==================== snoop_bus_arbiter
`src/rtl/snoop_bus_arbiter.sv`:
```
// snoop_bus_arbiter: serialises the one-cycle miss/invalidate messages of
// NUM_CPU nodes onto a 13-bit coherence bus. Each transaction runs through
// IDLE -> BCAST -> SNOOP -> REPLY, with every output registered.
// Optional feature macro: BUS_ARB_ROUND_ROBIN_EN (round-robin winner
// selection; when undefined the lowest pending index wins).
//
// Bus field layout: [12] write_back, [11] abort, [10] valid/reply,
// [9] readMiss, [8] writeMiss, [7] invalidate, [6:4] addr, [3:0] data.

// Per-node capture lane: holds the pending flag and the latched message.
module snoop_arb_lane (
  input  logic       clock,
  input  logic       reset_n,
  input  logic [6:0] req,      // bus_out[10:4] of this node
  input  logic       clr,      // node was granted this cycle
  output logic       pend,
  output logic [5:0] msg
);
  logic       pend_q, pend_d;
  logic [5:0] msg_q, msg_d;

  // A new request only lands while the node is not pending; set beats clear.
  always_comb begin
    pend_d = pend_q;
    msg_d  = msg_q;
    if (clr) pend_d = 1'b0;
    if (req[6] && !pend_q) begin
      pend_d = 1'b1;
      msg_d  = req[5:0];
    end
  end

  // Capture registers.
  always_ff @(posedge clock) begin
    if (!reset_n) begin
      pend_q <= 1'b0;
      msg_q  <= '0;
    end else begin
      pend_q <= pend_d;
      msg_q  <= msg_d;
    end
  end

  assign pend = pend_q;
  assign msg  = msg_q;
endmodule

module snoop_bus_arbiter #(
  parameter int NUM_CPU = 3
) (
  input  logic                  clock,
  input  logic                  reset_n,
  input  logic [13*NUM_CPU-1:0] cpu_bus_out,
  output logic [13*NUM_CPU-1:0] cpu_bus_in,
  output logic [NUM_CPU-1:0]    grant,
  output logic                  busy,
  output logic [2:0]            mem_addr,
  input  logic [3:0]            mem_rdata,
  output logic [3:0]            mem_wdata,
  output logic                  mem_we
);
  localparam int IW = (NUM_CPU > 1) ? $clog2(NUM_CPU) : 1;

  typedef enum logic [1:0] {IDLE, BCAST, SNOOP, REPLY} state_e;

  state_e                     state_q, state_d;
  logic [NUM_CPU-1:0][12:0]   bus_out_a;
  logic [NUM_CPU-1:0][12:0]   bus_in_q, bus_in_d;
  logic [NUM_CPU-1:0]         grant_q, grant_d;
  logic [NUM_CPU-1:0]         pend, pend_clr;
  logic [NUM_CPU-1:0][5:0]    msg_a;
  logic [IW-1:0]              win_q, win_d;
  logic [5:0]                 cur_msg_q, cur_msg_d;
  logic [2:0]                 mem_addr_q, mem_addr_d;
  logic [3:0]                 mem_wdata_q, mem_wdata_d;
  logic                       mem_we_q, mem_we_d;
  logic                       busy_q, busy_d;
  logic                       any;
  logic [IW-1:0]              sel;
  logic                       snp_hit;
  logic [3:0]                 snp_data;
`ifdef BUS_ARB_ROUND_ROBIN_EN
  logic [IW-1:0]              ptr_q, ptr_d;
  int                         j;
`endif

  assign bus_out_a = cpu_bus_out;

  genvar g;
  generate
    for (g = 0; g < NUM_CPU; g++) begin : g_lane
      snoop_arb_lane u_lane (
        .clock   (clock),
        .reset_n (reset_n),
        .req     (bus_out_a[g][10:4]),
        .clr     (pend_clr[g]),
        .pend    (pend[g]),
        .msg     (msg_a[g])
      );
    end
  endgenerate

  // Winner selection among pending nodes.
  always_comb begin
    any = 1'b0;
    sel = '0;
`ifdef BUS_ARB_ROUND_ROBIN_EN
    j = 0;
    for (int k = 0; k < NUM_CPU; k++) begin
      j = int'(ptr_q) + k;
      if (j >= NUM_CPU) j = j - NUM_CPU;
      if (!any && pend[j]) begin
        any = 1'b1;
        sel = IW'(j);
      end
    end
`else
    for (int k = 0; k < NUM_CPU; k++) begin
      if (!any && pend[k]) begin
        any = 1'b1;
        sel = IW'(k);
      end
    end
`endif
  end

  // Snoop response: lowest-index non-requester asserting write_back or abort
  // supplies the data; otherwise memory does.
  always_comb begin
    snp_hit  = 1'b0;
    snp_data = mem_rdata;
    for (int i = 0; i < NUM_CPU; i++) begin
      if (!snp_hit && (IW'(i) != win_q) && (bus_out_a[i][12] || bus_out_a[i][11])) begin
        snp_hit  = 1'b1;
        snp_data = bus_out_a[i][3:0];
      end
    end
  end

  // Transaction FSM; next-cycle bus values are computed here so every
  // output comes straight from a flop.
  always_comb begin
    state_d     = state_q;
    grant_d     = grant_q;
    win_d       = win_q;
    cur_msg_d   = cur_msg_q;
    mem_addr_d  = mem_addr_q;
    mem_wdata_d = mem_wdata_q;
    mem_we_d    = 1'b0;
    bus_in_d    = '0;
    pend_clr    = '0;
`ifdef BUS_ARB_ROUND_ROBIN_EN
    ptr_d       = ptr_q;
`endif
    case (state_q)
      IDLE: begin
        if (any) begin
          state_d       = BCAST;
          win_d         = sel;
          grant_d       = '0;
          grant_d[sel]  = 1'b1;
          pend_clr[sel] = 1'b1;
          cur_msg_d     = msg_a[sel];
          mem_addr_d    = msg_a[sel][2:0];
          for (int i = 0; i < NUM_CPU; i++)
            if (IW'(i) != sel) bus_in_d[i] = {3'b000, msg_a[sel], 4'b0000};
`ifdef BUS_ARB_ROUND_ROBIN_EN
          ptr_d = (sel == IW'(NUM_CPU - 1)) ? '0 : sel + 1'b1;
`endif
        end
      end
      BCAST: state_d = SNOOP;
      SNOOP: begin
        state_d         = REPLY;
        bus_in_d[win_q] = {3'b001, cur_msg_q, snp_data};
        mem_we_d        = snp_hit;
        mem_wdata_d     = snp_hit ? snp_data : 4'h0;
      end
      REPLY: begin
        state_d     = IDLE;
        grant_d     = '0;
        mem_addr_d  = '0;
        mem_wdata_d = '0;
      end
      default: state_d = IDLE;
    endcase
    busy_d = (state_d != IDLE);
  end

  // State and output registers.
  always_ff @(posedge clock) begin
    if (!reset_n) begin
      state_q     <= IDLE;
      grant_q     <= '0;
      win_q       <= '0;
      cur_msg_q   <= '0;
      mem_addr_q  <= '0;
      mem_wdata_q <= '0;
      mem_we_q    <= 1'b0;
      busy_q      <= 1'b0;
      bus_in_q    <= '0;
`ifdef BUS_ARB_ROUND_ROBIN_EN
      ptr_q       <= '0;
`endif
    end else begin
      state_q     <= state_d;
      grant_q     <= grant_d;
      win_q       <= win_d;
      cur_msg_q   <= cur_msg_d;
      mem_addr_q  <= mem_addr_d;
      mem_wdata_q <= mem_wdata_d;
      mem_we_q    <= mem_we_d;
      busy_q      <= busy_d;
      bus_in_q    <= bus_in_d;
`ifdef BUS_ARB_ROUND_ROBIN_EN
      ptr_q       <= ptr_d;
`endif
    end
  end

  assign cpu_bus_in = bus_in_q;
  assign grant      = grant_q;
  assign busy       = busy_q;
  assign mem_addr   = mem_addr_q;
  assign mem_wdata  = mem_wdata_q;
  assign mem_we     = mem_we_q;
endmodule

```
`config.mk`:
```
export PLATFORM = sky130hd
export DESIGN_NAME = snoop_bus_arbiter
export DESIGN_NICKNAME = d
export VERILOG_FILES = /design/src/rtl/snoop_bus_arbiter.sv
export SDC_FILE = /design/constraint.sdc
export NUM_CORES = 1
export LEC_CHECK = 0
export CAP_MARGIN = 20
export CORE_AREA = 2 2 83 85
export CTS_CLUSTER_DIAMETER = 40
export CTS_CLUSTER_SIZE = 25
export DETAILED_ROUTE_END_ITERATION = 10
export DIE_AREA = 0 0 85 87
export PLACE_DENSITY = 0.94
export SLEW_MARGIN = 20
export SYNTH_ARGS = -nofsm -noshare
export SYNTH_HDL_FRONTEND = slang
export SYNTH_SLANG_ARGS = --single-unit
```
`constraint.sdc`:
```
create_clock -name clock -period 3.3 [get_ports clock]
set_input_delay 0.66 -clock clock [delete_from_list [all_inputs] [get_ports clock]]
set_output_delay 0.66 -clock clock [all_outputs]
set_load 0.01 [all_outputs]
```
==================== ac_register_flat
### src/rtl/ac_register_pkg.sv
// Shared processor constants used by the accumulator and its bus interface.
package ac_register_pkg;

  // Native data width of the processor datapath.
  localparam int PROC_WIDTH = 16;

endpackage

### src/rtl/ac_register_if.sv
// Control/data bundle between the processor datapath and the accumulator.
interface ac_register_if
  import ac_register_pkg::*;
#(
  parameter int WIDTH = PROC_WIDTH
);
  logic             write_en;
  logic             alu_to_ac;
  logic             inc_en;
  logic [WIDTH-1:0] data_in;
  logic [WIDTH-1:0] alu_out;
  logic [WIDTH-1:0] data_out;
  logic             zero;

  // The datapath controller drives operands and enables and observes AC.
  modport master (
    output write_en, alu_to_ac, inc_en, data_in, alu_out,
    input  data_out, zero
  );

  modport slave (
    input  write_en, alu_to_ac, inc_en, data_in, alu_out,
    output data_out, zero
  );
endinterface

### src/rtl/ac_register.sv
// Accumulator register: prioritised load / ALU write-back / increment / hold,
// with a zero flag decoded straight from the register.
module ac_register
  import ac_register_pkg::*;
#(
  parameter int WIDTH = PROC_WIDTH
) (
  input  logic          clk,
  input  logic          rst,
  ac_register_if.slave  bus
);

  logic [WIDTH-1:0] ac;

  // Priority: reset, bus load, ALU write-back, increment (wraps), hold.
  always_ff @(posedge clk) begin
    if (rst) begin
      ac <= '0;
    end else if (bus.write_en) begin
      ac <= bus.data_in;
    end else if (bus.alu_to_ac) begin
      ac <= bus.alu_out;
    end else if (bus.inc_en) begin
      ac <= ac + WIDTH'(1);
    end
  end

  assign bus.data_out = ac;
  assign bus.zero     = (ac == '0);

endmodule

### src/flat_wrapper.sv
// flat-port wrapper written by rule: the top's interface ports become plain ports
module ac_register_flat import ac_register_pkg::*;
#(
  parameter int WIDTH = PROC_WIDTH
)
  (clk, rst, bus_write_en, bus_alu_to_ac, bus_inc_en, bus_data_in, bus_alu_out, bus_data_out, bus_zero);
  ac_register_if #(.WIDTH(WIDTH)) bus_i ();
  input  logic clk;
  input  logic rst;
  input wire logic [$bits(bus_i.write_en)-1:0] bus_write_en;
  input wire logic [$bits(bus_i.alu_to_ac)-1:0] bus_alu_to_ac;
  input wire logic [$bits(bus_i.inc_en)-1:0] bus_inc_en;
  input wire logic [$bits(bus_i.data_in)-1:0] bus_data_in;
  input wire logic [$bits(bus_i.alu_out)-1:0] bus_alu_out;
  output wire logic [$bits(bus_i.data_out)-1:0] bus_data_out;
  output wire logic [$bits(bus_i.zero)-1:0] bus_zero;
  assign bus_i.write_en = bus_write_en;
  assign bus_i.alu_to_ac = bus_alu_to_ac;
  assign bus_i.inc_en = bus_inc_en;
  assign bus_i.data_in = bus_data_in;
  assign bus_i.alu_out = bus_alu_out;
  assign bus_data_out = bus_i.data_out;
  assign bus_zero = bus_i.zero;
  ac_register #(.WIDTH(WIDTH)) u_core (.clk(clk), .rst(rst), .bus(bus_i));
endmodule
### config.mk
export PLATFORM = sky130hd
export DESIGN_NAME = ac_register_flat
export DESIGN_NICKNAME = d
export VERILOG_FILES = /design/src/rtl/ac_register_pkg.sv /design/src/rtl/ac_register_if.sv /design/src/rtl/ac_register.sv /design/src/flat_wrapper.sv
export SDC_FILE = /design/constraint.sdc
export NUM_CORES = 1
export LEC_CHECK = 0
export ABC_AREA = 0
export CAP_MARGIN = 20
export CORE_ASPECT_RATIO = 1.75
export CORE_MARGIN = 5
export CORE_UTILIZATION = 35
export CTS_CLUSTER_DIAMETER = 50
export CTS_CLUSTER_SIZE = 10
export DETAILED_ROUTE_END_ITERATION = 8
export GPL_TIMING_DRIVEN = 1
export PLACE_DENSITY_LB_ADDON = 0.2
export SYNTH_ARGS = -nofsm -noshare
export SYNTH_HDL_FRONTEND = slang
export SYNTH_SLANG_ARGS = --single-unit
export TNS_END_PERCENT = 1
### constraint.sdc
create_clock -name clk -period 1.9 [get_ports clk]
set_input_delay 0.19 -clock clk [delete_from_list [all_inputs] [get_ports clk]]
set_output_delay 0.19 -clock clk [all_outputs]
set_load 0.01 [all_outputs]
==================== load_store_unit
`config.mk`:
```
export PLATFORM = sky130hd
export DESIGN_NAME = load_store_unit
export DESIGN_NICKNAME = d
export VERILOG_FILES = /design/src/rtl/load_store_unit.sv
export SDC_FILE = /design/constraint.sdc
export NUM_CORES = 1
export LEC_CHECK = 0
export ABC_AREA = 1
export ABC_CLOCK_PERIOD_IN_PS = 4400
export CAP_MARGIN = 25
export CORE_MARGIN = 10
export CORE_UTILIZATION = 45
export CTS_CLUSTER_SIZE = 12
export DETAILED_ROUTE_END_ITERATION = 10
export MAX_ROUTING_LAYER = met4
export PLACE_DENSITY = 0.9
export SYNTH_ARGS = -nofsm -noshare
export SYNTH_HDL_FRONTEND = slang
export SYNTH_SLANG_ARGS = --single-unit
```
`constraint.sdc`:
```
create_clock -name clk -period 4.4 [get_ports clk]
set_input_delay 0.88 -clock clk [delete_from_list [all_inputs] [get_ports clk]]
set_output_delay 0.88 -clock clk [all_outputs]
set_load 0.05 [all_outputs]
```
`src/rtl/load_store_unit.sv`:
```
`default_nettype none
// ============================================================================
// Module      : load_store_unit
// Description : Initiator side of the data-memory interface. Takes one RV32I
//               load/store per handshake and generates the word address,
//               byte enables and lane-shifted store data. It then waits for
//               mem_ack and returns a one-cycle response that carries the
//               sign/zero-extended load data.
//
//   Ports:
//     clk, reset             clock / asynchronous active-high reset
//     req_valid/req_ready    request handshake from the execute stage
//     req_we, req_funct3     store flag and RV32I width/sign code
//     req_addr, req_wdata    byte address, right-aligned store data
//     resp_valid/rdata/err   one-cycle completion pulse with load data / error
//     mem_req/we/addr/be     word-organised memory request (held until ack)
//     mem_wdata, mem_rdata   lane-aligned write data / read word
//     mem_ack                completes the current memory transaction
//
//   Optional feature macro:
//     LSU_MISALIGN_SPLIT_EN  defined   -> word-crossing accesses are split
//                                         into two memory transactions
//                            undefined -> misaligned accesses return resp_err
//
// Revision    : 1.0  initial release
// ============================================================================
module load_store_unit #(
    parameter int ADDR_WIDTH = 32,
    parameter int DATA_WIDTH = 32
) (
    input  logic                  clk,
    input  logic                  reset,
    input  logic                  req_valid,
    output logic                  req_ready,
    input  logic                  req_we,
    input  logic [2:0]            req_funct3,
    input  logic [ADDR_WIDTH-1:0] req_addr,
    input  logic [DATA_WIDTH-1:0] req_wdata,
    output logic                  resp_valid,
    output logic [DATA_WIDTH-1:0] resp_rdata,
    output logic                  resp_err,
    output logic                  mem_req,
    output logic                  mem_we,
    output logic [ADDR_WIDTH-3:0] mem_addr,
    output logic [3:0]            mem_be,
    output logic [DATA_WIDTH-1:0] mem_wdata,
    input  logic [DATA_WIDTH-1:0] mem_rdata,
    input  logic                  mem_ack
);

    localparam logic [1:0] c_idle = 2'd0;
    localparam logic [1:0] c_acc0 = 2'd1;
`ifdef LSU_MISALIGN_SPLIT_EN
    localparam logic [1:0] c_acc1 = 2'd2;
`endif
    localparam logic [1:0] c_resp = 2'd3;
    localparam logic [ADDR_WIDTH-3:0] c_word_step = 1;

    logic [1:0] r_state;
    logic [1:0] r_off;
    logic [2:0] r_funct3;

    logic [3:0] w_mask;
    logic       w_illegal;
    logic       w_misalign;

`ifdef LSU_MISALIGN_SPLIT_EN
    logic [3:0]            r_mask;
    logic [DATA_WIDTH-1:0] r_wdata;
    logic [DATA_WIDTH-1:0] r_rdata0;
    logic [2:0]            w_size;
    logic [2:0]            w_rem;
    logic                  w_cross;
`endif

    assign req_ready = (r_state == c_idle);

    // Request decode, evaluated only while IDLE.
    always_comb begin
        case (req_funct3[1:0])
            2'b00:   w_mask = 4'b0001;
            2'b01:   w_mask = 4'b0011;
            default: w_mask = 4'b1111;
        endcase
        // Stores: only sb/sh/sw. Loads: 011, 110 and 111 are undefined.
        if (req_we)
            w_illegal = req_funct3[2] || (req_funct3[1:0] == 2'b11);
        else
            w_illegal = (req_funct3[1:0] == 2'b11) || (req_funct3[2] && req_funct3[1]);
`ifdef LSU_MISALIGN_SPLIT_EN
        w_misalign = 1'b0;
`else
        w_misalign = ((req_funct3[1:0] == 2'b01) && req_addr[0]) ||
                     ((req_funct3[1:0] == 2'b10) && (req_addr[1:0] != 2'b00));
`endif
    end

`ifdef LSU_MISALIGN_SPLIT_EN
    // Second-half geometry of a word-crossing access, from the latched request.
    always_comb begin
        case (r_funct3[1:0])
            2'b00:   w_size = 3'd1;
            2'b01:   w_size = 3'd2;
            default: w_size = 3'd4;
        endcase
        w_cross = ({1'b0, r_off} + w_size) > 3'd4;
        w_rem   = 3'd4 - {1'b0, r_off};
    end
`endif

    // Bytes {word1[23:0], word0} are shifted down by the byte offset, then
    // truncated to the access size and extended according to funct3.
    function automatic logic [31:0] f_load_data(input logic [2:0]  f3,
                                                input logic [1:0]  off,
                                                input logic [55:0] bytes);
        logic [31:0] v;
        v = 32'(bytes >> {off, 3'b000});
        case (f3)
            3'b000:  return {{24{v[7]}}, v[7:0]};
            3'b001:  return {{16{v[15]}}, v[15:0]};
            3'b100:  return {24'h0, v[7:0]};
            3'b101:  return {16'h0, v[15:0]};
            default: return v;
        endcase
    endfunction

    always_ff @(posedge clk or posedge reset) begin
        if (reset) begin
            r_state    <= c_idle;
            r_off      <= 2'b00;
            r_funct3   <= 3'b000;
`ifdef LSU_MISALIGN_SPLIT_EN
            r_mask     <= 4'b0000;
            r_wdata    <= '0;
            r_rdata0   <= '0;
`endif
            resp_valid <= 1'b0;
            resp_rdata <= '0;
            resp_err   <= 1'b0;
            mem_req    <= 1'b0;
            mem_we     <= 1'b0;
            mem_addr   <= '0;
            mem_be     <= 4'b0000;
            mem_wdata  <= '0;
        end else begin
            case (r_state)
                c_idle: begin
                    if (req_valid) begin
                        r_off    <= req_addr[1:0];
                        r_funct3 <= req_funct3;
`ifdef LSU_MISALIGN_SPLIT_EN
                        r_mask   <= w_mask;
                        r_wdata  <= req_wdata;
`endif
                        if (w_illegal || w_misalign) begin
                            // Rejected without touching memory.
                            r_state    <= c_resp;
                            resp_valid <= 1'b1;
                            resp_err   <= 1'b1;
                            resp_rdata <= '0;
                        end else begin
                            r_state   <= c_acc0;
                            mem_req   <= 1'b1;
                            mem_we    <= req_we;
                            mem_addr  <= req_addr[ADDR_WIDTH-1:2];
                            mem_be    <= w_mask << req_addr[1:0];
                            mem_wdata <= req_wdata << {req_addr[1:0], 3'b000};
                        end
                    end
                end
                c_acc0: begin
                    if (mem_ack) begin
`ifdef LSU_MISALIGN_SPLIT_EN
                        if (w_cross) begin
                            // Keep mem_req high and move to the next word.
                            r_state   <= c_acc1;
                            r_rdata0  <= mem_rdata;
                            mem_addr  <= mem_addr + c_word_step;
                            mem_be    <= r_mask >> w_rem;
                            mem_wdata <= r_wdata >> {w_rem, 3'b000};
                        end else
`endif
                        begin
                            r_state    <= c_resp;
                            mem_req    <= 1'b0;
                            mem_we     <= 1'b0;
                            mem_be     <= 4'b0000;
                            resp_valid <= 1'b1;
                            resp_err   <= 1'b0;
                            resp_rdata <= mem_we ? '0 :
                                          f_load_data(r_funct3, r_off, {24'h0, mem_rdata});
                        end
                    end
                end
`ifdef LSU_MISALIGN_SPLIT_EN
                c_acc1: begin
                    if (mem_ack) begin
                        r_state    <= c_resp;
                        mem_req    <= 1'b0;
                        mem_we     <= 1'b0;
                        mem_be     <= 4'b0000;
                        resp_valid <= 1'b1;
                        resp_err   <= 1'b0;
                        resp_rdata <= mem_we ? '0 :
                                      f_load_data(r_funct3, r_off, {mem_rdata[23:0], r_rdata0});
                    end
                end
`endif
                c_resp: begin
                    r_state    <= c_idle;
                    resp_valid <= 1'b0;
                    resp_err   <= 1'b0;
                    resp_rdata <= '0;
                end
                default: r_state <= c_idle;
            endcase
        end
    end

endmodule
`default_nettype wire

```
==================== clk_div_multi
## src/rtl/clk_div_multi_pkg.sv

```systemverilog
// ============================================================================
// Module   : clk_div_multi_pkg
// Purpose  : Shared constants, channel FSM encoding and helpers for clk_div_multi
// Revision : 1.0 - initial multi-channel release
// ============================================================================
`default_nettype none

package clk_div_multi_pkg;

    localparam int c_CNT_W        = 24;
    localparam int c_DEFAULT_HALF = 49_999;

    typedef enum logic [1:0] {
        IDLE = 2'd0,
        RUN  = 2'd1,
        STOP = 2'd2
    } chan_state_t;

    // A single-channel build still needs a one-bit select port.
    function automatic int sel_width(input int n);
        return (n > 1) ? $clog2(n) : 1;
    endfunction

endpackage

`default_nettype wire

```

## src/rtl/clk_div_chan.sv

```systemverilog
// ============================================================================
// Module   : clk_div_chan
// Purpose  : One divider channel: half-period counter, shadow/active ratio,
//            IDLE/RUN/STOP control and registered SLOW/TICK/RUNNING outputs
// Revision : 1.0 - initial multi-channel release
// ============================================================================
`default_nettype none

module clk_div_chan
    import clk_div_multi_pkg::*;
#(
    parameter int               CNT_W        = c_CNT_W,
    parameter logic [CNT_W-1:0] DEFAULT_HALF = CNT_W'(c_DEFAULT_HALF)
) (
    input  logic             clk,
    input  logic             rst_n,
    input  logic             i_en,
    input  logic             i_we,
    input  logic [CNT_W-1:0] i_half,
    output logic             o_slow,
    output logic             o_tick,
    output logic             o_running
);

    chan_state_t      r_state;
    logic [CNT_W-1:0] r_cnt;
    logic [CNT_W-1:0] r_active;
    logic [CNT_W-1:0] r_shadow;
    logic             r_slow;
    logic             r_tick;
    logic             r_running;
    logic             w_wrap;

    assign w_wrap = (r_cnt == r_active);

    always_ff @(posedge clk or negedge rst_n) begin
        if (!rst_n) begin
            r_state   <= IDLE;
            r_cnt     <= '0;
            r_active  <= DEFAULT_HALF;
            r_shadow  <= DEFAULT_HALF;
            r_slow    <= 1'b0;
            r_tick    <= 1'b0;
            r_running <= 1'b0;
        end else begin
            r_tick <= 1'b0;
            if (i_we) begin
                r_shadow <= i_half;
            end
            case (r_state)
                IDLE: begin
                    r_active <= r_shadow;
                    r_cnt    <= '0;
                    r_slow   <= 1'b0;
                    if (i_en) begin
                        r_state   <= RUN;
                        r_running <= 1'b1;
                    end
                end
                RUN, STOP: begin
                    if (!i_en && !r_slow) begin
                        // Stopping in the low phase cannot produce a runt.
                        r_state   <= IDLE;
                        r_running <= 1'b0;
                        r_cnt     <= '0;
                    end else if (w_wrap) begin
                        r_cnt  <= '0;
                        r_slow <= ~r_slow;
                        if (!r_slow) begin
                            r_tick  <= 1'b1;
                            r_state <= RUN;
                        end else begin
                            // End of a full period: the only safe point to retune.
                            r_active <= r_shadow;
                            if (!i_en) begin
                                r_state   <= IDLE;
                                r_running <= 1'b0;
                            end else begin
                                r_state <= RUN;
                            end
                        end
                    end else begin
                        r_cnt   <= r_cnt + CNT_W'(1);
                        r_state <= i_en ? RUN : STOP;
                    end
                end
                default: begin
                    r_state   <= IDLE;
                    r_running <= 1'b0;
                    r_cnt     <= '0;
                    r_slow    <= 1'b0;
                end
            endcase
        end
    end

    assign o_slow    = r_slow;
    assign o_tick    = r_tick;
    assign o_running = r_running;

endmodule

`default_nettype wire

```

## src/rtl/clk_div_multi.sv

```systemverilog
// ============================================================================
// Module   : clk_div_multi
// Purpose  : CHANNELS independent programmable clock dividers with clock
//            enables; decodes the shared config port into per-channel writes
// Revision : 1.0 - initial multi-channel release
// ============================================================================
`default_nettype none

module clk_div_multi
    import clk_div_multi_pkg::*;
#(
    parameter int               CHANNELS     = 4,
    parameter int               CNT_W        = c_CNT_W,
    parameter logic [CNT_W-1:0] DEFAULT_HALF = CNT_W'(c_DEFAULT_HALF),
    localparam int              SEL_W        = sel_width(CHANNELS)
) (
    input  logic                clk,
    input  logic                rst_n,
    input  logic [CHANNELS-1:0] i_en,
    input  logic                i_cfg_we,
    input  logic [SEL_W-1:0]    i_cfg_sel,
    input  logic [CNT_W-1:0]    i_cfg_half,
    output logic [CHANNELS-1:0] o_slow,
    output logic [CHANNELS-1:0] o_tick,
    output logic [CHANNELS-1:0] o_running
);

    // Out-of-range selects match no channel and are dropped.
    for (genvar g = 0; g < CHANNELS; g++) begin : g_chan
        logic w_we;

        assign w_we = i_cfg_we && (i_cfg_sel == SEL_W'(g));

        clk_div_chan #(
            .CNT_W        (CNT_W),
            .DEFAULT_HALF (DEFAULT_HALF)
        ) u_chan (
            .clk       (clk),
            .rst_n     (rst_n),
            .i_en      (i_en[g]),
            .i_we      (w_we),
            .i_half    (i_cfg_half),
            .o_slow    (o_slow[g]),
            .o_tick    (o_tick[g]),
            .o_running (o_running[g])
        );
    end

endmodule

`default_nettype wire

```

## config.mk

```make
export PLATFORM = sky130hd
export DESIGN_NAME = clk_div_multi
export DESIGN_NICKNAME = d
export VERILOG_FILES = /design/src/rtl/clk_div_multi_pkg.sv /design/src/rtl/clk_div_chan.sv /design/src/rtl/clk_div_multi.sv
export SDC_FILE = /design/constraint.sdc
export NUM_CORES = 1
export LEC_CHECK = 0
export ABC_AREA = 1
export CAP_MARGIN = 10
export CORE_ASPECT_RATIO = 0.7
export CORE_MARGIN = 10
export CORE_UTILIZATION = 30
export CTS_BUF_LIST = sky130_fd_sc_hd__clkbuf_2 sky130_fd_sc_hd__clkbuf_4 sky130_fd_sc_hd__clkbuf_8
export DETAILED_ROUTE_END_ITERATION = 8
export SETUP_SLACK_MARGIN = 0.05
export SLEW_MARGIN = 10
export SYNTH_ARGS = -nofsm -noshare
export SYNTH_HDL_FRONTEND = slang
export SYNTH_SLANG_ARGS = --single-unit
export TNS_END_PERCENT = 1
```

## constraint.sdc

```tcl
create_clock -name clk -period 5.6 [get_ports clk]
set_clock_uncertainty 0.1 [all_clocks]
set_input_delay 1.68 -clock clk [delete_from_list [all_inputs] [get_ports clk]]
set_output_delay 1.68 -clock clk [all_outputs]
set_load 0.01 [all_outputs]
```

load_store_unit/m4.png
The bar under the picture is 50 um long. Supply wires on this layer in grey.
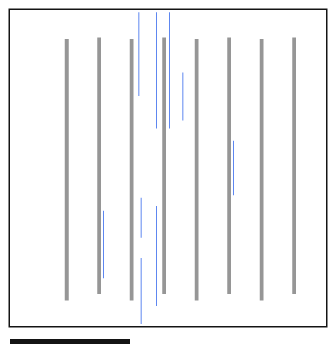
- share of all routed wire: 1.6%
- longest straight run: 48.3 um
- nets with wire on the layer: 8
vias: 5,632
final wirelength: 17,800 um

load_store_unit/placed.png
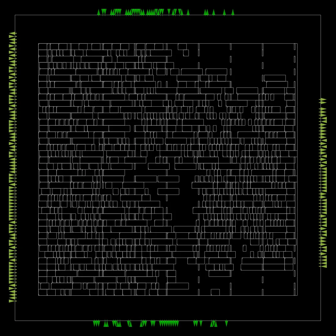
# fillers: 1,038
Row Count: 40
# Taps: 168
final cell count without fillers: 1,117

==> impl_metrics.py, load_store_unit <==
# Auto-generated metrics
metrics = {
    "run_status": {
        "status": "completed",
    },
    "die": {
        "die_h_um": 132,
        "coreArea_um2": 12200,
    },
    "route": {
        "wl_met1_um": 7490,
        "dr_wl_met2_um": 8240,
        "drt_iter0_markers": 594,
        "wl_met3_um": 1770,
    },
    "placement": {
        "routabilityCongestion": 0.903,
        "dp_slack_ns": 1.12,
    },
    "timing": {
        "finalCriticalPeriod_ns": 2.93,
    },
    "synth": {
        "largest_area_cell": "dfrtp_1",
        "simple_gate_share_pct": 30.2,
        "synthXorXnorAreaFrac_pct": 0,
        "synth_cell_types": 23,
        "netlist_instances": 767,
    },
    "grt": {
        "grt_use_met3_pct": 7.16,
    },
    "pwr": {
        "seqPwrFrac_pct": 27.8,
    },
    "clock_tree": {
        "cts_tree": "yes",
    },
    "flow_run": {
        "warnings": 27,
    },
}
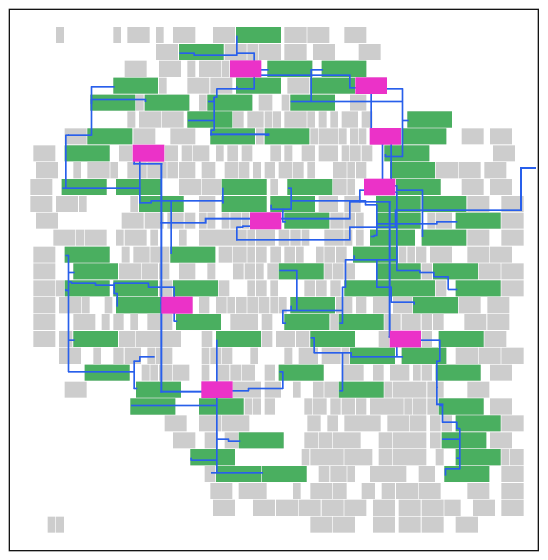
snoop_bus_arbiter/clock_wires.png
- magenta: clock-net drivers (count 9)
- blue: clock wires (length 756 um)
- green: flip-flops (count 76)
- routed clock nets: 10
clock skew: 0.00882 ns
Clk. pwr: 0.556 mW
clk latency late pin: 0.34 ns

==> impl_metrics.py, snoop_bus_arbiter <==
# Auto-generated metrics
metrics = {
    "die": {
        "coreArea_um2": 6570,
        "row_count": 30,
    },
    "clock_tree": {
        "clkSlewWorstSetupHoldPaths_ns": 0.07,
    },
    "synth": {
        "synth-compound-area-share_pct": 19.5,
        "logic_family": "simple AND/OR/NAND/NOR gates",
        "flop_cell": "dfxtp_1",
        "synthXorXnorAreaFrac_pct": 0,
        "synth_area_um2": 3260,
        "ys_ff": 76,
    },
    "pwr": {
        "p_comb_mw": 0.971,
        "power_leader": "registers",
        "leakagePower_nw": 1.56,
    },
    "placement": {
        "dp.cells": 510,
    },
    "grt": {
        "grt.overflow.total": 0,
        "use_met1_pct": 26.6,
        "grtUsageTotal_pct": 21.8,
    },
    "critical_path": {
        "crit_chain": "clkdlybuf4s50_1 > nor4_2 > o32ai_2 > a21boi_0 > a311oi_1",
    },
    "route": {
        "drt_iter0_markers": 262,
        "first_pass_iters": 4,
        "wirelength_um": 7970,
    },
    "layout": {
        "clockBufferCount": 10,
    },
    "run_status": {
        "status": "completed",
    },
    "flow_run": {
        "maxCapViolations": 0,
    },
}
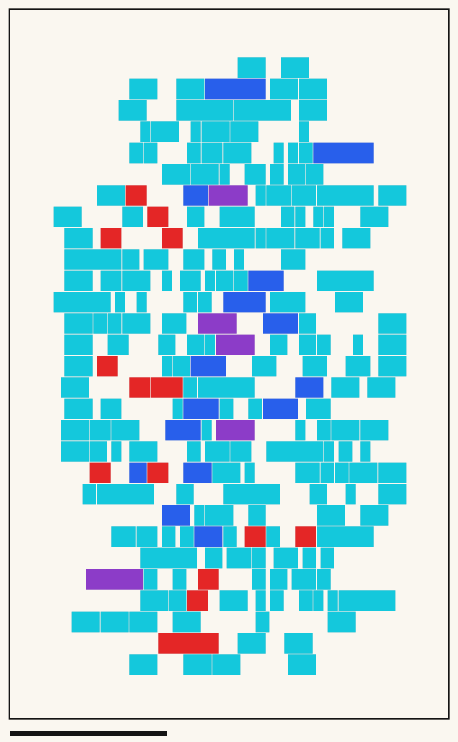
ac_register_flat/sizing.png
The bar under the picture is 20 um long.
- cyan: x1 and smaller (cells 190; share 85%)
- red: x3 and x4 (cells 14; share 6.3%)
- blue: x2 (cells 15; share 6.7%)
- purple: x6 and larger (cells 5; share 2.2%)
design area: 2000 um^2
area delta synth->final: 54.7%

==> impl_metrics.py, ac_register_flat <==
# Auto-generated metrics
metrics = {
    "placement": {
        "numPortBuffers": 53,
        "dp.cells": 266,
        "routabilityCongestion": 0.881,
    },
    "die": {
        "initial_core_util_pct": 35.9,
        "coreArea_um2": 3590,
        "tapCellCount": 46,
        "io_pins": 54,
        "die-area_um2": 5050,
        "row_count": 29,
        "die_h_um": 90.3,
    },
    "timing": {
        "finalCriticalPeriod_ns": 1.74,
        "timing.final.crit_share_pct": 91.4,
        "tns_ns": 0,
        "finalMaxSlewViolations": 0,
        "worst_clock_skew_ns": 0.00129,
        "fmaxAchievable_mhz": 576,
        "worst_pin_slew_ns": 0.327,
    },
    "clock_tree": {
        "numCtsBuffers": 3,
        "htree_levels": 1,
        "clkSinkCount": 16,
        "ctsHoldBuffers": 0,
        "cts_resized": 4,
    },
    "grt": {
        "grtUsageTotal_pct": 17.1,
        "antenna_found_initial": 0,
        "grt_use_met3_pct": 4.15,
        "grt_max_degree": 18,
        "grt_pass1_vias": 1534,
        "use_met1_pct": 18.1,
        "use_met2_pct": 31.6,
    },
    "worst_hold_path": {
        "whs_endpoint": "u_core.bus.data_out[4]",
        "hold_start": "bus_data_in[4]",
    },
    "critical_path": {
        "cp_top_family": "simple AND/OR/NAND/NOR gates",
        "cp.arrival_ns": 1.88,
        "worst_setup_path_start_kind": "flop",
        "worstPathRequired_ns": 2.04,
        "r2r_cells": 5,
        "r2r_slack_ns": 0.16,
        "criticalPathCategory": "reg2reg",
        "crit_chain": "ha_1 > nand4_2 > nor4_2 > nor4bb_1 > a311o_1",
        "crit_buf_inv": 0,
        "cp-end-kind": "flop",
        "max_stage_delay_ns": 0.42,
    },
    "synth": {
        "ys_sh_mux_pct": 3.88,
        "common_cells": "16 x a21oi_1, 16 x dfxtp_1, 16 x nand2_1",
        "netlist_instances": 166,
        "yosysChipArea_um2": 1290,
        "syn-mean-instance-area_um2": 7.77,
    },
    "pwr": {
        "switching_share_pct": 29.2,
        "p_clk_share_pct": 30.2,
        "seqPwrFrac_pct": 39.1,
        "clk-power_mw": 0.313,
        "power_leader": "registers",
        "leakagePower_nw": 0.716,
        "switchingPower_mw": 0.302,
        "ir_drop_mv": 0.306,
    },
    "layout": {
        "fill_cells": 346,
        "clockBufferCount": 4,
        "seq_cells": 16,
        "layout.nets": 264,
        "ff_latch_area_um2": 323,
        "comb_area_um2": 891,
    },
    "run_status": {
        "status": "completed",
    },
    "route": {
        "wire_per_inst_um": 15.9,
        "viasPerCell": 5.43,
        "wirelength_um": 4280,
        "highest_layer": "met4",
        "drc_errors": 0,
        "first_pass_iters": 4,
    },
    "flow_run": {
        "maxCapViolations": 0,
    },
}
clk_div_multi/clock_wires.png
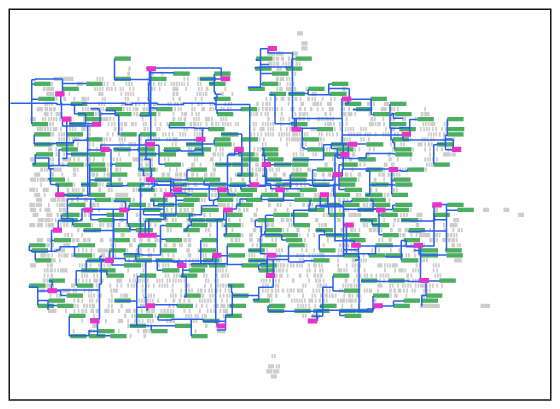
- green: flip-flops (count 308)
- magenta: clock-net drivers (count 50)
- blue: clock wires (length 4,680 um)
- routed clock nets: 51
Clk. pwr: 2.17 mW
clk latency late pin: 0.60 ns

clk_div_multi/m4.png
The bar under the picture is 100 um long. Supply wires on this layer in grey.
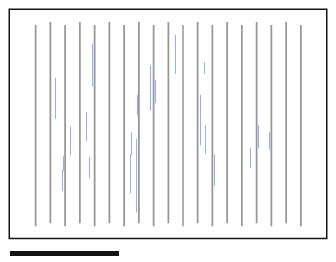
- wire length on this layer: 589 um
- nets with wire on the layer: 9
- main direction: vertical

==> impl_metrics.py, clk_div_multi <==
# Auto-generated metrics
metrics = {
    "die": {
        "initial_core_util_pct": 30.4,
        "die-area_um2": 61100,
    },
    "route": {
        "viasPerCell": 4.60,
        "highest_layer": "met4",
        "ant_nets": 0,
        "vias": 12689,
    },
    "synth": {
        "simple_gate_share_pct": 31.9,
        "yosysChipArea_um2": 15400,
        "synthXorXnorAreaFrac_pct": 2.50,
        "logic_family": "simple AND/OR/NAND/NOR gates",
        "top_area_share_pct": 38.3,
        "largest_area_cell": "dfrtp_1",
        "ys_sh_mux_pct": 0,
        "synth-compound-area-share_pct": 5.02,
    },
    "critical_path": {
        "crit_slowest_cell": "a21oi_2",
        "cp-endpoint": "g_chan[3].u_chan.r_active[20]",
        "crit_cells": 6,
        "max_stage_delay_ns": 0.84,
        "worstPathMaxFanout": 25,
    },
    "grt": {
        "top_usage_layer": "met1",
        "grt_first_pass_wirelength_um": 64100,
        "grt.overflow.total": 0,
        "grt_use_met3_pct": 2.72,
        "grt_pass1_vias": 12535,
        "grt_max_degree": 109,
    },
    "placement": {
        "dp.cells": 2661,
        "routabilityCongestion": 0.855,
    },
    "layout": {
        "syn_to_final_growth_pct": 13.6,
        "num-nonclk-inverters": 261,
        "ff_latch_area_um2": 7800,
        "largestRegisters": "g_chan.u_chan.r_active: 96 flops, g_chan.u_chan.r_cnt: 96 flops, g_chan.u_chan.r_shadow: 96 flops",
        "comb_area_um2": 6240,
    },
    "clock_tree": {
        "ctsHoldBuffers": 0,
    },
    "pwr": {
        "power_mw": 7.75,
        "power_leader": "registers",
    },
    "run_status": {
        "status": "completed",
    },
}

==================== song_sequencer
song_sequencer/ff_map.png
Other sequential cells in the stronger grey, the rest of the logic in the fainter grey.
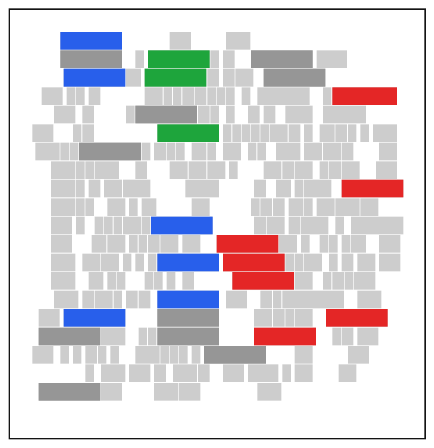

$ cat src/rtl/song_sequencer.sv
// song_sequencer: walks a song ROM of {note, duration} words and feeds note_player.
// Each nonzero word produces one load_new_note strobe; the sequencer then waits for
// done_with_note before fetching the next word. The all-zero word ends the song.
//
// Ports
//   clk, reset        clock, asynchronous active-high reset
//   play              level: 1 = run/advance, 0 = pause
//   restart           1-cycle pulse: back to address 0 and IDLE
//   rom_addr          song ROM address (registered)
//   rom_data          ROM word {note[11:6], duration[5:0]}, valid 1 cycle after rom_addr
//   note_to_load      note for note_player (registered)
//   duration_to_load  duration for note_player (registered)
//   load_new_note     1-cycle load strobe to note_player
//   done_with_note    note_player finished the current note
//   play_enable       registered copy of play, forced 0 outside the run states
//   song_done         high while in DONE
module song_sequencer #(
    parameter int unsigned ADDR_WIDTH = 7
) (
    input  logic                  clk,
    input  logic                  reset,
    input  logic                  play,
    input  logic                  restart,
    output logic [ADDR_WIDTH-1:0] rom_addr,
    input  logic [11:0]           rom_data,
    output logic [5:0]            note_to_load,
    output logic [5:0]            duration_to_load,
    output logic                  load_new_note,
    input  logic                  done_with_note,
    output logic                  play_enable,
    output logic                  song_done
);

    localparam int unsigned FIELD_W = 6;
    localparam logic [ADDR_WIDTH-1:0] LAST_ADDR = '1;

    typedef enum logic [2:0] {
        S_IDLE,
        S_FETCH,
        S_WAIT_ROM,
        S_LOAD,
        S_SETTLE,
        S_WAIT_DONE,
        S_DONE
    } state_t;

    state_t                  state_q, state_d;
    logic [ADDR_WIDTH-1:0]   addr_q, addr_d;
    logic [FIELD_W-1:0]      note_q, note_d;
    logic [FIELD_W-1:0]      dur_q, dur_d;
    logic                    load_q, load_d;
    logic                    play_en_q, play_en_d;
    logic                    done_q, done_d;
    // Address already advanced for the next note; waiting for play to fetch it.
    logic                    pending_q, pending_d;
    logic                    run_state;

    // State and output registers.
    always_ff @(posedge clk or posedge reset) begin
        if (reset) begin
            state_q   <= S_IDLE;
            addr_q    <= '0;
            note_q    <= '0;
            dur_q     <= '0;
            load_q    <= 1'b0;
            play_en_q <= 1'b0;
            done_q    <= 1'b0;
            pending_q <= 1'b0;
        end else begin
            state_q   <= state_d;
            addr_q    <= addr_d;
            note_q    <= note_d;
            dur_q     <= dur_d;
            load_q    <= load_d;
            play_en_q <= play_en_d;
            done_q    <= done_d;
            pending_q <= pending_d;
        end
    end

    // Next-state and next-output logic.
    always_comb begin
        state_d   = state_q;
        addr_d    = addr_q;
        note_d    = note_q;
        dur_d     = dur_q;
        pending_d = pending_q;
        run_state = (state_q == S_FETCH) || (state_q == S_WAIT_ROM) || (state_q == S_LOAD) ||
                    (state_q == S_SETTLE) || (state_q == S_WAIT_DONE);

        if (restart) begin
            // Restart beats everything, including a coincident done_with_note.
            state_d   = S_IDLE;
            addr_d    = '0;
            pending_d = 1'b0;
        end else begin
            unique case (state_q)
                S_IDLE:     if (play) state_d = S_FETCH;
                S_FETCH:    state_d = S_WAIT_ROM;
                S_WAIT_ROM: begin
                    if (rom_data == 12'h000) begin
                        state_d = S_DONE;
                    end else begin
                        note_d  = rom_data[11:6];
                        dur_d   = rom_data[5:0];
                        state_d = S_LOAD;
                    end
                end
                S_LOAD:     state_d = S_SETTLE;
                // done_with_note may still be stale from the previous note here.
                S_SETTLE:   state_d = S_WAIT_DONE;
                S_WAIT_DONE: begin
                    // Address advances on the done cycle; the fetch itself is taken from
                    // the pending cycle once play is high, so pause and run share one path.
                    if (pending_q) begin
                        if (play) begin
                            pending_d = 1'b0;
                            state_d   = S_FETCH;
                        end
                    end else if (done_with_note) begin
                        if (addr_q == LAST_ADDR) begin
                            state_d = S_DONE;
                        end else begin
                            addr_d    = addr_q + ADDR_WIDTH'(1);
                            pending_d = 1'b1;
                        end
                    end
                end
                S_DONE:     state_d = S_DONE;
                default:    state_d = S_IDLE;
            endcase
        end

        load_d    = (state_d == S_LOAD);
        done_d    = (state_d == S_DONE);
        play_en_d = run_state && play;
    end

    assign rom_addr         = addr_q;
    assign note_to_load     = note_q;
    assign duration_to_load = dur_q;
    assign load_new_note    = load_q;
    assign play_enable      = play_en_q;
    assign song_done        = done_q;

endmodule
$ cat config.mk
export PLATFORM = sky130hd
export DESIGN_NAME = song_sequencer
export DESIGN_NICKNAME = d
export VERILOG_FILES = /design/src/rtl/song_sequencer.sv
export SDC_FILE = /design/constraint.sdc
export NUM_CORES = 1
export LEC_CHECK = 0
export ABC_AREA = 1
export CORE_AREA = 3 3 58 60
export DETAILED_ROUTE_END_ITERATION = 7
export DIE_AREA = 0 0 61 63
export MAX_ROUTING_LAYER = met4
export PLACE_DENSITY_LB_ADDON = 0.2
export SYNTH_ARGS = -nofsm -noshare
export SYNTH_HDL_FRONTEND = slang
export SYNTH_SLANG_ARGS = --single-unit
$ cat constraint.sdc
create_clock -name clk -period 1.5 [get_ports clk]
set_input_delay 0.3 -clock clk [delete_from_list [all_inputs] [get_ports clk]]
set_output_delay 0.3 -clock clk [all_outputs]
set_load 0.01 [all_outputs]
==================== ap_ctrl_chain_master
File: src/rtl/ap_chain_pkg.sv
// Shared encodings for the ap_ctrl_chain initiator: FSM states, request type and timeout read data.
package ap_chain_pkg;

    typedef enum logic [1:0] {
        M_IDLE      = 2'd0,
        M_START     = 2'd1,
        M_WAIT_DONE = 2'd2,
        M_CONT      = 2'd3
    } state_t;

    localparam logic [31:0] AP_ERR_DATA = 32'hDEADBEEF;

    localparam logic RD = 1'b1;
    localparam logic WR = 1'b0;

endpackage

File: src/rtl/ap_watchdog.sv
// Cycle counter that flags expiry on the cycle it would reach LIMIT; clear wins over enable.
// Expiry is combinational from the count so the caller acts on the same edge; no backpressure.
module ap_watchdog #(
    parameter int unsigned LIMIT = 1024
) (
    input  logic clk,
    input  logic rst,
    input  logic clr,
    input  logic en,
    output logic expired
);

    logic [31:0] cnt_q, cnt_d;

    always_comb begin
        cnt_d = cnt_q;
        if (clr) begin
            cnt_d = '0;
        end else if (en) begin
            cnt_d = cnt_q + 32'd1;
        end
    end

    assign expired = en && !clr && (cnt_q == 32'(LIMIT - 1));

    always_ff @(posedge clk) begin
        if (rst) begin
            cnt_q <= '0;
        end else begin
            cnt_q <= cnt_d;
        end
    end

endmodule

File: src/rtl/ap_ctrl_chain_master.sv
// ap_ctrl_chain initiator: one host request -> ap_start/ap_continue handshake -> one response (AP_MASTER_TIMEOUT_EN adds a watchdog).
// Single outstanding transaction; req_ready stays low until the previous response drains via rsp_ready.
module ap_ctrl_chain_master
    import ap_chain_pkg::*;
#(
    parameter int unsigned TIMEOUT_CYCLES = 1024,
    parameter logic [31:0] ERR_DATA       = AP_ERR_DATA
) (
    input  logic        clk,
    input  logic        ap_rst,
    input  logic        req_valid,
    output logic        req_ready,
    input  logic        req_rd_wr,
    input  logic [31:0] req_addr,
    input  logic [31:0] req_wdata,
    output logic        rsp_valid,
    input  logic        rsp_ready,
    output logic [31:0] rsp_data,
    output logic        rsp_rd_wr,
    output logic        rsp_err,
    output logic [31:0] addr,
    output logic [31:0] wr_data,
    output logic        rd_wr,
    output logic        ap_start,
    output logic        ap_continue,
    input  logic        ap_idle,
    input  logic        ap_ready,
    input  logic        ap_done,
    input  logic [31:0] ap_return
);

    state_t      state_q, state_d;
    logic [31:0] addr_q, addr_d;
    logic [31:0] wr_data_q, wr_data_d;
    logic        rd_wr_q, rd_wr_d;
    logic        rsp_valid_q, rsp_valid_d;
    logic [31:0] rsp_data_q, rsp_data_d;
    logic        rsp_rd_wr_q, rsp_rd_wr_d;
    logic        rsp_err_q, rsp_err_d;
    logic        req_fire, wd_en, wd_expired;
    logic        do_capture, do_timeout;

    assign req_ready = (state_q == M_IDLE) && !rsp_valid_q && ap_idle && !ap_rst;
    assign req_fire  = req_valid && req_ready;
    assign wd_en     = (state_q == M_START) || (state_q == M_WAIT_DONE);

`ifdef AP_MASTER_TIMEOUT_EN
    ap_watchdog #(
        .LIMIT(TIMEOUT_CYCLES)
    ) u_watchdog (
        .clk    (clk),
        .rst    (ap_rst),
        .clr    (req_fire),
        .en     (wd_en),
        .expired(wd_expired)
    );
`else
    logic unused_timeout_cfg;
    assign unused_timeout_cfg = ^{TIMEOUT_CYCLES, wd_en};
    assign wd_expired         = 1'b0;
`endif

    always_comb begin
        state_d     = state_q;
        addr_d      = addr_q;
        wr_data_d   = wr_data_q;
        rd_wr_d     = rd_wr_q;
        rsp_valid_d = rsp_valid_q;
        rsp_data_d  = rsp_data_q;
        rsp_rd_wr_d = rsp_rd_wr_q;
        rsp_err_d   = rsp_err_q;
        do_capture  = 1'b0;
        do_timeout  = 1'b0;

        if (rsp_valid_q && rsp_ready) begin
            rsp_valid_d = 1'b0;
        end

        case (state_q)
            M_IDLE: begin
                if (req_fire) begin
                    addr_d    = req_addr;
                    wr_data_d = req_wdata;
                    rd_wr_d   = req_rd_wr;
                    state_d   = M_START;
                end
            end
            M_START: begin
                if (ap_ready && ap_done) begin
                    do_capture = 1'b1;
                    state_d    = M_CONT;
                end else if (ap_ready) begin
                    state_d = M_WAIT_DONE;
                end else if (wd_expired) begin
                    do_timeout = 1'b1;
                    state_d    = M_IDLE;
                end
            end
            M_WAIT_DONE: begin
                // A done arriving on the expiry cycle still completes normally.
                if (ap_done) begin
                    do_capture = 1'b1;
                    state_d    = M_CONT;
                end else if (wd_expired) begin
                    do_timeout = 1'b1;
                    state_d    = M_IDLE;
                end
            end
            M_CONT: begin
                if (!ap_done) begin
                    state_d = M_IDLE;
                end
            end
            default: state_d = M_IDLE;
        endcase

        if (do_capture) begin
            rsp_data_d  = (rd_wr_q == RD) ? ap_return : '0;
            rsp_rd_wr_d = rd_wr_q;
            rsp_err_d   = 1'b0;
            rsp_valid_d = 1'b1;
        end
        if (do_timeout) begin
            rsp_data_d  = ERR_DATA;
            rsp_rd_wr_d = rd_wr_q;
            rsp_err_d   = 1'b1;
            rsp_valid_d = 1'b1;
        end
    end

    always_ff @(posedge clk) begin
        if (ap_rst) begin
            state_q     <= M_IDLE;
            addr_q      <= '0;
            wr_data_q   <= '0;
            rd_wr_q     <= 1'b0;
            rsp_valid_q <= 1'b0;
            rsp_data_q  <= '0;
            rsp_rd_wr_q <= 1'b0;
            rsp_err_q   <= 1'b0;
        end else begin
            state_q     <= state_d;
            addr_q      <= addr_d;
            wr_data_q   <= wr_data_d;
            rd_wr_q     <= rd_wr_d;
            rsp_valid_q <= rsp_valid_d;
            rsp_data_q  <= rsp_data_d;
            rsp_rd_wr_q <= rsp_rd_wr_d;
            rsp_err_q   <= rsp_err_d;
        end
    end

    // Strobes decode straight from state so start can never overlap continue.
    assign ap_start    = (state_q == M_START);
    assign ap_continue = (state_q == M_CONT);
    assign addr        = addr_q;
    assign wr_data     = wr_data_q;
    assign rd_wr       = rd_wr_q;
    assign rsp_valid   = rsp_valid_q;
    assign rsp_data    = rsp_data_q;
    assign rsp_rd_wr   = rsp_rd_wr_q;
    assign rsp_err     = rsp_err_q;

endmodule

File: config.mk
export PLATFORM = sky130hd
export DESIGN_NAME = ap_ctrl_chain_master
export DESIGN_NICKNAME = d
export VERILOG_FILES = /design/src/rtl/ap_chain_pkg.sv /design/src/rtl/ap_watchdog.sv /design/src/rtl/ap_ctrl_chain_master.sv
export SDC_FILE = /design/constraint.sdc
export NUM_CORES = 1
export LEC_CHECK = 0
export CAP_MARGIN = 10
export CORE_MARGIN = 3
export CORE_UTILIZATION = 41
export CTS_BUF_LIST = sky130_fd_sc_hd__clkbuf_8
export DETAILED_ROUTE_END_ITERATION = 6
export PLACE_DENSITY = 0.83
export SLEW_MARGIN = 25
export SYNTH_ARGS = -nofsm -noshare
export SYNTH_HDL_FRONTEND = slang
export SYNTH_SLANG_ARGS = --single-unit
export TNS_END_PERCENT = 5
File: constraint.sdc
create_clock -name clk -period 2.25 [get_ports clk]
set_clock_uncertainty 0.1 [all_clocks]
set_input_delay 0.675 -clock clk [delete_from_list [all_inputs] [get_ports clk]]
set_output_delay 0.675 -clock clk [all_outputs]
set_load 0.02 [all_outputs]
==================== apb_completer_regfile
## src/rtl/apb_completer_regfile.sv

```systemverilog
// APB completer with a small register file, read-only ID at address 0 and fixed wait states.
// Out-of-range accesses and writes to the ID register complete with pslverr.
module apb_completer_regfile #(
    parameter int unsigned DEPTH       = 12,
    parameter int unsigned WAIT_STATES = 2,
    parameter logic [7:0]  ID_VALUE    = 8'hA5
) (
    input  logic       pclk_i,
    input  logic       preset_i,
    input  logic       psel_i,
    input  logic       penable_i,
    input  logic       pwrite_i,
    input  logic [3:0] paddr_i,
    input  logic [7:0] pwdata_i,
    output logic [7:0] prdata_o,
    output logic       pready_o,
    output logic       pslverr_o
);

    typedef enum logic [1:0] {StIdle, StAccess, StDone} state_e;

    localparam logic [4:0] DepthW   = 5'(DEPTH);
    localparam logic [3:0] WaitInit = 4'(WAIT_STATES);

    state_e     state_q, state_d;
    logic [3:0] addr_q, addr_d;
    logic [3:0] cnt_q, cnt_d;
    logic       write_q, write_d;
    logic [7:0] wdata_q, wdata_d;
    logic [7:0] prdata_q, prdata_d;
    logic       pready_q, pready_d;
    logic       pslverr_q, pslverr_d;
    logic       mem_we;
    logic       oor;
    logic       err;

    // Address 0 is the ID register, so storage only covers 1..DEPTH-1.
    logic [7:0] mem_q [1:DEPTH-1];

    assign oor = ({1'b0, addr_q} >= DepthW);
    assign err = oor || (write_q && (addr_q == 4'd0));

    always_comb begin
        state_d   = state_q;
        addr_d    = addr_q;
        cnt_d     = cnt_q;
        write_d   = write_q;
        wdata_d   = wdata_q;
        prdata_d  = prdata_q;
        pready_d  = pready_q;
        pslverr_d = pslverr_q;
        mem_we    = 1'b0;
        unique case (state_q)
            StIdle: begin
                if (psel_i && !penable_i) begin
                    addr_d  = paddr_i;
                    write_d = pwrite_i;
                    wdata_d = pwdata_i;
                    cnt_d   = WaitInit;
                    state_d = StAccess;
                end
            end
            StAccess: begin
                if (!psel_i) begin
                    state_d = StIdle;
                end else if (penable_i) begin
                    if (cnt_q != 4'd0) begin
                        cnt_d = cnt_q - 4'd1;
                    end else begin
                        pready_d  = 1'b1;
                        pslverr_d = err;
                        mem_we    = write_q && !err;
                        if (!write_q) begin
                            if (addr_q == 4'd0) begin
                                prdata_d = ID_VALUE;
                            end else if (oor) begin
                                prdata_d = 8'h00;
                            end else begin
                                prdata_d = mem_q[addr_q];
                            end
                        end
                        state_d = StDone;
                    end
                end
            end
            StDone: begin
                pready_d  = 1'b0;
                pslverr_d = 1'b0;
                state_d   = StIdle;
            end
            default: state_d = StIdle;
        endcase
    end

    always_ff @(posedge pclk_i) begin
        if (preset_i) begin
            state_q   <= StIdle;
            addr_q    <= 4'd0;
            cnt_q     <= 4'd0;
            write_q   <= 1'b0;
            wdata_q   <= 8'h00;
            prdata_q  <= 8'h00;
            pready_q  <= 1'b0;
            pslverr_q <= 1'b0;
            mem_q     <= '{default: 8'h00};
        end else begin
            state_q   <= state_d;
            addr_q    <= addr_d;
            cnt_q     <= cnt_d;
            write_q   <= write_d;
            wdata_q   <= wdata_d;
            prdata_q  <= prdata_d;
            pready_q  <= pready_d;
            pslverr_q <= pslverr_d;
            if (mem_we) begin
                mem_q[addr_q] <= wdata_q;
            end
        end
    end

    assign prdata_o  = prdata_q;
    assign pready_o  = pready_q;
    assign pslverr_o = pslverr_q;

endmodule

```

## config.mk

```make
export PLATFORM = sky130hd
export DESIGN_NAME = apb_completer_regfile
export DESIGN_NICKNAME = d
export VERILOG_FILES = /design/src/rtl/apb_completer_regfile.sv
export SDC_FILE = /design/constraint.sdc
export NUM_CORES = 1
export LEC_CHECK = 0
export CORE_ASPECT_RATIO = 0.9
export CORE_MARGIN = 2
export CORE_UTILIZATION = 54
export CTS_CLUSTER_DIAMETER = 40
export CTS_CLUSTER_SIZE = 10
export DETAILED_ROUTE_END_ITERATION = 8
export GPL_TIMING_DRIVEN = 0
export PLACE_DENSITY = 0.81
export SYNTH_ARGS = -nofsm -noshare
export SYNTH_HDL_FRONTEND = slang
export SYNTH_SLANG_ARGS = --single-unit
```

## constraint.sdc

```tcl
create_clock -name pclk_i -period 1.9 [get_ports pclk_i]
set_input_delay 0.19 -clock pclk_i [delete_from_list [all_inputs] [get_ports pclk_i]]
set_output_delay 0.19 -clock pclk_i [all_outputs]
set_load 0.01 [all_outputs]
```

==================== sum_block_accumulator_flat
<file path="src/rtl/sum_block_accumulator_if.sv">
// Stream bundle between the adder pipeline, the block accumulator and its consumer.
// Handshake: a beat transfers on a clk edge where valid && ready; the producer holds data until then.
interface sum_block_accumulator_if #(
  parameter int IN_W   = 12,
  parameter int LOG2_N = 2
);
  localparam int ACC_W = IN_W + LOG2_N;

  logic [IN_W-1:0]   in_data;
  logic              in_valid;
  logic              in_ready;
  logic              clear;
  logic [ACC_W-1:0]  out_sum;
  logic [IN_W-1:0]   out_avg;
  logic              out_valid;
  logic              out_ready;
  logic [LOG2_N-1:0] sample_cnt;

  modport master (
    output in_data, in_valid, clear, out_ready,
    input  in_ready, out_sum, out_avg, out_valid, sample_cnt
  );

  modport slave (
    input  in_data, in_valid, clear, out_ready,
    output in_ready, out_sum, out_avg, out_valid, sample_cnt
  );
endinterface

</file>
<file path="src/rtl/sum_block_accumulator.sv">
// Accumulates blocks of 2^LOG2_N unsigned samples and emits block sum and truncated average
// through a one-deep output buffer, so the next block can fill while a result waits.
module sum_block_accumulator #(
  parameter int IN_W   = 12,
  parameter int LOG2_N = 2
) (
  input  logic clk,
  input  logic rst_n,
  sum_block_accumulator_if.slave bus,
  output logic fsm_state
);
  localparam int ACC_W = IN_W + LOG2_N;
  localparam logic [LOG2_N-1:0] ONE      = 1;
  localparam logic [LOG2_N-1:0] LAST_CNT = '1;
  localparam logic [LOG2_N-1:0] PRE_CNT  = LAST_CNT - ONE;

  typedef enum logic {ACCUM = 1'b0, LAST = 1'b1} state_t;

  state_t            state_q, state_d;
  logic [ACC_W-1:0]  acc_q;
  logic [LOG2_N-1:0] cnt_q;
  logic [ACC_W-1:0]  sum_q;
  logic [IN_W-1:0]   avg_q;
  logic              valid_q;

  logic              ready;
  logic              accept;
  logic              complete;
  logic [ACC_W-1:0]  sum_next;

  // Only the block-completing sample has to wait for a stalled consumer.
  assign ready    = rst_n && !bus.clear && !(valid_q && !bus.out_ready && state_q == LAST);
  assign accept   = bus.in_valid && ready;
  assign complete = accept && state_q == LAST;
  assign sum_next = acc_q + ACC_W'(bus.in_data);

  always_comb begin
    state_d = state_q;
    if (bus.clear) begin
      state_d = ACCUM;
    end else if (accept) begin
      if (state_q == LAST)
        state_d = ACCUM;
      else if (cnt_q == PRE_CNT)
        state_d = LAST;
    end
  end

  always_ff @(posedge clk) begin
    if (!rst_n) begin
      state_q <= ACCUM;
      acc_q   <= '0;
      cnt_q   <= '0;
      sum_q   <= '0;
      avg_q   <= '0;
      valid_q <= 1'b0;
    end else begin
      state_q <= state_d;
      if (bus.clear) begin
        acc_q <= '0;
        cnt_q <= '0;
      end else if (complete) begin
        acc_q <= '0;
        cnt_q <= '0;
        sum_q <= sum_next;
        avg_q <= sum_next[ACC_W-1:LOG2_N];
      end else if (accept) begin
        acc_q <= sum_next;
        cnt_q <= cnt_q + ONE;
      end
      // A completion on the consume edge reloads the buffer without a bubble.
      if (complete)
        valid_q <= 1'b1;
      else if (bus.out_ready)
        valid_q <= 1'b0;
    end
  end

  assign bus.in_ready   = ready;
  assign bus.out_sum    = sum_q;
  assign bus.out_avg    = avg_q;
  assign bus.out_valid  = valid_q;
  assign bus.sample_cnt = cnt_q;
  assign fsm_state      = (state_q == LAST);
endmodule
</file>
<file path="src/flat_wrapper.sv">
// flat-port wrapper written by rule: the top's interface ports become plain ports
module sum_block_accumulator_flat 
#(
  parameter int IN_W   = 12,
  parameter int LOG2_N = 2
)
  (clk, rst_n, fsm_state, bus_in_data, bus_in_valid, bus_clear, bus_out_ready, bus_in_ready, bus_out_sum, bus_out_avg, bus_out_valid, bus_sample_cnt);
  sum_block_accumulator_if #(.IN_W(IN_W), .LOG2_N(LOG2_N)) bus_i ();
  input  logic clk;
  input  logic rst_n;
  output logic fsm_state;
  input wire logic [$bits(bus_i.in_data)-1:0] bus_in_data;
  input wire logic [$bits(bus_i.in_valid)-1:0] bus_in_valid;
  input wire logic [$bits(bus_i.clear)-1:0] bus_clear;
  input wire logic [$bits(bus_i.out_ready)-1:0] bus_out_ready;
  output wire logic [$bits(bus_i.in_ready)-1:0] bus_in_ready;
  output wire logic [$bits(bus_i.out_sum)-1:0] bus_out_sum;
  output wire logic [$bits(bus_i.out_avg)-1:0] bus_out_avg;
  output wire logic [$bits(bus_i.out_valid)-1:0] bus_out_valid;
  output wire logic [$bits(bus_i.sample_cnt)-1:0] bus_sample_cnt;
  assign bus_i.in_data = bus_in_data;
  assign bus_i.in_valid = bus_in_valid;
  assign bus_i.clear = bus_clear;
  assign bus_i.out_ready = bus_out_ready;
  assign bus_in_ready = bus_i.in_ready;
  assign bus_out_sum = bus_i.out_sum;
  assign bus_out_avg = bus_i.out_avg;
  assign bus_out_valid = bus_i.out_valid;
  assign bus_sample_cnt = bus_i.sample_cnt;
  sum_block_accumulator #(.IN_W(IN_W), .LOG2_N(LOG2_N)) u_core (.clk(clk), .rst_n(rst_n), .bus(bus_i), .fsm_state(fsm_state));
endmodule
</file>
<file path="config.mk">
export PLATFORM = sky130hd
export DESIGN_NAME = sum_block_accumulator_flat
export DESIGN_NICKNAME = d
export VERILOG_FILES = /design/src/rtl/sum_block_accumulator_if.sv /design/src/rtl/sum_block_accumulator.sv /design/src/flat_wrapper.sv
export SDC_FILE = /design/constraint.sdc
export NUM_CORES = 1
export LEC_CHECK = 0
export ABC_AREA = 1
export CORE_MARGIN = 3
export CORE_UTILIZATION = 50
export DETAILED_ROUTE_END_ITERATION = 12
export PLACE_DENSITY = 0.79
export SLEW_MARGIN = 0
export SYNTH_ARGS = -nofsm -noshare
export SYNTH_HDL_FRONTEND = slang
export SYNTH_SLANG_ARGS = --single-unit
</file>
<file path="constraint.sdc">
create_clock -name clk -period 2.2 [get_ports clk]
set_clock_uncertainty 0.2 [all_clocks]
set_input_delay 0.22 -clock clk [delete_from_list [all_inputs] [get_ports clk]]
set_output_delay 0.22 -clock clk [all_outputs]
set_load 0.005 [all_outputs]
</file>
==================== unidade_busca
## config.mk

```make
export PLATFORM = sky130hd
export DESIGN_NAME = unidade_busca
export DESIGN_NICKNAME = d
export VERILOG_FILES = /design/src/rtl/unidade_busca.sv
export SDC_FILE = /design/constraint.sdc
export NUM_CORES = 1
export LEC_CHECK = 0
export CELL_PAD_IN_SITES_DETAIL_PLACEMENT = 0
export CELL_PAD_IN_SITES_GLOBAL_PLACEMENT = 2
export CORE_MARGIN = 10
export CORE_UTILIZATION = 28
export CTS_BUF_LIST = sky130_fd_sc_hd__clkbuf_4
export CTS_CLUSTER_DIAMETER = 80
export DETAILED_ROUTE_END_ITERATION = 12
export PLACE_DENSITY_LB_ADDON = 0.12
export SYNTH_ARGS = -nofsm -noshare
export SYNTH_HDL_FRONTEND = slang
export SYNTH_SLANG_ARGS = --single-unit
```

## constraint.sdc

```tcl
create_clock -name clk -period 1.7 [get_ports clk]
set_input_delay 0.34 -clock clk [delete_from_list [all_inputs] [get_ports clk]]
set_output_delay 0.34 -clock clk [all_outputs]
set_load 0.005 [all_outputs]
```

## src/rtl/unidade_busca.sv

```systemverilog
// -----------------------------------------------------------------------------
// unidade_busca -- instruction-fetch front end of the nRisc core.
//
// Drives the read address of a synchronous instruction memory (the memory
// registers Memo[label] on every posedge and shows it on `instrucao` one cycle
// later) and captures each returned word into an instruction register.
//
// Ports:
//   clk            system clock, all state changes on posedge
//   reset          asynchronous, active-low reset
//   label          [7:0] combinational read address to instruction memory
//   instrucao      [7:0] memory data = Memo[label sampled at previous posedge]
//   stall          decode cannot accept a new word this cycle
//   branch_taken   instruction in `ir` redirects the PC to branch_target
//   branch_target  [7:0] redirect address, valid with branch_taken
//   ir             [7:0] instruction register
//   ir_pc          [7:0] address of the word held in `ir`
//   ir_valid       `ir` holds a live instruction
//   halted         HALT opcode reached; fetch frozen until reset (FSM state)
//   addr_err       one-cycle pulse when branch_target >= MEM_DEPTH
//
// Flow control: `stall` is the decode-side "not ready". A word in `ir` with
// ir_valid=1 is consumed on every posedge where stall=0; while stall=1 all
// fetch state holds and the memory keeps re-reading the in-flight address so
// `instrucao` stays valid for the held word. branch_taken overrides stall.
// -----------------------------------------------------------------------------
module unidade_busca #(
  parameter int         MEM_DEPTH   = 30,
  parameter logic [7:0] RESET_PC    = 8'd0,
  parameter logic [7:0] HALT_OPCODE = 8'hFF
) (
  input  logic       clk,
  input  logic       reset,
  output logic [7:0] label,
  input  logic [7:0] instrucao,
  input  logic       stall,
  input  logic       branch_taken,
  input  logic [7:0] branch_target,
  output logic [7:0] ir,
  output logic [7:0] ir_pc,
  output logic       ir_valid,
  output logic       halted,
  output logic       addr_err
);

  localparam logic [7:0] LAST_ADDR = 8'(MEM_DEPTH - 1);
  localparam logic [8:0] DEPTH9    = 9'(MEM_DEPTH);

  typedef enum logic {
    ST_RUN  = 1'b0,
    ST_HALT = 1'b1
  } state_t;

  state_t     r_state, w_state_nxt;
  logic [7:0] r_pc, w_pc_nxt;
  logic [7:0] r_f_addr, w_f_addr_nxt;
  logic       r_f_valid, w_f_valid_nxt;
  logic [7:0] r_ir, w_ir_nxt;
  logic [7:0] r_ir_pc, w_ir_pc_nxt;
  logic       r_ir_valid, w_ir_valid_nxt;
  logic       r_addr_err, w_addr_err_nxt;

  logic       w_tgt_oob;
  logic [7:0] w_tgt;
  logic [7:0] w_label;

  // Sequential increment that wraps at the end of the memory image.
  function automatic logic [7:0] inc(input logic [7:0] x);
    return (x == LAST_ADDR) ? 8'd0 : x + 8'd1;
  endfunction

  // Out-of-range branch targets are redirected to address 0.
  assign w_tgt_oob = ({1'b0, branch_target} >= DEPTH9);
  assign w_tgt     = w_tgt_oob ? 8'd0 : branch_target;

  always_comb begin
    w_state_nxt    = r_state;
    w_pc_nxt       = r_pc;
    w_f_addr_nxt   = r_f_addr;
    w_f_valid_nxt  = r_f_valid;
    w_ir_nxt       = r_ir;
    w_ir_pc_nxt    = r_ir_pc;
    w_ir_valid_nxt = r_ir_valid;
    w_addr_err_nxt = 1'b0;
    w_label        = r_pc;

    case (r_state)
      ST_RUN: begin
        if (branch_taken) begin
          // Redirect: the word arriving now is discarded, the target is
          // fetched this edge and pc moves past it.
          w_label        = w_tgt;
          w_f_addr_nxt   = w_tgt;
          w_f_valid_nxt  = 1'b1;
          w_pc_nxt       = inc(w_tgt);
          w_ir_valid_nxt = 1'b0;
          w_addr_err_nxt = w_tgt_oob;
        end else if (stall) begin
          // Re-read the in-flight word so it is still on instrucao next cycle.
          w_label = r_f_addr;
        end else begin
          w_label        = r_pc;
          w_ir_nxt       = instrucao;
          w_ir_pc_nxt    = r_f_addr;
          w_ir_valid_nxt = r_f_valid;
          w_f_addr_nxt   = r_pc;
          if (r_f_valid && (instrucao == HALT_OPCODE)) begin
            // HALT still goes into ir; nothing behind it is live.
            w_f_valid_nxt = 1'b0;
            w_state_nxt   = ST_HALT;
          end else begin
            w_f_valid_nxt = 1'b1;
            w_pc_nxt      = inc(r_pc);
          end
        end
      end
      ST_HALT: begin
        w_label = r_f_addr;
        if (!stall) w_ir_valid_nxt = 1'b0;
      end
      default: begin
        w_state_nxt = ST_RUN;
      end
    endcase
  end

  always_ff @(posedge clk or negedge reset) begin
    if (!reset) begin
      r_state    <= ST_RUN;
      r_pc       <= RESET_PC;
      r_f_addr   <= RESET_PC;
      r_f_valid  <= 1'b0;
      r_ir       <= 8'd0;
      r_ir_pc    <= 8'd0;
      r_ir_valid <= 1'b0;
      r_addr_err <= 1'b0;
    end else begin
      r_state    <= w_state_nxt;
      r_pc       <= w_pc_nxt;
      r_f_addr   <= w_f_addr_nxt;
      r_f_valid  <= w_f_valid_nxt;
      r_ir       <= w_ir_nxt;
      r_ir_pc    <= w_ir_pc_nxt;
      r_ir_valid <= w_ir_valid_nxt;
      r_addr_err <= w_addr_err_nxt;
    end
  end

  assign label    = w_label;
  assign ir       = r_ir;
  assign ir_pc    = r_ir_pc;
  assign ir_valid = r_ir_valid;
  assign halted   = (r_state == ST_HALT);
  assign addr_err = r_addr_err;

endmodule
```

sum_block_accumulator_flat/placed.png
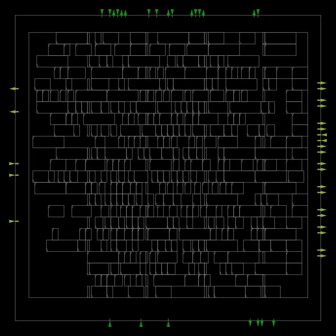
core footprint: 4120 um^2
flop count: 32

==> impl_metrics.py, sum_block_accumulator_flat <==
# Auto-generated metrics
metrics = {
    "grt": {
        "use_met2_pct": 31.1,
        "grt_pass1_vias": 1868,
        "grt_max_degree": 25,
        "grtUsageTotal_pct": 19.0,
    },
    "synth": {
        "synthXorXnorAreaFrac_pct": 2.01,
        "synth_area_um2": 2180,
        "ys_ff": 32,
        "ys_cells": 341,
        "simple_gate_share_pct": 31.1,
        "flop_cell": "dfxtp_1",
        "top_area_share_pct": 29.4,
        "syn-num-nets": 372,
        "yosysChipArea_um2": 2180,
        "logic_family": "simple AND/OR/NAND/NOR gates",
    },
    "timing": {
        "finalCriticalPeriod_ns": 2.10,
        "worst_pin_slew_ns": 0.303,
        "setup_ws_ns": 0.104,
        "rsz0062_at_grt": "false",
    },
    "pwr": {
        "p_comb_share_pct": 13.7,
        "power_mw": 1.25,
        "p_int_mw": 0.940,
        "switching_share_pct": 24.8,
        "p_comb_mw": 0.171,
        "p_clk_share_pct": 39.2,
        "switchingPower_mw": 0.310,
        "power_density_nw_per_um2": 454,
    },
    "worst_hold_path": {
        "hold_class": "reg2reg",
        "hold_start": "u_core.bus.out_sum[0]",
    },
    "layout": {
        "fill_cells": 380,
        "final_cell_mix": "97 x nand2_1, 71 x inv_1, 47 x clkdlybuf4s50_1",
        "layout.nets": 416,
        "comb_area_um2": 1120,
        "largest_register": "u_core.acc_q",
        "dominant-cell-class": "logic gates",
        "signal_buffers": 55,
        "syn_to_final_growth_pct": 26.2,
        "comb_cells": 214,
    },
    "critical_path": {
        "cp.arrival_ns": 2.13,
        "cp_top_family": "simple AND/OR/NAND/NOR gates",
        "max_stage_delay_ns": 0.46,
        "reg2reg_to": "u_core.acc_q[8]",
        "crit_top_cell": "nor2_1",
        "worstPathRequired_ns": 2.23,
        "r2r_start": "u_core.acc_q[0]",
        "crit_buf_inv": 3,
    },
    "run_status": {
        "status": "completed",
    },
    "flow_run": {
        "warnings": 26,
    },
    "clock_tree": {
        "clockBufferDepth": 2,
        "postCtsSetupBuffers": 0,
        "ctsHoldBuffers": 0,
        "cts_resized": 0,
        "clkSlewWorstSetupHoldPaths_ns": 0.07,
    },
    "route": {
        "dr_wl_met2_um": 2170,
        "drc_errors": 0,
        "wl_met3_um": 286,
    },
    "placement": {
        "dp_slack_ns": -0.153,
    },
}
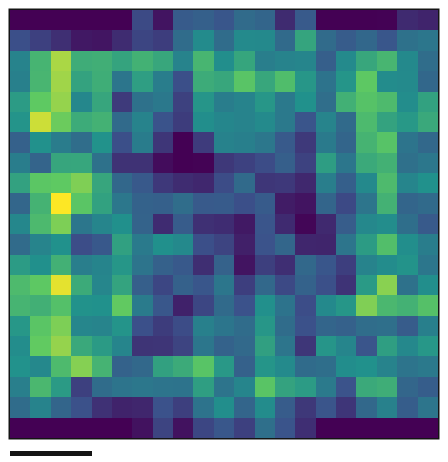
ap_ctrl_chain_master/route_heat.png
The bar under the picture is 20 um long. The die is cut into 21 by 21 equal tiles; dark purple is low, yellow is high, scaled to the fullest tile. Values are wire area over tile area, all layers added.
- mean over tiles: 0.20
- fullest tile: 0.52
- nearly empty tiles: 5.9%
- densest ninth of the die: left middle
- tiles over half the peak: 28%
- emptiest ninth of the die: middle

ap_ctrl_chain_master/placed.png
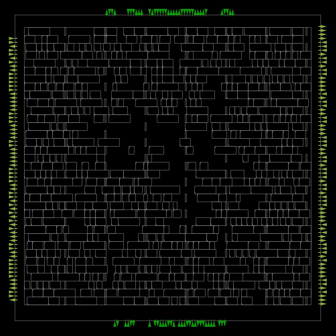
flop share of the area: 31.6%
core footprint: 9370 um^2

==> impl_metrics.py, ap_ctrl_chain_master <==
# Auto-generated metrics
metrics = {
    "pwr": {
        "switchingPower_mw": 1.35,
        "p_seq_mw": 1.90,
        "p_int_mw": 2.82,
    },
    "layout": {
        "drive_above_1_share_pct": 6.73,
        "lay_top_count": "clkdlybuf4s50_1",
        "signal_buffers": 227,
    },
    "clock_tree": {
        "clkSlewWorstSetupHoldPaths_ns": 0.09,
        "clockBufferDepth": 2,
    },
    "route": {
        "vias": 4319,
        "viasPerCell": 5.41,
        "wirelength_um": 13200,
    },
    "grt": {
        "antenna_found_initial": 0,
        "use_met2_pct": 37.6,
        "use_met1_pct": 30.0,
    },
    "synth": {
        "ys_ff": 101,
        "synthAdderAreaFrac_pct": 1.56,
    },
    "timing": {
        "finalMaxSlewViolations": 0,
        "hold_ws_ns": 0.378,
        "timing.final.crit_share_pct": 97.0,
    },
    "run_status": {
        "status": "completed",
    },
    "critical_path": {
        "worstPathRequired_ns": 1.47,
    },
}
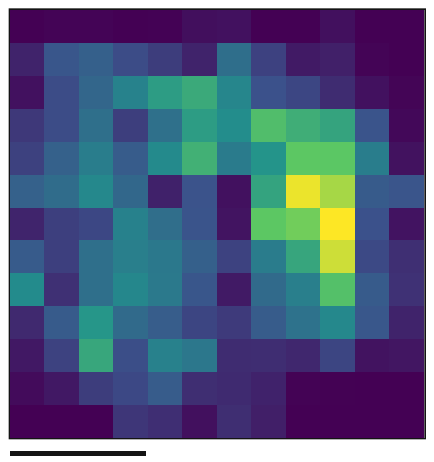
song_sequencer/route_heat.png
The bar under the picture is 20 um long. The die is cut into 12 by 13 equal tiles; dark purple is low, yellow is high, scaled to the fullest tile. Values are wire area over tile area, all layers added.
- nearly empty tiles: 15%
- emptiest ninth of the die: bottom right
- mean over tiles: 0.15
- densest ninth of the die: right middle

About song_sequencer/ff_map.png:
- green: `state_q` (flops 3)
- blue: `note_to_load` (flops 6)
- red: `rom_addr` (flops 7)
- not coloured: 10
flop share of the area: 32.0%
Storage cell area: 652 um^2
seq pwr: 0.962 mW
Finished Core Util: 68.3%

==> impl_metrics.py, song_sequencer <==
# Auto-generated metrics
metrics = {
    "run_status": {
        "status": "completed",
    },
    "synth": {
        "ys_ff": 26,
        "syn-num-nets": 187,
        "synthXorXnorAreaFrac_pct": 0,
        "top_area_share_pct": 48.9,
        "ys_cells": 169,
        "ys_seq_share_pct": 48.9,
    },
    "flow_run": {
        "warnings": 27,
        "maxCapViolations": 0,
    },
    "pwr": {
        "power_leader": "registers",
        "ir_drop_mv": 0.584,
        "clk-power_mw": 0.344,
        "p_clk_share_pct": 17.4,
        "power_mw": 1.98,
        "leakagePower_nw": 1.07,
    },
    "die": {
        "die_h_um": 63,
        "io_pins": 39,
        "tapCellCount": 33,
        "initial_core_util_pct": 44.7,
    },
    "timing": {
        "slew_headroom_pct": 71.1,
    },
    "critical_path": {
        "r2r_slack_ns": 0.007,
        "crit_buf_inv": 1,
        "r2r_start": "rom_addr[0]",
        "criticalPathCategory": "reg2reg",
    },
    "layout": {
        "fin_cells": 272,
        "seq_cells": 26,
        "clkCellAreaFrac_pct": 1.78,
        "signal_buffers": 69,
    },
    "placement": {
        "placed_cell_area_um2": 1850,
        "routabilityCongestion": 0.856,
    },
    "grt": {
        "antenna_found_initial": 0,
        "grt_first_pass_wirelength_um": 5860,
        "grt_pass1_vias": 1371,
    },
    "route": {
        "first_pass_iters": 4,
        "wirelength_um": 3570,
    },
    "clock_tree": {
        "cts_tree": "yes",
    },
}
apb_completer_regfile/route_heat.png
The bar under the picture is 20 um long. The die is cut into 21 by 19 equal tiles; dark purple is low, yellow is high, scaled to the fullest tile. Values are wire area over tile area, all layers added.
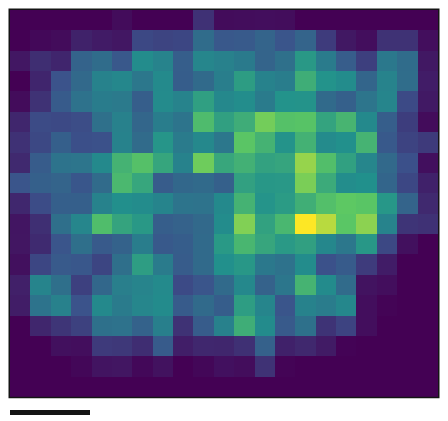
- nearly empty tiles: 18%
- tiles over half the peak: 17%
- fullest tile: 0.81
- mean over tiles: 0.23
- emptiest ninth of the die: bottom right
- densest ninth of the die: middle

apb_completer_regfile/ff_map.png
Other sequential cells in the stronger grey, the rest of the logic in the fainter grey.
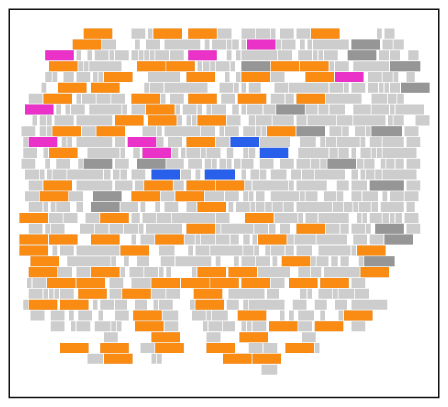
- blue: `addr_q` (flops 4; where middle)
- orange: `mem_q` (flops 88)
- magenta: `wdata_q` (flops 8)
- not coloured: 17
flop share of the area: 35.4%
seq pwr: 2.50 mW

==> impl_metrics.py, apb_completer_regfile <==
# Auto-generated metrics
metrics = {
    "layout": {
        "buf_share_pct": 9.94,
        "fill_cells": 639,
        "comb_area_um2": 2820,
        "fin_util_pct": 71.8,
        "drive_above_1_share_pct": 20.9,
    },
    "pwr": {
        "power_density_nw_per_um2": 966,
        "switchingPower_mw": 1.53,
        "p_comb_mw": 0.482,
        "power_mw": 6.42,
        "p_int_mw": 4.89,
        "power_leader": "the clock network",
        "switching_share_pct": 23.8,
        "ir_drop_mv": 0.755,
        "leakagePower_nw": 2.86,
    },
    "placement": {
        "dp.cells": 667,
    },
    "critical_path": {
        "crit_chain": "inv_2 > ha_4 > or3b_4 > buf_8 > a2111oi_4 > o221ai_1 > o221a_2",
        "max_stage_delay_ns": 0.40,
        "r2r_slack_ns": -0.17,
        "cp-end-kind": "flop",
    },
    "worst_hold_path": {
        "whs_endpoint": "wdata_q[4]",
    },
    "route": {
        "wire_per_inst_um": 20.8,
        "viasPerCell": 6.14,
        "drt_iter0_markers": 381,
        "drc_errors": 0,
        "wirelength_um": 14800,
        "highest_layer": "met4",
    },
    "timing": {
        "setup_viol": 18,
        "setup_ws_ns": -0.174,
        "finalCriticalPeriod_ns": 2.07,
        "hold_ws_ns": 0.223,
    },
    "run_status": {
        "status": "complete, but fails checks",
        "violations": "setup timing",
    },
    "grt": {
        "grt.overflow.total": 0,
        "grt_first_pass_wirelength_um": 23600,
        "antenna_found_initial": 0,
    },
    "clock_tree": {
        "insertion_delay_ns": 0.52,
        "clockBufferDepth": 2,
        "ctsHoldBuffers": 0,
    },
    "flow_run": {
        "maxCapViolations": 0,
    },
    "synth": {
        "common_cells": "117 x dfxtp_1, 105 x mux2i_1, 94 x nor2_1",
        "ys_ff": 117,
        "yosys_warnings": 0,
        "largest_area_cell": "dfxtp_1",
        "netlist_instances": 519,
        "top_area_share_pct": 45.1,
        "synth_cell_types": 51,
        "yosysChipArea_um2": 5190,
        "synth_async_sr_flop_share_pct": 0,
        "logic_family": "multiplexers",
        "simple_gate_share_pct": 16.9,
        "synth-compound-area-share_pct": 8.26,
        "ys_sh_mux_pct": 25.4,
    },
    "die": {
        "die-area_um2": 10400,
    },
}
unidade_busca/clock_wires.png
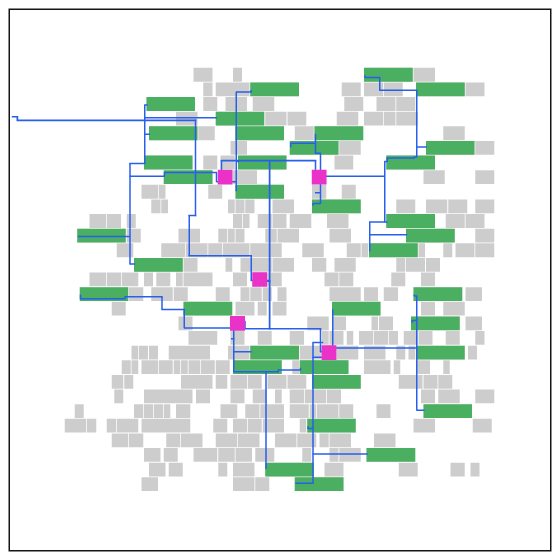
- green: flip-flops (count 36)
- magenta: clock-net drivers (count 5)
- blue: clock wires (length 523 um)
- routed clock nets: 6
clock network power share: 23.3%
clock skew: 0.00416 ns
Clk. pwr: 0.471 mW
clk latency late pin: 0.34 ns

==> impl_metrics.py, unidade_busca <==
# Auto-generated metrics
metrics = {
    "run_status": {
        "status": "complete, but fails checks",
        "violations": "setup timing",
    },
    "worst_hold_path": {
        "hold_class": "in2async",
    },
    "critical_path": {
        "crit_slowest_cell": "dfrtp_1",
        "crit_buf_inv": 10,
        "max_stage_delay_ns": 0.41,
        "cp.arrival_ns": 2.38,
        "cp_top_family": "buffers and inverters",
        "worstPathMaxFanout": 2,
        "worstPathRequired_ns": 1.95,
        "reg2reg_to": "r_f_addr[0]",
        "crit_chain": "buf_4 > nor3_1 > a21oi_1 > nor2_1 > a211oi_2 > buf_4 > buf_4 > buf_4 > buf_4 > buf_4 > buf_4 > buf_4 > buf_4 > buf_4",
        "crit_start": "r_pc[0]",
    },
    "synth": {
        "ys_sh_mux_pct": 9.94,
        "synth-compound-area-share_pct": 16.9,
        "top_area_share_pct": 49.7,
        "synth_cell_types": 45,
        "ys_cells": 163,
        "common_cells": "36 x dfrtp_1, 16 x mux2_2, 10 x nor2_1",
        "syn-mean-instance-area_um2": 11.1,
        "yosys_warnings": 0,
        "ys_ff": 36,
        "ys_seq_share_pct": 49.7,
    },
    "die": {
        "io_pins": 47,
        "initial_core_util_pct": 28.7,
    },
    "layout": {
        "lay_top_count": "buf_4",
        "fill_cells": 585,
        "clockBufferCount": 6,
        "fin_cells": 365,
        "signal_buffers": 124,
        "comb_area_share_pct": 31.2,
        "num_antenna_cells": 0,
        "fin_util_pct": 49.4,
        "final_cell_mix": "58 x buf_4, 36 x dfrtp_1, 27 x clkdlybuf4s50_1",
    },
    "pwr": {
        "p_seq_mw": 0.957,
        "power_leader": "registers",
        "ir_drop_mv": 0.286,
        "p_int_mw": 1.45,
    },
    "route": {
        "wl_met3_um": 340,
        "wirelength_um": 5940,
        "ant_nets": 0,
        "highest_layer": "met4",
        "viasPerCell": 4.85,
        "drc_errors": 0,
        "drt_iter0_markers": 53,
    },
    "placement": {
        "numPortBuffers": 46,
        "dp_slack_ns": -1.01,
        "dp.cells": 320,
    },
    "timing": {
        "hold_ws_ns": 0.0320,
        "tns_ns": -4.27,
        "setup_viol": 18,
        "setup_ws_ns": -0.433,
        "worst_pin_slew_ns": 0.472,
        "finalCriticalPeriod_ns": 2.13,
        "rsz0062_at_grt": "true",
        "fmaxAchievable_mhz": 469,
        "hold_viol": 0,
        "finalMaxSlewViolations": 0,
    },
    "clock_tree": {
        "ctsHoldBuffers": 0,
        "clkSinkCount": 36,
        "clockBufferDepth": 2,
        "htree_levels": 2,
        "clkSlewWorstSetupHoldPaths_ns": 0.11,
        "cts-root-buf": "clkbuf_4",
    },
    "grt": {
        "use_met2_pct": 20.0,
    },
    "flow_run": {
        "maxCapViolations": 0,
    },
}

==================== retire_unit
==> src/rtl/retire_unit.sv <==
`default_nettype none
// retire_unit: final pipeline stage. Drops results from a stale branch epoch,
// writes back ALU/branch results, performs loads/stores and redirects fetch.
// Revision: 1.0
module retire_unit #(
   parameter int TAG_W = 4
) (
   input  logic             clk,
   input  logic             reset,
   input  logic             valid_in,
   output logic             ready_out,
   input  logic [2:0]       xu_sel,
   input  logic [2:0]       i_in,
   input  logic [TAG_W-1:0] tag_in,
   input  logic             wb_in,
   input  logic [31:0]      result,
   input  logic [31:0]      store_data,
   input  logic             jump_in,
   input  logic [31:0]      jump_target,
   output logic             we_out,
   output logic [31:0]      wr_data,
   output logic             jump_out,
   output logic [31:0]      jump_pc,
   output logic [TAG_W-1:0] tag_out,
   output logic             mem_req,
   output logic [3:0]       mem_we,
   output logic [31:0]      mem_addr,
   output logic [31:0]      mem_wdata,
   input  logic [31:0]      mem_rdata,
   input  logic             mem_ack
);

   localparam logic [2:0] XU_BRANCH = 3'd4;
   localparam logic [2:0] XU_MEMORY = 3'd5;

   localparam logic [2:0] OP_LB  = 3'd0;
   localparam logic [2:0] OP_LH  = 3'd1;
   localparam logic [2:0] OP_LW  = 3'd2;
   localparam logic [2:0] OP_LBU = 3'd3;
   localparam logic [2:0] OP_LHU = 3'd4;
   localparam logic [2:0] OP_SB  = 3'd5;
   localparam logic [2:0] OP_SH  = 3'd6;
   localparam logic [2:0] OP_SW  = 3'd7;

   typedef enum logic [1:0] {
      IDLE     = 2'd0,
      MEM_WAIT = 2'd1,
      LOAD_WB  = 2'd2
   } state_t;

   state_t           state_q, state_d;
   logic [TAG_W-1:0] cur_tag_q, cur_tag_d;
   logic             we_q, we_d;
   logic [31:0]      wr_data_q, wr_data_d;
   logic             jump_q, jump_d;
   logic [31:0]      jump_pc_q, jump_pc_d;
   logic [3:0]       mem_we_q, mem_we_d;
   logic [31:0]      mem_addr_q, mem_addr_d;
   logic [31:0]      mem_wdata_q, mem_wdata_d;
   logic [2:0]       op_q, op_d;
   logic [1:0]       lane_q, lane_d;
   logic             wb_q, wb_d;

   logic             accept;
   logic             is_store;
   logic [7:0]       ld_byte;
   logic [15:0]      ld_half;
   logic [31:0]      ld_data;

   assign accept   = valid_in && (state_q == IDLE) && (tag_in == cur_tag_q);
   assign is_store = (op_q == OP_SB) || (op_q == OP_SH) || (op_q == OP_SW);

   // Lane extraction uses the byte offset captured at acceptance, since
   // mem_addr itself is word aligned.
   always_comb begin
      ld_byte = mem_rdata[7:0];
      case (lane_q)
         2'd1:    ld_byte = mem_rdata[15:8];
         2'd2:    ld_byte = mem_rdata[23:16];
         2'd3:    ld_byte = mem_rdata[31:24];
         default: ld_byte = mem_rdata[7:0];
      endcase
      ld_half = lane_q[1] ? mem_rdata[31:16] : mem_rdata[15:0];
      case (op_q)
         OP_LB:   ld_data = {{24{ld_byte[7]}}, ld_byte};
         OP_LH:   ld_data = {{16{ld_half[15]}}, ld_half};
         OP_LBU:  ld_data = {24'd0, ld_byte};
         OP_LHU:  ld_data = {16'd0, ld_half};
         OP_LW:   ld_data = mem_rdata;
         default: ld_data = mem_rdata;
      endcase
   end

   always_comb begin
      state_d     = state_q;
      cur_tag_d   = cur_tag_q;
      we_d        = 1'b0;
      wr_data_d   = wr_data_q;
      jump_d      = 1'b0;
      jump_pc_d   = jump_pc_q;
      mem_we_d    = mem_we_q;
      mem_addr_d  = mem_addr_q;
      mem_wdata_d = mem_wdata_q;
      op_d        = op_q;
      lane_d      = lane_q;
      wb_d        = wb_q;

      case (state_q)
         IDLE: begin
            if (accept) begin
               if (xu_sel == XU_MEMORY) begin
                  state_d    = MEM_WAIT;
                  op_d       = i_in;
                  lane_d     = result[1:0];
                  wb_d       = wb_in;
                  mem_addr_d = {result[31:2], 2'b00};
                  case (i_in)
                     OP_SB: begin
                        mem_we_d    = 4'b0001 << result[1:0];
                        mem_wdata_d = {4{store_data[7:0]}};
                     end
                     OP_SH: begin
                        mem_we_d    = 4'b0011 << {result[1], 1'b0};
                        mem_wdata_d = {2{store_data[15:0]}};
                     end
                     OP_SW: begin
                        mem_we_d    = 4'b1111;
                        mem_wdata_d = store_data;
                     end
                     default: begin
                        mem_we_d    = 4'b0000;
                        mem_wdata_d = 32'd0;
                     end
                  endcase
               end else begin
                  we_d      = wb_in;
                  wr_data_d = result;
                  if ((xu_sel == XU_BRANCH) && jump_in) begin
                     jump_d    = 1'b1;
                     jump_pc_d = jump_target;
                     // Epoch advances with the redirect; wraps naturally.
                     cur_tag_d = cur_tag_q + {{(TAG_W-1){1'b0}}, 1'b1};
                  end
               end
            end
         end
         MEM_WAIT: begin
            if (mem_ack) begin
               if (is_store) begin
                  state_d = IDLE;
               end else begin
                  state_d   = LOAD_WB;
                  we_d      = wb_q;
                  wr_data_d = ld_data;
               end
            end
         end
         LOAD_WB: state_d = IDLE;
         default: state_d = IDLE;
      endcase
   end

   always_ff @(posedge clk) begin
      if (reset) begin
         state_q     <= IDLE;
         cur_tag_q   <= '0;
         we_q        <= 1'b0;
         wr_data_q   <= 32'd0;
         jump_q      <= 1'b0;
         jump_pc_q   <= 32'd0;
         mem_we_q    <= 4'd0;
         mem_addr_q  <= 32'd0;
         mem_wdata_q <= 32'd0;
         op_q        <= 3'd0;
         lane_q      <= 2'd0;
         wb_q        <= 1'b0;
      end else begin
         state_q     <= state_d;
         cur_tag_q   <= cur_tag_d;
         we_q        <= we_d;
         wr_data_q   <= wr_data_d;
         jump_q      <= jump_d;
         jump_pc_q   <= jump_pc_d;
         mem_we_q    <= mem_we_d;
         mem_addr_q  <= mem_addr_d;
         mem_wdata_q <= mem_wdata_d;
         op_q        <= op_d;
         lane_q      <= lane_d;
         wb_q        <= wb_d;
      end
   end

   assign ready_out = (state_q == IDLE);
   assign mem_req   = (state_q == MEM_WAIT);
   assign we_out    = we_q;
   assign wr_data   = wr_data_q;
   assign jump_out  = jump_q;
   assign jump_pc   = jump_pc_q;
   assign tag_out   = cur_tag_q;
   assign mem_we    = mem_we_q;
   assign mem_addr  = mem_addr_q;
   assign mem_wdata = mem_wdata_q;

endmodule
`default_nettype wire

==> config.mk <==
export PLATFORM = sky130hd
export DESIGN_NAME = retire_unit
export DESIGN_NICKNAME = d
export VERILOG_FILES = /design/src/rtl/retire_unit.sv
export SDC_FILE = /design/constraint.sdc
export NUM_CORES = 1
export LEC_CHECK = 0
export CAP_MARGIN = 15
export CORE_MARGIN = 4
export CORE_UTILIZATION = 39
export CTS_BUF_LIST = sky130_fd_sc_hd__clkbuf_8
export DETAILED_ROUTE_END_ITERATION = 10
export GPL_TIMING_DRIVEN = 0
export PLACE_DENSITY = 0.86
export RECOVER_POWER = 100
export SLEW_MARGIN = 15
export SYNTH_ARGS = -nofsm -noshare
export SYNTH_HDL_FRONTEND = slang
export SYNTH_SLANG_ARGS = --single-unit
==> constraint.sdc <==
create_clock -name clk -period 1.78 [get_ports clk]
set_clock_uncertainty 0.1 [all_clocks]
set_input_delay 0.267 -clock clk [delete_from_list [all_inputs] [get_ports clk]]
set_output_delay 0.267 -clock clk [all_outputs]
set_load 0.005 [all_outputs]
==================== fetch_unit_flat
--- src/rtl/fetch_unit_if.sv ---
// Instruction-memory fetch bus shared by the IF stage and its memory.
//   imem_req    master -> slave  fetch request, held until imem_ack
//   imem_addr   master -> slave  fetch address, stable while imem_req=1
//   imem_ack    slave -> master  imem_rdata valid this cycle (may coincide with req)
//   imem_rdata  slave -> master  fetched instruction word
interface fetch_unit_if;
    logic        imem_req;
    logic [31:0] imem_addr;
    logic        imem_ack;
    logic [31:0] imem_rdata;

    modport master (
        output imem_req,
        output imem_addr,
        input  imem_ack,
        input  imem_rdata
    );

    modport slave (
        input  imem_req,
        input  imem_addr,
        output imem_ack,
        output imem_rdata
    );
endinterface

--- src/rtl/fetch_unit.sv ---
// IF-stage producer for the IF/ID pipeline register. Owns the PC, runs the
// instruction-memory request/ack handshake and presents PCF/InstrF/ValidF.
// Redirects from ID take effect after the delay slot has been delivered.
//   clk          clock, rising edge
//   reset        asynchronous, active-low
//   en           IF/ID enable from hazard unit (0 = stall)
//   redir_valid  ID resolved a taken branch/jump this cycle
//   redir_pc     redirect target
//   imem         fetch bus (master side)
//   PCF          PC of the presented instruction
//   InstrF       presented instruction
//   ValidF       PCF/InstrF valid; IF/ID captures when ValidF && en
module fetch_unit #(
    parameter logic [31:0] RESET_PC = 32'h0000_3000,
    parameter int unsigned PC_STEP  = 4
) (
    input  logic                clk,
    input  logic                reset,
    input  logic                en,
    input  logic                redir_valid,
    input  logic [31:0]         redir_pc,
    fetch_unit_if.master        imem,
    output logic [31:0]         PCF,
    output logic [31:0]         InstrF,
    output logic                ValidF
);

    typedef enum logic [1:0] {StBoot, StWait, StHold} state_e;

    state_e      state_q, state_d;
    logic [31:0] pc_q, pc_d;
    logic [31:0] buf_q, buf_d;
    logic [31:0] redir_tgt_q, redir_tgt_d;
    logic        redir_pend_q, redir_pend_d;
    logic        deliver;

    // State register
    always_ff @(posedge clk or negedge reset) begin
        if (!reset) begin
            state_q <= StBoot;
        end else begin
            state_q <= state_d;
        end
    end

    // Datapath registers
    always_ff @(posedge clk or negedge reset) begin
        if (!reset) begin
            pc_q         <= RESET_PC;
            buf_q        <= '0;
            redir_tgt_q  <= '0;
            redir_pend_q <= 1'b0;
        end else begin
            pc_q         <= pc_d;
            buf_q        <= buf_d;
            redir_tgt_q  <= redir_tgt_d;
            redir_pend_q <= redir_pend_d;
        end
    end

    // Next-state logic
    always_comb begin
        state_d = state_q;
        unique case (state_q)
            StBoot: state_d = StWait;
            StWait: if (imem.imem_ack && !en) state_d = StHold;
            StHold: if (en) state_d = StWait;
            default: state_d = StBoot;
        endcase
    end

    // Outputs depend only on registered state plus imem_ack/rdata, so neither
    // en nor redir_* can reach imem_req/imem_addr combinationally.
    always_comb begin
        imem.imem_req  = 1'b0;
        imem.imem_addr = pc_q;
        PCF            = pc_q;
        InstrF         = '0;
        ValidF         = 1'b0;
        unique case (state_q)
            StBoot: begin
            end
            StWait: begin
                imem.imem_req = 1'b1;
                if (imem.imem_ack) begin
                    // Zero-cycle bypass of the returning word
                    ValidF = 1'b1;
                    InstrF = imem.imem_rdata;
                end
            end
            StHold: begin
                ValidF = 1'b1;
                InstrF = buf_q;
            end
            default: begin
            end
        endcase
    end

    assign deliver = ValidF && en;

    // PC / buffer / pending-redirect update
    always_comb begin
        pc_d         = pc_q;
        buf_d        = buf_q;
        redir_tgt_d  = redir_tgt_q;
        redir_pend_d = redir_pend_q;

        if (state_q == StWait && imem.imem_ack && !en) begin
            buf_d = imem.imem_rdata;
        end

        if (deliver) begin
            // The delivered word is the delay slot; the redirect applies to the next PC.
            redir_pend_d = 1'b0;
            if (redir_valid) begin
                pc_d = redir_pc;
            end else if (redir_pend_q) begin
                pc_d = redir_tgt_q;
            end else begin
                pc_d = pc_q + 32'(PC_STEP);
            end
        end else if (redir_valid) begin
            // Latest target wins while ID is stalled
            redir_pend_d = 1'b1;
            redir_tgt_d  = redir_pc;
        end
    end

endmodule

--- src/flat_wrapper.sv ---
// flat-port wrapper written by rule: the top's interface ports become plain ports
module fetch_unit_flat 
#(
    parameter logic [31:0] RESET_PC = 32'h0000_3000,
    parameter int unsigned PC_STEP  = 4
)
  (clk, reset, en, redir_valid, redir_pc, PCF, InstrF, ValidF, imem_imem_req, imem_imem_addr, imem_imem_ack, imem_imem_rdata);
  fetch_unit_if imem_i ();
  input  logic clk;
  input  logic reset;
  input  logic en;
  input  logic redir_valid;
  input  logic [31:0] redir_pc;
  output logic [31:0] PCF;
  output logic [31:0] InstrF;
  output logic ValidF;
  output wire logic [$bits(imem_i.imem_req)-1:0] imem_imem_req;
  output wire logic [$bits(imem_i.imem_addr)-1:0] imem_imem_addr;
  input wire logic [$bits(imem_i.imem_ack)-1:0] imem_imem_ack;
  input wire logic [$bits(imem_i.imem_rdata)-1:0] imem_imem_rdata;
  assign imem_imem_req = imem_i.imem_req;
  assign imem_imem_addr = imem_i.imem_addr;
  assign imem_i.imem_ack = imem_imem_ack;
  assign imem_i.imem_rdata = imem_imem_rdata;
  fetch_unit #(.RESET_PC(RESET_PC), .PC_STEP(PC_STEP)) u_core (.clk(clk), .reset(reset), .en(en), .redir_valid(redir_valid), .redir_pc(redir_pc), .imem(imem_i), .PCF(PCF), .InstrF(InstrF), .ValidF(ValidF));
endmodule
--- config.mk ---
export PLATFORM = sky130hd
export DESIGN_NAME = fetch_unit_flat
export DESIGN_NICKNAME = d
export VERILOG_FILES = /design/src/rtl/fetch_unit_if.sv /design/src/rtl/fetch_unit.sv /design/src/flat_wrapper.sv
export SDC_FILE = /design/constraint.sdc
export NUM_CORES = 1
export LEC_CHECK = 0
export CORE_MARGIN = 5
export CORE_UTILIZATION = 48
export DETAILED_ROUTE_END_ITERATION = 12
export HOLD_SLACK_MARGIN = 0.05
export PLACE_DENSITY_LB_ADDON = 0.12
export SYNTH_ARGS = -nofsm -noshare
export SYNTH_HDL_FRONTEND = slang
export SYNTH_SLANG_ARGS = --single-unit
--- constraint.sdc ---
create_clock -name clk -period 2.6 [get_ports clk]
set_input_delay 0.52 -clock clk [delete_from_list [all_inputs] [get_ports clk]]
set_output_delay 0.52 -clock clk [all_outputs]
set_load 0.01 [all_outputs]

==> gallery <==
Where the registers sit.
Other sequential cells in the stronger grey, the rest of the logic in the fainter grey.
shot_01.png
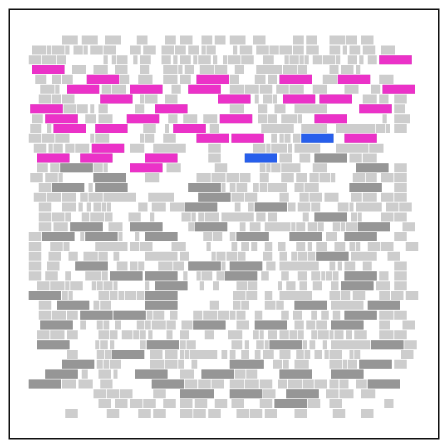
shot_02.png
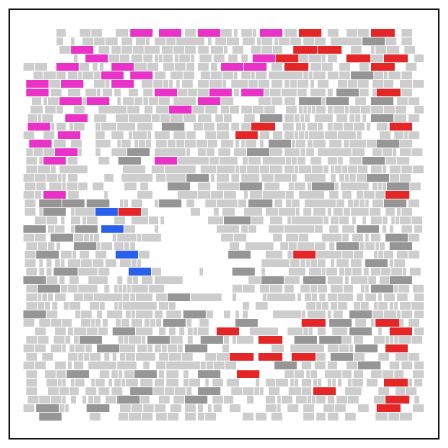
fetch_unit_flat -> shot_01.png
retire_unit -> shot_02.png

Key to shot_02.png:
- red: `mem_addr` (flops 30)
- magenta: `jump_pc` (flops 32)
- blue: `mem_we` (flops 4; where left middle)

fetch_unit_flat/clock_wires.png
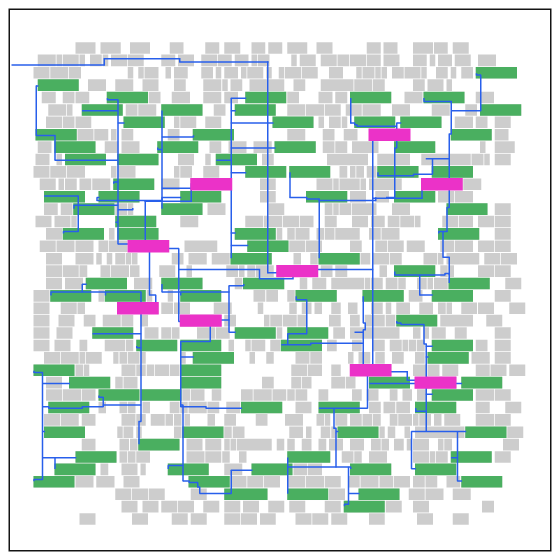
- blue: clock wires (length 1,220 um)
- green: flip-flops (count 99)
- magenta: clock-net drivers (count 9)
- routed clock nets: 10
Clk. pwr: 1.51 mW
clock network power share: 18.6%
clk latency late pin: 0.34 ns
clock skew: 0.00794 ns

fetch_unit_flat/sizing.png
The bar under the picture is 20 um long.
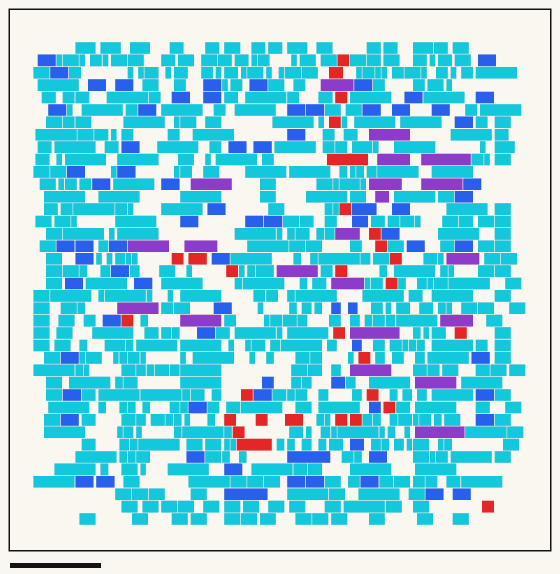
- red: x3 and x4 (cells 29; share 4.2%)
- purple: x6 and larger (cells 21; share 3.0%)
- blue: x2 (cells 78; share 11%)
- cyan: x1 and smaller (cells 569; share 82%)

==> impl_metrics.py, fetch_unit_flat <==
# Auto-generated metrics
metrics = {
    "timing": {
        "worst_pin_slew_ns": 1.15,
        "timing.final.crit_share_pct": 94.4,
        "slew_headroom_pct": 22.8,
        "tns_ns": 0,
        "hold_viol": 0,
        "fmaxAchievable_mhz": 407,
        "setup_viol": 0,
        "finalCriticalPeriod_ns": 2.46,
    },
    "placement": {
        "routabilityCongestion": 0.857,
        "hpwl_um": 11100,
        "numPortBuffers": 166,
        "placed_cell_area_um2": 7400,
        "dp_slack_ns": -0.0627,
    },
    "grt": {
        "use_met1_pct": 30.2,
        "grt_max_degree": 59,
        "top_usage_layer": "met2",
        "use_met2_pct": 38.3,
        "grt.overflow.total": 0,
        "grtUsageTotal_pct": 22.7,
        "antenna_found_initial": 0,
    },
    "die": {
        "tapCellCount": 143,
        "die_h_um": 118,
        "die_w_um": 118,
        "row_count": 39,
    },
    "clock_tree": {
        "cts-root-buf": "clkbuf_16",
        "clkSlewWorstSetupHoldPaths_ns": 0.06,
        "htree_levels": 3,
    },
    "pwr": {
        "p_comb_mw": 3.77,
        "power_density_nw_per_um2": 1050,
        "p_seq_mw": 2.83,
        "ir_drop_mv": 0.680,
        "switching_share_pct": 36.4,
        "seqPwrFrac_pct": 34.9,
    },
    "critical_path": {
        "crit_cells": 6,
        "worstPathRequired_ns": 2.08,
        "crit_buf_inv": 4,
        "reg2reg_to": "u_core.PCF[20]",
        "cp_top_family": "buffers and inverters",
        "r2r_slack_ns": 0.33,
        "cp-end-kind": "primary output",
        "worstPathMaxFanout": 36,
    },
    "synth": {
        "ys_sh_mux_pct": 14.0,
        "synthAdderAreaFrac_pct": 1.11,
        "syn-num-nets": 634,
        "logic_family": "AND-OR/OR-AND gates",
        "common_cells": "97 x dfrtp_1, 65 x mux2_2, 55 x nor2_1",
        "simple_gate_share_pct": 13.8,
        "synth_cell_types": 60,
        "flop_cell": "dfrtp_1",
        "netlist_instances": 560,
        "synth-compound-area-share_pct": 19.0,
        "synthXorXnorAreaFrac_pct": 0,
        "yosysChipArea_um2": 5650,
        "top_cell": "dfrtp_1",
        "ys_cells": 560,
    },
    "layout": {
        "comb_cells": 374,
        "signal_buffers": 197,
        "fill_cells": 922,
        "lay_top_count": "clkdlybuf4s50_1",
        "final_cell_mix": "132 x clkdlybuf4s50_1, 97 x dfrtp_1, 65 x mux2_2",
        "clockBufferCount": 11,
        "num-nonclk-inverters": 12,
        "comb_area_share_pct": 35.4,
        "fin_util_pct": 67.5,
    },
    "worst_hold_path": {
        "hold_class": "in2async",
    },
    "route": {
        "vias": 5083,
        "drc_errors": 0,
        "highest_layer": "met4",
        "wirelength_um": 16000,
    },
    "run_status": {
        "status": "completed",
    },
}
retire_unit/m4.png
The bar under the picture is 50 um long. Supply wires on this layer in grey.
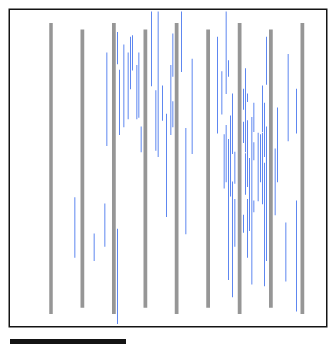
- main direction: vertical
- longest straight run: 72.1 um
- share of all routed wire: 5.5%
- wire length on this layer: 1,750 um
final wirelength: 31,800 um
vias: 8,047

retire_unit/route_heat.png
The bar under the picture is 50 um long. The die is cut into 27 by 27 equal tiles; dark purple is low, yellow is high, scaled to the fullest tile. Values are wire area over tile area, all layers added.
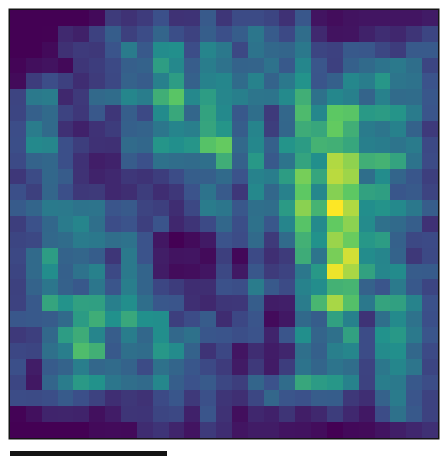
- tiles over half the peak: 14%
- densest ninth of the die: right middle
- fullest tile: 0.94

==> impl_metrics.py, retire_unit <==
# Auto-generated metrics
metrics = {
    "pwr": {
        "leakagePower_nw": 4.42,
        "ir_drop_mv": 0.479,
        "power_mw": 7.25,
        "seqPwrFrac_pct": 44.7,
    },
    "critical_path": {
        "cp_top_family": "AND-OR/OR-AND gates",
        "worstPathRequired_ns": 2.03,
        "cp-end-kind": "flop",
        "worst_setup_path_start_kind": "flop",
        "cp.arrival_ns": 2.25,
        "crit_start": "lane_q[1]",
    },
    "synth": {
        "synth_cell_types": 46,
        "flop_cell": "dfxtp_1",
        "area_leaders": "dfxtp_1 45%, nand2_1 12%, a21oi_1 11%",
        "synthAdderAreaFrac_pct": 0.194,
        "synth_async_sr_flop_share_pct": 0,
        "simple_gate_share_pct": 22.0,
        "logic_family": "AND-OR/OR-AND gates",
    },
    "clock_tree": {
        "clkSlewWorstSetupHoldPaths_ns": 0.08,
        "insertion_delay_ns": 0.46,
        "clockBufferDepth": 2,
        "cts_resized": 223,
        "postCtsSetupBuffers": 31,
        "cts_tree": "yes",
        "htree_levels": 4,
    },
    "route": {
        "ant_nets": 0,
        "drt_iter0_markers": 789,
        "highest_layer": "met4",
        "drc_errors": 0,
        "wire_per_inst_um": 22.7,
        "viasPerCell": 5.74,
    },
    "run_status": {
        "violations": "setup timing",
        "status": "complete, but fails checks",
    },
    "timing": {
        "slew_headroom_pct": 36.5,
        "setup_viol": 141,
        "tns_ns": -18.09,
        "rsz0062_at_grt": "true",
        "hold_viol": 0,
        "setup_ws_ns": -0.220,
        "fmaxAchievable_mhz": 500,
    },
    "flow_run": {
        "warnings": 29,
        "maxCapViolations": 0,
    },
    "placement": {
        "numPortBuffers": 281,
        "hpwl_um": 19800,
    },
    "grt": {
        "grt_first_pass_wirelength_um": 42800,
        "grt_max_degree": 17,
    },
    "layout": {
        "finalInstanceArea_um2": 12400,
        "clkCellAreaFrac_pct": 3.66,
        "clockBufferCount": 18,
        "seq_cells": 144,
        "seqAreaFraction_pct": 23.5,
        "comb_area_um2": 4560,
        "fin_util_pct": 77.6,
        "num-nonclk-inverters": 5,
        "syn_to_final_growth_pct": 92.9,
    },
    "die": {
        "die_h_um": 136,
        "die-area_um2": 18600,
        "die_w_um": 136,
    },
}

==================== writeback
writeback/ff_map.png
Other sequential cells in the stronger grey, the rest of the logic in the fainter grey.
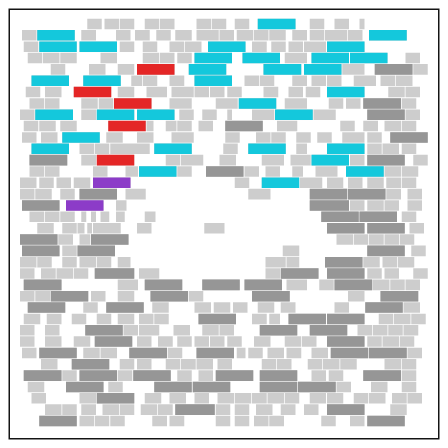

## src/rtl/writeback.sv

```systemverilog
// Writeback stage: retires execute results into the register file and owns
// pipeline flush/redirect and halt-on-trap.
//
// Optional feature: define WRITEBACK_INSTRET_EN to add the 64-bit retired
// instruction counter output 'instret'. Without it the port and counter are absent.
//
// Handshake: result_valid/result_ready follow valid/ready semantics. A result
// transfers on a rising edge where both are 1. result_ready is tied to 1 because
// execute can never be stalled. A transferred result is discarded unless the
// FSM is in RUN.
//
// All outputs are registered, so a commit shows on the outputs one cycle
// after acceptance. state_dbg exposes the FSM state. commit_pc holds the pc of
// the most recently accepted RUN result.
module writeback #(
  parameter int              XLEN     = 32,
  parameter logic [XLEN-1:0] RESET_PC = 32'h8000_0000
) (
  input  logic            clk,
  input  logic            rst,
  // decoupled exec_result input
  input  logic            result_valid,
  output logic            result_ready,
  input  logic [XLEN-1:0] result_pc,
  input  logic [4:0]      result_rd,
  input  logic [XLEN-1:0] result_rd_val,
  input  logic            result_wb_en,
  input  logic            result_redirect,
  input  logic [XLEN-1:0] result_redirect_pc,
  input  logic            result_trap,
  // register-file write port
  output logic            rf_we,
  output logic [4:0]      rf_waddr,
  output logic [XLEN-1:0] rf_wdata,
  // pipeline control
  output logic            flush,
  output logic            redirect_valid,
  output logic [XLEN-1:0] redirect_pc,
  output logic            halted,
`ifdef WRITEBACK_INSTRET_EN
  output logic [63:0]     instret,
`endif
  // observability
  output logic [XLEN-1:0] commit_pc,
  output logic [1:0]      state_dbg
);

  localparam logic [1:0] RUN   = 2'd0;
  localparam logic [1:0] FLUSH = 2'd1;
  localparam logic [1:0] HALT  = 2'd2;

  logic [1:0] state;
  logic [1:0] state_nxt;
  logic       commit;
  logic       do_write;
  logic       do_redirect;
  logic       do_trap;

  assign result_ready = 1'b1;
  assign state_dbg    = state;

  // Decode what the presented result does. Only RUN accepts commits, and a trap
  // overrides both the register write and any redirect.
  always_comb begin
    commit      = (state == RUN) && result_valid;
    do_trap     = commit && result_trap;
    do_write    = commit && !result_trap && result_wb_en && (result_rd != 5'd0);
    do_redirect = commit && !result_trap && result_redirect;
  end

  // FSM next state. FLUSH lasts exactly one cycle. HALT is left only by reset.
  always_comb begin
    state_nxt = state;
    case (state)
      RUN: begin
        if (do_trap)          state_nxt = HALT;
        else if (do_redirect) state_nxt = FLUSH;
      end
      FLUSH:   state_nxt = RUN;
      HALT:    state_nxt = HALT;
      default: state_nxt = RUN;
    endcase
  end

  // State and one-cycle strobes. Reset presents a flush plus a redirect to
  // RESET_PC, so fetch starts cleanly once reset is released.
  always_ff @(posedge clk or posedge rst) begin
    if (rst) begin
      state          <= RUN;
      rf_we          <= 1'b0;
      flush          <= 1'b1;
      redirect_valid <= 1'b1;
      halted         <= 1'b0;
    end else begin
      state          <= state_nxt;
      rf_we          <= do_write;
      flush          <= do_redirect || do_trap;
      redirect_valid <= do_redirect;
      halted         <= (state_nxt == HALT);
    end
  end

  // Payload registers. Each one only loads with its strobe and holds its value otherwise.
  always_ff @(posedge clk or posedge rst) begin
    if (rst) begin
      rf_waddr    <= 5'd0;
      rf_wdata    <= '0;
      redirect_pc <= RESET_PC;
      commit_pc   <= '0;
    end else begin
      if (do_write) begin
        rf_waddr <= result_rd;
        rf_wdata <= result_rd_val;
      end
      if (do_redirect) begin
        redirect_pc <= result_redirect_pc;
      end
      if (commit) begin
        commit_pc <= result_pc;
      end
    end
  end

`ifdef WRITEBACK_INSTRET_EN
  logic [63:0] instret_q;

  assign instret = instret_q;

  // Count every non-trapping RUN commit, including commits that do not write
  // the register file. The counter wraps naturally at 2^64.
  always_ff @(posedge clk or posedge rst) begin
    if (rst) begin
      instret_q <= 64'd0;
    end else if (commit && !result_trap) begin
      instret_q <= instret_q + 64'd1;
    end
  end
`endif

endmodule

```

## config.mk

```make
export PLATFORM = sky130hd
export DESIGN_NAME = writeback
export DESIGN_NICKNAME = d
export VERILOG_FILES = /design/src/rtl/writeback.sv
export SDC_FILE = /design/constraint.sdc
export NUM_CORES = 1
export LEC_CHECK = 0
export CORE_MARGIN = 2
export CORE_UTILIZATION = 42
export DETAILED_ROUTE_END_ITERATION = 6
export GPL_ROUTABILITY_DRIVEN = 1
export PLACE_DENSITY = 0.85
export SYNTH_ARGS = -nofsm -noshare
export SYNTH_HDL_FRONTEND = slang
export SYNTH_SLANG_ARGS = --single-unit
export TNS_END_PERCENT = 30
```

## constraint.sdc

```tcl
create_clock -name clk -period 7.4 [get_ports clk]
set_clock_uncertainty 0.2 [all_clocks]
set_input_delay 1.48 -clock clk [delete_from_list [all_inputs] [get_ports clk]]
set_output_delay 1.48 -clock clk [all_outputs]
set_load 0.05 [all_outputs]
```

==================== lcd_bus_responder
===== config.mk =====
export PLATFORM = sky130hd
export DESIGN_NAME = lcd_bus_responder
export DESIGN_NICKNAME = d
export VERILOG_FILES = /design/src/rtl/lcd_pkg.sv /design/src/rtl/lcd_ddram.sv /design/src/rtl/lcd_bus_responder.sv
export SDC_FILE = /design/constraint.sdc
export NUM_CORES = 1
export LEC_CHECK = 0
export CORE_AREA = 3 3 193 195
export CTS_BUF_LIST = sky130_fd_sc_hd__clkbuf_16
export DETAILED_ROUTE_END_ITERATION = 10
export DIE_AREA = 0 0 196 198
export GPL_TIMING_DRIVEN = 0
export PLACE_DENSITY = 0.68
export SLEW_MARGIN = 20
export SYNTH_ARGS = -nofsm -noshare
export SYNTH_HDL_FRONTEND = slang
export SYNTH_SLANG_ARGS = --single-unit

===== constraint.sdc =====
create_clock -name clk -period 2.8 [get_ports clk]
set_input_delay 0.42 -clock clk [delete_from_list [all_inputs] [get_ports clk]]
set_output_delay 0.42 -clock clk [all_outputs]
set_load 0.03 [all_outputs]

===== src/rtl/lcd_pkg.sv =====
// Shared definitions for the HD44780 bus responder: opcodes, FSM states,
// character constants and the address-counter stepping rule.
package lcd_pkg;

    localparam logic [7:0] CMD_CLEAR   = 8'h01;
    localparam logic [7:0] CMD_HOME    = 8'h02;
    localparam logic [7:0] CMD_ENTRY   = 8'h04;
    localparam logic [7:0] CMD_DISPLAY = 8'h08;
    localparam logic [7:0] CMD_SHIFT   = 8'h10;
    localparam logic [7:0] CMD_FUNC    = 8'h20;
    localparam logic [7:0] CMD_CGRAM   = 8'h40;
    localparam logic [7:0] CMD_DDRAM   = 8'h80;

    localparam logic [7:0] CHAR_SPACE = 8'h20;
    localparam logic [7:0] CHAR_ZERO  = 8'h30;
    localparam logic [7:0] CHAR_SLASH = 8'h2F;
    localparam logic [7:0] CHAR_COLON = 8'h3A;

    localparam logic [6:0] LINE0_BASE = 7'h00;
    localparam logic [6:0] LINE1_BASE = 7'h40;
    localparam logic [6:0] LINE_LAST  = 7'h27;
    localparam logic [6:0] ONE_LINE_LAST = 7'h4F;

    typedef enum logic [1:0] {
        ST_IDLE,
        ST_EXEC,
        ST_BUSY
    } lcd_state_t;

    // Step the address counter, wrapping at the ends of the active line map.
    function automatic logic [6:0] ac_step(input logic [6:0] ac, input logic inc,
                                           input logic two_line);
        logic [6:0] nxt;
        nxt = inc ? ac + 7'd1 : ac - 7'd1;
        if (two_line) begin
            if (inc && ac == LINE0_BASE + LINE_LAST)       nxt = LINE1_BASE;
            else if (inc && ac == LINE1_BASE + LINE_LAST)  nxt = LINE0_BASE;
            else if (!inc && ac == LINE0_BASE)             nxt = LINE1_BASE + LINE_LAST;
            else if (!inc && ac == LINE1_BASE)             nxt = LINE0_BASE + LINE_LAST;
        end else begin
            if (inc && ac == ONE_LINE_LAST)                nxt = LINE0_BASE;
            else if (!inc && ac == LINE0_BASE)             nxt = ONE_LINE_LAST;
        end
        return nxt;
    endfunction

endpackage


===== src/rtl/lcd_ddram.sv =====
// 2 lines x 16 columns display memory: one write port, a single-cycle
// fill-with-space, and a combinational read port.
module lcd_ddram
    import lcd_pkg::*;
(
    input  logic       clk,
    input  logic       reset,
    input  logic       we,
    input  logic [4:0] waddr,
    input  logic [7:0] wdata,
    input  logic       fill,
    input  logic [4:0] raddr,
    output logic [7:0] rdata
);

    logic [7:0] mem_q [32];
    logic [7:0] mem_d [32];

    always_comb begin
        mem_d = mem_q;
        if (fill) begin
            for (int unsigned i = 0; i < 32; i++) mem_d[i] = CHAR_SPACE;
        end else if (we) begin
            mem_d[waddr] = wdata;
        end
    end

    always_ff @(posedge clk or negedge reset) begin
        if (!reset) begin
            for (int unsigned i = 0; i < 32; i++) mem_q[i] <= CHAR_SPACE;
        end else begin
            mem_q <= mem_d;
        end
    end

    assign rdata = mem_q[raddr];

endmodule


===== src/rtl/lcd_bus_responder.sv =====
// Passive HD44780 model: samples the LCD bus, decodes instructions and data
// writes, tracks busy time and exposes the display memory for readback.
module lcd_bus_responder
    import lcd_pkg::*;
#(
    parameter int unsigned BUSY_CYC = 3700,
    parameter int unsigned CLR_CYC  = 152000
) (
    input  logic       clk,
    input  logic       reset,
    input  logic       lcd_e,
    input  logic       lcd_rs,
    input  logic       lcd_rw,
    input  logic [7:0] lcd_data,
    input  logic       rd_line,
    input  logic [3:0] rd_col,
    output logic [7:0] rd_char,
    output logic [6:0] ac,
    output logic       disp_on,
    output logic       cursor_on,
    output logic       blink_on,
    output logic       entry_id,
    output logic       entry_sh,
    output logic       func_8bit,
    output logic       func_2line,
    output logic       busy,
    output logic       err_busy,
    output logic       err_rw,
    output logic       cmd_stb,
    output logic [7:0] cmd_byte
);

    logic       e_s1_q, e_s2_q, e_s3_q, rs_s1_q, rs_s2_q, rw_s1_q, rw_s2_q;
    logic [7:0] data_s1_q, data_s2_q;
    lcd_state_t state_q, state_d;
    logic [31:0] cnt_q, cnt_d;
    logic       x_rs_q, x_rs_d;
    logic [7:0] x_data_q, x_data_d;
    logic [6:0] ac_q, ac_d;
    logic       disp_on_q, disp_on_d, cursor_on_q, cursor_on_d, blink_on_q, blink_on_d;
    logic       entry_id_q, entry_id_d, entry_sh_q, entry_sh_d;
    logic       func_8bit_q, func_8bit_d, func_2line_q, func_2line_d;
    logic       busy_q, busy_d, err_busy_q, err_busy_d, err_rw_q, err_rw_d;
    logic       cmd_stb_q, cmd_stb_d;
    logic [7:0] cmd_byte_q, cmd_byte_d;
    logic       fall, mem_we, mem_fill, is_long;

    // e_s3_q holds the previous synchronised strobe for edge detection.
    assign fall = e_s3_q & ~e_s2_q;
    assign is_long = !x_rs_q && (x_data_q == CMD_CLEAR || x_data_q[7:1] == CMD_HOME[7:1]);

    always_comb begin
        state_d = state_q;      cnt_d = cnt_q;
        x_rs_d = x_rs_q;        x_data_d = x_data_q;
        ac_d = ac_q;
        disp_on_d = disp_on_q;  cursor_on_d = cursor_on_q;  blink_on_d = blink_on_q;
        entry_id_d = entry_id_q; entry_sh_d = entry_sh_q;
        func_8bit_d = func_8bit_q; func_2line_d = func_2line_q;
        busy_d = busy_q;        err_busy_d = err_busy_q;    err_rw_d = err_rw_q;
        cmd_stb_d = 1'b0;       cmd_byte_d = cmd_byte_q;
        mem_we = 1'b0;          mem_fill = 1'b0;
        unique case (state_q)
            ST_IDLE: begin
                if (fall) begin
                    if (rw_s2_q) begin
                        err_rw_d = 1'b1;
                    end else begin
                        state_d = ST_EXEC;
                        busy_d = 1'b1;
                        x_rs_d = rs_s2_q;
                        x_data_d = data_s2_q;
                        if (!rs_s2_q) begin
                            cmd_stb_d = 1'b1;
                            cmd_byte_d = data_s2_q;
                        end
                    end
                end
            end
            ST_EXEC: begin
                state_d = ST_BUSY;
                cnt_d = is_long ? 32'(CLR_CYC - 1) : 32'(BUSY_CYC - 1);
                if (x_rs_q) begin
                    mem_we = (ac_q[5:4] == 2'b00);
                    ac_d = ac_step(ac_q, entry_id_q, func_2line_q);
                end else if ((x_data_q & CMD_DDRAM) != '0) begin
                    ac_d = x_data_q[6:0];
                end else if ((x_data_q & CMD_CGRAM) != '0) begin
                    ac_d = ac_q;
                end else if ((x_data_q & CMD_FUNC) != '0) begin
                    func_8bit_d = x_data_q[4];
                    func_2line_d = x_data_q[3];
                end else if ((x_data_q & CMD_SHIFT) != '0) begin
                    ac_d = ac_q;
                end else if ((x_data_q & CMD_DISPLAY) != '0) begin
                    disp_on_d = x_data_q[2];
                    cursor_on_d = x_data_q[1];
                    blink_on_d = x_data_q[0];
                end else if ((x_data_q & CMD_ENTRY) != '0) begin
                    entry_id_d = x_data_q[1];
                    entry_sh_d = x_data_q[0];
                end else if ((x_data_q & CMD_HOME) != '0) begin
                    ac_d = LINE0_BASE;
                end else if (x_data_q == CMD_CLEAR) begin
                    mem_fill = 1'b1;
                    ac_d = LINE0_BASE;
                    entry_id_d = 1'b1;
                end
            end
            ST_BUSY: begin
                if (cnt_q == '0) begin
                    state_d = ST_IDLE;
                    busy_d = 1'b0;
                end else begin
                    cnt_d = cnt_q - 32'd1;
                end
            end
            default: state_d = ST_IDLE;
        endcase
        if (fall && state_q != ST_IDLE) err_busy_d = 1'b1;
    end

    always_ff @(posedge clk or negedge reset) begin
        if (!reset) begin
            e_s1_q <= 1'b0; e_s2_q <= 1'b0; e_s3_q <= 1'b0;
            rs_s1_q <= 1'b0; rs_s2_q <= 1'b0; rw_s1_q <= 1'b0; rw_s2_q <= 1'b0;
            data_s1_q <= '0; data_s2_q <= '0;
            state_q <= ST_IDLE; cnt_q <= '0;
            x_rs_q <= 1'b0; x_data_q <= '0;
            ac_q <= '0;
            disp_on_q <= 1'b0; cursor_on_q <= 1'b0; blink_on_q <= 1'b0;
            entry_id_q <= 1'b1; entry_sh_q <= 1'b0;
            func_8bit_q <= 1'b1; func_2line_q <= 1'b0;
            busy_q <= 1'b0; err_busy_q <= 1'b0; err_rw_q <= 1'b0;
            cmd_stb_q <= 1'b0; cmd_byte_q <= '0;
        end else begin
            e_s1_q <= lcd_e; e_s2_q <= e_s1_q; e_s3_q <= e_s2_q;
            rs_s1_q <= lcd_rs; rs_s2_q <= rs_s1_q;
            rw_s1_q <= lcd_rw; rw_s2_q <= rw_s1_q;
            data_s1_q <= lcd_data; data_s2_q <= data_s1_q;
            state_q <= state_d; cnt_q <= cnt_d;
            x_rs_q <= x_rs_d; x_data_q <= x_data_d;
            ac_q <= ac_d;
            disp_on_q <= disp_on_d; cursor_on_q <= cursor_on_d; blink_on_q <= blink_on_d;
            entry_id_q <= entry_id_d; entry_sh_q <= entry_sh_d;
            func_8bit_q <= func_8bit_d; func_2line_q <= func_2line_d;
            busy_q <= busy_d; err_busy_q <= err_busy_d; err_rw_q <= err_rw_d;
            cmd_stb_q <= cmd_stb_d; cmd_byte_q <= cmd_byte_d;
        end
    end

    lcd_ddram u_ddram (
        .clk   (clk),
        .reset (reset),
        .we    (mem_we),
        .waddr ({ac_q[6], ac_q[3:0]}),
        .wdata (x_data_q),
        .fill  (mem_fill),
        .raddr ({rd_line, rd_col}),
        .rdata (rd_char)
    );

    assign ac = ac_q;
    assign disp_on = disp_on_q;
    assign cursor_on = cursor_on_q;
    assign blink_on = blink_on_q;
    assign entry_id = entry_id_q;
    assign entry_sh = entry_sh_q;
    assign func_8bit = func_8bit_q;
    assign func_2line = func_2line_q;
    assign busy = busy_q;
    assign err_busy = err_busy_q;
    assign err_rw = err_rw_q;
    assign cmd_stb = cmd_stb_q;
    assign cmd_byte = cmd_byte_q;

endmodule


==================== spi_mem_emu_param_flat
===== config.mk =====
export PLATFORM = sky130hd
export DESIGN_NAME = spi_mem_emu_param_flat
export DESIGN_NICKNAME = d
export VERILOG_FILES = /design/src/rtl/spi_mem_emu_param_if.sv /design/src/rtl/spi_mem_emu_param.sv /design/src/flat_wrapper.sv
export SDC_FILE = /design/constraint.sdc
export NUM_CORES = 1
export LEC_CHECK = 0
export CORE_MARGIN = 5
export CORE_UTILIZATION = 40
export DETAILED_ROUTE_END_ITERATION = 7
export PLACE_DENSITY = 0.64
export SETUP_SLACK_MARGIN = 0.1
export SYNTH_ARGS = -nofsm -noshare
export SYNTH_HDL_FRONTEND = slang
export SYNTH_SLANG_ARGS = --single-unit
export TNS_END_PERCENT = 30

===== constraint.sdc =====
create_clock -name clk_i -period 4.6 [get_ports clk_i]
set_input_delay 0.92 -clock clk_i [delete_from_list [all_inputs] [get_ports clk_i]]
set_output_delay 0.92 -clock clk_i [all_outputs]
set_load 0.005 [all_outputs]

===== src/rtl/spi_mem_emu_param_if.sv =====
// -----------------------------------------------------------------------------
// spi_mem_emu_param_if
//   Request/response bundle between an SPI slave datapath (master side) and the
//   memory emulator (slave side).
//   Signals:
//     en       master->slave  request, held until valid seen
//     wr_en    master->slave  1 = write, 0 = read
//     addr     master->slave  word address (ADDR_W)
//     wr_data  master->slave  write data (DATA_W)
//     wr_mask  master->slave  per-bit write enable (DATA_W)
//     rd_data  slave->master  registered read result (DATA_W)
//     valid    slave->master  access complete
//     err      slave->master  out-of-range flag, qualified by valid
// -----------------------------------------------------------------------------
interface spi_mem_emu_param_if #(
    parameter int DATA_W = 8,
    parameter int ADDR_W = 6
);
    logic              en;
    logic              wr_en;
    logic [ADDR_W-1:0] addr;
    logic [DATA_W-1:0] wr_data;
    logic [DATA_W-1:0] wr_mask;
    logic [DATA_W-1:0] rd_data;
    logic              valid;
    logic              err;

    modport master (
        output en, wr_en, addr, wr_data, wr_mask,
        input  rd_data, valid, err
    );

    modport slave (
        input  en, wr_en, addr, wr_data, wr_mask,
        output rd_data, valid, err
    );
endinterface


===== src/rtl/spi_mem_emu_param.sv =====
// -----------------------------------------------------------------------------
// spi_mem_emu_param
//   Register-file memory model behind an en/valid handshake. Each transaction
//   performs exactly one read or one bit-masked write at the access edge, then
//   asserts valid LATENCY cycles later and holds it until en is seen low.
//   Addresses >= DEPTH never touch the memory and read back as zero.
//
//   Optional feature macro: SPI_MEM_EMU_RANGE_ERR_EN
//     defined   : err rises together with valid for an out-of-range address
//     undefined : err is tied low
//
//   Ports:
//     clk_i   clock, rising edge
//     rst_i   synchronous reset, active high (memory contents are kept)
//     bus     spi_mem_emu_param_if.slave request/response bundle
// -----------------------------------------------------------------------------
module spi_mem_emu_param #(
    parameter int              DATA_W   = 8,
    parameter int              ADDR_W   = 6,
    parameter int              DEPTH    = 64,
    parameter int              LATENCY  = 7,
    parameter logic [DATA_W-1:0] INIT_VAL = '0
) (
    input  logic               clk_i,
    input  logic               rst_i,
    spi_mem_emu_param_if.slave bus
);
    // Counter only ever holds LATENCY-1 down to 1.
    localparam int CNT_W = (LATENCY > 1) ? $clog2(LATENCY) : 1;
    localparam int IDX_W = (DEPTH > 1) ? $clog2(DEPTH) : 1;

    typedef enum logic [1:0] {
        IDLE = 2'd0,
        WAIT = 2'd1,
        DONE = 2'd2
    } state_e;

    state_e            state_q;
    logic [CNT_W-1:0]  cnt_q;
    logic              valid_q;
    logic [DATA_W-1:0] rd_data_q;

    // Power-up content only; reset never reloads it.
    logic [DATA_W-1:0] mem_q [DEPTH] = '{default: INIT_VAL};

    logic              in_range;
    logic [IDX_W-1:0]  idx;
    logic              access;
    logic [DATA_W-1:0] mem_wdata_d;

    // The range test is also what keeps out-of-range writes off the array.
    assign in_range    = (32'(bus.addr) < DEPTH);
    assign idx         = IDX_W'(bus.addr);
    assign access      = (state_q == IDLE) && bus.en;
    assign mem_wdata_d = (mem_q[idx] & ~bus.wr_mask) | (bus.wr_data & bus.wr_mask);

    always_ff @(posedge clk_i) begin
        if (!rst_i && access && bus.wr_en && in_range) begin
            mem_q[idx] <= mem_wdata_d;
        end
    end

`ifdef SPI_MEM_EMU_RANGE_ERR_EN
    // Range result captured at the access edge; addr may wander during WAIT.
    logic oor_q;
    logic err_q;
`endif

    always_ff @(posedge clk_i) begin
        if (rst_i) begin
            state_q   <= IDLE;
            cnt_q     <= '0;
            valid_q   <= 1'b0;
            rd_data_q <= '0;
`ifdef SPI_MEM_EMU_RANGE_ERR_EN
            oor_q     <= 1'b0;
            err_q     <= 1'b0;
`endif
        end else begin
            case (state_q)
                IDLE: begin
                    if (bus.en) begin
                        if (!bus.wr_en) begin
                            rd_data_q <= in_range ? mem_q[idx] : '0;
                        end
                        cnt_q <= CNT_W'(LATENCY - 1);
`ifdef SPI_MEM_EMU_RANGE_ERR_EN
                        oor_q <= !in_range;
`endif
                        if (LATENCY == 1) begin
                            // Single-cycle latency skips WAIT entirely.
                            valid_q <= 1'b1;
`ifdef SPI_MEM_EMU_RANGE_ERR_EN
                            err_q   <= !in_range;
`endif
                            state_q <= DONE;
                        end else begin
                            state_q <= WAIT;
                        end
                    end
                end
                WAIT: begin
                    cnt_q <= cnt_q - CNT_W'(1);
                    if (cnt_q == CNT_W'(1)) begin
                        valid_q <= 1'b1;
`ifdef SPI_MEM_EMU_RANGE_ERR_EN
                        err_q   <= oor_q;
`endif
                        state_q <= DONE;
                    end
                end
                DONE: begin
                    // An early en drop lands here too, giving a one-cycle pulse.
                    if (!bus.en) begin
                        valid_q <= 1'b0;
`ifdef SPI_MEM_EMU_RANGE_ERR_EN
                        err_q   <= 1'b0;
`endif
                        state_q <= IDLE;
                    end
                end
                default: begin
                    state_q <= IDLE;
                end
            endcase
        end
    end

    assign bus.rd_data = rd_data_q;
    assign bus.valid   = valid_q;
`ifdef SPI_MEM_EMU_RANGE_ERR_EN
    assign bus.err     = err_q;
`else
    assign bus.err     = 1'b0;
`endif

endmodule


===== src/flat_wrapper.sv =====
// flat-port wrapper written by rule: the top's interface ports become plain ports
module spi_mem_emu_param_flat 
#(
    parameter int              DATA_W   = 8,
    parameter int              ADDR_W   = 6,
    parameter int              DEPTH    = 64,
    parameter int              LATENCY  = 7,
    parameter logic [DATA_W-1:0] INIT_VAL = '0
)
  (clk_i, rst_i, bus_en, bus_wr_en, bus_addr, bus_wr_data, bus_wr_mask, bus_rd_data, bus_valid, bus_err);
  spi_mem_emu_param_if #(.DATA_W(DATA_W), .ADDR_W(ADDR_W)) bus_i ();
  input  logic clk_i;
  input  logic rst_i;
  input wire logic [$bits(bus_i.en)-1:0] bus_en;
  input wire logic [$bits(bus_i.wr_en)-1:0] bus_wr_en;
  input wire logic [$bits(bus_i.addr)-1:0] bus_addr;
  input wire logic [$bits(bus_i.wr_data)-1:0] bus_wr_data;
  input wire logic [$bits(bus_i.wr_mask)-1:0] bus_wr_mask;
  output wire logic [$bits(bus_i.rd_data)-1:0] bus_rd_data;
  output wire logic [$bits(bus_i.valid)-1:0] bus_valid;
  output wire logic [$bits(bus_i.err)-1:0] bus_err;
  assign bus_i.en = bus_en;
  assign bus_i.wr_en = bus_wr_en;
  assign bus_i.addr = bus_addr;
  assign bus_i.wr_data = bus_wr_data;
  assign bus_i.wr_mask = bus_wr_mask;
  assign bus_rd_data = bus_i.rd_data;
  assign bus_valid = bus_i.valid;
  assign bus_err = bus_i.err;
  spi_mem_emu_param #(.DATA_W(DATA_W), .ADDR_W(ADDR_W), .DEPTH(DEPTH), .LATENCY(LATENCY), .INIT_VAL(INIT_VAL)) u_core (.clk_i(clk_i), .rst_i(rst_i), .bus(bus_i));
endmodule

lcd_bus_responder/placed.png
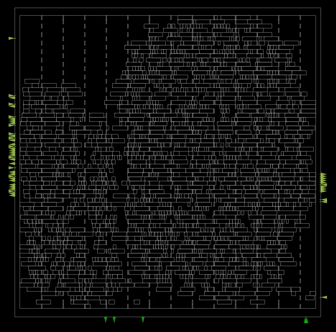
Finished Core Util: 55.7%
# Taps: 461
flop share of the area: 44.1%
flop count: 348

==> impl_metrics.py, lcd_bus_responder <==
# Auto-generated metrics
metrics = {
    "pwr": {
        "seqPwrFrac_pct": 38.4,
        "ir_drop_mv": 0.571,
        "p_clk_share_pct": 33.0,
        "power_density_nw_per_um2": 804,
    },
    "timing": {
        "rsz0062_at_grt": "true",
        "finalCriticalPeriod_ns": 2.87,
        "finalMaxSlewViolations": 0,
        "setup_viol": 7,
        "setup_ws_ns": -0.0658,
        "slew_headroom_pct": 28.2,
    },
    "route": {
        "wl_met3_um": 4800,
        "wire_per_inst_um": 23.8,
        "first_pass_iters": 5,
        "wirelength_um": 52000,
        "drc_errors": 0,
        "highest_layer": "met4",
    },
    "worst_hold_path": {
        "whs_endpoint": "data_s1_q[6]",
        "whs_path_depth": 1,
    },
    "flow_run": {
        "warnings": 29,
    },
    "synth": {
        "largest_area_cell": "dfrtp_1",
        "syn-num-nets": 1622,
        "synth_area_um2": 17000,
        "ys_ff": 348,
        "yosys_warnings": 0,
        "common_cells": "314 x dfrtp_1, 187 x nand2_1, 176 x a21oi_1",
        "top_area_share_pct": 46.1,
        "synthXorXnorAreaFrac_pct": 0.206,
        "simple_gate_share_pct": 14.2,
        "logic_family": "multiplexers",
        "ys_seq_share_pct": 51.3,
    },
    "die": {
        "die_h_um": 198,
        "coreArea_um2": 35600,
        "row_count": 69,
    },
    "critical_path": {
        "crit_slowest_cell": "mux4_2",
        "crit_cells": 4,
        "r2r_slack_ns": 0.11,
        "crit_top_cell": "mux4_2",
        "worst_setup_path_start_kind": "flop",
        "crit_buf_inv": 1,
        "criticalPathCategory": "reg2out",
        "cp.arrival_ns": 2.45,
        "r2r_start": "x_data_q[6]",
    },
    "run_status": {
        "status": "complete, but fails checks",
        "violations": "setup timing",
    },
    "clock_tree": {
        "numCtsBuffers": 40,
        "clockBufferDepth": 3,
        "cts_tree": "yes",
        "clkSinkCount": 348,
        "htree_levels": 2,
    },
    "grt": {
        "grt_pass1_vias": 13887,
        "grt.overflow.total": 0,
        "antenna_found_initial": 1,
        "grt_use_met3_pct": 6.33,
        "grt_first_pass_wirelength_um": 81900,
        "top_usage_layer": "met2",
    },
    "layout": {
        "fill_cells": 3078,
        "buf_share_pct": 6.88,
        "finalInstanceArea_um2": 19800,
        "num-nonclk-inverters": 11,
        "lay_top_count": "dfrtp_1",
        "clkCellAreaFrac_pct": 6.61,
        "dominant-cell-class": "sequential cells",
        "comb_cells": 1100,
    },
    "placement": {
        "dp.cells": 2106,
        "routabilityCongestion": 0.909,
    },
}
spi_mem_emu_param_flat/placed.png
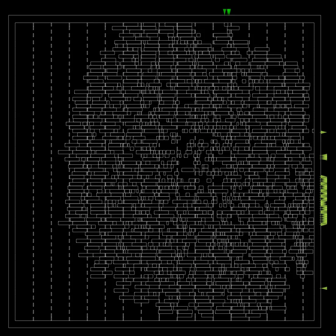
Finished Core Util: 47.5%
# fillers: 4,391

==> impl_metrics.py, spi_mem_emu_param_flat <==
# Auto-generated metrics
metrics = {
    "synth": {
        "common_cells": "512 x edfxtp_1, 108 x nor2_1, 80 x a22oi_1",
        "flop_cell": "edfxtp_1",
        "synth_area_um2": 21100,
        "ys_ff": 526,
        "logic_family": "AND-OR/OR-AND gates",
        "yosysChipArea_um2": 21100,
    },
    "pwr": {
        "seqPwrFrac_pct": 51.7,
        "clk-power_mw": 4.17,
        "leakagePower_nw": 8.10,
    },
    "timing": {
        "hold_ws_ns": 0.485,
        "setup_ws_ns": 0.830,
        "hold_viol": 0,
        "finalCriticalPeriod_ns": 3.77,
        "worst_pin_slew_ns": 1.02,
    },
    "layout": {
        "signal_buffers": 191,
        "comb_area_share_pct": 19.8,
        "num_antenna_cells": 1,
        "layout.nets": 1478,
        "ff_latch_area_um2": 15700,
        "largest_register_ffs": 512,
        "clkCellAreaFrac_pct": 6.59,
        "comb_cells": 665,
    },
    "clock_tree": {
        "cts_tree": "yes",
    },
    "route": {
        "wl_met3_um": 6410,
        "drt_iter0_markers": 2037,
        "wire_per_inst_um": 30.7,
        "wirelength_um": 66800,
    },
    "worst_hold_path": {
        "whs_path_depth": 2,
        "hold_start": "u_core.bus.valid",
        "hold_class": "reg2reg",
    },
    "run_status": {
        "status": "completed",
    },
    "flow_run": {
        "maxCapViolations": 0,
    },
    "critical_path": {
        "cp_top_family": "buffers and inverters",
        "r2r_slack_ns": 1.54,
    },
}
writeback/clock_wires.png
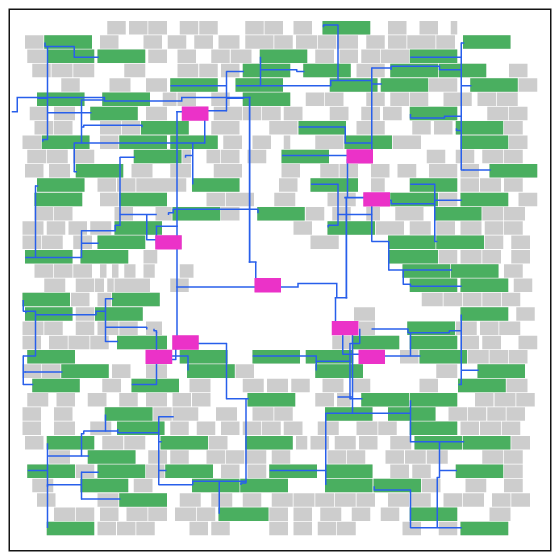
- blue: clock wires (length 1,190 um)
- green: flip-flops (count 107)
- magenta: clock-net drivers (count 9)
- flops lie: widely spread
- routed clock nets: 10
Clk. pwr: 0.334 mW
clk latency late pin: 0.34 ns
clock network power share: 13.5%

writeback/route_heat.png
The bar under the picture is 20 um long. The die is cut into 21 by 21 equal tiles; dark purple is low, yellow is high, scaled to the fullest tile. Values are wire area over tile area, all layers added.
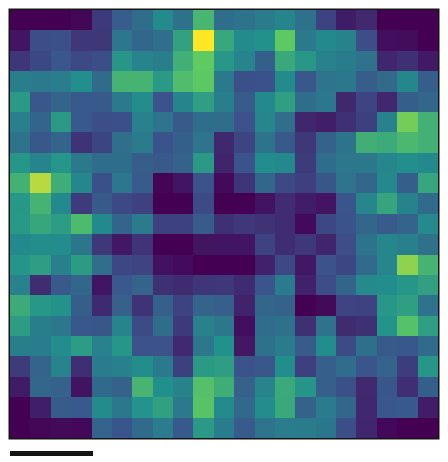
- emptiest ninth of the die: middle
- densest ninth of the die: top middle
- mean over tiles: 0.15
- fullest tile: 0.46
- tiles over half the peak: 17%
vias: 2,743
final wirelength: 9720 um
per-cell routed wire length: 16.6 um
GRT Overall Usage: 18.4%

## Picture notes: writeback/ff_map.png
- red: `rf_waddr` (flops 5; where top left)
- purple: `state_dbg` (flops 2)
- cyan: `rf_wdata` (flops 32)
- not coloured: 68

==> impl_metrics.py, writeback <==
# Auto-generated metrics
metrics = {
    "timing": {
        "setup_ws_ns": 3.60,
        "hold_ws_ns": 0.314,
    },
    "critical_path": {
        "cp-endpoint": "rf_wdata[30]",
        "r2r_start": "state_dbg[1]",
        "cp.arrival_ns": 3.85,
    },
    "grt": {
        "use_met2_pct": 32.5,
        "antenna_found_initial": 0,
        "grt_max_degree": 68,
        "grt_pass1_vias": 2908,
    },
    "synth": {
        "synth-compound-area-share_pct": 0.674,
        "largest_area_cell": "dfrtp_1",
        "synth_cell_types": 18,
        "area_leaders": "dfrtp_1 64%, mux2_2 23%, mux2_4 7.0%",
        "synth_area_um2": 4090,
    },
    "clock_tree": {
        "ctsHoldBuffers": 0,
        "clkSinkCount": 107,
    },
    "route": {
        "viasPerCell": 4.67,
        "drc_errors": 0,
    },
    "die": {
        "tapCellCount": 133,
    },
    "run_status": {
        "status": "completed",
    },
    "layout": {
        "final_cell_mix": "213 x clkdlybuf4s50_1, 104 x dfrtp_1, 82 x mux2_2",
        "drive_above_1_share_pct": 28.0,
    },
    "worst_hold_path": {
        "whs_endpoint": "redirect_pc[0]",
    },
}

==> notes/layouts.md <==
Pictures saved along the way, in no particular order.

M4 wires.
Plate I
The bar under the picture is 50 um long. Supply wires on this layer in grey.
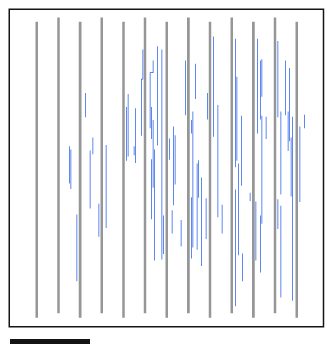
Plate II
The bar under the picture is 50 um long. Supply wires on this layer in grey.
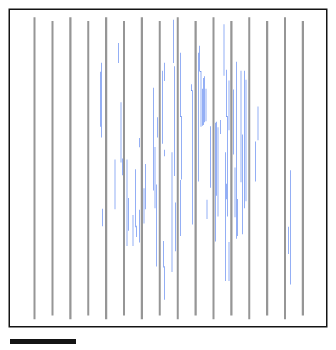
Plate III
The bar under the picture is 20 um long. Supply wires on this layer in grey.
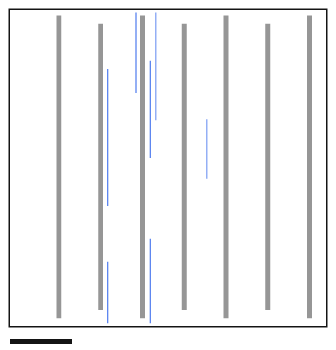
Plate III is writeback.
Plate I is lcd_bus_responder.
Plate II is spi_mem_emu_param_flat.
- largest die: Plate II
- smallest die: Plate III



## Gallery

Drive-strength map.
The bar under the picture is 20 um long.
picture 1
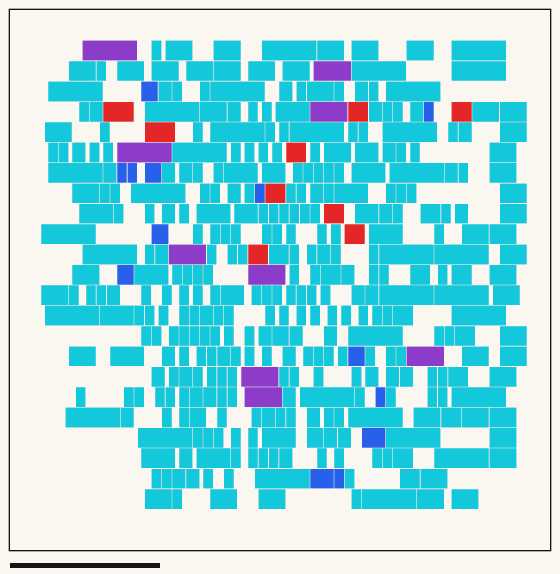
picture 2
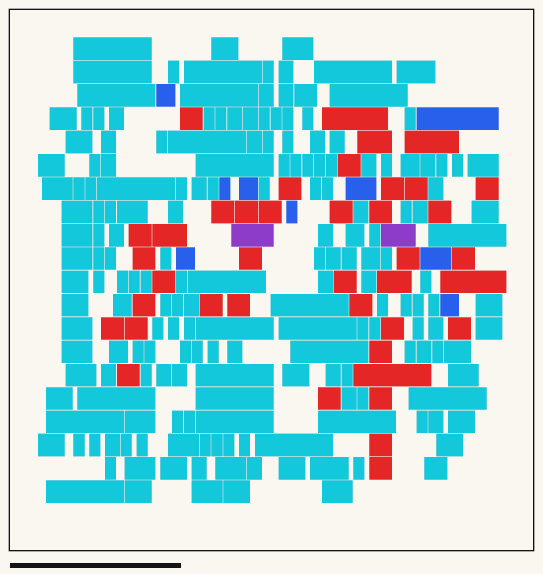
picture 3
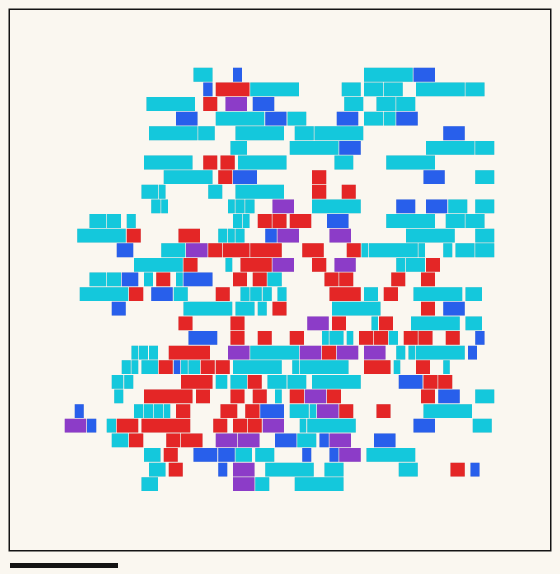
sum_block_accumulator_flat is picture 1.
unidade_busca is picture 3.
song_sequencer is picture 2.
- fewest cells: picture 2


==> notes/layouts.md <==
Pictures saved along the way, in no particular order.

M4 wires.
The bar under the picture is 20 um long. Supply wires on this layer in grey.
panel A
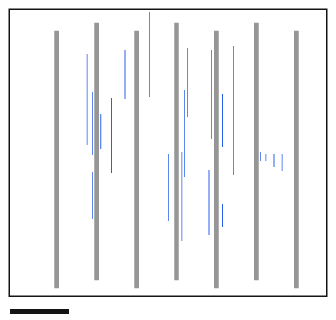
panel B
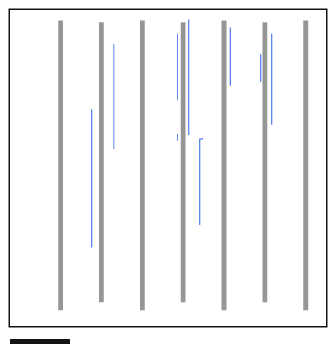
panel C
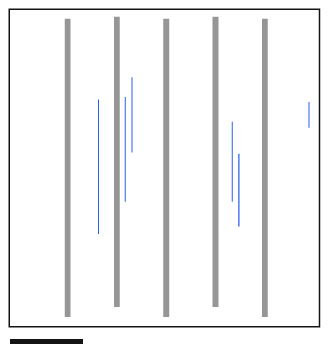
Panel B comes from ap_ctrl_chain_master.
Panel A comes from apb_completer_regfile.
Panel C comes from snoop_bus_arbiter.
The one with the smallest die is panel C.

Key to panel C:
- share of all routed wire: 1.7%
- longest straight run: 36.7 um

No activity file was given, so power comes from the tool's default toggle rates.
